# ---- mem_rr_arbiter_flat ----
mem_rr_arbiter_flat, sequential cells colored by netlist name:
The bar under the picture is 50 um long.
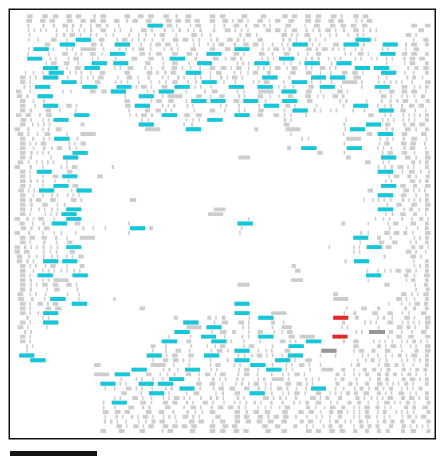

--- config.mk ---
export PLATFORM = sky130hd
export DESIGN_NAME = mem_rr_arbiter_flat
export DESIGN_NICKNAME = d
export VERILOG_FILES = /design/src/rtl/mem_rr_arbiter_pkg.sv /design/src/rtl/mem_rr_arbiter_if.sv /design/src/rtl/mem_rr_arbiter_rr_pick2.sv /design/src/rtl/mem_rr_arbiter.sv /design/src/flat_wrapper.sv
export SDC_FILE = /design/constraint.sdc
export NUM_CORES = 1
export LEC_CHECK = 0
export ABC_AREA = 1
export CELL_PAD_IN_SITES_DETAIL_PLACEMENT = 2
export CELL_PAD_IN_SITES_GLOBAL_PLACEMENT = 2
export CORE_AREA = 2 2 243 245
export DETAILED_ROUTE_END_ITERATION = 7
export DIE_AREA = 0 0 245 247
export GPL_ROUTABILITY_DRIVEN = 0
export PLACE_DENSITY = 0.8
export SLEW_MARGIN = 20
export SYNTH_ARGS = -nofsm -noshare
export SYNTH_HDL_FRONTEND = slang
export SYNTH_SLANG_ARGS = --single-unit
export TNS_END_PERCENT = 5
--- constraint.sdc ---
create_clock -name clk -period 3.58 [get_ports clk]
set_clock_uncertainty 0.1 [all_clocks]
set_input_delay 0.358 -clock clk [delete_from_list [all_inputs] [get_ports clk]]
set_output_delay 0.358 -clock clk [all_outputs]
set_load 0.1 [all_outputs]
--- src/rtl/mem_rr_arbiter_pkg.sv ---
`timescale 1ns/1ps
// Shared types for the two-master memory arbiter: FSM states, request payload, grant helper.
// Widths are fixed here so the interface and every instance agree on the payload layout.
package mem_rr_arbiter_pkg;

  localparam int ADDR_WIDTH = 64;
  localparam int DATA_WIDTH = 64;
  localparam int MASK_WIDTH = DATA_WIDTH / 8;

  typedef enum logic [1:0] {
    ARB_IDLE,
    ARB_ISSUE,
    ARB_WAIT
  } arb_state_e;

  typedef struct packed {
    logic                  we;
    logic [ADDR_WIDTH-1:0] addr;
    logic [DATA_WIDTH-1:0] wdata;
    logic [MASK_WIDTH-1:0] wmask;
  } mem_req_t;

  function automatic logic [1:0] idx_to_onehot(input logic idx, input logic any);
    logic [1:0] oh;
    oh = 2'b00;
    if (any) begin
      oh[idx] = 1'b1;
    end
    return oh;
  endfunction

endpackage

--- src/rtl/mem_rr_arbiter_if.sv ---
`timescale 1ns/1ps
// One request/response memory channel; the master modport issues requests, the slave modport answers.
// Used for both master-facing ports and the single slave-facing port of the arbiter.
interface mem_rr_arbiter_if;
  import mem_rr_arbiter_pkg::*;

  logic                  req_valid;
  logic                  req_ready;
  mem_req_t              req;
  logic                  resp_valid;
  logic                  resp_ready;
  logic [DATA_WIDTH-1:0] resp_rdata;

  modport master (
    output req_valid,
    output req,
    output resp_ready,
    input  req_ready,
    input  resp_valid,
    input  resp_rdata
  );

  modport slave (
    input  req_valid,
    input  req,
    input  resp_ready,
    output req_ready,
    output resp_valid,
    output resp_rdata
  );

endinterface

--- src/rtl/mem_rr_arbiter_rr_pick2.sv ---
`timescale 1ns/1ps
// Combinational two-way round-robin pick: a lone requester wins, a tie goes to the one that did not win last.
// Zero latency; no state, so the caller owns the last-grant register.
module mem_rr_arbiter_rr_pick2
  import mem_rr_arbiter_pkg::*;
(
  input  logic [1:0] valid_i,
  input  logic       last_i,
  output logic [1:0] gnt_o,
  output logic       idx_o
);

  always_comb begin
    idx_o = 1'b0;
    case (valid_i)
      2'b01:   idx_o = 1'b0;
      2'b10:   idx_o = 1'b1;
      2'b11:   idx_o = ~last_i;
      default: idx_o = 1'b0;
    endcase
    gnt_o = idx_to_onehot(idx_o, |valid_i);
  end

endmodule

--- src/rtl/mem_rr_arbiter.sv ---
`timescale 1ns/1ps
// Round-robin share of one single-ported memory between two masters; accept at N, slave request at N+1.
// One transaction in flight: slave stalls hold the registered payload, response stalls pass through to the owner.
module mem_rr_arbiter
  import mem_rr_arbiter_pkg::*;
(
  input  logic             clk,
  input  logic             rstn,
  mem_rr_arbiter_if.slave  m0,
  mem_rr_arbiter_if.slave  m1,
  mem_rr_arbiter_if.master s
);

  arb_state_e state_q, state_d;
  logic       grant_q, grant_d;
  logic       last_q,  last_d;
  mem_req_t   req_q,   req_d;

  logic [1:0] req_vld;
  logic [1:0] pick_gnt;
  logic       pick_idx;
  logic [1:0] req_rdy;
  logic [1:0] resp_vld;
  logic       s_req_vld;
  logic       s_resp_rdy;
  logic       owner_resp_rdy;

  assign req_vld = {m1.req_valid, m0.req_valid};

  mem_rr_arbiter_rr_pick2 u_pick (
    .valid_i (req_vld),
    .last_i  (last_q),
    .gnt_o   (pick_gnt),
    .idx_o   (pick_idx)
  );

  always_comb begin
    state_d        = state_q;
    grant_d        = grant_q;
    last_d         = last_q;
    req_d          = req_q;
    req_rdy        = 2'b00;
    resp_vld       = 2'b00;
    s_req_vld      = 1'b0;
    s_resp_rdy     = 1'b0;
    owner_resp_rdy = grant_q ? m1.resp_ready : m0.resp_ready;

    case (state_q)
      ARB_IDLE: begin
        // Gate with rstn so no ready pulse escapes while reset is held.
        if (rstn && (|req_vld)) begin
          req_rdy = pick_gnt;
          grant_d = pick_idx;
          req_d   = pick_idx ? m1.req : m0.req;
          state_d = ARB_ISSUE;
        end
      end
      ARB_ISSUE: begin
        s_req_vld = 1'b1;
        if (s.req_ready) begin
          state_d = ARB_WAIT;
        end
      end
      ARB_WAIT: begin
        s_resp_rdy        = owner_resp_rdy;
        resp_vld[grant_q] = s.resp_valid;
        if (s.resp_valid && owner_resp_rdy) begin
          last_d  = grant_q;
          state_d = ARB_IDLE;
        end
      end
      default: state_d = ARB_IDLE;
    endcase
  end

  always_ff @(posedge clk or negedge rstn) begin
    if (!rstn) begin
      state_q <= ARB_IDLE;
      grant_q <= 1'b0;
      last_q  <= 1'b1;
      req_q   <= '0;
    end else begin
      state_q <= state_d;
      grant_q <= grant_d;
      last_q  <= last_d;
      req_q   <= req_d;
    end
  end

  assign m0.req_ready  = req_rdy[0];
  assign m1.req_ready  = req_rdy[1];
  assign m0.resp_valid = resp_vld[0];
  assign m1.resp_valid = resp_vld[1];
  assign m0.resp_rdata = (state_q == ARB_WAIT && !grant_q) ? s.resp_rdata : '0;
  assign m1.resp_rdata = (state_q == ARB_WAIT &&  grant_q) ? s.resp_rdata : '0;

  assign s.req_valid  = s_req_vld;
  assign s.req        = req_q;
  assign s.resp_ready = s_resp_rdy;

  // A stray slave response is dropped (resp_ready stays low) but flagged.
  a_resp_only_in_wait: assert property (@(posedge clk) disable iff (!rstn)
    s.resp_valid |-> (state_q == ARB_WAIT))
    else $warning("mem_rr_arbiter: s_resp_valid outside WAIT ignored");

endmodule

--- src/flat_wrapper.sv ---
// flat-port wrapper written by rule: the top's interface ports become plain ports
module mem_rr_arbiter_flat import mem_rr_arbiter_pkg::*;
  (clk, rstn, m0_req_valid, m0_req, m0_resp_ready, m0_req_ready, m0_resp_valid, m0_resp_rdata, m1_req_valid, m1_req, m1_resp_ready, m1_req_ready, m1_resp_valid, m1_resp_rdata, s_req_valid, s_req, s_resp_ready, s_req_ready, s_resp_valid, s_resp_rdata);
  mem_rr_arbiter_if m0_i ();
  mem_rr_arbiter_if m1_i ();
  mem_rr_arbiter_if s_i ();
  input  logic clk;
  input  logic rstn;
  input wire logic [$bits(m0_i.req_valid)-1:0] m0_req_valid;
  input wire logic [$bits(m0_i.req)-1:0] m0_req;
  input wire logic [$bits(m0_i.resp_ready)-1:0] m0_resp_ready;
  output wire logic [$bits(m0_i.req_ready)-1:0] m0_req_ready;
  output wire logic [$bits(m0_i.resp_valid)-1:0] m0_resp_valid;
  output wire logic [$bits(m0_i.resp_rdata)-1:0] m0_resp_rdata;
  input wire logic [$bits(m1_i.req_valid)-1:0] m1_req_valid;
  input wire logic [$bits(m1_i.req)-1:0] m1_req;
  input wire logic [$bits(m1_i.resp_ready)-1:0] m1_resp_ready;
  output wire logic [$bits(m1_i.req_ready)-1:0] m1_req_ready;
  output wire logic [$bits(m1_i.resp_valid)-1:0] m1_resp_valid;
  output wire logic [$bits(m1_i.resp_rdata)-1:0] m1_resp_rdata;
  output wire logic [$bits(s_i.req_valid)-1:0] s_req_valid;
  output wire logic [$bits(s_i.req)-1:0] s_req;
  output wire logic [$bits(s_i.resp_ready)-1:0] s_resp_ready;
  input wire logic [$bits(s_i.req_ready)-1:0] s_req_ready;
  input wire logic [$bits(s_i.resp_valid)-1:0] s_resp_valid;
  input wire logic [$bits(s_i.resp_rdata)-1:0] s_resp_rdata;
  assign m0_i.req_valid = m0_req_valid;
  assign m0_i.req = m0_req;
  assign m0_i.resp_ready = m0_resp_ready;
  assign m0_req_ready = m0_i.req_ready;
  assign m0_resp_valid = m0_i.resp_valid;
  assign m0_resp_rdata = m0_i.resp_rdata;
  assign m1_i.req_valid = m1_req_valid;
  assign m1_i.req = m1_req;
  assign m1_i.resp_ready = m1_resp_ready;
  assign m1_req_ready = m1_i.req_ready;
  assign m1_resp_valid = m1_i.resp_valid;
  assign m1_resp_rdata = m1_i.resp_rdata;
  assign s_req_valid = s_i.req_valid;
  assign s_req = s_i.req;
  assign s_resp_ready = s_i.resp_ready;
  assign s_i.req_ready = s_req_ready;
  assign s_i.resp_valid = s_resp_valid;
  assign s_i.resp_rdata = s_resp_rdata;
  mem_rr_arbiter u_core (.clk(clk), .rstn(rstn), .m0(m0_i), .m1(m1_i), .s(s_i));
endmodule
# ---- mb_scan_gen_flat ----
==> src/rtl/mb_scan_gen_pkg.sv <==
// Shared types and helpers for the block-scan sequencer and the stages that consume its coordinates.
package idaten_scan_pkg;

  typedef enum logic {
    SCAN_RASTER = 1'b0,
    SCAN_MB_Z   = 1'b1
  } scan_mode_e;

  typedef enum logic [1:0] {
    IDLE = 2'd0,
    RUN  = 2'd1,
    DONE = 2'd2
  } scan_state_e;

  // Places row above col; callers truncate the result to 2*coord_w bits.
  function automatic logic [63:0] pack_mbnumber(input logic [31:0] row,
                                                 input logic [31:0] col,
                                                 input int unsigned coord_w);
    return (64'(row) << coord_w) | 64'(col);
  endfunction

endpackage

==> src/rtl/mb_scan_gen_if.sv <==
// Valid/ready block-coordinate stream from the scan sequencer to a consumer stage.
interface mb_scan_gen_if #(
  parameter int COORD_W = 16
);
  logic                   valid;
  logic                   ready;
  logic [2*COORD_W-1:0]   mbnumber;
  logic [3:0]             blk_idx;
  logic                   last_in_row;
  logic                   last_in_frame;

  modport master (
    output valid, mbnumber, blk_idx, last_in_row, last_in_frame,
    input  ready
  );

  modport slave (
    input  valid, mbnumber, blk_idx, last_in_row, last_in_frame,
    output ready
  );
endinterface

==> src/rtl/mb_scan_gen_z_offset.sv <==
// Pixel offset of a 4x4-block Z-order index inside its macroblock; bit 0/2 select x, bit 1/3 select y.
module mb_z_offset #(
  parameter int BLK     = 4,
  parameter int COORD_W = 16
) (
  input  logic [3:0]         blk_idx,
  output logic [COORD_W-1:0] dy,
  output logic [COORD_W-1:0] dx
);
  assign dx = COORD_W'({blk_idx[2], blk_idx[0]}) * COORD_W'(BLK);
  assign dy = COORD_W'({blk_idx[3], blk_idx[1]}) * COORD_W'(BLK);
endmodule

==> src/rtl/mb_scan_gen.sv <==
// Block-scan sequencer: walks a WIDTH x LENGTH frame in BLK x BLK steps (raster or MB Z-order)
// and presents each block's top-left {row, col} on a valid/ready stream.
module mb_scan_gen
  import idaten_scan_pkg::*;
#(
  parameter int WIDTH   = 1280,
  parameter int LENGTH  = 720,
  parameter int BLK     = 4,
  parameter int COORD_W = 16,
  parameter int FRAME_W = 8
) (
  input  logic               clk,
  input  logic               reset,
  input  logic               start,
  input  logic               mode,
  input  logic               continuous,
  input  logic               abort,
  mb_scan_gen_if.master      bus,
  output logic               done,
  output logic [FRAME_W-1:0] frame_cnt,
  output logic               busy
);
  typedef logic [COORD_W-1:0] coord_t;

  localparam coord_t BLK_STEP   = coord_t'(BLK);
  localparam coord_t MB_STEP    = coord_t'(4 * BLK);
  localparam coord_t COL_LAST   = coord_t'(WIDTH - BLK);
  localparam coord_t ROW_LAST   = coord_t'(LENGTH - BLK);
  localparam coord_t MBCOL_LAST = coord_t'(WIDTH - 4 * BLK);
  localparam coord_t MBROW_LAST = coord_t'(LENGTH - 4 * BLK);
  localparam bit     FIRST_LROW   = (WIDTH == BLK);
  localparam bit     FIRST_LFRAME = (WIDTH == BLK) && (LENGTH == BLK);

  // MB mode additionally needs WIDTH and LENGTH to be multiples of 4*BLK.
  if (BLK < 1 || (BLK & (BLK - 1)) != 0 || (WIDTH % BLK) != 0 || (LENGTH % BLK) != 0)
  begin : g_param_check
    $error("mb_scan_gen: BLK must be a power of two dividing WIDTH and LENGTH");
  end

  scan_state_e        state;
  scan_mode_e         mode_q;
  coord_t             row_q, col_q, mb_row_q, mb_col_q;
  logic [3:0]         bidx_q;
  logic               valid_q, lrow_q, lframe_q, done_q, busy_q;
  logic [FRAME_W-1:0] frame_q;

  coord_t     nxt_row, nxt_col, nxt_mb_row, nxt_mb_col, dy, dx;
  logic [3:0] nxt_bidx;
  logic       nxt_lrow, nxt_lframe;

  assign nxt_bidx = (mode_q == SCAN_MB_Z) ? bidx_q + 4'd1 : 4'd0;

  mb_z_offset #(.BLK(BLK), .COORD_W(COORD_W)) u_z_offset (
    .blk_idx (nxt_bidx),
    .dy      (dy),
    .dx      (dx)
  );

  // Coordinates and flags of the block that follows the current one; wraps to {0,0} after the last.
  always_comb begin
    nxt_row    = row_q;
    nxt_col    = col_q;
    nxt_mb_row = mb_row_q;
    nxt_mb_col = mb_col_q;
    nxt_lrow   = 1'b0;
    nxt_lframe = 1'b0;
    if (mode_q == SCAN_RASTER) begin
      if (col_q == COL_LAST) begin
        nxt_col = '0;
        nxt_row = (row_q == ROW_LAST) ? '0 : row_q + BLK_STEP;
      end else begin
        nxt_col = col_q + BLK_STEP;
      end
      nxt_lrow   = (nxt_col == COL_LAST);
      nxt_lframe = nxt_lrow && (nxt_row == ROW_LAST);
    end else begin
      if (bidx_q == 4'd15) begin
        if (mb_col_q == MBCOL_LAST) begin
          nxt_mb_col = '0;
          nxt_mb_row = (mb_row_q == MBROW_LAST) ? '0 : mb_row_q + MB_STEP;
        end else begin
          nxt_mb_col = mb_col_q + MB_STEP;
        end
      end
      nxt_row    = nxt_mb_row + dy;
      nxt_col    = nxt_mb_col + dx;
      nxt_lrow   = (nxt_bidx == 4'd15) && (nxt_mb_col == MBCOL_LAST);
      nxt_lframe = nxt_lrow && (nxt_mb_row == MBROW_LAST);
    end
  end

  // Abort outranks everything but reset; done/frame_cnt follow the final handshake in both exit paths.
  always_ff @(posedge clk) begin
    if (!reset) begin
      state    <= IDLE;
      mode_q   <= SCAN_RASTER;
      row_q    <= '0;
      col_q    <= '0;
      mb_row_q <= '0;
      mb_col_q <= '0;
      bidx_q   <= '0;
      valid_q  <= 1'b0;
      lrow_q   <= 1'b0;
      lframe_q <= 1'b0;
      done_q   <= 1'b0;
      busy_q   <= 1'b0;
      frame_q  <= '0;
    end else begin
      done_q <= 1'b0;
      if (abort) begin
        state    <= IDLE;
        row_q    <= '0;
        col_q    <= '0;
        mb_row_q <= '0;
        mb_col_q <= '0;
        bidx_q   <= '0;
        valid_q  <= 1'b0;
        lrow_q   <= 1'b0;
        lframe_q <= 1'b0;
        busy_q   <= 1'b0;
      end else begin
        case (state)
          IDLE: begin
            if (start) begin
              state    <= RUN;
              mode_q   <= scan_mode_e'(mode);
              row_q    <= '0;
              col_q    <= '0;
              mb_row_q <= '0;
              mb_col_q <= '0;
              bidx_q   <= '0;
              valid_q  <= 1'b1;
              lrow_q   <= mode ? 1'b0 : FIRST_LROW;
              lframe_q <= mode ? 1'b0 : FIRST_LFRAME;
              busy_q   <= 1'b1;
            end
          end
          RUN: begin
            if (valid_q && bus.ready) begin
              if (lframe_q) begin
                done_q  <= 1'b1;
                frame_q <= frame_q + 1'b1;
              end
              if (lframe_q && !continuous) begin
                state    <= DONE;
                row_q    <= '0;
                col_q    <= '0;
                mb_row_q <= '0;
                mb_col_q <= '0;
                bidx_q   <= '0;
                valid_q  <= 1'b0;
                lrow_q   <= 1'b0;
                lframe_q <= 1'b0;
              end else begin
                row_q    <= nxt_row;
                col_q    <= nxt_col;
                mb_row_q <= nxt_mb_row;
                mb_col_q <= nxt_mb_col;
                bidx_q   <= nxt_bidx;
                lrow_q   <= nxt_lrow;
                lframe_q <= nxt_lframe;
              end
            end
          end
          DONE: begin
            state  <= IDLE;
            busy_q <= 1'b0;
          end
          default: begin
            state  <= IDLE;
            busy_q <= 1'b0;
          end
        endcase
      end
    end
  end

  assign bus.valid         = valid_q;
  assign bus.mbnumber      = (2 * COORD_W)'(pack_mbnumber(32'(row_q), 32'(col_q), COORD_W));
  assign bus.blk_idx       = bidx_q;
  assign bus.last_in_row   = lrow_q;
  assign bus.last_in_frame = lframe_q;
  assign done              = done_q;
  assign frame_cnt         = frame_q;
  assign busy              = busy_q;

endmodule

==> src/flat_wrapper.sv <==
// flat-port wrapper written by rule: the top's interface ports become plain ports
module mb_scan_gen_flat import idaten_scan_pkg::*;
#(
  parameter int WIDTH   = 1280,
  parameter int LENGTH  = 720,
  parameter int BLK     = 4,
  parameter int COORD_W = 16,
  parameter int FRAME_W = 8
)
  (clk, reset, start, mode, continuous, abort, done, frame_cnt, busy, bus_valid, bus_mbnumber, bus_blk_idx, bus_last_in_row, bus_last_in_frame, bus_ready);
  mb_scan_gen_if #(.COORD_W(COORD_W)) bus_i ();
  input  logic clk;
  input  logic reset;
  input  logic start;
  input  logic mode;
  input  logic continuous;
  input  logic abort;
  output logic done;
  output logic [FRAME_W-1:0] frame_cnt;
  output logic busy;
  output wire logic [$bits(bus_i.valid)-1:0] bus_valid;
  output wire logic [$bits(bus_i.mbnumber)-1:0] bus_mbnumber;
  output wire logic [$bits(bus_i.blk_idx)-1:0] bus_blk_idx;
  output wire logic [$bits(bus_i.last_in_row)-1:0] bus_last_in_row;
  output wire logic [$bits(bus_i.last_in_frame)-1:0] bus_last_in_frame;
  input wire logic [$bits(bus_i.ready)-1:0] bus_ready;
  assign bus_valid = bus_i.valid;
  assign bus_mbnumber = bus_i.mbnumber;
  assign bus_blk_idx = bus_i.blk_idx;
  assign bus_last_in_row = bus_i.last_in_row;
  assign bus_last_in_frame = bus_i.last_in_frame;
  assign bus_i.ready = bus_ready;
  mb_scan_gen #(.WIDTH(WIDTH), .LENGTH(LENGTH), .BLK(BLK), .COORD_W(COORD_W), .FRAME_W(FRAME_W)) u_core (.clk(clk), .reset(reset), .start(start), .mode(mode), .continuous(continuous), .abort(abort), .bus(bus_i), .done(done), .frame_cnt(frame_cnt), .busy(busy));
endmodule
==> config.mk <==
export PLATFORM = sky130hd
export DESIGN_NAME = mb_scan_gen_flat
export DESIGN_NICKNAME = d
export VERILOG_FILES = /design/src/rtl/mb_scan_gen_pkg.sv /design/src/rtl/mb_scan_gen_if.sv /design/src/rtl/mb_scan_gen_z_offset.sv /design/src/rtl/mb_scan_gen.sv /design/src/flat_wrapper.sv
export SDC_FILE = /design/constraint.sdc
export NUM_CORES = 1
export LEC_CHECK = 0
export CORE_MARGIN = 2
export CORE_UTILIZATION = 35
export CTS_BUF_LIST = sky130_fd_sc_hd__clkbuf_8
export CTS_CLUSTER_DIAMETER = 60
export CTS_CLUSTER_SIZE = 12
export DETAILED_ROUTE_END_ITERATION = 6
export SYNTH_ARGS = -nofsm -noshare
export SYNTH_HDL_FRONTEND = slang
export SYNTH_SLANG_ARGS = --single-unit
==> constraint.sdc <==
create_clock -name clk -period 3 [get_ports clk]
set_input_delay 0.75 -clock clk [delete_from_list [all_inputs] [get_ports clk]]
set_output_delay 0.75 -clock clk [all_outputs]
set_load 0.02 [all_outputs]
mb_scan_gen_flat, sequential cells colored by netlist name:
The bar under the picture is 50 um long.
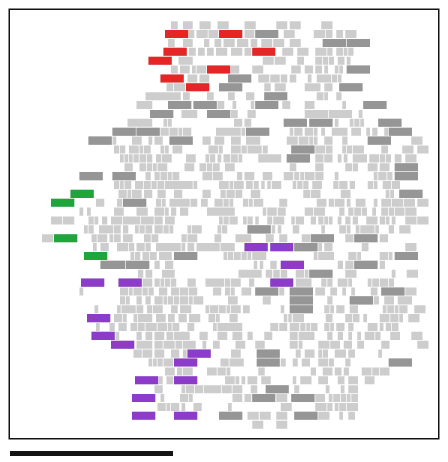
`u_core.mb_row_q`: shown in purple, sequential cells 16. `u_core.bus.blk_idx`: shown in green, sequential cells 4, where left middle. `u_core.frame_cnt`: shown in red, sequential cells 8, where top middle.
Another 56 sequential cells are not colored.

==> flow_summary.json, mb_scan_gen_flat <==
{
  "status": "complete, no violations",
  "comb_power_share_pct": 6.0,
  "fp-row-count": 46,
  "top_area_cell": "dfxtp_1",
  "wl_met3_mm": 1.020,
  "worst_pin_slew_ps": 585.4,
  "synthSimpleGateAreaFrac_pct": 33.07,
  "rr_endpoint": "u_core.col_q[13]",
  "tns_ps": 0,
  "worstHoldStart": "u_core.busy",
  "fp_util_pct": 35.74,
  "cts_tree": "built",
  "synth-edff-count": 0,
  "post_cts_buffers": 0,
  "max_cap_violations": 0,
  "finalCriticalPeriod_ps": 2729,
  "fin_skew_ps": 15.10,
  "io_buffers": 55,
  "slew_headroom_pct": 60.98,
  "die_h_um": 131.1,
  "worstSetupEndpointType": "flip-flop",
  "max_freq_mhz": 366.4,
  "seq_power_share_pct": 54.4
}
-- mb_scan_gen_flat: cells in the mapped netlist (4+ instances only) --
master,count
xnor2_1,42
a22oi_1,26
and3_1,14
a221oi_1,5
xor2_1,19
clkbuf_1,38
inv_1,17
ha_1,11
o211ai_1,7
nand3_1,28
nand2_1,54
dfxtp_1,84
and2_1,26
o21ai_0,24
nor2_1,89
or3_1,5
nor4b_1,6
and4_1,6
nor3_1,28
a21oi_1,40
nand4_1,24
o22ai_1,6
nor4_1,9
nor2b_1,11
mux2i_1,4
a31oi_1,8
-- mb_scan_gen_flat: power by group through the flow --
stage / Clock [mW] / Sequential [mW] / Combinational (mW)
final: 0.816 / 1.12 / 0.124
after global routing: 0.881 / 1.12 / 0.134
after CTS: 0.842 / 1.12 / 0.124
after detailed placement: 0 / 1.15 / 0.123
after global placement: 0 / 1.15 / 0.122
after floorplan: 0 / 1.15 / 0.0639
-- mb_scan_gen_flat: cell type report --
type | count | area (um2)
clock inverter | 5 | 53.80
clock buffer | 10 | 137.6
inverter | 17 | 63.81
multi-input combinational | 570 | 3716
timing repair buffer | 101 | 933.4
tap | 216 | 270.3
sequential | 84 | 1683
fill | 1552 | 8970
mem_rr_arbiter_flat, cells colored by class:
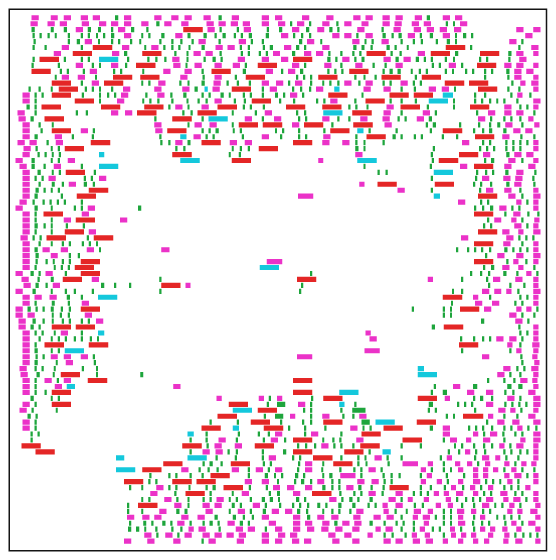
sequential cells: shown in red, cells 141. combinational and other logic: shown in green, cells 1051. remaining buffers and delay cells: shown in magenta, cells 630. clock drivers and dummy loads: shown in cyan, cells 32.

Notes on 'sequential cells colored by netlist name' of mem_rr_arbiter_flat above:
`u_core.state_q`: shown in red, sequential cells 2. `u_core.s.req`: shown in cyan, sequential cells 137, where spread over the die.
Another 2 sequential cells are not colored.
Reg area: 3530 um2
sequential share of cell area: 23.16%
seq pwr: 2.91 mW

==> flow_summary.json, mem_rr_arbiter_flat <==
{
  "status": "complete, no violations",
  "yosys_warnings": 0,
  "buf_share_pct": 39.42,
  "top_cell": "nand2_1",
  "synth-edff-count": 0,
  "p_per_area_nw_per_um2": 1128,
  "nNonClkInverters": 71,
  "post-dp-hpwl_mm": 36.94,
  "final_util_pct": 26.17,
  "dieArea_um2": 60520,
  "worstSetupEndpointType": "output pin",
  "warnings": 28,
  "logic_gates": 980,
  "use_met2_pct": 28.49,
  "ff_count": 141,
  "io_pins": 617,
  "diodes": 2,
  "start_kind": "flip-flop",
  "tns_ps": 0,
  "dr.max_layer_used": "met5",
  "mostFrequentLayoutCells": "nand2_1 (699), clkdlybuf4s50_1 (478), buf_4 (144), dfrtp_1 (140), nand3_1 (138)",
  "post_cts_buffers": 0,
  "cp.arrival_ps": 2390,
  "wl_per_cell_um": 18.07,
  "synth_area_per_cell_um2": 6.356,
  "clkLatencyLatePin_ps": 460,
  "path_class": "flip-flop to output pin",
  "first_iter_violations": 349,
  "common_cells": "nand2_1 (703), dfrtp_1 (140), nand3_1 (138)"
}
-- mem_rr_arbiter_flat: state kept, by name, summed over array words and instances (netlist names) --
register and count:
u_core.grant_q 1, u_core.s.req 137, u_core.last_q 1, u_core.state_q 2
-- mem_rr_arbiter_flat: where the power goes --
part	internal (mW)	switching, mW	total (mW)
Sequential	2.41	0.500	2.91
Combinational	2.54	9.96	12.5
Clock	0.929	0.850	1.78
-- mem_rr_arbiter_flat: logic make-up after synthesis --
logic type | after synthesis | share of synthesized area, %
and+or+nand+nor | 979 | 47.46
AOI/OAI and AO/OA | 1 | 0.06141
buffers and inverters | 160 | 9.129
DFF | 141 | 43.35
-- mem_rr_arbiter_flat: path summary, 6_finish.rpt --
path	slack (ps)	depth (start not counted)	endpoint	from
max	730	5	m0_resp_rdata[5]	u_core.state_q[0]
min	220	2	u_core.s.req[45]	rstn
max reg2reg	1570	7	u_core.s.req[57]	u_core.last_q
min reg2reg	380	2	u_core.s.req[12]	u_core.s.req[12]
max in group asynchronous	2100	3	u_core.s.req[52]	rstn
min in group clk	220	5	u_core.s.req[39]	m1_req_valid

## Gallery

Routed metal, one color a layer.
The bar under the picture is 50 um long.
Plate I
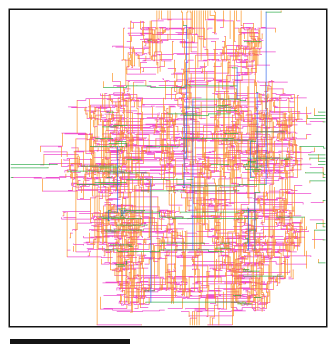
Plate II
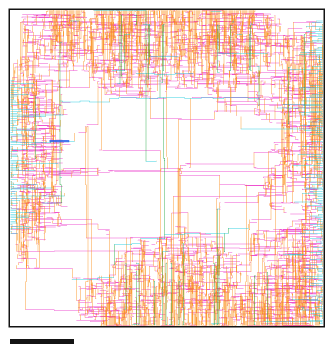
- mem_rr_arbiter_flat = Plate II
- mb_scan_gen_flat = Plate I
The one with the most wire is Plate II.
The one with the largest die is Plate II.


# ---- wm_setup_ctrl ----
wm_setup_ctrl, sequential cells colored by netlist name:
The bar under the picture is 20 um long.
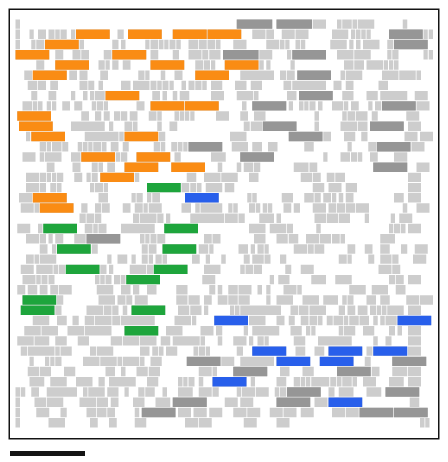

File: src/rtl/wm_pkg.sv
// Shared types and helpers for the washing-machine setup controller.
// Latency: n/a (package only).
// Backpressure: n/a.
package wm_pkg;

    // Setup steps, in the order the user walks through them.
    typedef enum logic [1:0] {
        BAL   = 2'd0,
        MODE  = 2'd1,
        TIME  = 2'd2,
        READY = 2'd3
    } step_t;

    // 7-seg display codes beyond the plain digits 0-9.
    localparam logic [3:0] DIG_MINUS = 4'd10;
    localparam logic [3:0] DIG_BLANK = 4'd11;

    // Widest BCD vector the conversion helper accepts.
    localparam int BCD_MAX_DIG = 8;

    // BCD vector (digit 0 in the LSB nibble) to binary.
    function automatic logic [31:0] bcd_to_bin(input logic [4*BCD_MAX_DIG-1:0] bcd);
        logic [31:0] acc;
        acc = '0;
        for (int i = BCD_MAX_DIG - 1; i >= 0; i--) begin
            acc = acc * 32'd10 + {28'd0, bcd[4*i +: 4]};
        end
        return acc;
    endfunction

    // One-hot step indicator lamp pattern.
    function automatic logic [3:0] step_light(input step_t s);
        logic [3:0] l;
        case (s)
            BAL:     l = 4'b0001;
            MODE:    l = 4'b0010;
            TIME:    l = 4'b0100;
            default: l = 4'b1000;
        endcase
        return l;
    endfunction

endpackage

File: src/rtl/wm_tick_gen.sv
// Free-running divider: one-cycle tick every TICK_CYCLES enabled clocks.
// Latency: tick is combinational from the counter state (asserted on the wrap cycle).
// Backpressure: none; en freezes the count, clr forces it back to 0.
// Ports: clk, rst (async active-low), en (count enable), clr (sync clear), tick (wrap strobe).
module wm_tick_gen #(
    parameter int unsigned TICK_CYCLES = 66000000
) (
    input  logic clk,
    input  logic rst,
    input  logic en,
    input  logic clr,
    output logic tick
);

    localparam int CNT_W = (TICK_CYCLES > 1) ? $clog2(TICK_CYCLES) : 1;
    localparam logic [CNT_W-1:0] CNT_LAST = CNT_W'(TICK_CYCLES - 1);

    logic [CNT_W-1:0] cnt;

    always_ff @(posedge clk or negedge rst) begin
        if (!rst) begin
            cnt <= '0;
        end else if (clr) begin
            cnt <= '0;
        end else if (en) begin
            if (cnt == CNT_LAST) begin
                cnt <= '0;
            end else begin
                cnt <= cnt + 1'b1;
            end
        end
    end

    assign tick = en && !clr && (cnt == CNT_LAST);

endmodule

File: src/rtl/wm_setup_ctrl.sv
// Pre-wash setup: balance entry, mode pick, time set, funded start with go strobe.
// Latency: go and bal_after appear one cycle after the accepted start confirm.
// Backpressure: none; one-cycle button pulses are consumed the cycle they arrive.
// Ports: clk/rst (async active-low), on (freeze when low), dig_sw/sign_sw/ok_pulse/inc_pulse
// from the debounced front end; bal/mode/minutes/cost/start_ok/go/bal_after to the sequencer;
// st_light step lamps; disp_r/disp_l digit codes for the 7-seg scanners.
module wm_setup_ctrl
    import wm_pkg::*;
#(
    parameter int unsigned               NUM_DIG     = 3,
    parameter int unsigned               BAL_W       = 10,
    parameter int unsigned               NUM_MODES   = 4,
    parameter int unsigned               TICK_CYCLES = 66000000,
    parameter logic [8*NUM_MODES-1:0]    MODE_MAX    = {8'd20, 8'd15, 8'd10, 8'd30},
    parameter int unsigned               PRICE       = 2,
    localparam int                       MODE_W      = (NUM_MODES > 1) ? $clog2(NUM_MODES) : 1
) (
    input  logic                       clk,
    input  logic                       rst,
    input  logic                       on,
    input  logic [NUM_DIG-1:0]         dig_sw,
    input  logic                       sign_sw,
    input  logic                       ok_pulse,
    input  logic                       inc_pulse,
    output logic [BAL_W-1:0]           bal,
    output logic [MODE_W-1:0]          mode,
    output logic [7:0]                 minutes,
    output logic [BAL_W:0]             cost,
    output logic                       start_ok,
    output logic                       go,
    output logic [BAL_W-1:0]           bal_after,
    output logic [3:0]                 st_light,
    output logic [4*(NUM_DIG+1)-1:0]   disp_r,
    output logic [15:0]                disp_l
);

    step_t                     state;
    logic [NUM_DIG-1:0][3:0]   digits;
    logic [3:0]                sign_code;
    logic [MODE_W-1:0]         cand;

    logic                      tick;
    logic                      tick_en;
    logic                      tick_clr;
    logic [4*BCD_MAX_DIG-1:0]  digs_ext;
    logic [BAL_W-1:0]          bal_bin;
    logic [7:0]                mode_max;
    logic [8:0]                min_sum;
    logic [MODE_W-1:0]         cand_nxt;
    logic                      bal_entry_ok;
    logic [7:0]                min_rem;

    // Counter only runs in BAL; holding it clear elsewhere makes every BAL entry start at 0.
    assign tick_en  = on && (state == BAL);
    assign tick_clr = on && (state != BAL);

    wm_tick_gen #(
        .TICK_CYCLES (TICK_CYCLES)
    ) u_tick (
        .clk  (clk),
        .rst  (rst),
        .en   (tick_en),
        .clr  (tick_clr),
        .tick (tick)
    );

    always_comb begin
        digs_ext = '0;
        for (int i = 0; i < int'(NUM_DIG); i++) begin
            digs_ext[4*i +: 4] = digits[i];
        end
    end

    assign bal_bin  = BAL_W'(bcd_to_bin(digs_ext));
    assign mode_max = MODE_MAX[8*int'(mode) +: 8];
    assign min_sum  = {1'b0, minutes} + (dig_sw[0] ? 9'd10 : 9'd1);
    assign cand_nxt = (cand == MODE_W'(NUM_MODES - 1)) ? '0 : cand + 1'b1;
    assign cost     = (BAL_W+1)'(minutes) * (BAL_W+1)'(PRICE);
    assign start_ok = ((state == TIME) || (state == READY)) && (minutes != 8'd0)
                      && (cost <= {1'b0, bal});
    assign st_light = step_light(state);

    // A balance is only accepted once every switch is back down and it is not negative.
    assign bal_entry_ok = (dig_sw == '0) && !sign_sw && (sign_code != DIG_MINUS);

    always_ff @(posedge clk or negedge rst) begin
        if (!rst) begin
            state     <= BAL;
            digits    <= '0;
            sign_code <= 4'd0;
            cand      <= '0;
            bal       <= '0;
            mode      <= '0;
            minutes   <= '0;
            bal_after <= '0;
            go        <= 1'b0;
            disp_l    <= {4{DIG_BLANK}};
        end else if (!on) begin
            go <= 1'b0;
        end else begin
            go <= 1'b0;
            case (state)
                BAL: begin
                    // ok wins over a same-cycle tick; that tick's increments are dropped.
                    if (ok_pulse) begin
                        if (bal_entry_ok) begin
                            bal   <= bal_bin;
                            cand  <= '0;
                            state <= MODE;
                        end else begin
                            digits    <= '0;
                            sign_code <= 4'd0;
                        end
                    end else if (tick) begin
                        for (int i = 0; i < int'(NUM_DIG); i++) begin
                            if (dig_sw[i]) begin
                                digits[i] <= (digits[i] == 4'd9) ? 4'd0 : digits[i] + 4'd1;
                            end
                        end
                        if (sign_sw) begin
                            sign_code <= (sign_code == DIG_MINUS) ? 4'd0 : DIG_MINUS;
                        end
                    end
                end
                MODE: begin
                    if (ok_pulse) begin
                        mode    <= cand;
                        disp_l  <= {4'(cand), DIG_BLANK, DIG_BLANK, DIG_BLANK};
                        minutes <= '0;
                        state   <= TIME;
                    end else if (inc_pulse) begin
                        cand <= cand_nxt;
                    end
                end
                TIME: begin
                    if (ok_pulse) begin
                        if (start_ok) begin
                            state <= READY;
                        end
                    end else if (inc_pulse) begin
                        minutes <= (min_sum > {1'b0, mode_max}) ? 8'd0 : min_sum[7:0];
                    end
                end
                READY: begin
                    // cost <= bal is guaranteed by start_ok, so the low bits suffice.
                    go        <= 1'b1;
                    bal_after <= bal - cost[BAL_W-1:0];
                    bal       <= bal - cost[BAL_W-1:0];
                    digits    <= '0;
                    sign_code <= 4'd0;
                    state     <= BAL;
                end
                default: state <= BAL;
            endcase
        end
    end

    // Right display: balance digits + sign in BAL, candidate in MODE, minutes in BCD after.
    always_comb begin
        disp_r  = '0;
        min_rem = minutes;
        case (state)
            BAL: begin
                for (int i = 0; i < int'(NUM_DIG); i++) begin
                    disp_r[4*i +: 4] = digits[i];
                end
                disp_r[4*NUM_DIG +: 4] = sign_code;
            end
            MODE: begin
                disp_r[3:0] = 4'(cand);
            end
            default: begin
                for (int i = 0; i < int'(NUM_DIG); i++) begin
                    disp_r[4*i +: 4] = 4'(min_rem % 8'd10);
                    min_rem          = min_rem / 8'd10;
                end
            end
        endcase
    end

endmodule

File: config.mk
export PLATFORM = sky130hd
export DESIGN_NAME = wm_setup_ctrl
export DESIGN_NICKNAME = d
export VERILOG_FILES = /design/src/rtl/wm_pkg.sv /design/src/rtl/wm_tick_gen.sv /design/src/rtl/wm_setup_ctrl.sv
export SDC_FILE = /design/constraint.sdc
export NUM_CORES = 1
export LEC_CHECK = 0
export CORE_MARGIN = 1
export CORE_UTILIZATION = 50
export DETAILED_ROUTE_END_ITERATION = 8
export PLACE_DENSITY_LB_ADDON = 0.05
export SYNTH_ARGS = -nofsm -noshare
export SYNTH_HDL_FRONTEND = slang
export SYNTH_SLANG_ARGS = --single-unit
File: constraint.sdc
create_clock -name clk -period 9.8 [get_ports clk]
set_input_delay 1.96 -clock clk [delete_from_list [all_inputs] [get_ports clk]]
set_output_delay 1.96 -clock clk [all_outputs]
set_load 0.005 [all_outputs]
# ---- bus_arbiter ----
### config.mk
export PLATFORM = sky130hd
export DESIGN_NAME = bus_arbiter
export DESIGN_NICKNAME = d
export VERILOG_FILES = /design/src/rtl/bus_arbiter.sv
export SDC_FILE = /design/constraint.sdc
export NUM_CORES = 1
export LEC_CHECK = 0
export ABC_AREA = 1
export CORE_MARGIN = 2
export CORE_UTILIZATION = 37
export DETAILED_ROUTE_END_ITERATION = 6
export PLACE_DENSITY = 0.85
export SYNTH_ARGS = -nofsm -noshare
export SYNTH_HDL_FRONTEND = slang
export SYNTH_SLANG_ARGS = --single-unit
### constraint.sdc
create_clock -name clock -period 1.5 [get_ports clock]
set_clock_uncertainty 0.15 [all_clocks]
set_input_delay 0.225 -clock clock [delete_from_list [all_inputs] [get_ports clock]]
set_output_delay 0.225 -clock clock [all_outputs]
set_load 0.01 [all_outputs]
### src/rtl/bus_arbiter.sv
// Two-requester (code/data) arbiter for the single external bus port.
// Define W80386_BUS_ARBITER_RR_EN for round-robin; default is data priority with a starvation counter.
module bus_arbiter #(
    parameter int unsigned STARVE_LIMIT = 4
) (
    input  logic        clock,
    input  logic        reset,

    input  logic        i_code_vaild,
    input  logic [31:0] i_code_address,
    output logic        o_code_ready,
    output logic [31:0] o_code_data_read,

    input  logic        i_data_vaild,
    input  logic        i_data_write_enable,
    input  logic [31:0] i_data_address,
    input  logic [31:0] i_data_data_write,
    output logic        o_data_ready,
    output logic [31:0] o_data_data_read,

    output logic        o_bus_vaild,
    input  logic        i_bus_ready,
    input  logic        i_bus_busy,
    output logic        o_bus_write_enable,
    output logic [31:0] o_bus_address,
    input  logic [31:0] i_bus_data_read,
    output logic [31:0] o_bus_data_write,

    output logic        o_grant_code
);

    localparam logic [1:0] StIdle = 2'd0;
    localparam logic [1:0] StBus  = 2'd1;
    localparam logic [1:0] StResp = 2'd2;

    logic [1:0]  state_q, state_d;
    logic        grant_code_q;
    logic        bus_we_q;
    logic [31:0] bus_addr_q;
    logic [31:0] bus_wdata_q;
    logic [31:0] code_rdata_q;
    logic [31:0] data_rdata_q;

    logic        req_any;
    logic        start;
    logic        win_code;
    logic        capture;

    assign req_any = i_code_vaild | i_data_vaild;
    assign start   = (state_q == StIdle) && req_any && !i_bus_busy;
    assign capture = (state_q == StBus) && i_bus_ready;

`ifdef W80386_BUS_ARBITER_RR_EN
    // Preferred requester: 1 = code, 0 = data.
    logic rr_q;

    always_comb begin
        win_code = i_code_vaild && (!i_data_vaild || rr_q);
    end

    always_ff @(posedge clock) begin
        if (reset) begin
            rr_q <= 1'b0;
        end else if (start) begin
            rr_q <= !rr_q;
        end
    end
`else
    localparam logic [3:0] StarveMax = 4'(STARVE_LIMIT);

    logic [3:0] starve_q, starve_d;
    logic       starve_hit;

    assign starve_hit = (starve_q == StarveMax);

    always_comb begin
        win_code = i_code_vaild && (!i_data_vaild || starve_hit);
    end

    // Count only data grants that made a pending code request wait.
    always_comb begin
        starve_d = starve_q;
        if (start) begin
            if (!win_code && i_code_vaild) begin
                starve_d = starve_q + 4'd1;
            end else begin
                starve_d = 4'd0;
            end
        end
    end

    always_ff @(posedge clock) begin
        if (reset) begin
            starve_q <= 4'd0;
        end else begin
            starve_q <= starve_d;
        end
    end
`endif

    always_comb begin
        state_d = state_q;
        case (state_q)
            StIdle: if (start) state_d = StBus;
            StBus:  if (i_bus_ready) state_d = StResp;
            StResp: state_d = StIdle;
            default: state_d = StIdle;
        endcase
    end

    always_ff @(posedge clock) begin
        if (reset) begin
            state_q      <= StIdle;
            grant_code_q <= 1'b0;
            bus_we_q     <= 1'b0;
            bus_addr_q   <= 32'd0;
            bus_wdata_q  <= 32'd0;
            code_rdata_q <= 32'd0;
            data_rdata_q <= 32'd0;
        end else begin
            state_q <= state_d;
            if (start) begin
                grant_code_q <= win_code;
                // Code fetches are always reads.
                bus_we_q     <= win_code ? 1'b0 : i_data_write_enable;
                bus_addr_q   <= win_code ? i_code_address : i_data_address;
                bus_wdata_q  <= win_code ? 32'd0 : i_data_data_write;
            end
            if (capture) begin
                if (grant_code_q) begin
                    code_rdata_q <= i_bus_data_read;
                end else begin
                    data_rdata_q <= i_bus_data_read;
                end
            end
        end
    end

    always_comb begin
        o_bus_vaild        = (state_q == StBus);
        o_code_ready       = (state_q == StResp) && grant_code_q;
        o_data_ready       = (state_q == StResp) && !grant_code_q;
        o_bus_write_enable = bus_we_q;
        o_bus_address      = bus_addr_q;
        o_bus_data_write   = bus_wdata_q;
        o_code_data_read   = code_rdata_q;
        o_data_data_read   = data_rdata_q;
        o_grant_code       = grant_code_q;
    end

endmodule

==> layout pictures side by side <==
Routed metal, one color a layer.
image #1
The bar under the picture is 50 um long.
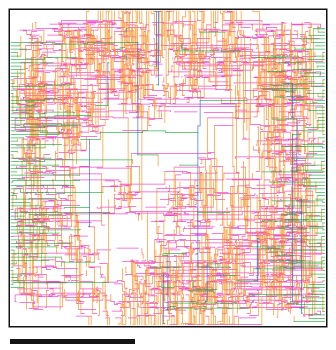
image #2
The bar under the picture is 20 um long.
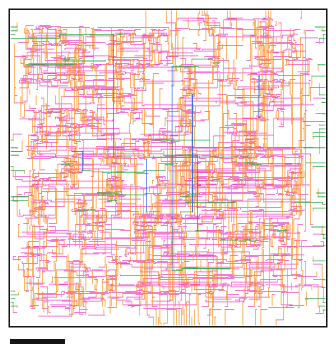
image #2: wm_setup_ctrl
image #1: bus_arbiter

Key to image #1:
metal 2: shown in orange, wire length 10500 um. metal 4: shown in blue, wire length 435 um. metal 3: shown in green, wire length 2180 um. metal 1: shown in magenta, wire length 7940 um.

bus_arbiter, cells colored by class:
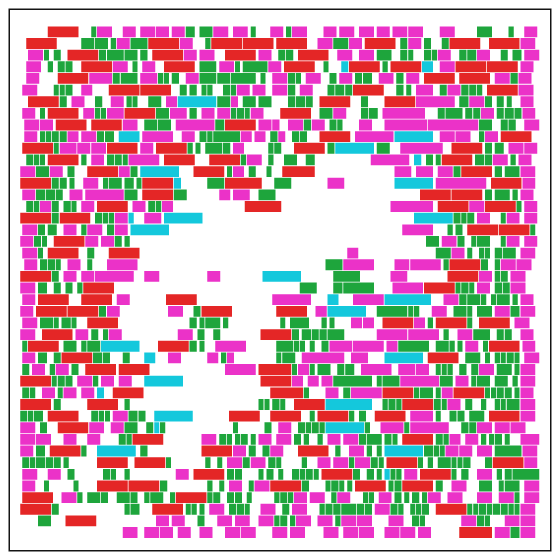
remaining buffers and delay cells: shown in magenta, cells 339. combinational and other logic: shown in green, cells 567. clock drivers and dummy loads: shown in cyan, cells 30. sequential cells: shown in red, cells 136.
sequential share of cell area: 26.86%
core area: 14530 um2
design area: 10180 um2
Placement Rows: 44

==> flow_summary.json, bus_arbiter <==
{
  "adder_share_pct": 0.4533,
  "violations": "negative setup slack",
  "io_pins": 268,
  "start_kind": "flip-flop",
  "final-comb-area_um2": 2649,
  "post_cts_buffers": 9,
  "dieArea_um2": 15910,
  "pg_clk_mw": 4.01,
  "cp.arrival_ps": 1760,
  "nNonClkBuffers": 339,
  "nFillCells": 1126,
  "critPathMaxStageDelay_ps": 370,
  "drive_above_1_share_pct": 21.64,
  "top_logic_kind": "simple AND/OR/NAND/NOR gates",
  "critPathTopFamily": "simple AND/OR/NAND/NOR gates",
  "layout_setup_ws_ps": -109.7,
  "finalSetupViolations": 98,
  "cp_slowest_cell": "dfxtp_4",
  "syn_area_um2": 5520,
  "io_buffers": 267,
  "totalPowerFinal_mw": 9.946,
  "critPathMaxFanout": 7,
  "max_cap_violations": 0,
  "grt-ovfl-total": 0,
  "floorplan.nets": 895,
  "path_depth": 8,
  "regArea_um2": 2735,
  "status": "finished with violations",
  "rsz0062_at_grt": "true",
  "grt_max_degree": 68,
  "diodes": 0,
  "switching_share_pct": 26.16,
  "top_power_group": "clock",
  "clkLatencyLatePin_ps": 410
}
bus_arbiter: routing by layer:
layer	GRT usage [%]	routed length (um)
met1	26.51	7943
met2	40.70	10470
met3	8.751	2181
met4	7.692	435
met5	0	0
bus_arbiter: per-stage QoR:
stage	hold slack [ps]	setup TNS [ps]	instances	area [um2]	worst slack (ps)
final	168.6	-4186	1256	10180	-109.7
after global routing	166.6	-13310	1256	10180	-192.3
after CTS	140.5	-6353	1238	9428	-138.0
after detailed placement	282.5	-34770	1189	8563	-376.3
after global placement	278.6	-31290	1189	8563	-316.1
after floorplan	209.9	0	758	5542	4.534
bus_arbiter: cell usage after synthesis:
master      n  share of area [%]
buf_1       2               0.14
buf_4       9                1.2
inv_2       3               0.20
buf_2      20                1.8
nor2_8      1               0.36
clkbuf_1   24                1.6
nand3_2     1               0.18
nor2_1     68                4.6
ha_1        2               0.45
nand2_2     1               0.11
nand3_1   101                9.2
dfxtp_1   136                 49
nand3b_2    1               0.20
a21oi_1   101                9.2
nor3_1      3               0.27
nand2_1   112                7.6
o21ai_1    13                1.2
inv_1     105                7.1
o21ai_0    53                4.8
nor2_4      2               0.41
wm_setup_ctrl, track usage over the die:
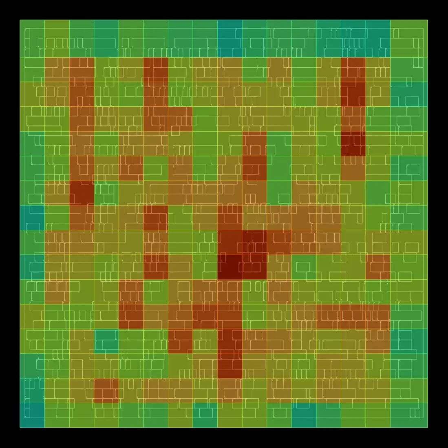
final core utilization: 59.68%
WL per Instance: 16.30 um
routing usage on met1: 35.20%
met3 global-route usage: 3.560%
Total GRT Usage: 25.51%

Notes on 'sequential cells colored by netlist name' of wm_setup_ctrl above:
`u_tick.cnt`: shown in orange, sequential cells 26. `digits`: shown in green, sequential cells 12. `bal`: shown in blue, sequential cells 10.
Another 29 sequential cells are not colored.

==> flow_summary.json, wm_setup_ctrl <==
{
  "firstDrtPassIters": 7,
  "start_kind": "flip-flop",
  "flop_cell": "dfrtp_1",
  "synthSimpleGateAreaFrac_pct": 21.02,
  "grt_max_degree": 78,
  "finalClockPeriodUsage_pct": 68.03,
  "drc_errors": 0,
  "comb_area_share_pct": 54.37,
  "fin_skew_ps": 8.979,
  "internal_power_mw": 1.065,
  "post-dp-hpwl_mm": 11.53,
  "top_area_cell": "dfrtp_1",
  "critPathMaxFanout": 20,
  "cp.required_ps": 7840,
  "regArea_um2": 1931,
  "max_freq_mhz": 150.0,
  "synth_cells": 747,
  "antenna_found_initial": 0,
  "finalSetupViolations": 0,
  "clkLatencyLatePin_ps": 340,
  "status": "complete, no violations",
  "drive_above_1_share_pct": 5.151,
  "post_cts_buffers": 0,
  "cp_cell_sequence": "nor2b_1, nor3_1, nor3_1, ha_1, inv_1, or4_1, o221ai_1, o211ai_1, a31oi_1, mux2i_1, a22o_1, clkdlybuf4s50_1",
  "nNonClkBuffers": 73,
  "lay_top_count": "nand2_1"
}
wm_setup_ctrl: power groups by stage:
stage / Sequential (mW) / Combinational [mW] / Clock, mW
after global routing: 0.516 / 1.11 / 0.358
after global placement: 0.504 / 0.965 / 0
after detailed placement: 0.509 / 0.983 / 0
after floorplan: 0.474 / 0.654 / 0
after CTS: 0.504 / 0.993 / 0.345
final: 0.503 / 0.990 / 0.337
wm_setup_ctrl: metal layers:
metal	global-route usage, %	share of wire, %	up-vias
met5	0	0	-
met4	7.273	1.4	0
li1	-	-	2706
met2	41.83	47	126
met1	35.20	49	2712
met3	3.560	3.2	15
wm_setup_ctrl: final timing paths:
path                            startpoint      endpoint  slack (ps)  cells after the start
worst max-delay path            minutes[6]     disp_r[6]        3130                     12
worst min-delay path            disp_l[13]    disp_l[13]         460                      2
worst max register to register   digits[9]        bal[9]        5320                     16
worst min register to register  disp_l[13]    disp_l[13]         460                      2
max in group asynchronous              rst  sign_code[1]        7330                      1
min in group asynchronous              rst            go        1760                      1
wm_setup_ctrl: registers in the layout, summed over array words and instances, names as in the netlist:
register / count
state: 2
minutes: 8
u_tick.cnt: 26
mode: 2
disp_l: 3
cand: 2
go: 1
sign_code: 1
bal_after: 10
digits: 12
bal: 10

# ---- apb_request_master ----
[src/rtl/apb_master_pkg.sv]
// Shared types and default widths for the APB request master.
package apb_master_pkg;

  localparam int unsigned APB_ADDR_W  = 32;
  localparam int unsigned APB_DATA_W  = 32;
  localparam int unsigned APB_TIMEOUT = 16;
  localparam int unsigned APB_WAIT_W  = 8;

  typedef enum logic [1:0] {
    ST_IDLE   = 2'd0,
    ST_SETUP  = 2'd1,
    ST_ACCESS = 2'd2,
    ST_RESP   = 2'd3
  } apb_state_e;

endpackage

[src/rtl/apb_wait_timer.sv]
// Counts ACCESS wait states and flags when the completer has stalled too long.
module apb_wait_timer
  import apb_master_pkg::*;
#(
  parameter int unsigned TIMEOUT = APB_TIMEOUT
) (
  input  logic clk,
  input  logic rst,
  input  logic clear,
  input  logic enable,
  output logic expired
);

  logic [APB_WAIT_W-1:0] r_count;

  // Saturating wait counter, cleared at the start of every transfer.
  always_ff @(posedge clk) begin
    if (rst || clear) begin
      r_count <= '0;
    end else if (enable && (r_count != '1)) begin
      r_count <= r_count + APB_WAIT_W'(1);
    end
  end

  assign expired = (r_count == APB_WAIT_W'(TIMEOUT - 1));

endmodule

[src/rtl/apb_request_master.sv]
// Turns single valid/ready requests into APB transfers, one outstanding at a time.
module apb_request_master
  import apb_master_pkg::*;
#(
  parameter int unsigned ADDR_W  = APB_ADDR_W,
  parameter int unsigned DATA_W  = APB_DATA_W,
  parameter int unsigned TIMEOUT = APB_TIMEOUT
) (
  input  logic              PCLK,
  input  logic              PRESET,
  input  logic              req_valid,
  output logic              req_ready,
  input  logic              req_write,
  input  logic [ADDR_W-1:0] req_addr,
  input  logic [DATA_W-1:0] req_wdata,
  output logic              rsp_valid,
  input  logic              rsp_ready,
  output logic [DATA_W-1:0] rsp_rdata,
  output logic              rsp_error,
  output logic              PSEL,
  output logic              PENABLE,
  output logic              PWRITE,
  output logic [ADDR_W-1:0] PADDR,
  output logic [DATA_W-1:0] PWDATA,
  input  logic [DATA_W-1:0] PRDATA,
  input  logic              PREADY,
  input  logic              PSLVERR
);

  apb_state_e        r_state, w_state;
  logic              r_req_ready, w_req_ready;
  logic              r_psel, w_psel;
  logic              r_penable, w_penable;
  logic              r_pwrite, w_pwrite;
  logic [ADDR_W-1:0] r_paddr, w_paddr;
  logic [DATA_W-1:0] r_pwdata, w_pwdata;
  logic              r_rsp_valid, w_rsp_valid;
  logic [DATA_W-1:0] r_rsp_rdata, w_rsp_rdata;
  logic              r_rsp_error, w_rsp_error;
  logic              w_timer_clear;
  logic              w_timer_enable;
  logic              w_expired;

  assign w_timer_enable = (r_state == ST_ACCESS) && !PREADY;

  apb_wait_timer #(
    .TIMEOUT(TIMEOUT)
  ) u_wait_timer (
    .clk    (PCLK),
    .rst    (PRESET),
    .clear  (w_timer_clear),
    .enable (w_timer_enable),
    .expired(w_expired)
  );

  // Next state plus next value of every registered output.
  // Outputs are decoded from the next state so they can all come straight from flops.
  always_comb begin
    w_state       = r_state;
    w_pwrite      = r_pwrite;
    w_paddr       = r_paddr;
    w_pwdata      = r_pwdata;
    w_rsp_rdata   = r_rsp_rdata;
    w_rsp_error   = r_rsp_error;
    w_timer_clear = 1'b0;

    case (r_state)
      ST_IDLE: begin
        if (req_valid && r_req_ready) begin
          w_state       = ST_SETUP;
          w_pwrite      = req_write;
          w_paddr       = req_addr;
          w_pwdata      = req_wdata;
          w_timer_clear = 1'b1;
        end
      end
      ST_SETUP: begin
        w_state = ST_ACCESS;
      end
      ST_ACCESS: begin
        if (PREADY) begin
          w_state     = ST_RESP;
          w_rsp_rdata = r_pwrite ? '0 : PRDATA;
          w_rsp_error = PSLVERR;
        end else if (w_expired) begin
          w_state     = ST_RESP;
          w_rsp_rdata = '0;
          w_rsp_error = 1'b1;
        end
      end
      ST_RESP: begin
        if (rsp_ready) begin
          w_state = ST_IDLE;
        end
      end
      default: begin
        w_state = ST_IDLE;
      end
    endcase

    w_req_ready = (w_state == ST_IDLE);
    w_psel      = (w_state == ST_SETUP) || (w_state == ST_ACCESS);
    w_penable   = (w_state == ST_ACCESS);
    w_rsp_valid = (w_state == ST_RESP);
  end

  // State and output registers with synchronous reset.
  always_ff @(posedge PCLK) begin
    if (PRESET) begin
      r_state     <= ST_IDLE;
      r_req_ready <= 1'b0;
      r_psel      <= 1'b0;
      r_penable   <= 1'b0;
      r_pwrite    <= 1'b0;
      r_paddr     <= '0;
      r_pwdata    <= '0;
      r_rsp_valid <= 1'b0;
      r_rsp_rdata <= '0;
      r_rsp_error <= 1'b0;
    end else begin
      r_state     <= w_state;
      r_req_ready <= w_req_ready;
      r_psel      <= w_psel;
      r_penable   <= w_penable;
      r_pwrite    <= w_pwrite;
      r_paddr     <= w_paddr;
      r_pwdata    <= w_pwdata;
      r_rsp_valid <= w_rsp_valid;
      r_rsp_rdata <= w_rsp_rdata;
      r_rsp_error <= w_rsp_error;
    end
  end

  assign req_ready = r_req_ready;
  assign PSEL      = r_psel;
  assign PENABLE   = r_penable;
  assign PWRITE    = r_pwrite;
  assign PADDR     = r_paddr;
  assign PWDATA    = r_pwdata;
  assign rsp_valid = r_rsp_valid;
  assign rsp_rdata = r_rsp_rdata;
  assign rsp_error = r_rsp_error;

endmodule
[config.mk]
export PLATFORM = sky130hd
export DESIGN_NAME = apb_request_master
export DESIGN_NICKNAME = d
export VERILOG_FILES = /design/src/rtl/apb_master_pkg.sv /design/src/rtl/apb_wait_timer.sv /design/src/rtl/apb_request_master.sv
export SDC_FILE = /design/constraint.sdc
export NUM_CORES = 1
export LEC_CHECK = 0
export CORE_MARGIN = 1.5
export CORE_UTILIZATION = 40
export DETAILED_ROUTE_END_ITERATION = 16
export PLACE_DENSITY = 0.9
export SYNTH_ARGS = -nofsm -noshare
export SYNTH_HDL_FRONTEND = slang
export SYNTH_SLANG_ARGS = --single-unit
[constraint.sdc]
create_clock -name PCLK -period 2.4 [get_ports PCLK]
set_clock_uncertainty 0.2 [all_clocks]
set_input_delay 0.48 -clock PCLK [delete_from_list [all_inputs] [get_ports PCLK]]
set_output_delay 0.48 -clock PCLK [all_outputs]
set_load 0.03 [all_outputs]
# ---- ps2_scancode_decoder ----
<file path="src/rtl/ps2_scancode_decoder.sv">
// PS/2 Set-2 scan-code decoder: folds E0/F0/E1 prefixes into key events and queues them in a FWFT FIFO.
// Define KBD_ASCII_EN to add the combinational ASCII translation of the head event on rd_ascii.
module ps2_scancode_decoder #(
  parameter int DEPTH       = 8,
  parameter int TIMEOUT_CYC = 2500000
) (
  input  logic                   clk,
  input  logic                   rst,
  input  logic [7:0]             code_in,
  input  logic                   code_valid,
  input  logic                   rd_en,
  output logic [15:0]            rd_data,
  output logic [7:0]             rd_ascii,
  output logic                   empty,
  output logic                   full,
  output logic [$clog2(DEPTH):0] count,
  output logic                   overflow,
  input  logic                   clr_ovf
);

  localparam int AW = $clog2(DEPTH);
  localparam int CW = AW + 1;
  localparam int TW = $clog2(TIMEOUT_CYC + 1);

  typedef enum logic [2:0] {
    S_IDLE,
    S_EXT,
    S_BRK,
    S_EXT_BRK,
    S_PAUSE
  } state_t;

  state_t        r_state;
  state_t        w_state_nxt;
  logic [2:0]    r_skip;
  logic [2:0]    w_skip_nxt;
  logic [TW-1:0] r_to_cnt;
  logic          w_timeout;
  logic          w_push;
  logic          w_ev_ext;
  logic          w_ev_brk;

  logic          r_lshift;
  logic          r_rshift;
  logic          r_caps;

  logic [11:0]   r_mem [DEPTH];
  logic [AW-1:0] r_wptr;
  logic [AW-1:0] r_rptr;
  logic [CW-1:0] r_count;
  logic          r_overflow;
  logic          w_empty;
  logic          w_full;
  logic          w_pop;
  logic          w_wr;
  logic          w_drop;
  logic [11:0]   w_event;
  logic [11:0]   w_head;

  always_ff @(posedge clk) begin
    if (rst) begin
      r_state  <= S_IDLE;
      r_skip   <= 3'd0;
      r_to_cnt <= '0;
    end else begin
      r_state <= w_state_nxt;
      r_skip  <= w_skip_nxt;
      if (code_valid || (r_state == S_IDLE) || w_timeout)
        r_to_cnt <= '0;
      else
        r_to_cnt <= r_to_cnt + TW'(1);
    end
  end

  // A strobe always takes priority over an expiring timeout in the same cycle.
  always_comb begin
    w_state_nxt = r_state;
    w_skip_nxt  = r_skip;
    w_push      = 1'b0;
    w_ev_ext    = 1'b0;
    w_ev_brk    = 1'b0;
    w_timeout   = (r_state != S_IDLE) && (r_to_cnt == TW'(TIMEOUT_CYC - 1));
    if (code_valid) begin
      case (r_state)
        S_IDLE: begin
          if (code_in == 8'hE0) begin
            w_state_nxt = S_EXT;
          end else if (code_in == 8'hF0) begin
            w_state_nxt = S_BRK;
          end else if (code_in == 8'hE1) begin
            w_state_nxt = S_PAUSE;
            w_skip_nxt  = 3'd7;
          end else if (!(code_in inside {8'hAA, 8'hFA, 8'hEE, 8'hFC, 8'hFE, 8'h00, 8'hFF})) begin
            w_push = 1'b1;
          end
        end
        S_EXT: begin
          if (code_in == 8'hF0) begin
            w_state_nxt = S_EXT_BRK;
          end else begin
            w_state_nxt = S_IDLE;
            w_push      = !(code_in inside {8'h12, 8'h59});
            w_ev_ext    = 1'b1;
          end
        end
        S_BRK: begin
          w_state_nxt = S_IDLE;
          w_push      = 1'b1;
          w_ev_brk    = 1'b1;
        end
        S_EXT_BRK: begin
          w_state_nxt = S_IDLE;
          w_push      = !(code_in inside {8'h12, 8'h59});
          w_ev_ext    = 1'b1;
          w_ev_brk    = 1'b1;
        end
        S_PAUSE: begin
          w_skip_nxt = r_skip - 3'd1;
          if (r_skip == 3'd1)
            w_state_nxt = S_IDLE;
        end
        default: w_state_nxt = S_IDLE;
      endcase
    end else if (w_timeout) begin
      w_state_nxt = S_IDLE;
    end
  end

  // Event carries the modifier state as it was before this byte.
  assign w_event = {r_caps, r_lshift | r_rshift, w_ev_brk, w_ev_ext, code_in};

  always_ff @(posedge clk) begin
    if (rst) begin
      r_lshift <= 1'b0;
      r_rshift <= 1'b0;
      r_caps   <= 1'b0;
    end else if (w_push && !w_ev_ext) begin
      if (code_in == 8'h12) r_lshift <= !w_ev_brk;
      if (code_in == 8'h59) r_rshift <= !w_ev_brk;
      if ((code_in == 8'h58) && !w_ev_brk) r_caps <= !r_caps;
    end
  end

  assign w_empty = (r_count == '0);
  assign w_full  = (r_count == CW'(DEPTH));
  assign w_pop   = rd_en && !w_empty;
  assign w_wr    = w_push && (!w_full || w_pop);
  assign w_drop  = w_push && w_full && !w_pop;

  always_ff @(posedge clk) begin
    if (w_wr)
      r_mem[r_wptr] <= w_event;
  end

  always_ff @(posedge clk) begin
    if (rst) begin
      r_wptr     <= '0;
      r_rptr     <= '0;
      r_count    <= '0;
      r_overflow <= 1'b0;
    end else begin
      if (w_wr)
        r_wptr <= r_wptr + AW'(1);
      if (w_pop)
        r_rptr <= r_rptr + AW'(1);
      if (w_wr && !w_pop)
        r_count <= r_count + CW'(1);
      else if (w_pop && !w_wr)
        r_count <= r_count - CW'(1);
      if (w_drop)
        r_overflow <= 1'b1;
      else if (clr_ovf)
        r_overflow <= 1'b0;
    end
  end

  assign w_head   = r_mem[r_rptr];
  assign rd_data  = w_empty ? 16'h0000 : {4'h0, w_head};
  assign empty    = w_empty;
  assign full     = w_full;
  assign count    = r_count;
  assign overflow = r_overflow;

`ifdef KBD_ASCII_EN
  function automatic logic [7:0] f_ascii(input logic [11:0] ev);
    logic [7:0] ch;
    ch = 8'h00;
    case (ev[7:0])
      8'h1C: ch = "a";  8'h32: ch = "b";  8'h21: ch = "c";  8'h23: ch = "d";
      8'h24: ch = "e";  8'h2B: ch = "f";  8'h34: ch = "g";  8'h33: ch = "h";
      8'h43: ch = "i";  8'h3B: ch = "j";  8'h42: ch = "k";  8'h4B: ch = "l";
      8'h3A: ch = "m";  8'h31: ch = "n";  8'h44: ch = "o";  8'h4D: ch = "p";
      8'h15: ch = "q";  8'h2D: ch = "r";  8'h1B: ch = "s";  8'h2C: ch = "t";
      8'h3C: ch = "u";  8'h2A: ch = "v";  8'h1D: ch = "w";  8'h22: ch = "x";
      8'h35: ch = "y";  8'h1A: ch = "z";
      8'h45: ch = "0";  8'h16: ch = "1";  8'h1E: ch = "2";  8'h26: ch = "3";
      8'h25: ch = "4";  8'h2E: ch = "5";  8'h36: ch = "6";  8'h3D: ch = "7";
      8'h3E: ch = "8";  8'h46: ch = "9";
      8'h29: ch = 8'h20;
      8'h5A: ch = 8'h0D;
      8'h66: ch = 8'h08;
      8'h76: ch = 8'h1B;
      default: ch = 8'h00;
    endcase
    if ((ch >= 8'h61) && (ch <= 8'h7A) && (ev[10] ^ ev[11]))
      ch = ch - 8'h20;
    if (ev[8] || ev[9])
      ch = 8'h00;
    return ch;
  endfunction

  assign rd_ascii = w_empty ? 8'h00 : f_ascii(w_head);
`else
  assign rd_ascii = 8'h00;
`endif

endmodule

</file>
<file path="config.mk">
export PLATFORM = sky130hd
export DESIGN_NAME = ps2_scancode_decoder
export DESIGN_NICKNAME = d
export VERILOG_FILES = /design/src/rtl/ps2_scancode_decoder.sv
export SDC_FILE = /design/constraint.sdc
export NUM_CORES = 1
export LEC_CHECK = 0
export CAP_MARGIN = 20
export CORE_ASPECT_RATIO = 1.1
export CORE_MARGIN = 2
export CORE_UTILIZATION = 58
export DETAILED_ROUTE_END_ITERATION = 10
export PLACE_DENSITY_LB_ADDON = 0.15
export REMOVE_ABC_BUFFERS = 1
export SYNTH_ARGS = -nofsm -noshare
export SYNTH_HDL_FRONTEND = slang
export SYNTH_SLANG_ARGS = --single-unit
export TNS_END_PERCENT = 100
</file>
<file path="constraint.sdc">
create_clock -name clk -period 4.4 [get_ports clk]
set_input_delay 1.1 -clock clk [delete_from_list [all_inputs] [get_ports clk]]
set_output_delay 1.1 -clock clk [all_outputs]
set_load 0.01 [all_outputs]
</file>
# ---- pc_sequencer ----
--- src/rtl/pc_sequencer_pkg.sv ---
// pc_sequencer_pkg
//   Shared definitions for the fetch-PC sequencer: reset PC, exception entry
//   PC, instruction-ROM index width and the sequencer state encoding.
//   No ports.
package pc_sequencer_pkg;

    localparam logic [31:0] PC_START   = 32'h0000_3000;
    localparam logic [31:0] EXC_VECTOR = 32'h0000_4180;
    localparam int          ROM_AW     = 10;

    typedef enum logic {
        ST_RUN  = 1'b0,
        ST_PEND = 1'b1
    } seq_state_t;

    // Sign-extend a 16-bit word offset and scale it to a byte offset.
    function automatic logic [31:0] br_offset(input logic [15:0] imm);
        return {{14{imm[15]}}, imm, 2'b00};
    endfunction

endpackage

--- src/rtl/pc_sequencer_npc.sv ---
// pc_sequencer_npc (npc_calc)
//   Combinational redirect-target calculation and redirect select.
//   The D-stage link-address logic can reuse it.
//   Ports:
//     i_pc          current fetch PC (the delay-slot PC, i.e. branch PC + 4)
//     i_br_taken    branch resolved taken
//     i_br_pc       PC of the branch instruction
//     i_br_imm      branch word offset
//     i_j_en        j/jal in D
//     i_j_index     jump instr_index
//     i_jr_en       jr/jalr in D
//     i_jr_target   forwarded rs value
//     o_t_br        branch target
//     o_t_j         jump target
//     o_redirect    any redirect requested
//     o_target      selected target (br > j > jr)
module pc_sequencer_npc
    import pc_sequencer_pkg::*;
(
    input  logic [31:0] i_pc,
    input  logic        i_br_taken,
    input  logic [31:0] i_br_pc,
    input  logic [15:0] i_br_imm,
    input  logic        i_j_en,
    input  logic [25:0] i_j_index,
    input  logic        i_jr_en,
    input  logic [31:0] i_jr_target,
    output logic [31:0] o_t_br,
    output logic [31:0] o_t_j,
    output logic        o_redirect,
    output logic [31:0] o_target
);

    assign o_t_br     = i_br_pc + 32'd4 + br_offset(i_br_imm);
    // Region bits come from the delay-slot PC, which is the current fetch PC.
    assign o_t_j      = {i_pc[31:28], i_j_index, 2'b00};
    assign o_redirect = i_br_taken | i_j_en | i_jr_en;

    always_comb begin
        o_target = i_jr_target;
        if (i_br_taken)  o_target = o_t_br;
        else if (i_j_en) o_target = o_t_j;
    end

endmodule

--- src/rtl/pc_sequencer.sv ---
// pc_sequencer
//   Owns the fetch PC and drives the instruction-ROM index. Selects the next
//   PC from sequential, branch, jump, register-jump, exception vector and
//   eret sources. A redirect that arrives while D is stalled is parked and
//   applied when the stall releases. Keeps EPC.
//   Ports:
//     i_clk, i_reset          clock; synchronous active-high reset
//     i_stall                 freeze PC this cycle
//     i_br_*, i_j_*, i_jr_*   D-stage redirect requests and operands
//     i_exc_req, i_exc_pc     M-stage exception and faulting PC
//     i_eret                  M-stage eret
//     o_pc                    current fetch PC
//     o_im_addr               ROM word index (pc[ROM_AW+1:2])
//     o_epc                   saved exception PC
//     o_pend                  redirect parked, waiting for stall release
//     o_misaligned            pc[1:0] != 0, flag only
module pc_sequencer
    import pc_sequencer_pkg::*;
#(
    parameter logic [31:0] P_PC_START   = PC_START,
    parameter logic [31:0] P_EXC_VECTOR = EXC_VECTOR,
    parameter int          P_ROM_AW     = ROM_AW
) (
    input  logic                i_clk,
    input  logic                i_reset,
    input  logic                i_stall,
    input  logic                i_br_taken,
    input  logic [31:0]         i_br_pc,
    input  logic [15:0]         i_br_imm,
    input  logic                i_j_en,
    input  logic [25:0]         i_j_index,
    input  logic                i_jr_en,
    input  logic [31:0]         i_jr_target,
    input  logic                i_exc_req,
    input  logic [31:0]         i_exc_pc,
    input  logic                i_eret,
    output logic [31:0]         o_pc,
    output logic [P_ROM_AW-1:0] o_im_addr,
    output logic [31:0]         o_epc,
    output logic                o_pend,
    output logic                o_misaligned
);

    seq_state_t  r_state, w_state_nxt;
    logic [31:0] r_pc, w_pc_nxt;
    logic [31:0] r_epc, w_epc_nxt;
    logic [31:0] r_pend_target, w_pend_target_nxt;

    logic        w_redirect;
    logic [31:0] w_target;
    logic [31:0] w_t_br;
    logic [31:0] w_t_j;

    pc_sequencer_npc u_npc (
        .i_pc        (r_pc),
        .i_br_taken  (i_br_taken),
        .i_br_pc     (i_br_pc),
        .i_br_imm    (i_br_imm),
        .i_j_en      (i_j_en),
        .i_j_index   (i_j_index),
        .i_jr_en     (i_jr_en),
        .i_jr_target (i_jr_target),
        .o_t_br      (w_t_br),
        .o_t_j       (w_t_j),
        .o_redirect  (w_redirect),
        .o_target    (w_target)
    );

    always_ff @(posedge i_clk) begin
        if (i_reset) begin
            r_state       <= ST_RUN;
            r_pc          <= P_PC_START;
            r_epc         <= 32'd0;
            r_pend_target <= 32'd0;
        end else begin
            r_state       <= w_state_nxt;
            r_pc          <= w_pc_nxt;
            r_epc         <= w_epc_nxt;
            r_pend_target <= w_pend_target_nxt;
        end
    end

    // Exception and eret override stall and any parked redirect; otherwise
    // RUN either advances/redirects or parks, and PEND waits out the stall.
    always_comb begin
        w_state_nxt       = r_state;
        w_pc_nxt          = r_pc;
        w_epc_nxt         = r_epc;
        w_pend_target_nxt = r_pend_target;
        if (i_exc_req) begin
            w_pc_nxt    = P_EXC_VECTOR;
            w_epc_nxt   = i_exc_pc;
            w_state_nxt = ST_RUN;
        end else if (i_eret) begin
            w_pc_nxt    = r_epc;
            w_state_nxt = ST_RUN;
        end else begin
            case (r_state)
                ST_RUN: begin
                    if (i_stall) begin
                        if (w_redirect) begin
                            w_pend_target_nxt = w_target;
                            w_state_nxt       = ST_PEND;
                        end
                    end else if (w_redirect) begin
                        w_pc_nxt = w_target;
                    end else begin
                        w_pc_nxt = r_pc + 32'd4;
                    end
                end
                ST_PEND: begin
                    // First capture wins; redirect inputs are ignored here.
                    if (!i_stall) begin
                        w_pc_nxt    = r_pend_target;
                        w_state_nxt = ST_RUN;
                    end
                end
                default: w_state_nxt = ST_RUN;
            endcase
        end
    end

    assign o_pc         = r_pc;
    assign o_im_addr    = r_pc[P_ROM_AW+1:2];
    assign o_epc        = r_epc;
    assign o_pend       = (r_state == ST_PEND);
    assign o_misaligned = |r_pc[1:0];

endmodule

--- config.mk ---
export PLATFORM = sky130hd
export DESIGN_NAME = pc_sequencer
export DESIGN_NICKNAME = d
export VERILOG_FILES = /design/src/rtl/pc_sequencer_pkg.sv /design/src/rtl/pc_sequencer_npc.sv /design/src/rtl/pc_sequencer.sv
export SDC_FILE = /design/constraint.sdc
export NUM_CORES = 1
export LEC_CHECK = 0
export ABC_AREA = 1
export CORE_ASPECT_RATIO = 0.9
export CORE_MARGIN = 4
export CORE_UTILIZATION = 51
export DETAILED_ROUTE_END_ITERATION = 7
export PLACE_DENSITY_LB_ADDON = 0.1
export SLEW_MARGIN = 5
export SYNTH_ARGS = -nofsm -noshare
export SYNTH_HDL_FRONTEND = slang
export SYNTH_HIERARCHICAL = 1
export SYNTH_SLANG_ARGS = --single-unit
--- constraint.sdc ---
create_clock -name i_clk -period 3.45 [get_ports i_clk]
set_clock_uncertainty 0.15 [all_clocks]
set_input_delay 0.5175 -clock i_clk [delete_from_list [all_inputs] [get_ports i_clk]]
set_output_delay 0.5175 -clock i_clk [all_outputs]
set_load 0.05 [all_outputs]
# ---- ll_walker ----
[src/rtl/ll_walker.sv]
// ll_walker: fetches a chain of DMA descriptors and hands each valid one to the channel engine
module ll_walker #(
  parameter int ADDR_W   = 32,
  parameter int DATA_W   = 32,
  parameter int DESC_WDS = 6,
  parameter int CNT_W    = 16
) (
  input  logic              clk,
  input  logic              rstn,
  input  logic              start,
  input  logic [ADDR_W-1:0] head_ptr,
  input  logic              abort,
  output logic              ll_req,
  output logic [ADDR_W-1:0] ll_addr,
  input  logic              ll_ack,
  input  logic              ll_dvld,
  input  logic [DATA_W-1:0] ll_rdata,
  input  logic [2:0]        ll_dcnt,
  output logic              desc_vld,
  input  logic              desc_rdy,
  output logic [DATA_W-1:0] desc_ctrl,
  output logic [DATA_W-1:0] desc_src,
  output logic [DATA_W-1:0] desc_dst,
  output logic [DATA_W-1:0] desc_len,
  output logic [DATA_W-1:0] desc_next,
  output logic [DATA_W-1:0] desc_attr,
  output logic              busy,
  output logic              done,
  output logic              err,
  output logic [CNT_W-1:0]  desc_cnt
);
  typedef enum logic [2:0] {IDLE, REQ, DATA, OUT, FIN} state_t;
  state_t state, nxt;
  logic [ADDR_W-1:0] ptr, nxt_ptr;
  logic [DATA_W-1:0] w [DESC_WDS];
  logic abort_q, err_q, beat, last_beat, stop;
  assign beat      = state == DATA && ll_dvld && int'(ll_dcnt) < DESC_WDS;
  assign last_beat = beat && int'(ll_dcnt) == DESC_WDS - 1;
  assign stop      = abort || abort_q;
  assign ll_addr   = ptr;
  assign desc_vld  = state == OUT;
  assign done      = state == FIN;
  assign err       = done && err_q;
  assign desc_ctrl = w[0];
  assign desc_src  = w[1];
  assign desc_dst  = w[2];
  assign desc_len  = w[3];
  assign desc_next = w[4];
  assign desc_attr = w[5];
  // next state and next pointer; a pointer with low bits set is never requested
  always_comb begin
    nxt     = state;
    nxt_ptr = ptr;
    case (state)
      IDLE: if (start) begin
        nxt     = REQ;
        nxt_ptr = head_ptr;
      end
      REQ:  nxt = (ll_req && ll_ack) ? DATA : (ptr[1:0] != 2'b0 || stop) ? FIN : REQ;
      DATA: nxt = last_beat ? (w[0][0] ? OUT : FIN) : DATA;
      OUT:  if (desc_rdy) begin
        nxt_ptr = ADDR_W'(w[4]);
        nxt     = (w[0][1] || w[4] == '0 || stop) ? FIN : REQ;
      end
      default: nxt = IDLE;
    endcase
  end
  // control registers; ll_req is raised on entry to REQ so it is glitch-free
  always_ff @(posedge clk or negedge rstn) begin
    if (!rstn) begin
      state    <= IDLE;
      ptr      <= '0;
      ll_req   <= 1'b0;
      busy     <= 1'b0;
      abort_q  <= 1'b0;
      err_q    <= 1'b0;
      desc_cnt <= '0;
    end else begin
      state    <= nxt;
      ptr      <= nxt_ptr;
      ll_req   <= nxt == REQ && nxt_ptr[1:0] == 2'b0;
      busy     <= nxt != IDLE;
      abort_q  <= state == IDLE ? 1'b0 : abort_q || abort;
      err_q    <= state == IDLE ? 1'b0 : err_q || (state == REQ && ptr[1:0] != 2'b0);
      desc_cnt <= (state == IDLE && start) ? '0 : desc_cnt + CNT_W'(state == OUT && desc_rdy);
    end
  end
  // descriptor word capture indexed by the beat counter; out-of-range beats are dropped
  always_ff @(posedge clk or negedge rstn) begin
    if (!rstn) begin
      for (int i = 0; i < DESC_WDS; i++) w[i] <= '0;
    end else if (beat) begin
      w[ll_dcnt] <= ll_rdata;
    end
  end
endmodule

[config.mk]
export PLATFORM = sky130hd
export DESIGN_NAME = ll_walker
export DESIGN_NICKNAME = d
export VERILOG_FILES = /design/src/rtl/ll_walker.sv
export SDC_FILE = /design/constraint.sdc
export NUM_CORES = 1
export LEC_CHECK = 0
export CAP_MARGIN = 20
export CORE_MARGIN = 5
export CORE_UTILIZATION = 48
export CTS_BUF_LIST = sky130_fd_sc_hd__clkbuf_2 sky130_fd_sc_hd__clkbuf_4 sky130_fd_sc_hd__clkbuf_8
export DETAILED_ROUTE_END_ITERATION = 8
export PLACE_DENSITY = 0.83
export SLEW_MARGIN = 20
export SYNTH_ARGS = -nofsm -noshare
export SYNTH_HDL_FRONTEND = slang
export SYNTH_SLANG_ARGS = --single-unit
[constraint.sdc]
create_clock -name clk -period 3 [get_ports clk]
set_clock_uncertainty 0.05 [all_clocks]
set_input_delay 0.6 -clock clk [delete_from_list [all_inputs] [get_ports clk]]
set_output_delay 0.6 -clock clk [all_outputs]
set_load 0.02 [all_outputs]
ll_walker, wire density map:
The bar under the picture is 50 um long. 31 x 31 tiles, from dark blue (low) to red (high), scaled to the fullest tile. Values are wire area over tile area, all layers added.
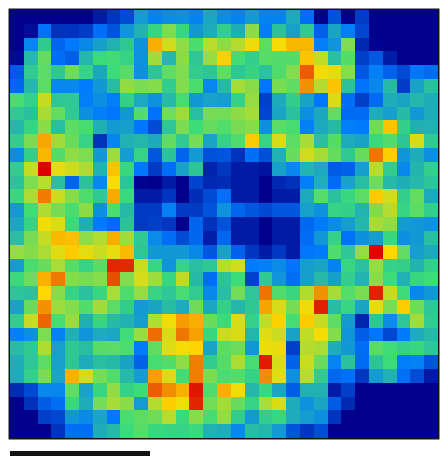
34% of the tiles are over half the peak. 7.3% of the tiles are nearly empty. The mean over all tiles is 0.20. The emptiest ninth of the die: middle. The fullest tile reaches 0.50.
Total GRT Usage: 24.29%
drt total wl: 28.71 mm

==> flow_summary.json, ll_walker <==
{
  "status": "complete, no violations",
  "ctsResizeCount": 0,
  "worstSetupEndpointType": "output pin",
  "critPathTopFamily": "buffers and inverters",
  "start_kind": "flip-flop",
  "top_logic_kind": "multiplexers",
  "r2r-start": "state[2]",
  "vias": 7010,
  "slew_headroom_pct": 37.55,
  "min_delay_path_depth": 2,
  "nNonClkInverters": 3,
  "path_class": "flip-flop to output pin",
  "reg2reg_slack_ps": 730,
  "drc_errors": 0,
  "clk_pin_slew_ps": 60,
  "irDropWorstVdd_v": 0.0006822,
  "dieArea_um2": 23310,
  "synthSimpleGateAreaFrac_pct": 7.542,
  "fin_area_um2": 14160,
  "worstHoldStart": "ll_addr[22]",
  "grt-ovfl-total": 0,
  "rr_worst_depth": 6,
  "synth_cells": 682,
  "core_area_um2": 20170,
  "finalSetupViolations": 0,
  "first_iter_violations": 330,
  "antenna_found_initial": 0,
  "final_util_pct": 70.23,
  "ys_chip_area_um2": 9772,
  "lay_top_count": "clkdlybuf4s50_1",
  "nNonClkBuffers": 339,
  "ant_nets": 0,
  "adder_share_pct": 0.2561,
  "cts_made_buffers": 41,
  "mostFrequentLayoutCells": "clkdlybuf4s50_1 (317), dfrtp_1 (247), mux2_2 (186), nand2_1 (68), clkbuf_8 (51)",
  "clkbuf_count": 67,
  "critPathMaxFanout": 13,
  "synth_area_per_cell_um2": 14.33,
  "wl_met2_mm": 14.32,
  "wl_met3_mm": 2.489,
  "comb_area_share_pct": 23.93,
  "die_h_um": 152.7,
  "drt-met1-wl_mm": 11.07,
  "dr.max_layer_used": "met4"
}
## ll_walker: power groups by stage
stage | Combinational [mW] | Clock (mW) | Sequential, mW
2_1_floorplan | 1.61 | 0 | 7.09
6_report | 6.69 | 3.03 | 5.60
3_5_place_dp | 6.73 | 0 | 5.64
4_1_cts | 6.77 | 3.11 | 5.60
3_3_place_gp | 6.63 | 0 | 5.57
5_1_grt | 7.06 | 3.27 | 5.78
## ll_walker: Yosys cell counts (3+ instances only)
library cell  number  area share [%]
a22oi_1           32             2.5
o21ai_0            3            0.15
mux2_2           186              21
buf_6              6            0.69
dfrtp_1          247              63
xor2_1            12             1.1
mux2_1             5            0.58
clkbuf_1          11            0.42
nor2b_1            3            0.19
nor3_1             4            0.20
nand3_1            9            0.46
buf_4              3            0.23
nor2_1            25            0.96
nor4_1             9            0.58
nand2_1           68             2.6
nand4_1            5            0.32
buf_2             16            0.82
and3_1             7            0.45
## ll_walker: how the worst max path moves through the flow
stage,end,slack [ps],cells past startpoint,start
after floorplan,desc_cnt[14],630,10,desc_rdy
after global placement,ll_req,360,7,desc_rdy
after detailed placement,ll_req,280,7,desc_rdy
after CTS,err,250,3,state[0]
after global routing,err,170,3,state[0]
final,err,280,3,state[0]
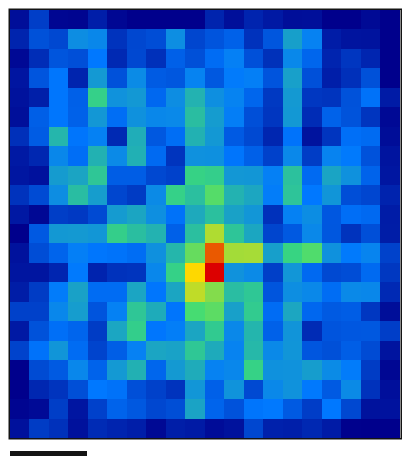
ps2_scancode_decoder: wire density map
The bar under the picture is 20 um long. 20 x 22 tiles, from dark blue (low) to red (high), scaled to the fullest tile. Values are wire area over tile area, all layers added.
5.7% of the tiles are nearly empty. The emptiest ninth of the die: top right. The densest ninth of the die: middle. 3.0% of the tiles are over half the peak. The fullest tile reaches 0.75.
via count: 3640
WL per Instance: 17.93 um
drt total wl: 11.74 mm
Total GRT Usage: 22.45%

==> flow_summary.json, ps2_scancode_decoder <==
{
  "status": "complete, no violations",
  "synth_cells": 440,
  "mux_share_pct": 11.41,
  "regArea_um2": 3784,
  "clk_path_buf_depth": 2,
  "rr_endpoint": "count[3]",
  "ctsResizeCount": 0,
  "yosys.area.top_type_share_pct": 47.55,
  "core_area_um2": 10300,
  "io_pins": 44,
  "viasPerCell": 5.557,
  "cp_slowest_cell": "clkdlybuf4s50_1",
  "hold_violations": 0,
  "rr_worst_depth": 13,
  "hold-path-endpoint": "r_to_cnt[0]",
  "flop_cell": "edfxtp_1",
  "io_buffers": 31,
  "comb_area_share_pct": 29.86,
  "path_class": "input pin to flip-flop"
}
ps2_scancode_decoder: critical path, delay by kind of cell:
family | cells | cell delay, ps
AND-OR/OR-AND | 5 | 860
XOR/XNOR | 1 | 90
adder cells (fa/ha/maj) | 2 | 470
buffers and inverters | 2 | 910
AND/OR/NAND/NOR | 4 | 970
ps2_scancode_decoder: through the flow:
stage,instance area (um2),cells,total power [mW],utilization [%]
finish,7233,655,3.882,70.25
global route,7233,655,4.053,70.25
CTS,7233,655,3.919,70.25
detailed placement,6654,623,2.522,64.63
global placement,6654,623,2.515,64.63
floorplan,5946,424,2.116,-
ps2_scancode_decoder: state kept, by name, summed over array words and instances (netlist names), named ones only:
| register | flops |
|---|---|
| count | 4 |
| r_skip | 3 |
| r_caps | 1 |
| r_wptr | 3 |
| overflow | 1 |
| r_to_cnt | 22 |
| r_rshift | 1 |
| r_mem | 96 |
| r_state | 3 |
| r_rptr | 3 |
| r_lshift | 1 |
ps2_scancode_decoder: power breakdown:
part / switching, mW / internal, mW / total, mW
sequential: 0.0536 / 1.48 / 1.54
clock: 0.509 / 0.880 / 1.39
combinational: 0.445 / 0.512 / 0.957
apb_request_master, routed metal, one color a layer:
The bar under the picture is 20 um long.
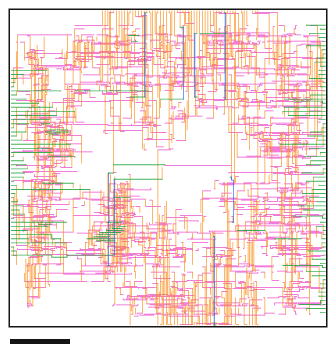
metal 4: shown in blue, wire length 202 um. metal 1: shown in magenta, wire length 4810 um. metal 2: shown in orange, wire length 6120 um. metal 3: shown in green, wire length 876 um.
Total GRT Usage: 21.21%
WL per Instance: 14.44 um
drt total wl: 12.01 mm
via count: 4190

apb_request_master, cells colored by class:
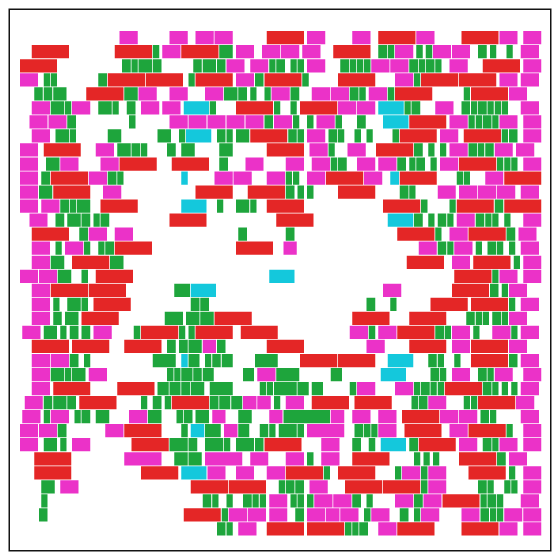
remaining buffers and delay cells: shown in magenta, cells 215. clock drivers and dummy loads: shown in cyan, cells 16. sequential cells: shown in red, cells 112. combinational and other logic: shown in green, cells 356.
final core utilization: 65.81%
sequential share of cell area: 34.38%
core area: 9910 um2
design area: 6521 um2

==> flow_summary.json, apb_request_master <==
{
  "busiest_layer": "met2",
  "start_kind": "flip-flop",
  "fp-row-count": 36,
  "xor_share_pct": 0.2119,
  "cp.arrival_ps": 1440,
  "hold_buffers": 0,
  "rsz0062_at_grt": "false",
  "cp.required_ps": 1720,
  "slew_headroom_pct": 50.10,
  "aoi_share_pct": 20.10,
  "ctsResizeCount": 0,
  "dp.cells": 816,
  "finalMaxSlewViolations": 0,
  "worst_pin_slew_ps": 748.5,
  "ys_seq_share_pct": 54.25,
  "io_buffers": 204,
  "status": "complete, no violations",
  "h-tree-depth": 3,
  "grt-ovfl-total": 0,
  "floorplan.nets": 612,
  "place.gp.congestion": 0.8219,
  "tns_ps": 0,
  "finalNetCount": 801,
  "post-dp-hpwl_mm": 8.612,
  "antenna_found_initial": 0,
  "hold_violations": 0,
  "place_area_um2": 6336,
  "synthSimpleGateAreaFrac_pct": 19.71,
  "n_tap_cell": 133,
  "post_cts_buffers": 0,
  "nNonClkInverters": 5,
  "critPathMaxFanout": 3,
  "whs_ps": 256.6,
  "syn_area_um2": 4133,
  "max_freq_mhz": 472.0,
  "grt_pass1_vias": 3979
}
[apb_request_master: worst max-delay path by stage]
stage / from / end / slack, ps
floorplan: req_ready / PSEL / 400
global placement: PREADY / PSEL / 160
detailed placement: PREADY / u_wait_timer.r_count[5] / 80
CTS: req_ready / req_ready / 250
global route: PWRITE / PWRITE / 220
finish: req_ready / req_ready / 280
[apb_request_master: cell usage after synthesis (2+ instances only)]
| cell type | number |
|---|---|
| nor3_1 | 3 |
| nor2b_1 | 4 |
| nor2_1 | 8 |
| ha_1 | 4 |
| buf_1 | 3 |
| or3_1 | 2 |
| buf_2 | 7 |
| o21a_1 | 2 |
| dfxtp_1 | 112 |
| or4_1 | 3 |
| clkbuf_1 | 27 |
| mux2i_1 | 2 |
| nand2_1 | 165 |
| nand3_1 | 6 |
| nor4_1 | 2 |
| a21oi_1 | 99 |
| a22oi_1 | 32 |
| inv_1 | 5 |
| o21ai_0 | 4 |
[apb_request_master: report_power, final]
part	internal (mW)	switching (mW)
clock network	0.464	0.589
registers	1.97	0.0674
logic	0.435	0.499
pc_sequencer, cells colored by class:
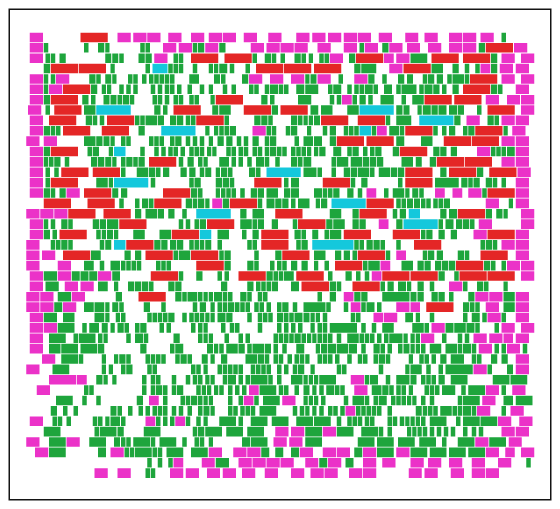
remaining buffers and delay cells: shown in magenta, cells 248. clock drivers and dummy loads: shown in cyan, cells 16. combinational and other logic: shown in green, cells 1190. sequential cells: shown in red, cells 97.

==> flow_summary.json, pc_sequencer <==
{
  "n_tap_cell": 202,
  "status": "complete, no violations",
  "start_kind": "input pin",
  "clk_pin_slew_ps": 70,
  "dp.cells": 1737,
  "finalNetCount": 1751,
  "rr_worst_depth": 10,
  "clkLatencyLatePin_ps": 350,
  "seq_share_pct": 17.83,
  "first_iter_violations": 974,
  "vias": 9510,
  "worstSetupEndpoint": "o_pc[14]",
  "clkbuf_count": 9,
  "grtUsageMet1_pct": 42.21,
  "drt-met1-wl_mm": 12.60,
  "diodes": 0,
  "totalPowerFinal_mw": 3.750,
  "final_util_pct": 69.82
}
==> pc_sequencer: how the worst min path moves through the flow <==
stage	slack, ps	end	depth (start not counted)
after global routing	310	r_pend_target[27]	2
after floorplan	270	r_pend_target[23]	2
after global placement	280	r_pend_target[22]	2
final	300	r_pend_target[22]	2
after detailed placement	290	r_pend_target[31]	2
after CTS	300	r_pend_target[31]	2
==> pc_sequencer: sequential cells by signal, indices dropped and copies added, names as in the netlist, named ones only <==
name	flops
o_epc	32
r_pend_target	32
o_pc	30
o_pend	1
==> pc_sequencer: power breakdown <==
| part | total (mW) | leakage, nW | switching [mW] | internal (mW) |
|---|---|---|---|---|
| clock | 1.04 | 0.153 | 0.459 | 0.576 |
| combinational | 1.45 | 3.86 | 0.869 | 0.578 |
| sequential | 1.27 | 0.799 | 0.0784 | 1.19 |
| total | 3.75 | 4.81 | 1.41 | 2.34 |
==> pc_sequencer: worst max-delay path, cell delays in order <==
cell             delay, ps
clkdlybuf4s50_1        410
ha_1                   320
ha_1                   370
nand2_1                170
inv_1                   50
nand2_1                 60
nand2_1                120
nand3b_1               360
xor2_1                 240
nor2_1                  50
nor2_1                 230
nor2_1                  80
nor2_1                 140
nand2_1                 60
a21oi_1                110

# ---- shift_exec_unit ----
shift_exec_unit, track usage over the die:
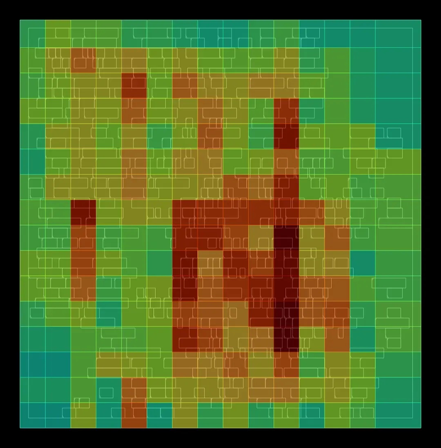

===== src/rtl/shift_exec_unit.sv =====
// shift_exec_unit: registered-operand 16-bit shifter feeding a 2-entry result queue.
// Define SHIFT_ROTATE_EN to build ROL/ROR; otherwise ops 10/11 pass data through with err set.
module shift_exec_unit #(
  parameter int OPERAND_WIDTH = 16,
  parameter int SHAMT_WIDTH   = 4,
  parameter int TAG_WIDTH     = 3
) (
  input  logic                     clk,
  input  logic                     rst,
  input  logic                     flush,
  input  logic                     in_valid,
  output logic                     in_ready,
  input  logic [1:0]               in_op,
  input  logic [OPERAND_WIDTH-1:0] in_data,
  input  logic [SHAMT_WIDTH-1:0]   in_shamt,
  input  logic [TAG_WIDTH-1:0]     in_tag,
  output logic                     out_valid,
  input  logic                     out_ready,
  output logic [OPERAND_WIDTH-1:0] out_data,
  output logic [TAG_WIDTH-1:0]     out_tag,
  output logic                     out_zero,
  output logic                     out_err
);
  logic                     r_s1_valid;
  logic [1:0]               r_s1_op;
  logic [OPERAND_WIDTH-1:0] r_s1_data;
  logic [SHAMT_WIDTH-1:0]   r_s1_shamt;
  logic [TAG_WIDTH-1:0]     r_s1_tag;
  logic [OPERAND_WIDTH-1:0] r_q_data [2];
  logic [TAG_WIDTH-1:0]     r_q_tag  [2];
  logic [1:0]               r_q_zero, r_q_err;
  logic                     r_wr_ptr, r_rd_ptr;
  logic [1:0]               r_count;
  logic                     w_pop, w_adv, w_acc, w_err;
  logic [OPERAND_WIDTH-1:0] w_res;
  assign w_pop     = out_valid && out_ready;
  assign w_adv     = r_s1_valid && (r_count < 2'd2 || w_pop);
  assign in_ready  = !r_s1_valid || w_adv;
  assign w_acc     = in_valid && in_ready && !flush;
  assign out_valid = r_count != 2'd0;
  assign out_data  = r_q_data[r_rd_ptr];
  assign out_tag   = r_q_tag[r_rd_ptr];
  assign out_zero  = r_q_zero[r_rd_ptr];
  assign out_err   = r_q_err[r_rd_ptr];
`ifdef SHIFT_ROTATE_EN
  logic [SHAMT_WIDTH:0]     w_rshamt;
  logic [OPERAND_WIDTH-1:0] w_rol, w_ror;
  // complementary amount reaches OPERAND_WIDTH at shamt 0, which shifts everything out
  assign w_rshamt = (SHAMT_WIDTH+1)'(OPERAND_WIDTH) - {1'b0, r_s1_shamt};
  assign w_rol    = (r_s1_data << r_s1_shamt) | (r_s1_data >> w_rshamt);
  assign w_ror    = (r_s1_data >> r_s1_shamt) | (r_s1_data << w_rshamt);
  always_comb begin
    w_res = r_s1_op == 2'b00 ? r_s1_data << r_s1_shamt :
            r_s1_op == 2'b01 ? r_s1_data >> r_s1_shamt :
            r_s1_op == 2'b10 ? w_rol : w_ror;
    w_err = 1'b0;
  end
`else
  always_comb begin
    w_res = r_s1_op[1] ? r_s1_data :
            r_s1_op[0] ? r_s1_data >> r_s1_shamt : r_s1_data << r_s1_shamt;
    w_err = r_s1_op[1];
  end
`endif
  always_ff @(posedge clk or posedge rst) begin
    if (rst) begin
      r_s1_valid <= 1'b0;
      r_s1_op    <= '0;
      r_s1_data  <= '0;
      r_s1_shamt <= '0;
      r_s1_tag   <= '0;
    end else begin
      if (w_acc) begin
        r_s1_op    <= in_op;
        r_s1_data  <= in_data;
        r_s1_shamt <= in_shamt;
        r_s1_tag   <= in_tag;
      end
      r_s1_valid <= flush ? 1'b0 : w_acc ? 1'b1 : w_adv ? 1'b0 : r_s1_valid;
    end
  end
  always_ff @(posedge clk or posedge rst) begin
    if (rst) begin
      r_q_data[0] <= '0;
      r_q_data[1] <= '0;
      r_q_tag[0]  <= '0;
      r_q_tag[1]  <= '0;
      r_q_zero    <= '0;
      r_q_err     <= '0;
      r_wr_ptr    <= 1'b0;
      r_rd_ptr    <= 1'b0;
      r_count     <= 2'd0;
    end else if (flush) begin
      r_wr_ptr <= 1'b0;
      r_rd_ptr <= 1'b0;
      r_count  <= 2'd0;
    end else begin
      if (w_adv) begin
        r_q_data[r_wr_ptr] <= w_res;
        r_q_tag[r_wr_ptr]  <= r_s1_tag;
        r_q_zero[r_wr_ptr] <= w_res == '0;
        r_q_err[r_wr_ptr]  <= w_err;
        r_wr_ptr           <= ~r_wr_ptr;
      end
      if (w_pop) r_rd_ptr <= ~r_rd_ptr;
      r_count <= r_count + 2'(w_adv) - 2'(w_pop);
    end
  end
endmodule


===== config.mk =====
export PLATFORM = sky130hd
export DESIGN_NAME = shift_exec_unit
export DESIGN_NICKNAME = d
export VERILOG_FILES = /design/src/rtl/shift_exec_unit.sv
export SDC_FILE = /design/constraint.sdc
export NUM_CORES = 1
export LEC_CHECK = 0
export CAP_MARGIN = 10
export CORE_AREA = 2 2 107 109
export CTS_CLUSTER_DIAMETER = 30
export CTS_CLUSTER_SIZE = 12
export DETAILED_ROUTE_END_ITERATION = 6
export DIE_AREA = 0 0 109 111
export PLACE_DENSITY_LB_ADDON = 0.25
export SYNTH_ARGS = -nofsm -noshare
export SYNTH_HDL_FRONTEND = slang
export SYNTH_SLANG_ARGS = --single-unit

===== constraint.sdc =====
create_clock -name clk -period 8.5 [get_ports clk]
set_clock_uncertainty 0.05 [all_clocks]
set_input_delay 1.7 -clock clk [delete_from_list [all_inputs] [get_ports clk]]
set_output_delay 1.7 -clock clk [all_outputs]
set_load 0.05 [all_outputs]

# ---- perf_counter_unit ----
===== src/rtl/perf_pkg.sv =====
// ---------------------------------------------------------------------------
// perf_pkg
// Shared types and constants for the performance-event counter stage.
//
// Contents:
//   PERF_WIDTH     default counter width (matches the scalar register file)
//   PERF_SAT       saturation value for a PERF_WIDTH counter
//   perf_state_t   counter FSM states (IDLE / RUN / FROZEN)
//   instr_class_t  class encoding of a retiring instruction
//   div_state_t    states of the CPI restoring divider
// ---------------------------------------------------------------------------
package perf_pkg;

    localparam int PERF_WIDTH = 19;
    localparam logic [PERF_WIDTH-1:0] PERF_SAT = {PERF_WIDTH{1'b1}};

    typedef enum logic [1:0] {
        PS_IDLE   = 2'd0,
        PS_RUN    = 2'd1,
        PS_FROZEN = 2'd2
    } perf_state_t;

    typedef enum logic [1:0] {
        IC_OTHER  = 2'd0,
        IC_ARITH  = 2'd1,
        IC_MEM    = 2'd2,
        IC_BRANCH = 2'd3
    } instr_class_t;

    typedef enum logic [1:0] {
        DV_IDLE = 2'd0,
        DV_BUSY = 2'd1,
        DV_DONE = 2'd2
    } div_state_t;

endpackage


===== src/rtl/perf_divider.sv =====
// ---------------------------------------------------------------------------
// perf_divider
// Restoring unsigned divider producing one quotient bit per cycle.
//
// Handshake: start_i is sampled only while idle (busy_o low, done_o low).
// The operands are captured on the start edge; the following WIDTH cycles
// each retire one quotient bit, and done_o rises with the last bit. done_o
// and quotient_o then hold until abort_i or rst. A zero divisor skips the
// iteration and reports an all-ones quotient on the start edge itself.
// abort_i has priority over everything except rst.
//
// Ports:
//   clk         system clock, rising edge
//   rst         synchronous, active-high reset
//   abort_i     drop any division in progress and clear the result
//   start_i     begin a division with dividend_i / divisor_i
//   dividend_i  WIDTH-bit dividend
//   divisor_i   WIDTH-bit divisor
//   busy_o      division iterating
//   done_o      quotient_o holds a final value
//   quotient_o  result, forced to 0 until done_o
// ---------------------------------------------------------------------------
module perf_divider
    import perf_pkg::*;
#(
    parameter int WIDTH = PERF_WIDTH
) (
    input  logic             clk,
    input  logic             rst,
    input  logic             abort_i,
    input  logic             start_i,
    input  logic [WIDTH-1:0] dividend_i,
    input  logic [WIDTH-1:0] divisor_i,
    output logic             busy_o,
    output logic             done_o,
    output logic [WIDTH-1:0] quotient_o
);

    localparam int CNT_W = $clog2(WIDTH + 1);
    localparam logic [CNT_W-1:0] LAST_STEP = CNT_W'(WIDTH - 1);

    div_state_t       state_q, state_d;
    logic [WIDTH-1:0] rem_q, rem_d;
    logic [WIDTH-1:0] quot_q, quot_d;
    logic [WIDTH-1:0] dvs_q, dvs_d;
    logic [CNT_W-1:0] cnt_q, cnt_d;

    // Partial remainder shifted left with the next dividend bit brought in.
    // quot_q doubles as the dividend shift register: its MSB is the next
    // dividend bit and quotient bits enter at the LSB.
    logic [WIDTH:0] shifted;
    logic           ge;

    assign shifted = {rem_q, quot_q[WIDTH-1]};
    assign ge      = (shifted >= {1'b0, dvs_q});

    always_comb begin
        state_d = state_q;
        rem_d   = rem_q;
        quot_d  = quot_q;
        dvs_d   = dvs_q;
        cnt_d   = cnt_q;

        if (abort_i) begin
            state_d = DV_IDLE;
            rem_d   = '0;
            quot_d  = '0;
            dvs_d   = '0;
            cnt_d   = '0;
        end else begin
            unique case (state_q)
                DV_IDLE: begin
                    if (start_i) begin
                        if (divisor_i == '0) begin
                            quot_d  = {WIDTH{1'b1}};
                            state_d = DV_DONE;
                        end else begin
                            quot_d  = dividend_i;
                            rem_d   = '0;
                            dvs_d   = divisor_i;
                            cnt_d   = '0;
                            state_d = DV_BUSY;
                        end
                    end
                end
                DV_BUSY: begin
                    // When ge, the difference is below the divisor and fits WIDTH bits.
                    rem_d  = ge ? WIDTH'(shifted - {1'b0, dvs_q}) : shifted[WIDTH-1:0];
                    quot_d = {quot_q[WIDTH-2:0], ge};
                    cnt_d  = cnt_q + CNT_W'(1);
                    if (cnt_q == LAST_STEP) begin
                        state_d = DV_DONE;
                    end
                end
                DV_DONE: begin
                    // Result holds until abort or reset.
                end
                default: begin
                    state_d = DV_IDLE;
                end
            endcase
        end
    end

    always_ff @(posedge clk) begin
        if (rst) begin
            state_q <= DV_IDLE;
            rem_q   <= '0;
            quot_q  <= '0;
            dvs_q   <= '0;
            cnt_q   <= '0;
        end else begin
            state_q <= state_d;
            rem_q   <= rem_d;
            quot_q  <= quot_d;
            dvs_q   <= dvs_d;
            cnt_q   <= cnt_d;
        end
    end

    assign busy_o     = (state_q == DV_BUSY);
    assign done_o     = (state_q == DV_DONE);
    assign quotient_o = (state_q == DV_DONE) ? quot_q : '0;

endmodule


===== src/rtl/perf_counter_unit.sv =====
// ---------------------------------------------------------------------------
// perf_counter_unit
// Performance-event counter stage feeding the scalar register file
// (R28..R31 expose stall, arithmetic, memory and instruction counts).
//
// FSM: IDLE --start--> RUN --finish--> FROZEN; clear returns to IDLE from
// any state and zeroes every count. All counters saturate at all-ones.
// Every output is registered: an event sampled at edge N is visible after N.
//
// Optional feature, macro PERF_CPI_EN: on entry to FROZEN a restoring
// divider computes cycle_count / instruction_count into cpi; cpi_valid
// rises WIDTH+1 cycles after FROZEN entry (1 cycle for a zero divisor).
// Without the macro cpi and cpi_valid are tied to 0.
//
// Ports:
//   clk, rst            clock (rising edge), synchronous active-high reset
//   start               one-cycle program-start pulse from fetch
//   clear               synchronous counter clear, returns to IDLE
//   wb_valid, wb_class  writeback retirement and its class
//   stall               pipeline held by the hazard unit this cycle
//   finish              end-of-program flag from the register file
//   stall_count, aritmetric_count, memory_count, instruction_count,
//   cycle_count         event counters (WIDTH bits)
//   running, frozen     state == RUN / state == FROZEN
//   cpi, cpi_valid      cycles per instruction and its valid flag
// ---------------------------------------------------------------------------
module perf_counter_unit
    import perf_pkg::*;
#(
    parameter int WIDTH = PERF_WIDTH
) (
    input  logic             clk,
    input  logic             rst,
    input  logic             start,
    input  logic             clear,
    input  logic             wb_valid,
    input  logic [1:0]       wb_class,
    input  logic             stall,
    input  logic             finish,
    output logic [WIDTH-1:0] stall_count,
    output logic [WIDTH-1:0] aritmetric_count,
    output logic [WIDTH-1:0] memory_count,
    output logic [WIDTH-1:0] instruction_count,
    output logic [WIDTH-1:0] cycle_count,
    output logic             running,
    output logic             frozen,
    output logic [WIDTH-1:0] cpi,
    output logic             cpi_valid
);

    localparam logic [WIDTH-1:0] SAT = {WIDTH{1'b1}};

    perf_state_t      state_q, state_d;
    logic [WIDTH-1:0] stall_q, stall_d;
    logic [WIDTH-1:0] arith_q, arith_d;
    logic [WIDTH-1:0] mem_q,   mem_d;
    logic [WIDTH-1:0] instr_q, instr_d;
    logic [WIDTH-1:0] cycle_q, cycle_d;

    function automatic logic [WIDTH-1:0] sat_inc(input logic [WIDTH-1:0] v);
        return (v == SAT) ? v : v + WIDTH'(1);
    endfunction

    always_comb begin
        state_d = state_q;
        stall_d = stall_q;
        arith_d = arith_q;
        mem_d   = mem_q;
        instr_d = instr_q;
        cycle_d = cycle_q;

        if (clear) begin
            state_d = PS_IDLE;
            stall_d = '0;
            arith_d = '0;
            mem_d   = '0;
            instr_d = '0;
            cycle_d = '0;
        end else begin
            unique case (state_q)
                PS_IDLE: begin
                    // Events in the start cycle itself are not counted.
                    if (start) begin
                        state_d = PS_RUN;
                    end
                end
                PS_RUN: begin
                    cycle_d = sat_inc(cycle_q);
                    if (stall) begin
                        stall_d = sat_inc(stall_q);
                    end
                    if (wb_valid) begin
                        instr_d = sat_inc(instr_q);
                        case (instr_class_t'(wb_class))
                            IC_ARITH: arith_d = sat_inc(arith_q);
                            IC_MEM:   mem_d   = sat_inc(mem_q);
                            default:  ;
                        endcase
                    end
                    // The finish cycle is still counted above.
                    if (finish) begin
                        state_d = PS_FROZEN;
                    end
                end
                PS_FROZEN: begin
                    // Counts hold; only clear or rst leave this state.
                end
                default: begin
                    state_d = PS_IDLE;
                end
            endcase
        end
    end

    always_ff @(posedge clk) begin
        if (rst) begin
            state_q <= PS_IDLE;
            stall_q <= '0;
            arith_q <= '0;
            mem_q   <= '0;
            instr_q <= '0;
            cycle_q <= '0;
        end else begin
            state_q <= state_d;
            stall_q <= stall_d;
            arith_q <= arith_d;
            mem_q   <= mem_d;
            instr_q <= instr_d;
            cycle_q <= cycle_d;
        end
    end

    assign stall_count       = stall_q;
    assign aritmetric_count  = arith_q;
    assign memory_count      = mem_q;
    assign instruction_count = instr_q;
    assign cycle_count       = cycle_q;
    assign running           = (state_q == PS_RUN);
    assign frozen            = (state_q == PS_FROZEN);

`ifdef PERF_CPI_EN
    // High during the first FROZEN cycle, when the counters already hold
    // their final values (the finish cycle was counted on the entry edge).
    logic frozen_entry_q;
    logic frozen_entry_d;
    logic div_busy;

    assign frozen_entry_d = (state_q == PS_RUN) && (state_d == PS_FROZEN);

    always_ff @(posedge clk) begin
        if (rst) begin
            frozen_entry_q <= 1'b0;
        end else begin
            frozen_entry_q <= frozen_entry_d;
        end
    end

    perf_divider #(
        .WIDTH(WIDTH)
    ) u_div (
        .clk        (clk),
        .rst        (rst),
        .abort_i    (clear),
        .start_i    (frozen_entry_q && !div_busy),
        .dividend_i (cycle_q),
        .divisor_i  (instr_q),
        .busy_o     (div_busy),
        .done_o     (cpi_valid),
        .quotient_o (cpi)
    );
`else
    assign cpi       = '0;
    assign cpi_valid = 1'b0;
`endif

endmodule


===== config.mk =====
export PLATFORM = sky130hd
export DESIGN_NAME = perf_counter_unit
export DESIGN_NICKNAME = d
export VERILOG_FILES = /design/src/rtl/perf_pkg.sv /design/src/rtl/perf_divider.sv /design/src/rtl/perf_counter_unit.sv
export SDC_FILE = /design/constraint.sdc
export NUM_CORES = 1
export LEC_CHECK = 0
export ABC_CLOCK_PERIOD_IN_PS = 2600
export CAP_MARGIN = 20
export CORE_UTILIZATION = 30
export DETAILED_ROUTE_END_ITERATION = 12
export GPL_TIMING_DRIVEN = 0
export REMOVE_ABC_BUFFERS = 1
export SLEW_MARGIN = 20
export SYNTH_ARGS = -nofsm -noshare
export SYNTH_HDL_FRONTEND = slang
export SYNTH_SLANG_ARGS = --single-unit

===== constraint.sdc =====
create_clock -name clk -period 2.6 [get_ports clk]
set_input_delay 0.65 -clock clk [delete_from_list [all_inputs] [get_ports clk]]
set_output_delay 0.65 -clock clk [all_outputs]
set_load 0.02 [all_outputs]

# ---- tone_gen ----
$ cat config.mk
export PLATFORM = sky130hd
export DESIGN_NAME = tone_gen
export DESIGN_NICKNAME = d
export VERILOG_FILES = /design/src/rtl/tone_gen.sv
export SDC_FILE = /design/constraint.sdc
export NUM_CORES = 1
export LEC_CHECK = 0
export CAP_MARGIN = 20
export CORE_MARGIN = 4
export CORE_UTILIZATION = 30
export DETAILED_ROUTE_END_ITERATION = 8
export GPL_TIMING_DRIVEN = 0
export PLACE_DENSITY_LB_ADDON = 0.05
export RECOVER_POWER = 25
export SLEW_MARGIN = 20
export SYNTH_ARGS = -nofsm -noshare
export SYNTH_HDL_FRONTEND = slang
export SYNTH_SLANG_ARGS = --single-unit
$ cat constraint.sdc
create_clock -name clk -period 2.1 [get_ports clk]
set_clock_uncertainty 0.15 [all_clocks]
set_input_delay 0.21 -clock clk [delete_from_list [all_inputs] [get_ports clk]]
set_output_delay 0.21 -clock clk [all_outputs]
set_load 0.005 [all_outputs]
$ cat src/rtl/tone_gen.sv
// tone_gen: note code + octave shift -> square wave.
// A 4-bit note selects a base half-period, right-shifted by the octave.
// A prescaler divides clk into ticks, and a half counter then toggles
// tone_out every (period_out+1)*PRESCALE clk cycles.
// While a tone is playing, note changes wait in a pending register and
// take effect only at a half-period boundary, so the output never glitches.
// Optional macro TONE_NOTE_ACK_EN adds a one-clk note_ack pulse on every
// period_out update.
module tone_gen #(
  parameter int CNT_W    = 11,
  parameter int OCT_W    = 2,
  parameter int PRESCALE = 50
) (
  input  logic             clk,
  input  logic             rst,
  input  logic             en,
  input  logic             note_vld,
  input  logic [3:0]       note,
  input  logic [OCT_W-1:0] oct,
`ifdef TONE_NOTE_ACK_EN
  output logic             note_ack,
`endif
  output logic             tone_out,
  output logic [CNT_W-1:0] period_out
);

  localparam int PS_W = (PRESCALE > 1) ? $clog2(PRESCALE) : 1;

  // Base half-period table, in prescaler ticks minus one.
  function automatic logic [10:0] base_tab(input logic [3:0] n);
    case (n)
      4'd0:  return 11'd1666;
      4'd1:  return 11'd999;
      4'd2:  return 11'd666;
      4'd3:  return 11'd499;
      4'd4:  return 11'd399;
      4'd5:  return 11'd332;
      4'd6:  return 11'd285;
      4'd7:  return 11'd249;
      4'd8:  return 11'd221;
      4'd9:  return 11'd199;
      4'd10: return 11'd181;
      4'd11: return 11'd165;
      4'd12: return 11'd152;
      4'd13: return 11'd141;
      4'd14: return 11'd132;
      default: return 11'd124;
    endcase
  endfunction

  logic [PS_W-1:0]  r_pcnt;
  logic [CNT_W-1:0] r_hcnt;
  logic [CNT_W-1:0] r_pend_period;
  logic             r_pend;
  logic             r_tone;
  logic [CNT_W-1:0] r_period;
  logic             r_ack;

  logic [CNT_W-1:0] w_base;
  logic [CNT_W-1:0] w_shift;
  logic [CNT_W-1:0] w_new;
  logic             w_idle;
  logic             w_run;
  logic             w_tick;
  logic             w_bnd;

  // The cast truncates narrow builds to the low CNT_W bits before the
  // shift. A zero result is clamped to 1 so a loaded note never looks idle.
  assign w_base  = CNT_W'(base_tab(note));
  assign w_shift = w_base >> oct;
  assign w_new   = (w_shift == '0) ? CNT_W'(1) : w_shift;

  assign w_idle  = (r_period == '0);
  assign w_run   = en && !w_idle;
  assign w_tick  = w_run && (r_pcnt == PS_W'(PRESCALE - 1));
  assign w_bnd   = w_tick && (r_hcnt == r_period);

  // Prescaler: free-runs only while enabled and a note is loaded.
  always_ff @(posedge clk or negedge rst) begin
    if (!rst)                r_pcnt <= '0;
    else if (!w_run||w_tick) r_pcnt <= '0;
    else                     r_pcnt <= r_pcnt + 1'b1;
  end

  // Half counter and output toggle; mute or idle forces both low.
  always_ff @(posedge clk or negedge rst) begin
    if (!rst) begin
      r_hcnt <= '0;
      r_tone <= 1'b0;
    end else if (!w_run) begin
      r_hcnt <= '0;
      r_tone <= 1'b0;
    end else if (w_bnd) begin
      r_hcnt <= '0;
      r_tone <= ~r_tone;
    end else if (w_tick) begin
      r_hcnt <= r_hcnt + 1'b1;
    end
  end

  // Period update: loads directly when idle, otherwise only at a boundary.
  // A strobe landing on the boundary itself beats any pending value.
  always_ff @(posedge clk or negedge rst) begin
    if (!rst) begin
      r_period      <= '0;
      r_pend_period <= '0;
      r_pend        <= 1'b0;
      r_ack         <= 1'b0;
    end else begin
      r_ack <= 1'b0;
      if (w_idle) begin
        if (note_vld) begin
          r_period <= w_new;
          r_pend   <= 1'b0;
          r_ack    <= 1'b1;
        end
      end else if (w_bnd && note_vld) begin
        r_period <= w_new;
        r_pend   <= 1'b0;
        r_ack    <= 1'b1;
      end else if (w_bnd && r_pend) begin
        r_period <= r_pend_period;
        r_pend   <= 1'b0;
        r_ack    <= 1'b1;
      end else if (note_vld) begin
        r_pend_period <= w_new;
        r_pend        <= 1'b1;
      end
    end
  end

  assign tone_out   = r_tone;
  assign period_out = r_period;

`ifdef TONE_NOTE_ACK_EN
  assign note_ack = r_ack;
`else
  logic w_ack_unused;
  assign w_ack_unused = r_ack;
`endif

endmodule
# ---- mem_responder_flat ----
File: src/rtl/mem_pkg.sv
// Shared encodings, address map constants and FSM state type for the memory responder.
package mem_pkg;

  localparam logic [1:0] MNONE  = 2'b00;
  localparam logic [1:0] MREAD  = 2'b01;
  localparam logic [1:0] MWRITE = 2'b10;
  localparam logic [1:0] MILL   = 2'b11;

  localparam logic [8:0] LED_ADDR = 9'h100;
  localparam logic [8:0] SW_ADDR  = 9'h140;

  typedef enum logic [1:0] {IDLE, WAIT, DONE} state_t;

  function automatic logic is_access(input logic [1:0] cmd);
    return (cmd == MREAD) || (cmd == MWRITE);
  endfunction

endpackage

File: src/rtl/mem_responder_if.sv
// CPU memory bus: command, address and write data from the CPU; read data and ready pulse back.
interface mem_responder_if #(
  parameter int DATA_W = 16,
  parameter int ADDR_W = 9
);

  logic [1:0]        mem_cmd;
  logic [ADDR_W-1:0] mem_addr;
  logic [DATA_W-1:0] write_data;
  logic [DATA_W-1:0] read_data;
  logic              mem_ready;

  modport master (
    output mem_cmd, mem_addr, write_data,
    input  read_data, mem_ready
  );

  modport slave (
    input  mem_cmd, mem_addr, write_data,
    output read_data, mem_ready
  );

endinterface

File: src/rtl/mem_responder_ram_array.sv
// Single-port data RAM: synchronous write, asynchronous read, contents never reset.
module ram_array #(
  parameter int DATA_W    = 16,
  parameter int RAM_DEPTH = 256,
  localparam int AW       = $clog2(RAM_DEPTH)
) (
  input  logic              clk,
  input  logic              we,
  input  logic [AW-1:0]     addr,
  input  logic [DATA_W-1:0] wdata,
  output logic [DATA_W-1:0] rdata
);

  logic [DATA_W-1:0] mem [RAM_DEPTH];

  always_ff @(posedge clk) begin
    if (we) mem[addr] <= wdata;
  end

  assign rdata = mem[addr];

endmodule

File: src/rtl/mem_responder.sv
// Memory-side responder: RAM, LED and switch registers behind a wait-stated single-request bus.
// Optional build macro MEM_ERR_EN adds a sticky access-error flag on err.
module mem_responder
  import mem_pkg::*;
#(
  parameter int DATA_W      = 16,
  parameter int ADDR_W      = 9,
  parameter int RAM_DEPTH   = 256,
  parameter int WAIT_STATES = 1
) (
  input  logic            clk,
  input  logic            reset,
  mem_responder_if.slave  bus,
  input  logic [7:0]      sw,
  output logic [7:0]      led,
  output logic            err
);

  localparam int               RAM_AW    = $clog2(RAM_DEPTH);
  localparam logic [3:0]       WAIT_LOAD = (WAIT_STATES > 0) ? 4'(WAIT_STATES - 1) : 4'd0;
  localparam logic [ADDR_W:0]  RAM_TOP   = (ADDR_W + 1)'(RAM_DEPTH);

  state_t            state, state_nxt;
  logic [3:0]        cnt, cnt_nxt;
  logic              accept;
  logic              enter_done;

  logic [1:0]        cmd_q;
  logic [ADDR_W-1:0] addr_q;
  logic [DATA_W-1:0] wdata_q;

  logic [1:0]        cmd_eff;
  logic [ADDR_W-1:0] addr_eff;
  logic [DATA_W-1:0] wdata_eff;

  logic              hit_ram, hit_led, hit_sw;
  logic              ram_we;
  logic [DATA_W-1:0] ram_rdata;
  logic [DATA_W-1:0] rd_mux;

  logic [7:0]        sw_meta, sw_sync;

  always_ff @(posedge clk or negedge reset) begin
    if (!reset) begin
      state <= IDLE;
      cnt   <= 4'd0;
    end else begin
      state <= state_nxt;
      cnt   <= cnt_nxt;
    end
  end

  always_comb begin
    state_nxt = state;
    cnt_nxt   = cnt;
    accept    = 1'b0;
    case (state)
      IDLE: begin
        if (is_access(bus.mem_cmd)) begin
          accept    = 1'b1;
          cnt_nxt   = WAIT_LOAD;
          state_nxt = (WAIT_STATES > 0) ? WAIT : DONE;
        end
      end
      WAIT: begin
        if (cnt == 4'd0) state_nxt = DONE;
        else             cnt_nxt   = cnt - 4'd1;
      end
      DONE:    state_nxt = IDLE;
      default: state_nxt = IDLE;
    endcase
  end

  always_ff @(posedge clk) begin
    if (accept) begin
      cmd_q   <= bus.mem_cmd;
      addr_q  <= bus.mem_addr;
      wdata_q <= bus.write_data;
    end
  end

  // With zero wait states the commit edge is also the accept edge, so use the live request in IDLE.
  assign cmd_eff    = (state == IDLE) ? bus.mem_cmd    : cmd_q;
  assign addr_eff   = (state == IDLE) ? bus.mem_addr   : addr_q;
  assign wdata_eff  = (state == IDLE) ? bus.write_data : wdata_q;
  assign enter_done = (state_nxt == DONE) && (state != DONE);

  assign hit_ram = ({1'b0, addr_eff} < RAM_TOP);
  assign hit_led = (addr_eff == ADDR_W'(LED_ADDR));
  assign hit_sw  = (addr_eff == ADDR_W'(SW_ADDR));

  // RAM has no reset, so a commit must also be blocked while reset is held.
  assign ram_we = enter_done && (cmd_eff == MWRITE) && hit_ram && reset;

  ram_array #(
    .DATA_W    (DATA_W),
    .RAM_DEPTH (RAM_DEPTH)
  ) u_ram (
    .clk   (clk),
    .we    (ram_we),
    .addr  (addr_eff[RAM_AW-1:0]),
    .wdata (wdata_eff),
    .rdata (ram_rdata)
  );

  always_comb begin
    rd_mux = '0;
    if (hit_ram)      rd_mux = ram_rdata;
    else if (hit_led) rd_mux = DATA_W'(led);
    else if (hit_sw)  rd_mux = DATA_W'(sw_sync);
  end

  always_ff @(posedge clk or negedge reset) begin
    if (!reset) begin
      bus.read_data <= '0;
    end else if (enter_done) begin
      bus.read_data <= (cmd_eff == MREAD) ? rd_mux : '0;
    end
  end

  assign bus.mem_ready = (state == DONE);

  always_ff @(posedge clk or negedge reset) begin
    if (!reset) begin
      led <= 8'h00;
    end else if (enter_done && (cmd_eff == MWRITE) && hit_led) begin
      led <= wdata_eff[7:0];
    end
  end

  always_ff @(posedge clk or negedge reset) begin
    if (!reset) begin
      sw_meta <= 8'h00;
      sw_sync <= 8'h00;
    end else begin
      sw_meta <= sw;
      sw_sync <= sw_meta;
    end
  end

`ifdef MEM_ERR_EN
  logic err_hit;

  // Only requests sampled in IDLE can raise the flag; addr_eff is the live address there.
  assign err_hit = (state == IDLE) &&
                   ((bus.mem_cmd == MILL) ||
                    (accept && (!(hit_ram || hit_led || hit_sw) ||
                                ((bus.mem_cmd == MWRITE) && hit_sw))));

  always_ff @(posedge clk or negedge reset) begin
    if (!reset)       err <= 1'b0;
    else if (err_hit) err <= 1'b1;
  end
`else
  assign err = 1'b0;
`endif

endmodule

File: src/flat_wrapper.sv
// flat-port wrapper written by rule: the top's interface ports become plain ports
module mem_responder_flat import mem_pkg::*;
#(
  parameter int DATA_W      = 16,
  parameter int ADDR_W      = 9,
  parameter int RAM_DEPTH   = 256,
  parameter int WAIT_STATES = 1
)
  (clk, reset, sw, led, err, bus_mem_cmd, bus_mem_addr, bus_write_data, bus_read_data, bus_mem_ready);
  mem_responder_if #(.DATA_W(DATA_W), .ADDR_W(ADDR_W)) bus_i ();
  input  logic clk;
  input  logic reset;
  input  logic [7:0] sw;
  output logic [7:0] led;
  output logic err;
  input wire logic [$bits(bus_i.mem_cmd)-1:0] bus_mem_cmd;
  input wire logic [$bits(bus_i.mem_addr)-1:0] bus_mem_addr;
  input wire logic [$bits(bus_i.write_data)-1:0] bus_write_data;
  output wire logic [$bits(bus_i.read_data)-1:0] bus_read_data;
  output wire logic [$bits(bus_i.mem_ready)-1:0] bus_mem_ready;
  assign bus_i.mem_cmd = bus_mem_cmd;
  assign bus_i.mem_addr = bus_mem_addr;
  assign bus_i.write_data = bus_write_data;
  assign bus_read_data = bus_i.read_data;
  assign bus_mem_ready = bus_i.mem_ready;
  mem_responder #(.DATA_W(DATA_W), .ADDR_W(ADDR_W), .RAM_DEPTH(RAM_DEPTH), .WAIT_STATES(WAIT_STATES)) u_core (.clk(clk), .reset(reset), .bus(bus_i), .sw(sw), .led(led), .err(err));
endmodule
File: config.mk
export PLATFORM = sky130hd
export DESIGN_NAME = mem_responder_flat
export DESIGN_NICKNAME = d
export VERILOG_FILES = /design/src/rtl/mem_pkg.sv /design/src/rtl/mem_responder_if.sv /design/src/rtl/mem_responder_ram_array.sv /design/src/rtl/mem_responder.sv /design/src/flat_wrapper.sv
export SDC_FILE = /design/constraint.sdc
export NUM_CORES = 2
export LEC_CHECK = 0
export CORE_ASPECT_RATIO = 1.25
export CORE_MARGIN = 2
export CORE_UTILIZATION = 60
export CTS_BUF_LIST = sky130_fd_sc_hd__clkbuf_16
export DETAILED_ROUTE_END_ITERATION = 10
export GPL_TIMING_DRIVEN = 0
export PLACE_DENSITY = 0.76
export SYNTH_ARGS = -nofsm -noshare
export SYNTH_HDL_FRONTEND = slang
export SYNTH_HIERARCHICAL = 1
export SYNTH_SLANG_ARGS = --single-unit
File: constraint.sdc
create_clock -name clk -period 6.4 [get_ports clk]
set_clock_uncertainty 0.1 [all_clocks]
set_input_delay 1.92 -clock clk [delete_from_list [all_inputs] [get_ports clk]]
set_output_delay 1.92 -clock clk [all_outputs]
set_load 0.03 [all_outputs]
tone_gen, cells colored by class:
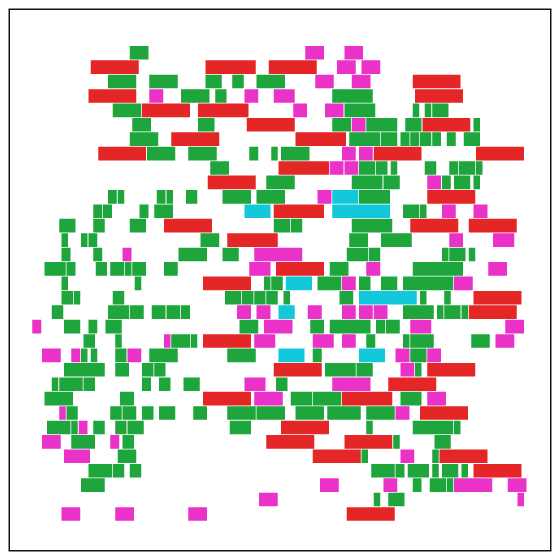
sequential cells: shown in red, cells 41. remaining buffers and delay cells: shown in magenta, cells 70. clock drivers and dummy loads: shown in cyan, cells 8. combinational and other logic: shown in green, cells 205.
sequential share of cell area: 27.91%
core area: 8382 um2
final core utilization: 44.23%

==> flow_summary.json, tone_gen <==
{
  "grt_pass1_wl_mm": 10.61,
  "status": "finished with violations",
  "worstSetupEndpoint": "period_out[6]",
  "mostFrequentLayoutCells": "dfrtp_1 (34), buf_4 (28), nor2_1 (25), mux2_4 (19), clkdlybuf4s50_1 (18)",
  "layout_setup_ws_ps": -274.8,
  "ant_nets": 0,
  "path_depth": 7,
  "hold_buffers": 1,
  "hold_class": "flip-flop to flip-flop",
  "die_w_um": 101.9,
  "cp_cell_sequence": "xnor2_2, nand4_1, nor4_4, a31oi_4, buf_8, mux2_4, mux2_4",
  "synthArstFlopShare_pct": 100.0,
  "place.gp.congestion": 0.7801,
  "comb_power_share_pct": 39.2,
  "finalSetupViolations": 33,
  "die_h_um": 101.9,
  "final-comb-area_um2": 1735,
  "synth-edff-count": 0,
  "lay_top_count": "dfrtp_1",
  "aoi_share_pct": 12.35,
  "path_class": "flip-flop to flip-flop",
  "finalCriticalPeriod_ps": 2375,
  "worstHoldStart": "tone_out",
  "violations": "negative setup slack",
  "power_switching_mw": 0.9567,
  "cts.sinks": 41
}
## tone_gen: metal layers
| metal | global-route usage, % | vias up | part of all wire [%] |
|---|---|---|---|
| li1 | - | 1043 | - |
| met1 | 15.90 | 1004 | 45 |
| met2 | 23.14 | 25 | 51 |
| met3 | 1.980 | 8 | 2.2 |
| met4 | 4.036 | 0 | 1.6 |
| met5 | 0 | - | 0 |
## tone_gen: Yosys cell counts, drive strengths merged (7+ instances only)
cell type  number  area (um2)
mux2           24       292.8
a21oi          10       76.32
xnor2          16       140.1
dfrtp          41        1026
nor2           30       120.1
nand3          14       70.07
inv             7       26.28
o21ai           8       40.04
clkbuf          7       26.28
mux2i           8       80.08
xor2            8       70.07
nand2          11       41.29
ha              9       112.6
## tone_gen: metrics by stage
step / hold WS, ps / worst slack (ps) / cells / util (%)
5_1_grt: 351.7 / -367.0 / 429 / 44.23
3_3_place_gp: 311.0 / -895.7 / 385 / 36.14
3_5_place_dp: 1.727 / -888.4 / 386 / 36.32
6_report: 327.2 / -274.8 / 429 / 44.23
2_1_floorplan: -235.6 / -77.72 / 259 / -
4_1_cts: 206.1 / -237.5 / 418 / 42.47
shift_exec_unit, cells colored by class:
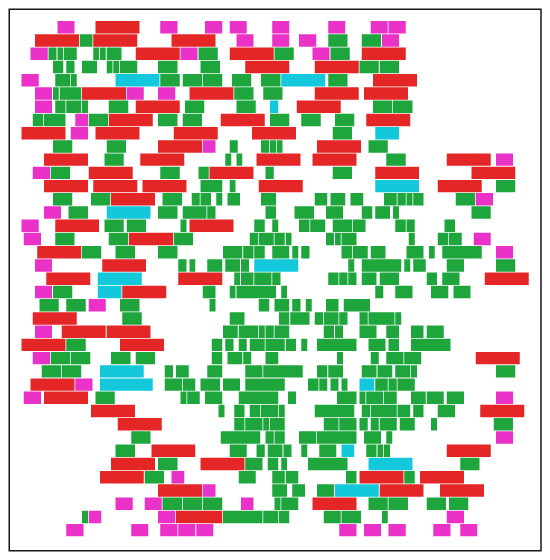
sequential cells: shown in red, cells 72. combinational and other logic: shown in green, cells 334. remaining buffers and delay cells: shown in magenta, cells 58. clock drivers and dummy loads: shown in cyan, cells 15.

shift_exec_unit, sequential cells colored by netlist name:
The bar under the picture is 20 um long.
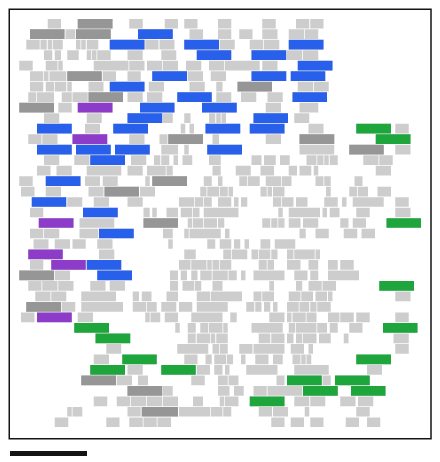
`r_q_data`: shown in blue, sequential cells 32. `r_q_tag`: shown in purple, sequential cells 6, where left middle. `r_s1_data`: shown in green, sequential cells 16.

About 'track usage over the die' of shift_exec_unit:
routing usage on met1: 31.34%
final core utilization: 51.80%
GRT busiest layer: met2
WL per Instance: 21.48 um

==> flow_summary.json, shift_exec_unit <==
{
  "critPathMaxStageDelay_ps": 820,
  "die_h_um": 111,
  "post-dp-hpwl_mm": 9.030,
  "syn_area_um2": 4910,
  "cts_made_buffers": 9,
  "drc_errors": 0,
  "finalMaxSlewViolations": 0,
  "area_leaders": "dfrtp_1 (37%), mux2_2 (20%), mux2i_1 (6.1%)",
  "firstDrtPassIters": 5,
  "status": "complete, no violations",
  "floorplan.nets": 486,
  "fin_area_um2": 5738,
  "rr_worst_depth": 8,
  "grt_pass1_vias": 4045,
  "whs_ps": 432.5,
  "ys_seq_share_pct": 36.70,
  "wl_met3_mm": 1.202,
  "cp.required_ps": 6750,
  "hold-path-endpoint": "r_q_err[1]"
}
## shift_exec_unit: power by group through the flow
stage                     logic, mW  clock network, mW  registers [mW]
after floorplan               0.774                  0           0.511
after global placement        0.966                  0           0.581
after detailed placement      0.970                  0           0.588
after CTS                     0.975              0.396           0.582
after global routing           1.03              0.410           0.603
final                         0.976              0.389           0.583
## shift_exec_unit: worst max path at each step
stage | to | startpoint | slack (ps)
floorplan | in_ready | out_ready | 4560
global placement | in_ready | out_ready | 3610
detailed placement | in_ready | out_ready | 3600
CTS | in_ready | out_ready | 3600
global route | in_ready | out_ready | 3560
finish | in_ready | out_ready | 3600
## shift_exec_unit: state kept, by name, summed over array words and instances (netlist names)
signal      count
r_s1_shamt      4
r_s1_op         2
r_q_tag         6
r_q_err         2
r_q_data       32
r_s1_data      16
r_wr_ptr        1
r_count         2
r_s1_valid      1
r_s1_tag        3
r_rd_ptr        1
r_q_zero        2
## shift_exec_unit: layout make-up
type	count	area (um2)
clock buffer	11	252.7
tap	143	178.9
timing repair buffer	58	565.5
sequential	72	1803
clock inverter	4	51.30
multi-input combinational	324	2849
inverter	10	37.54
fill	990	5339
perf_counter_unit, I/O pins on the die edge:
Pins as bars across the die edge, other pins in gray.
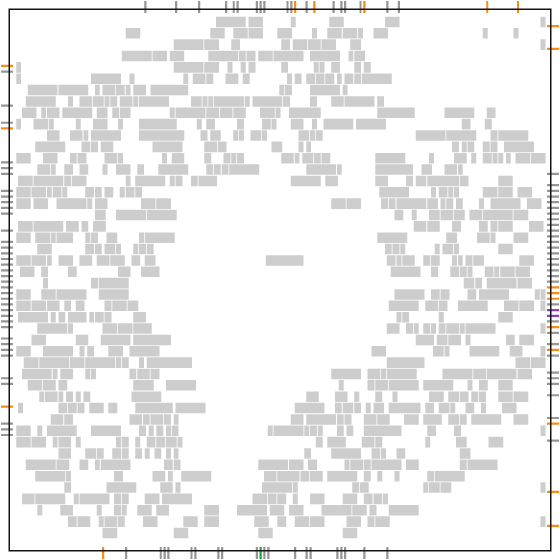
`rst`: shown in green, pins 1, direction input, edge bottom. `cpi`: shown in orange, pins 19, direction output, edge 10 right, 5 top, 3 left, 1 bottom. `wb_class`: shown in purple, pins 2, direction input, edge right.
chip height: 129.3 um
Die X: 129.3 um

==> flow_summary.json, perf_counter_unit <==
{
  "slew_headroom_pct": 55.36,
  "synthSimpleGateAreaFrac_pct": 29.24,
  "seq_power_share_pct": 49.1,
  "synth_cell_types": 56,
  "yosys.area.top_type_share_pct": 39.92,
  "common_cells": "dfxtp_1 (97), nor2_1 (70), nand2_1 (48)",
  "top_power_group": "sequential cells",
  "worstHoldStart": "memory_count[5]",
  "synth_area_per_cell_um2": 8.259,
  "hold-path-endpoint": "memory_count[5]",
  "synth-edff-count": 0,
  "top_area_cell": "dfxtp_1",
  "clk_path_buf_depth": 2,
  "drc_errors": 1,
  "cp_cell_sequence": "nor2b_2, clkdlybuf4s50_1",
  "ant_nets": 0,
  "status": "finished with violations",
  "clk_share_pct": 4.972,
  "comb_area_share_pct": 42.32,
  "clkbuf_count": 10,
  "path_class": "flip-flop to output pin",
  "ff_count": 97,
  "totalPowerFinal_mw": 3.034,
  "reg2reg_slack_ps": 400,
  "ys_chip_area_um2": 4865,
  "place.gp.congestion": 0.8653,
  "r2r-start": "instruction_count[4]",
  "regArea_um2": 1942,
  "p_per_area_nw_per_um2": 474.6,
  "hold_class": "flip-flop to flip-flop",
  "cp.required_ps": 1950,
  "flop_cell": "dfxtp_1",
  "finalCriticalPeriod_ps": 2467,
  "warnings": 25,
  "buf_share_pct": 16.99,
  "max_cap_violations": 0,
  "violations": "design-rule violations",
  "cp.arrival_ps": 1820,
  "dieArea_um2": 16730
}
==> perf_counter_unit: per-stage QoR <==
step                      util, %  instance area, um2  setup WS, ps
after floorplan                 -                4696         410.8
final                       40.24                6392         133.1
after global placement      37.88                6017        -435.2
after global routing        40.24                6392         12.13
after detailed placement    38.13                6057        -390.7
after CTS                   40.15                6379         115.6
==> perf_counter_unit: worst min-delay path, delay by kind of cell (launching register included) <==
family,cells,cell delay [ps]
simple gates,1,60
mux,1,60
flops,1,330
==> perf_counter_unit: repair_timing <==
| item | CTS | global route |
|---|---|---|
| pin swaps | 0 | 0 |
| gates resized | 2 | 2 |
| endpoints found under the setup margin | 2 | 2 |
==> perf_counter_unit: registers in the layout, indices dropped and copies added, names as in the netlist <==
signal / cells
aritmetric_count: 19
cycle_count: 19
instruction_count: 19
memory_count: 19
stall_count: 19
state_q: 2
==> perf_counter_unit: per-layer routing <==
layer	track usage (%)	part of all wire (%)
met5	0	0
met4	6.436	1.7
met3	3.716	5.8
met2	25.84	47
met1	18.23	46
mem_responder_flat, sequential cells colored by netlist name:
The bar under the picture is 100 um long.
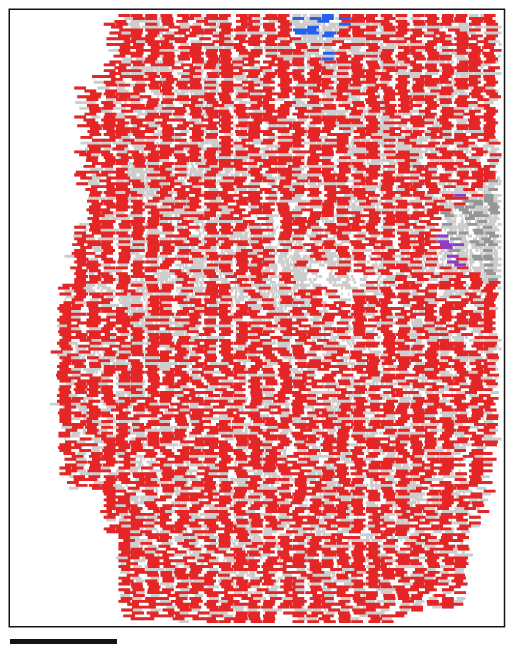
`u_core/addr_q`: shown in purple, sequential cells 9. `u_core/u_ram/mem`: shown in red, sequential cells 4096, where spread over the die. `u_core/wdata_q`: shown in blue, sequential cells 16.
Another 48 sequential cells are not colored.
Reg area: 125000 um2
seq pwr: 33.9 mW
final core utilization: 68.66%

==> flow_summary.json, mem_responder_flat <==
{
  "fp_util_pct": 60.32,
  "post-place-ws_ps": -2859,
  "antenna_found_initial": 25,
  "cp.arrival_ps": 7400,
  "die_h_um": 577.8,
  "layout_setup_ws_ps": -326.3,
  "clkbuf_count": 382,
  "post_cts_buffers": 3,
  "h-tree-depth": 5,
  "mostFrequentLayoutCells": "edfxtp_1 (4123), mux4_2 (1024), a22oi_1 (512), clkbuf_16 (382), a21oi_1 (243)",
  "cts_made_buffers": 370,
  "whs_ps": 252.6,
  "totalPowerFinal_mw": 82.17,
  "finalNetCount": 7555,
  "cp_num_buf_inv": 5,
  "finalSetupViolations": 213,
  "drive_above_1_share_pct": 28.91,
  "cts_tree": "built",
  "grt_use_met3_pct": 10.34,
  "status": "finished with violations",
  "p_per_area_nw_per_um2": 456.8,
  "largest_register_ffs": 4096,
  "top_logic_kind": "multiplexers",
  "ys_seq_share_pct": 79.08,
  "firstDrtPassIters": 9,
  "grt_pass1_vias": 81220,
  "dp.cells": 10640,
  "violations": "max-capacitance violations, max-slew violations, negative setup slack",
  "start_kind": "input pin",
  "io_pins": 63,
  "synthArstFlopShare_pct": 1.103,
  "drt-met1-wl_mm": 137.9,
  "dr.max_layer_used": "met5",
  "rr_worst_depth": 15,
  "clkLatencyLatePin_ps": 930,
  "areaGrowthSynthToFinish_pct": 13.82,
  "nFillCells": 14840,
  "finalMaxSlewViolations": 2,
  "worstSetupEndpointType": "flip-flop",
  "max_cap_violations": 1
}
## mem_responder_flat: synthesized netlist by cell type, types with 3 or more instances
master | n | share of area (%)
a22o_1 | 8 | 0.044
nor2b_1 | 9 | 0.036
or2_2 | 3 | 0.012
o41ai_1 | 64 | 0.35
nor2_1 | 242 | 0.57
nand2b_1 | 7 | 0.028
a22oi_1 | 512 | 2.4
mux2_2 | 31 | 0.22
buf_2 | 78 | 0.25
nor3_1 | 31 | 0.098
and2_1 | 3 | 0.012
mux4_2 | 1024 | 15
buf_4 | 17 | 0.081
o22ai_1 | 7 | 0.028
dfrtp_1 | 46 | 0.73
buf_6 | 25 | 0.18
nand2_1 | 33 | 0.078
a31oi_1 | 6 | 0.024
edfxtp_1 | 4123 | 78
nand3_1 | 18 | 0.057
mux2i_1 | 9 | 0.057
buf_1 | 54 | 0.13
nand4_1 | 18 | 0.071
inv_1 | 3 | 0.0071
clkbuf_1 | 252 | 0.60
a21oi_1 | 256 | 0.81
## mem_responder_flat: where the power goes
part	leakage (nW)	total (mW)	switching, mW	internal (mW)
clock	6.05	22.2	9.80	12.4
combinational	11.6	26.0	18.1	7.94
sequential	37.6	33.9	0.0786	33.8
total	55.3	82.2	28.0	54.2

## Gallery

Routed metal, one color a layer.
picture 1
The bar under the picture is 50 um long.
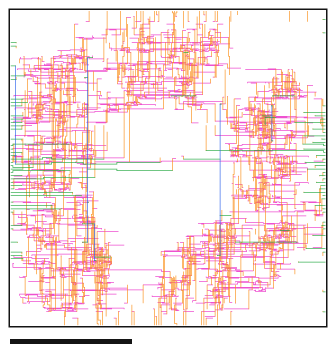
picture 2
The bar under the picture is 20 um long.
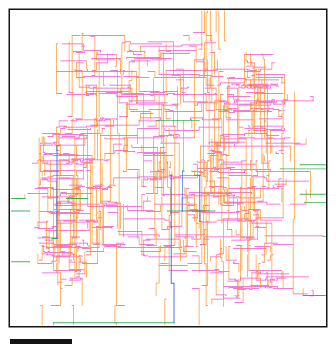
picture 3
The bar under the picture is 100 um long.
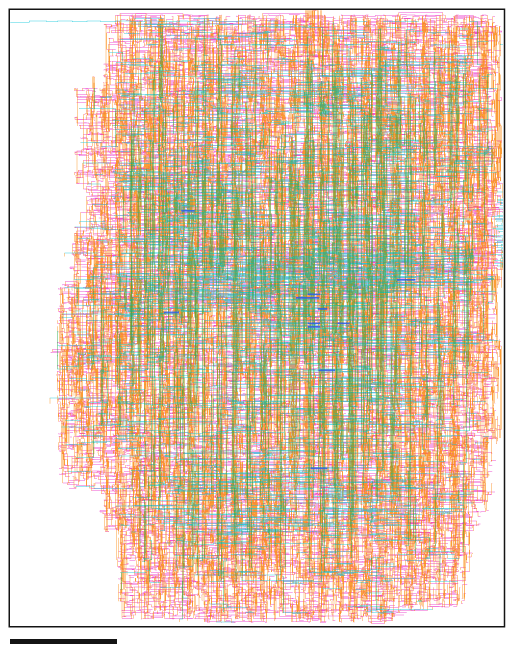
picture 4
The bar under the picture is 20 um long.
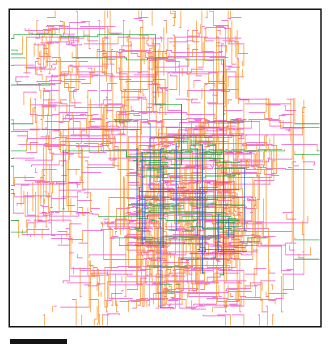
Picture 1 comes from perf_counter_unit.
Picture 4 comes from shift_exec_unit.
Picture 2 comes from tone_gen.
Picture 3 comes from mem_responder_flat.
- largest die: picture 3

Key to picture 4:
metal 4: shown in blue, wire length 566 um. metal 1: shown in magenta, wire length 5370 um. metal 3: shown in green, wire length 1200 um. metal 2: shown in orange, wire length 6230 um.



==> gallery <==
Cells colored by class.
(a)
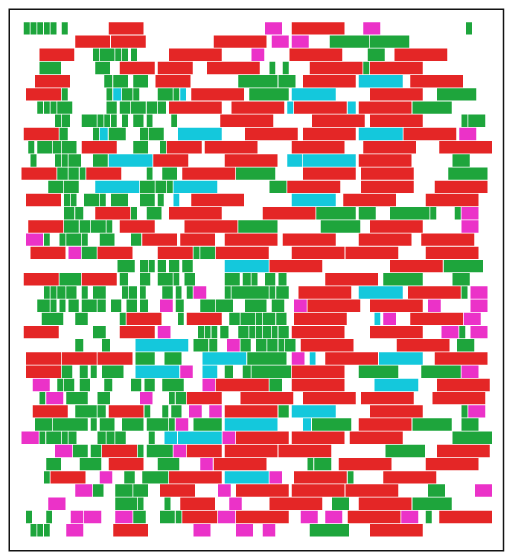
(b)
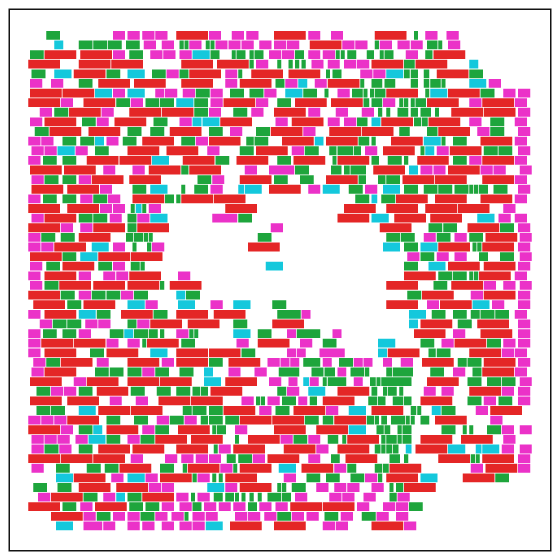
(c)
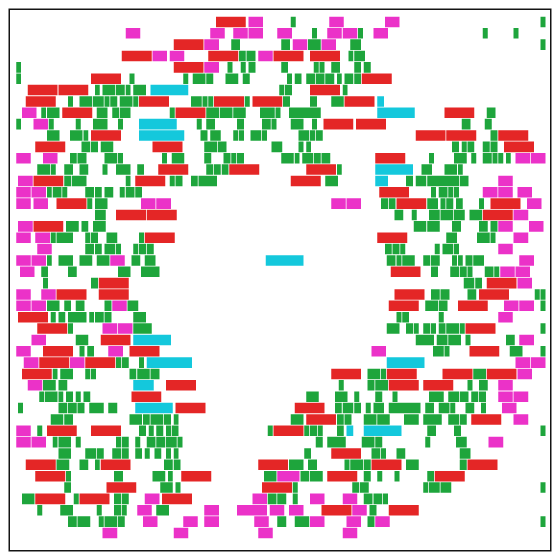
(d)
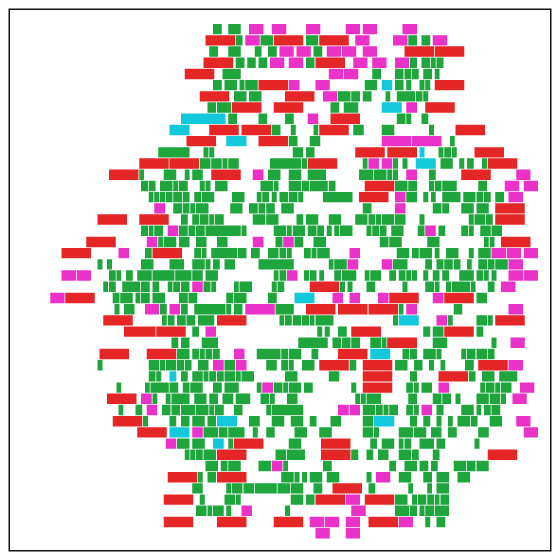
(e)
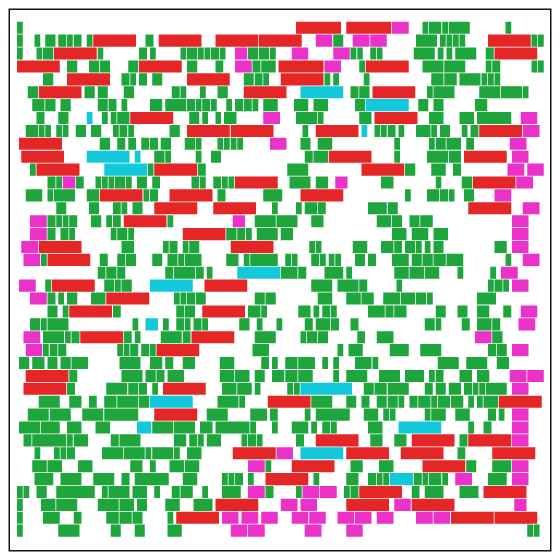
(f)
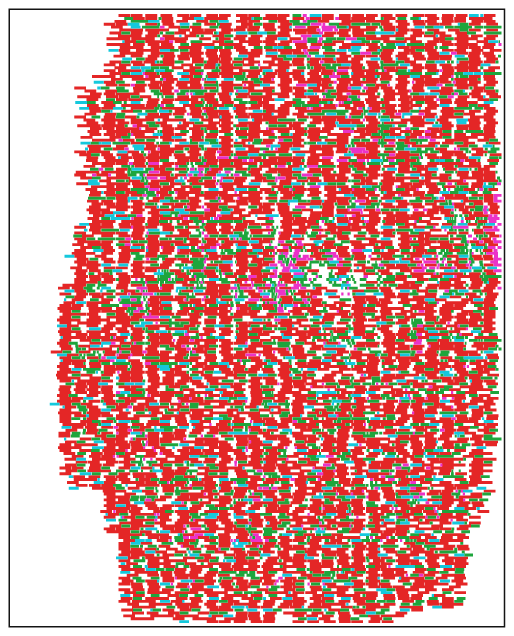
For mb_scan_gen_flat, see (d).
For mem_responder_flat, see (f).
For ll_walker, see (b).
For wm_setup_ctrl, see (e).
For perf_counter_unit, see (c).
For ps2_scancode_decoder, see (a).
The one with the most sequential cells is (f).
The one with the most cells is (f).


==> notes/layouts.md <==
Pictures saved along the way, in no particular order.

Wire density map.
panel A
The bar under the picture is 100 um long. 23 x 29 tiles, from dark blue (low) to red (high), scaled to the fullest tile. Values are wire area over tile area, all layers added.
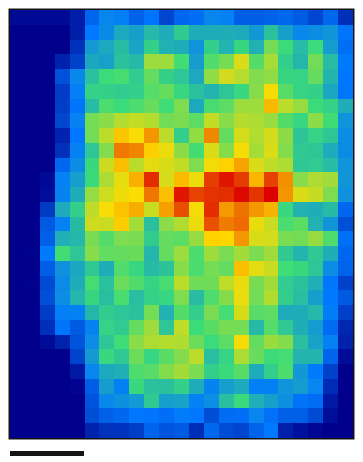
panel B
The bar under the picture is 50 um long. 28 x 26 tiles, from dark blue (low) to red (high), scaled to the fullest tile. Values are wire area over tile area, all layers added.
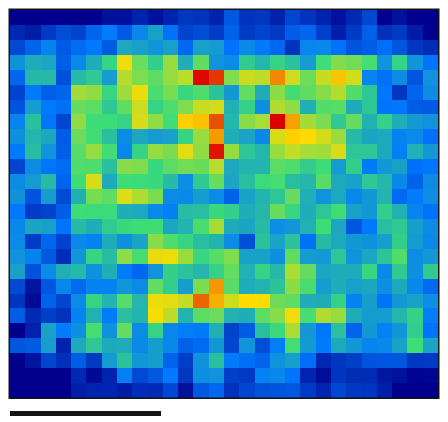
panel C
The bar under the picture is 20 um long. 23 x 23 tiles, from dark blue (low) to red (high), scaled to the fullest tile. Values are wire area over tile area, all layers added.
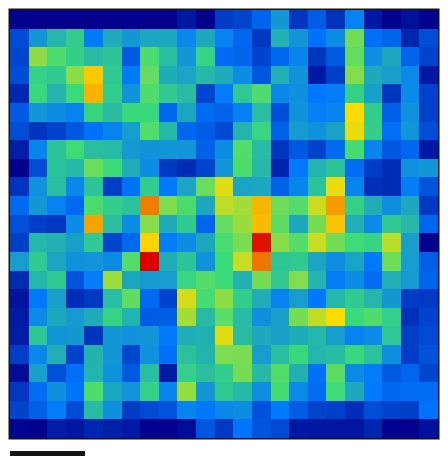
panel D
The bar under the picture is 20 um long. 21 x 21 tiles, from dark blue (low) to red (high), scaled to the fullest tile. Values are wire area over tile area, all layers added.
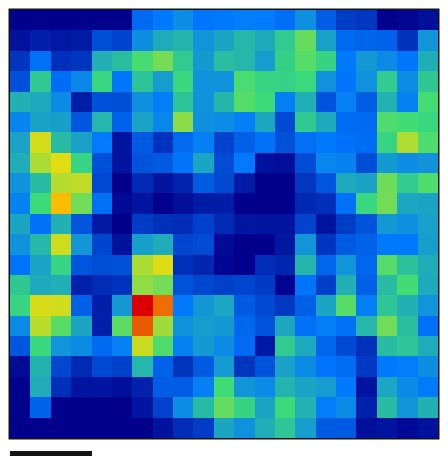
panel E
The bar under the picture is 50 um long. 25 x 25 tiles, from dark blue (low) to red (high), scaled to the fullest tile. Values are wire area over tile area, all layers added.
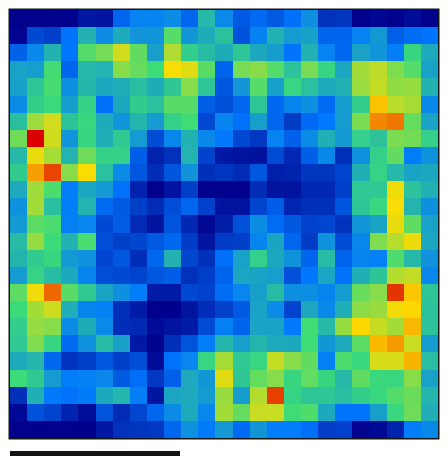
panel F
The bar under the picture is 50 um long. 26 x 26 tiles, from dark blue (low) to red (high), scaled to the fullest tile. Values are wire area over tile area, all layers added.
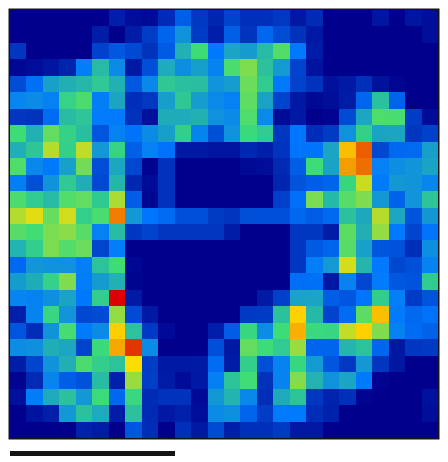
| picture | from |
|---|---|
| panel F | perf_counter_unit |
| panel E | bus_arbiter |
| panel B | pc_sequencer |
| panel D | apb_request_master |
| panel A | mem_responder_flat |
| panel C | wm_setup_ctrl |
- smallest die: panel D

Key to panel E:
The emptiest ninth of the die: middle. The fullest tile reaches 0.65. The mean over all tiles is 0.22. 4.0% of the tiles are nearly empty.

Power is estimated from default activity; no workload was simulated.
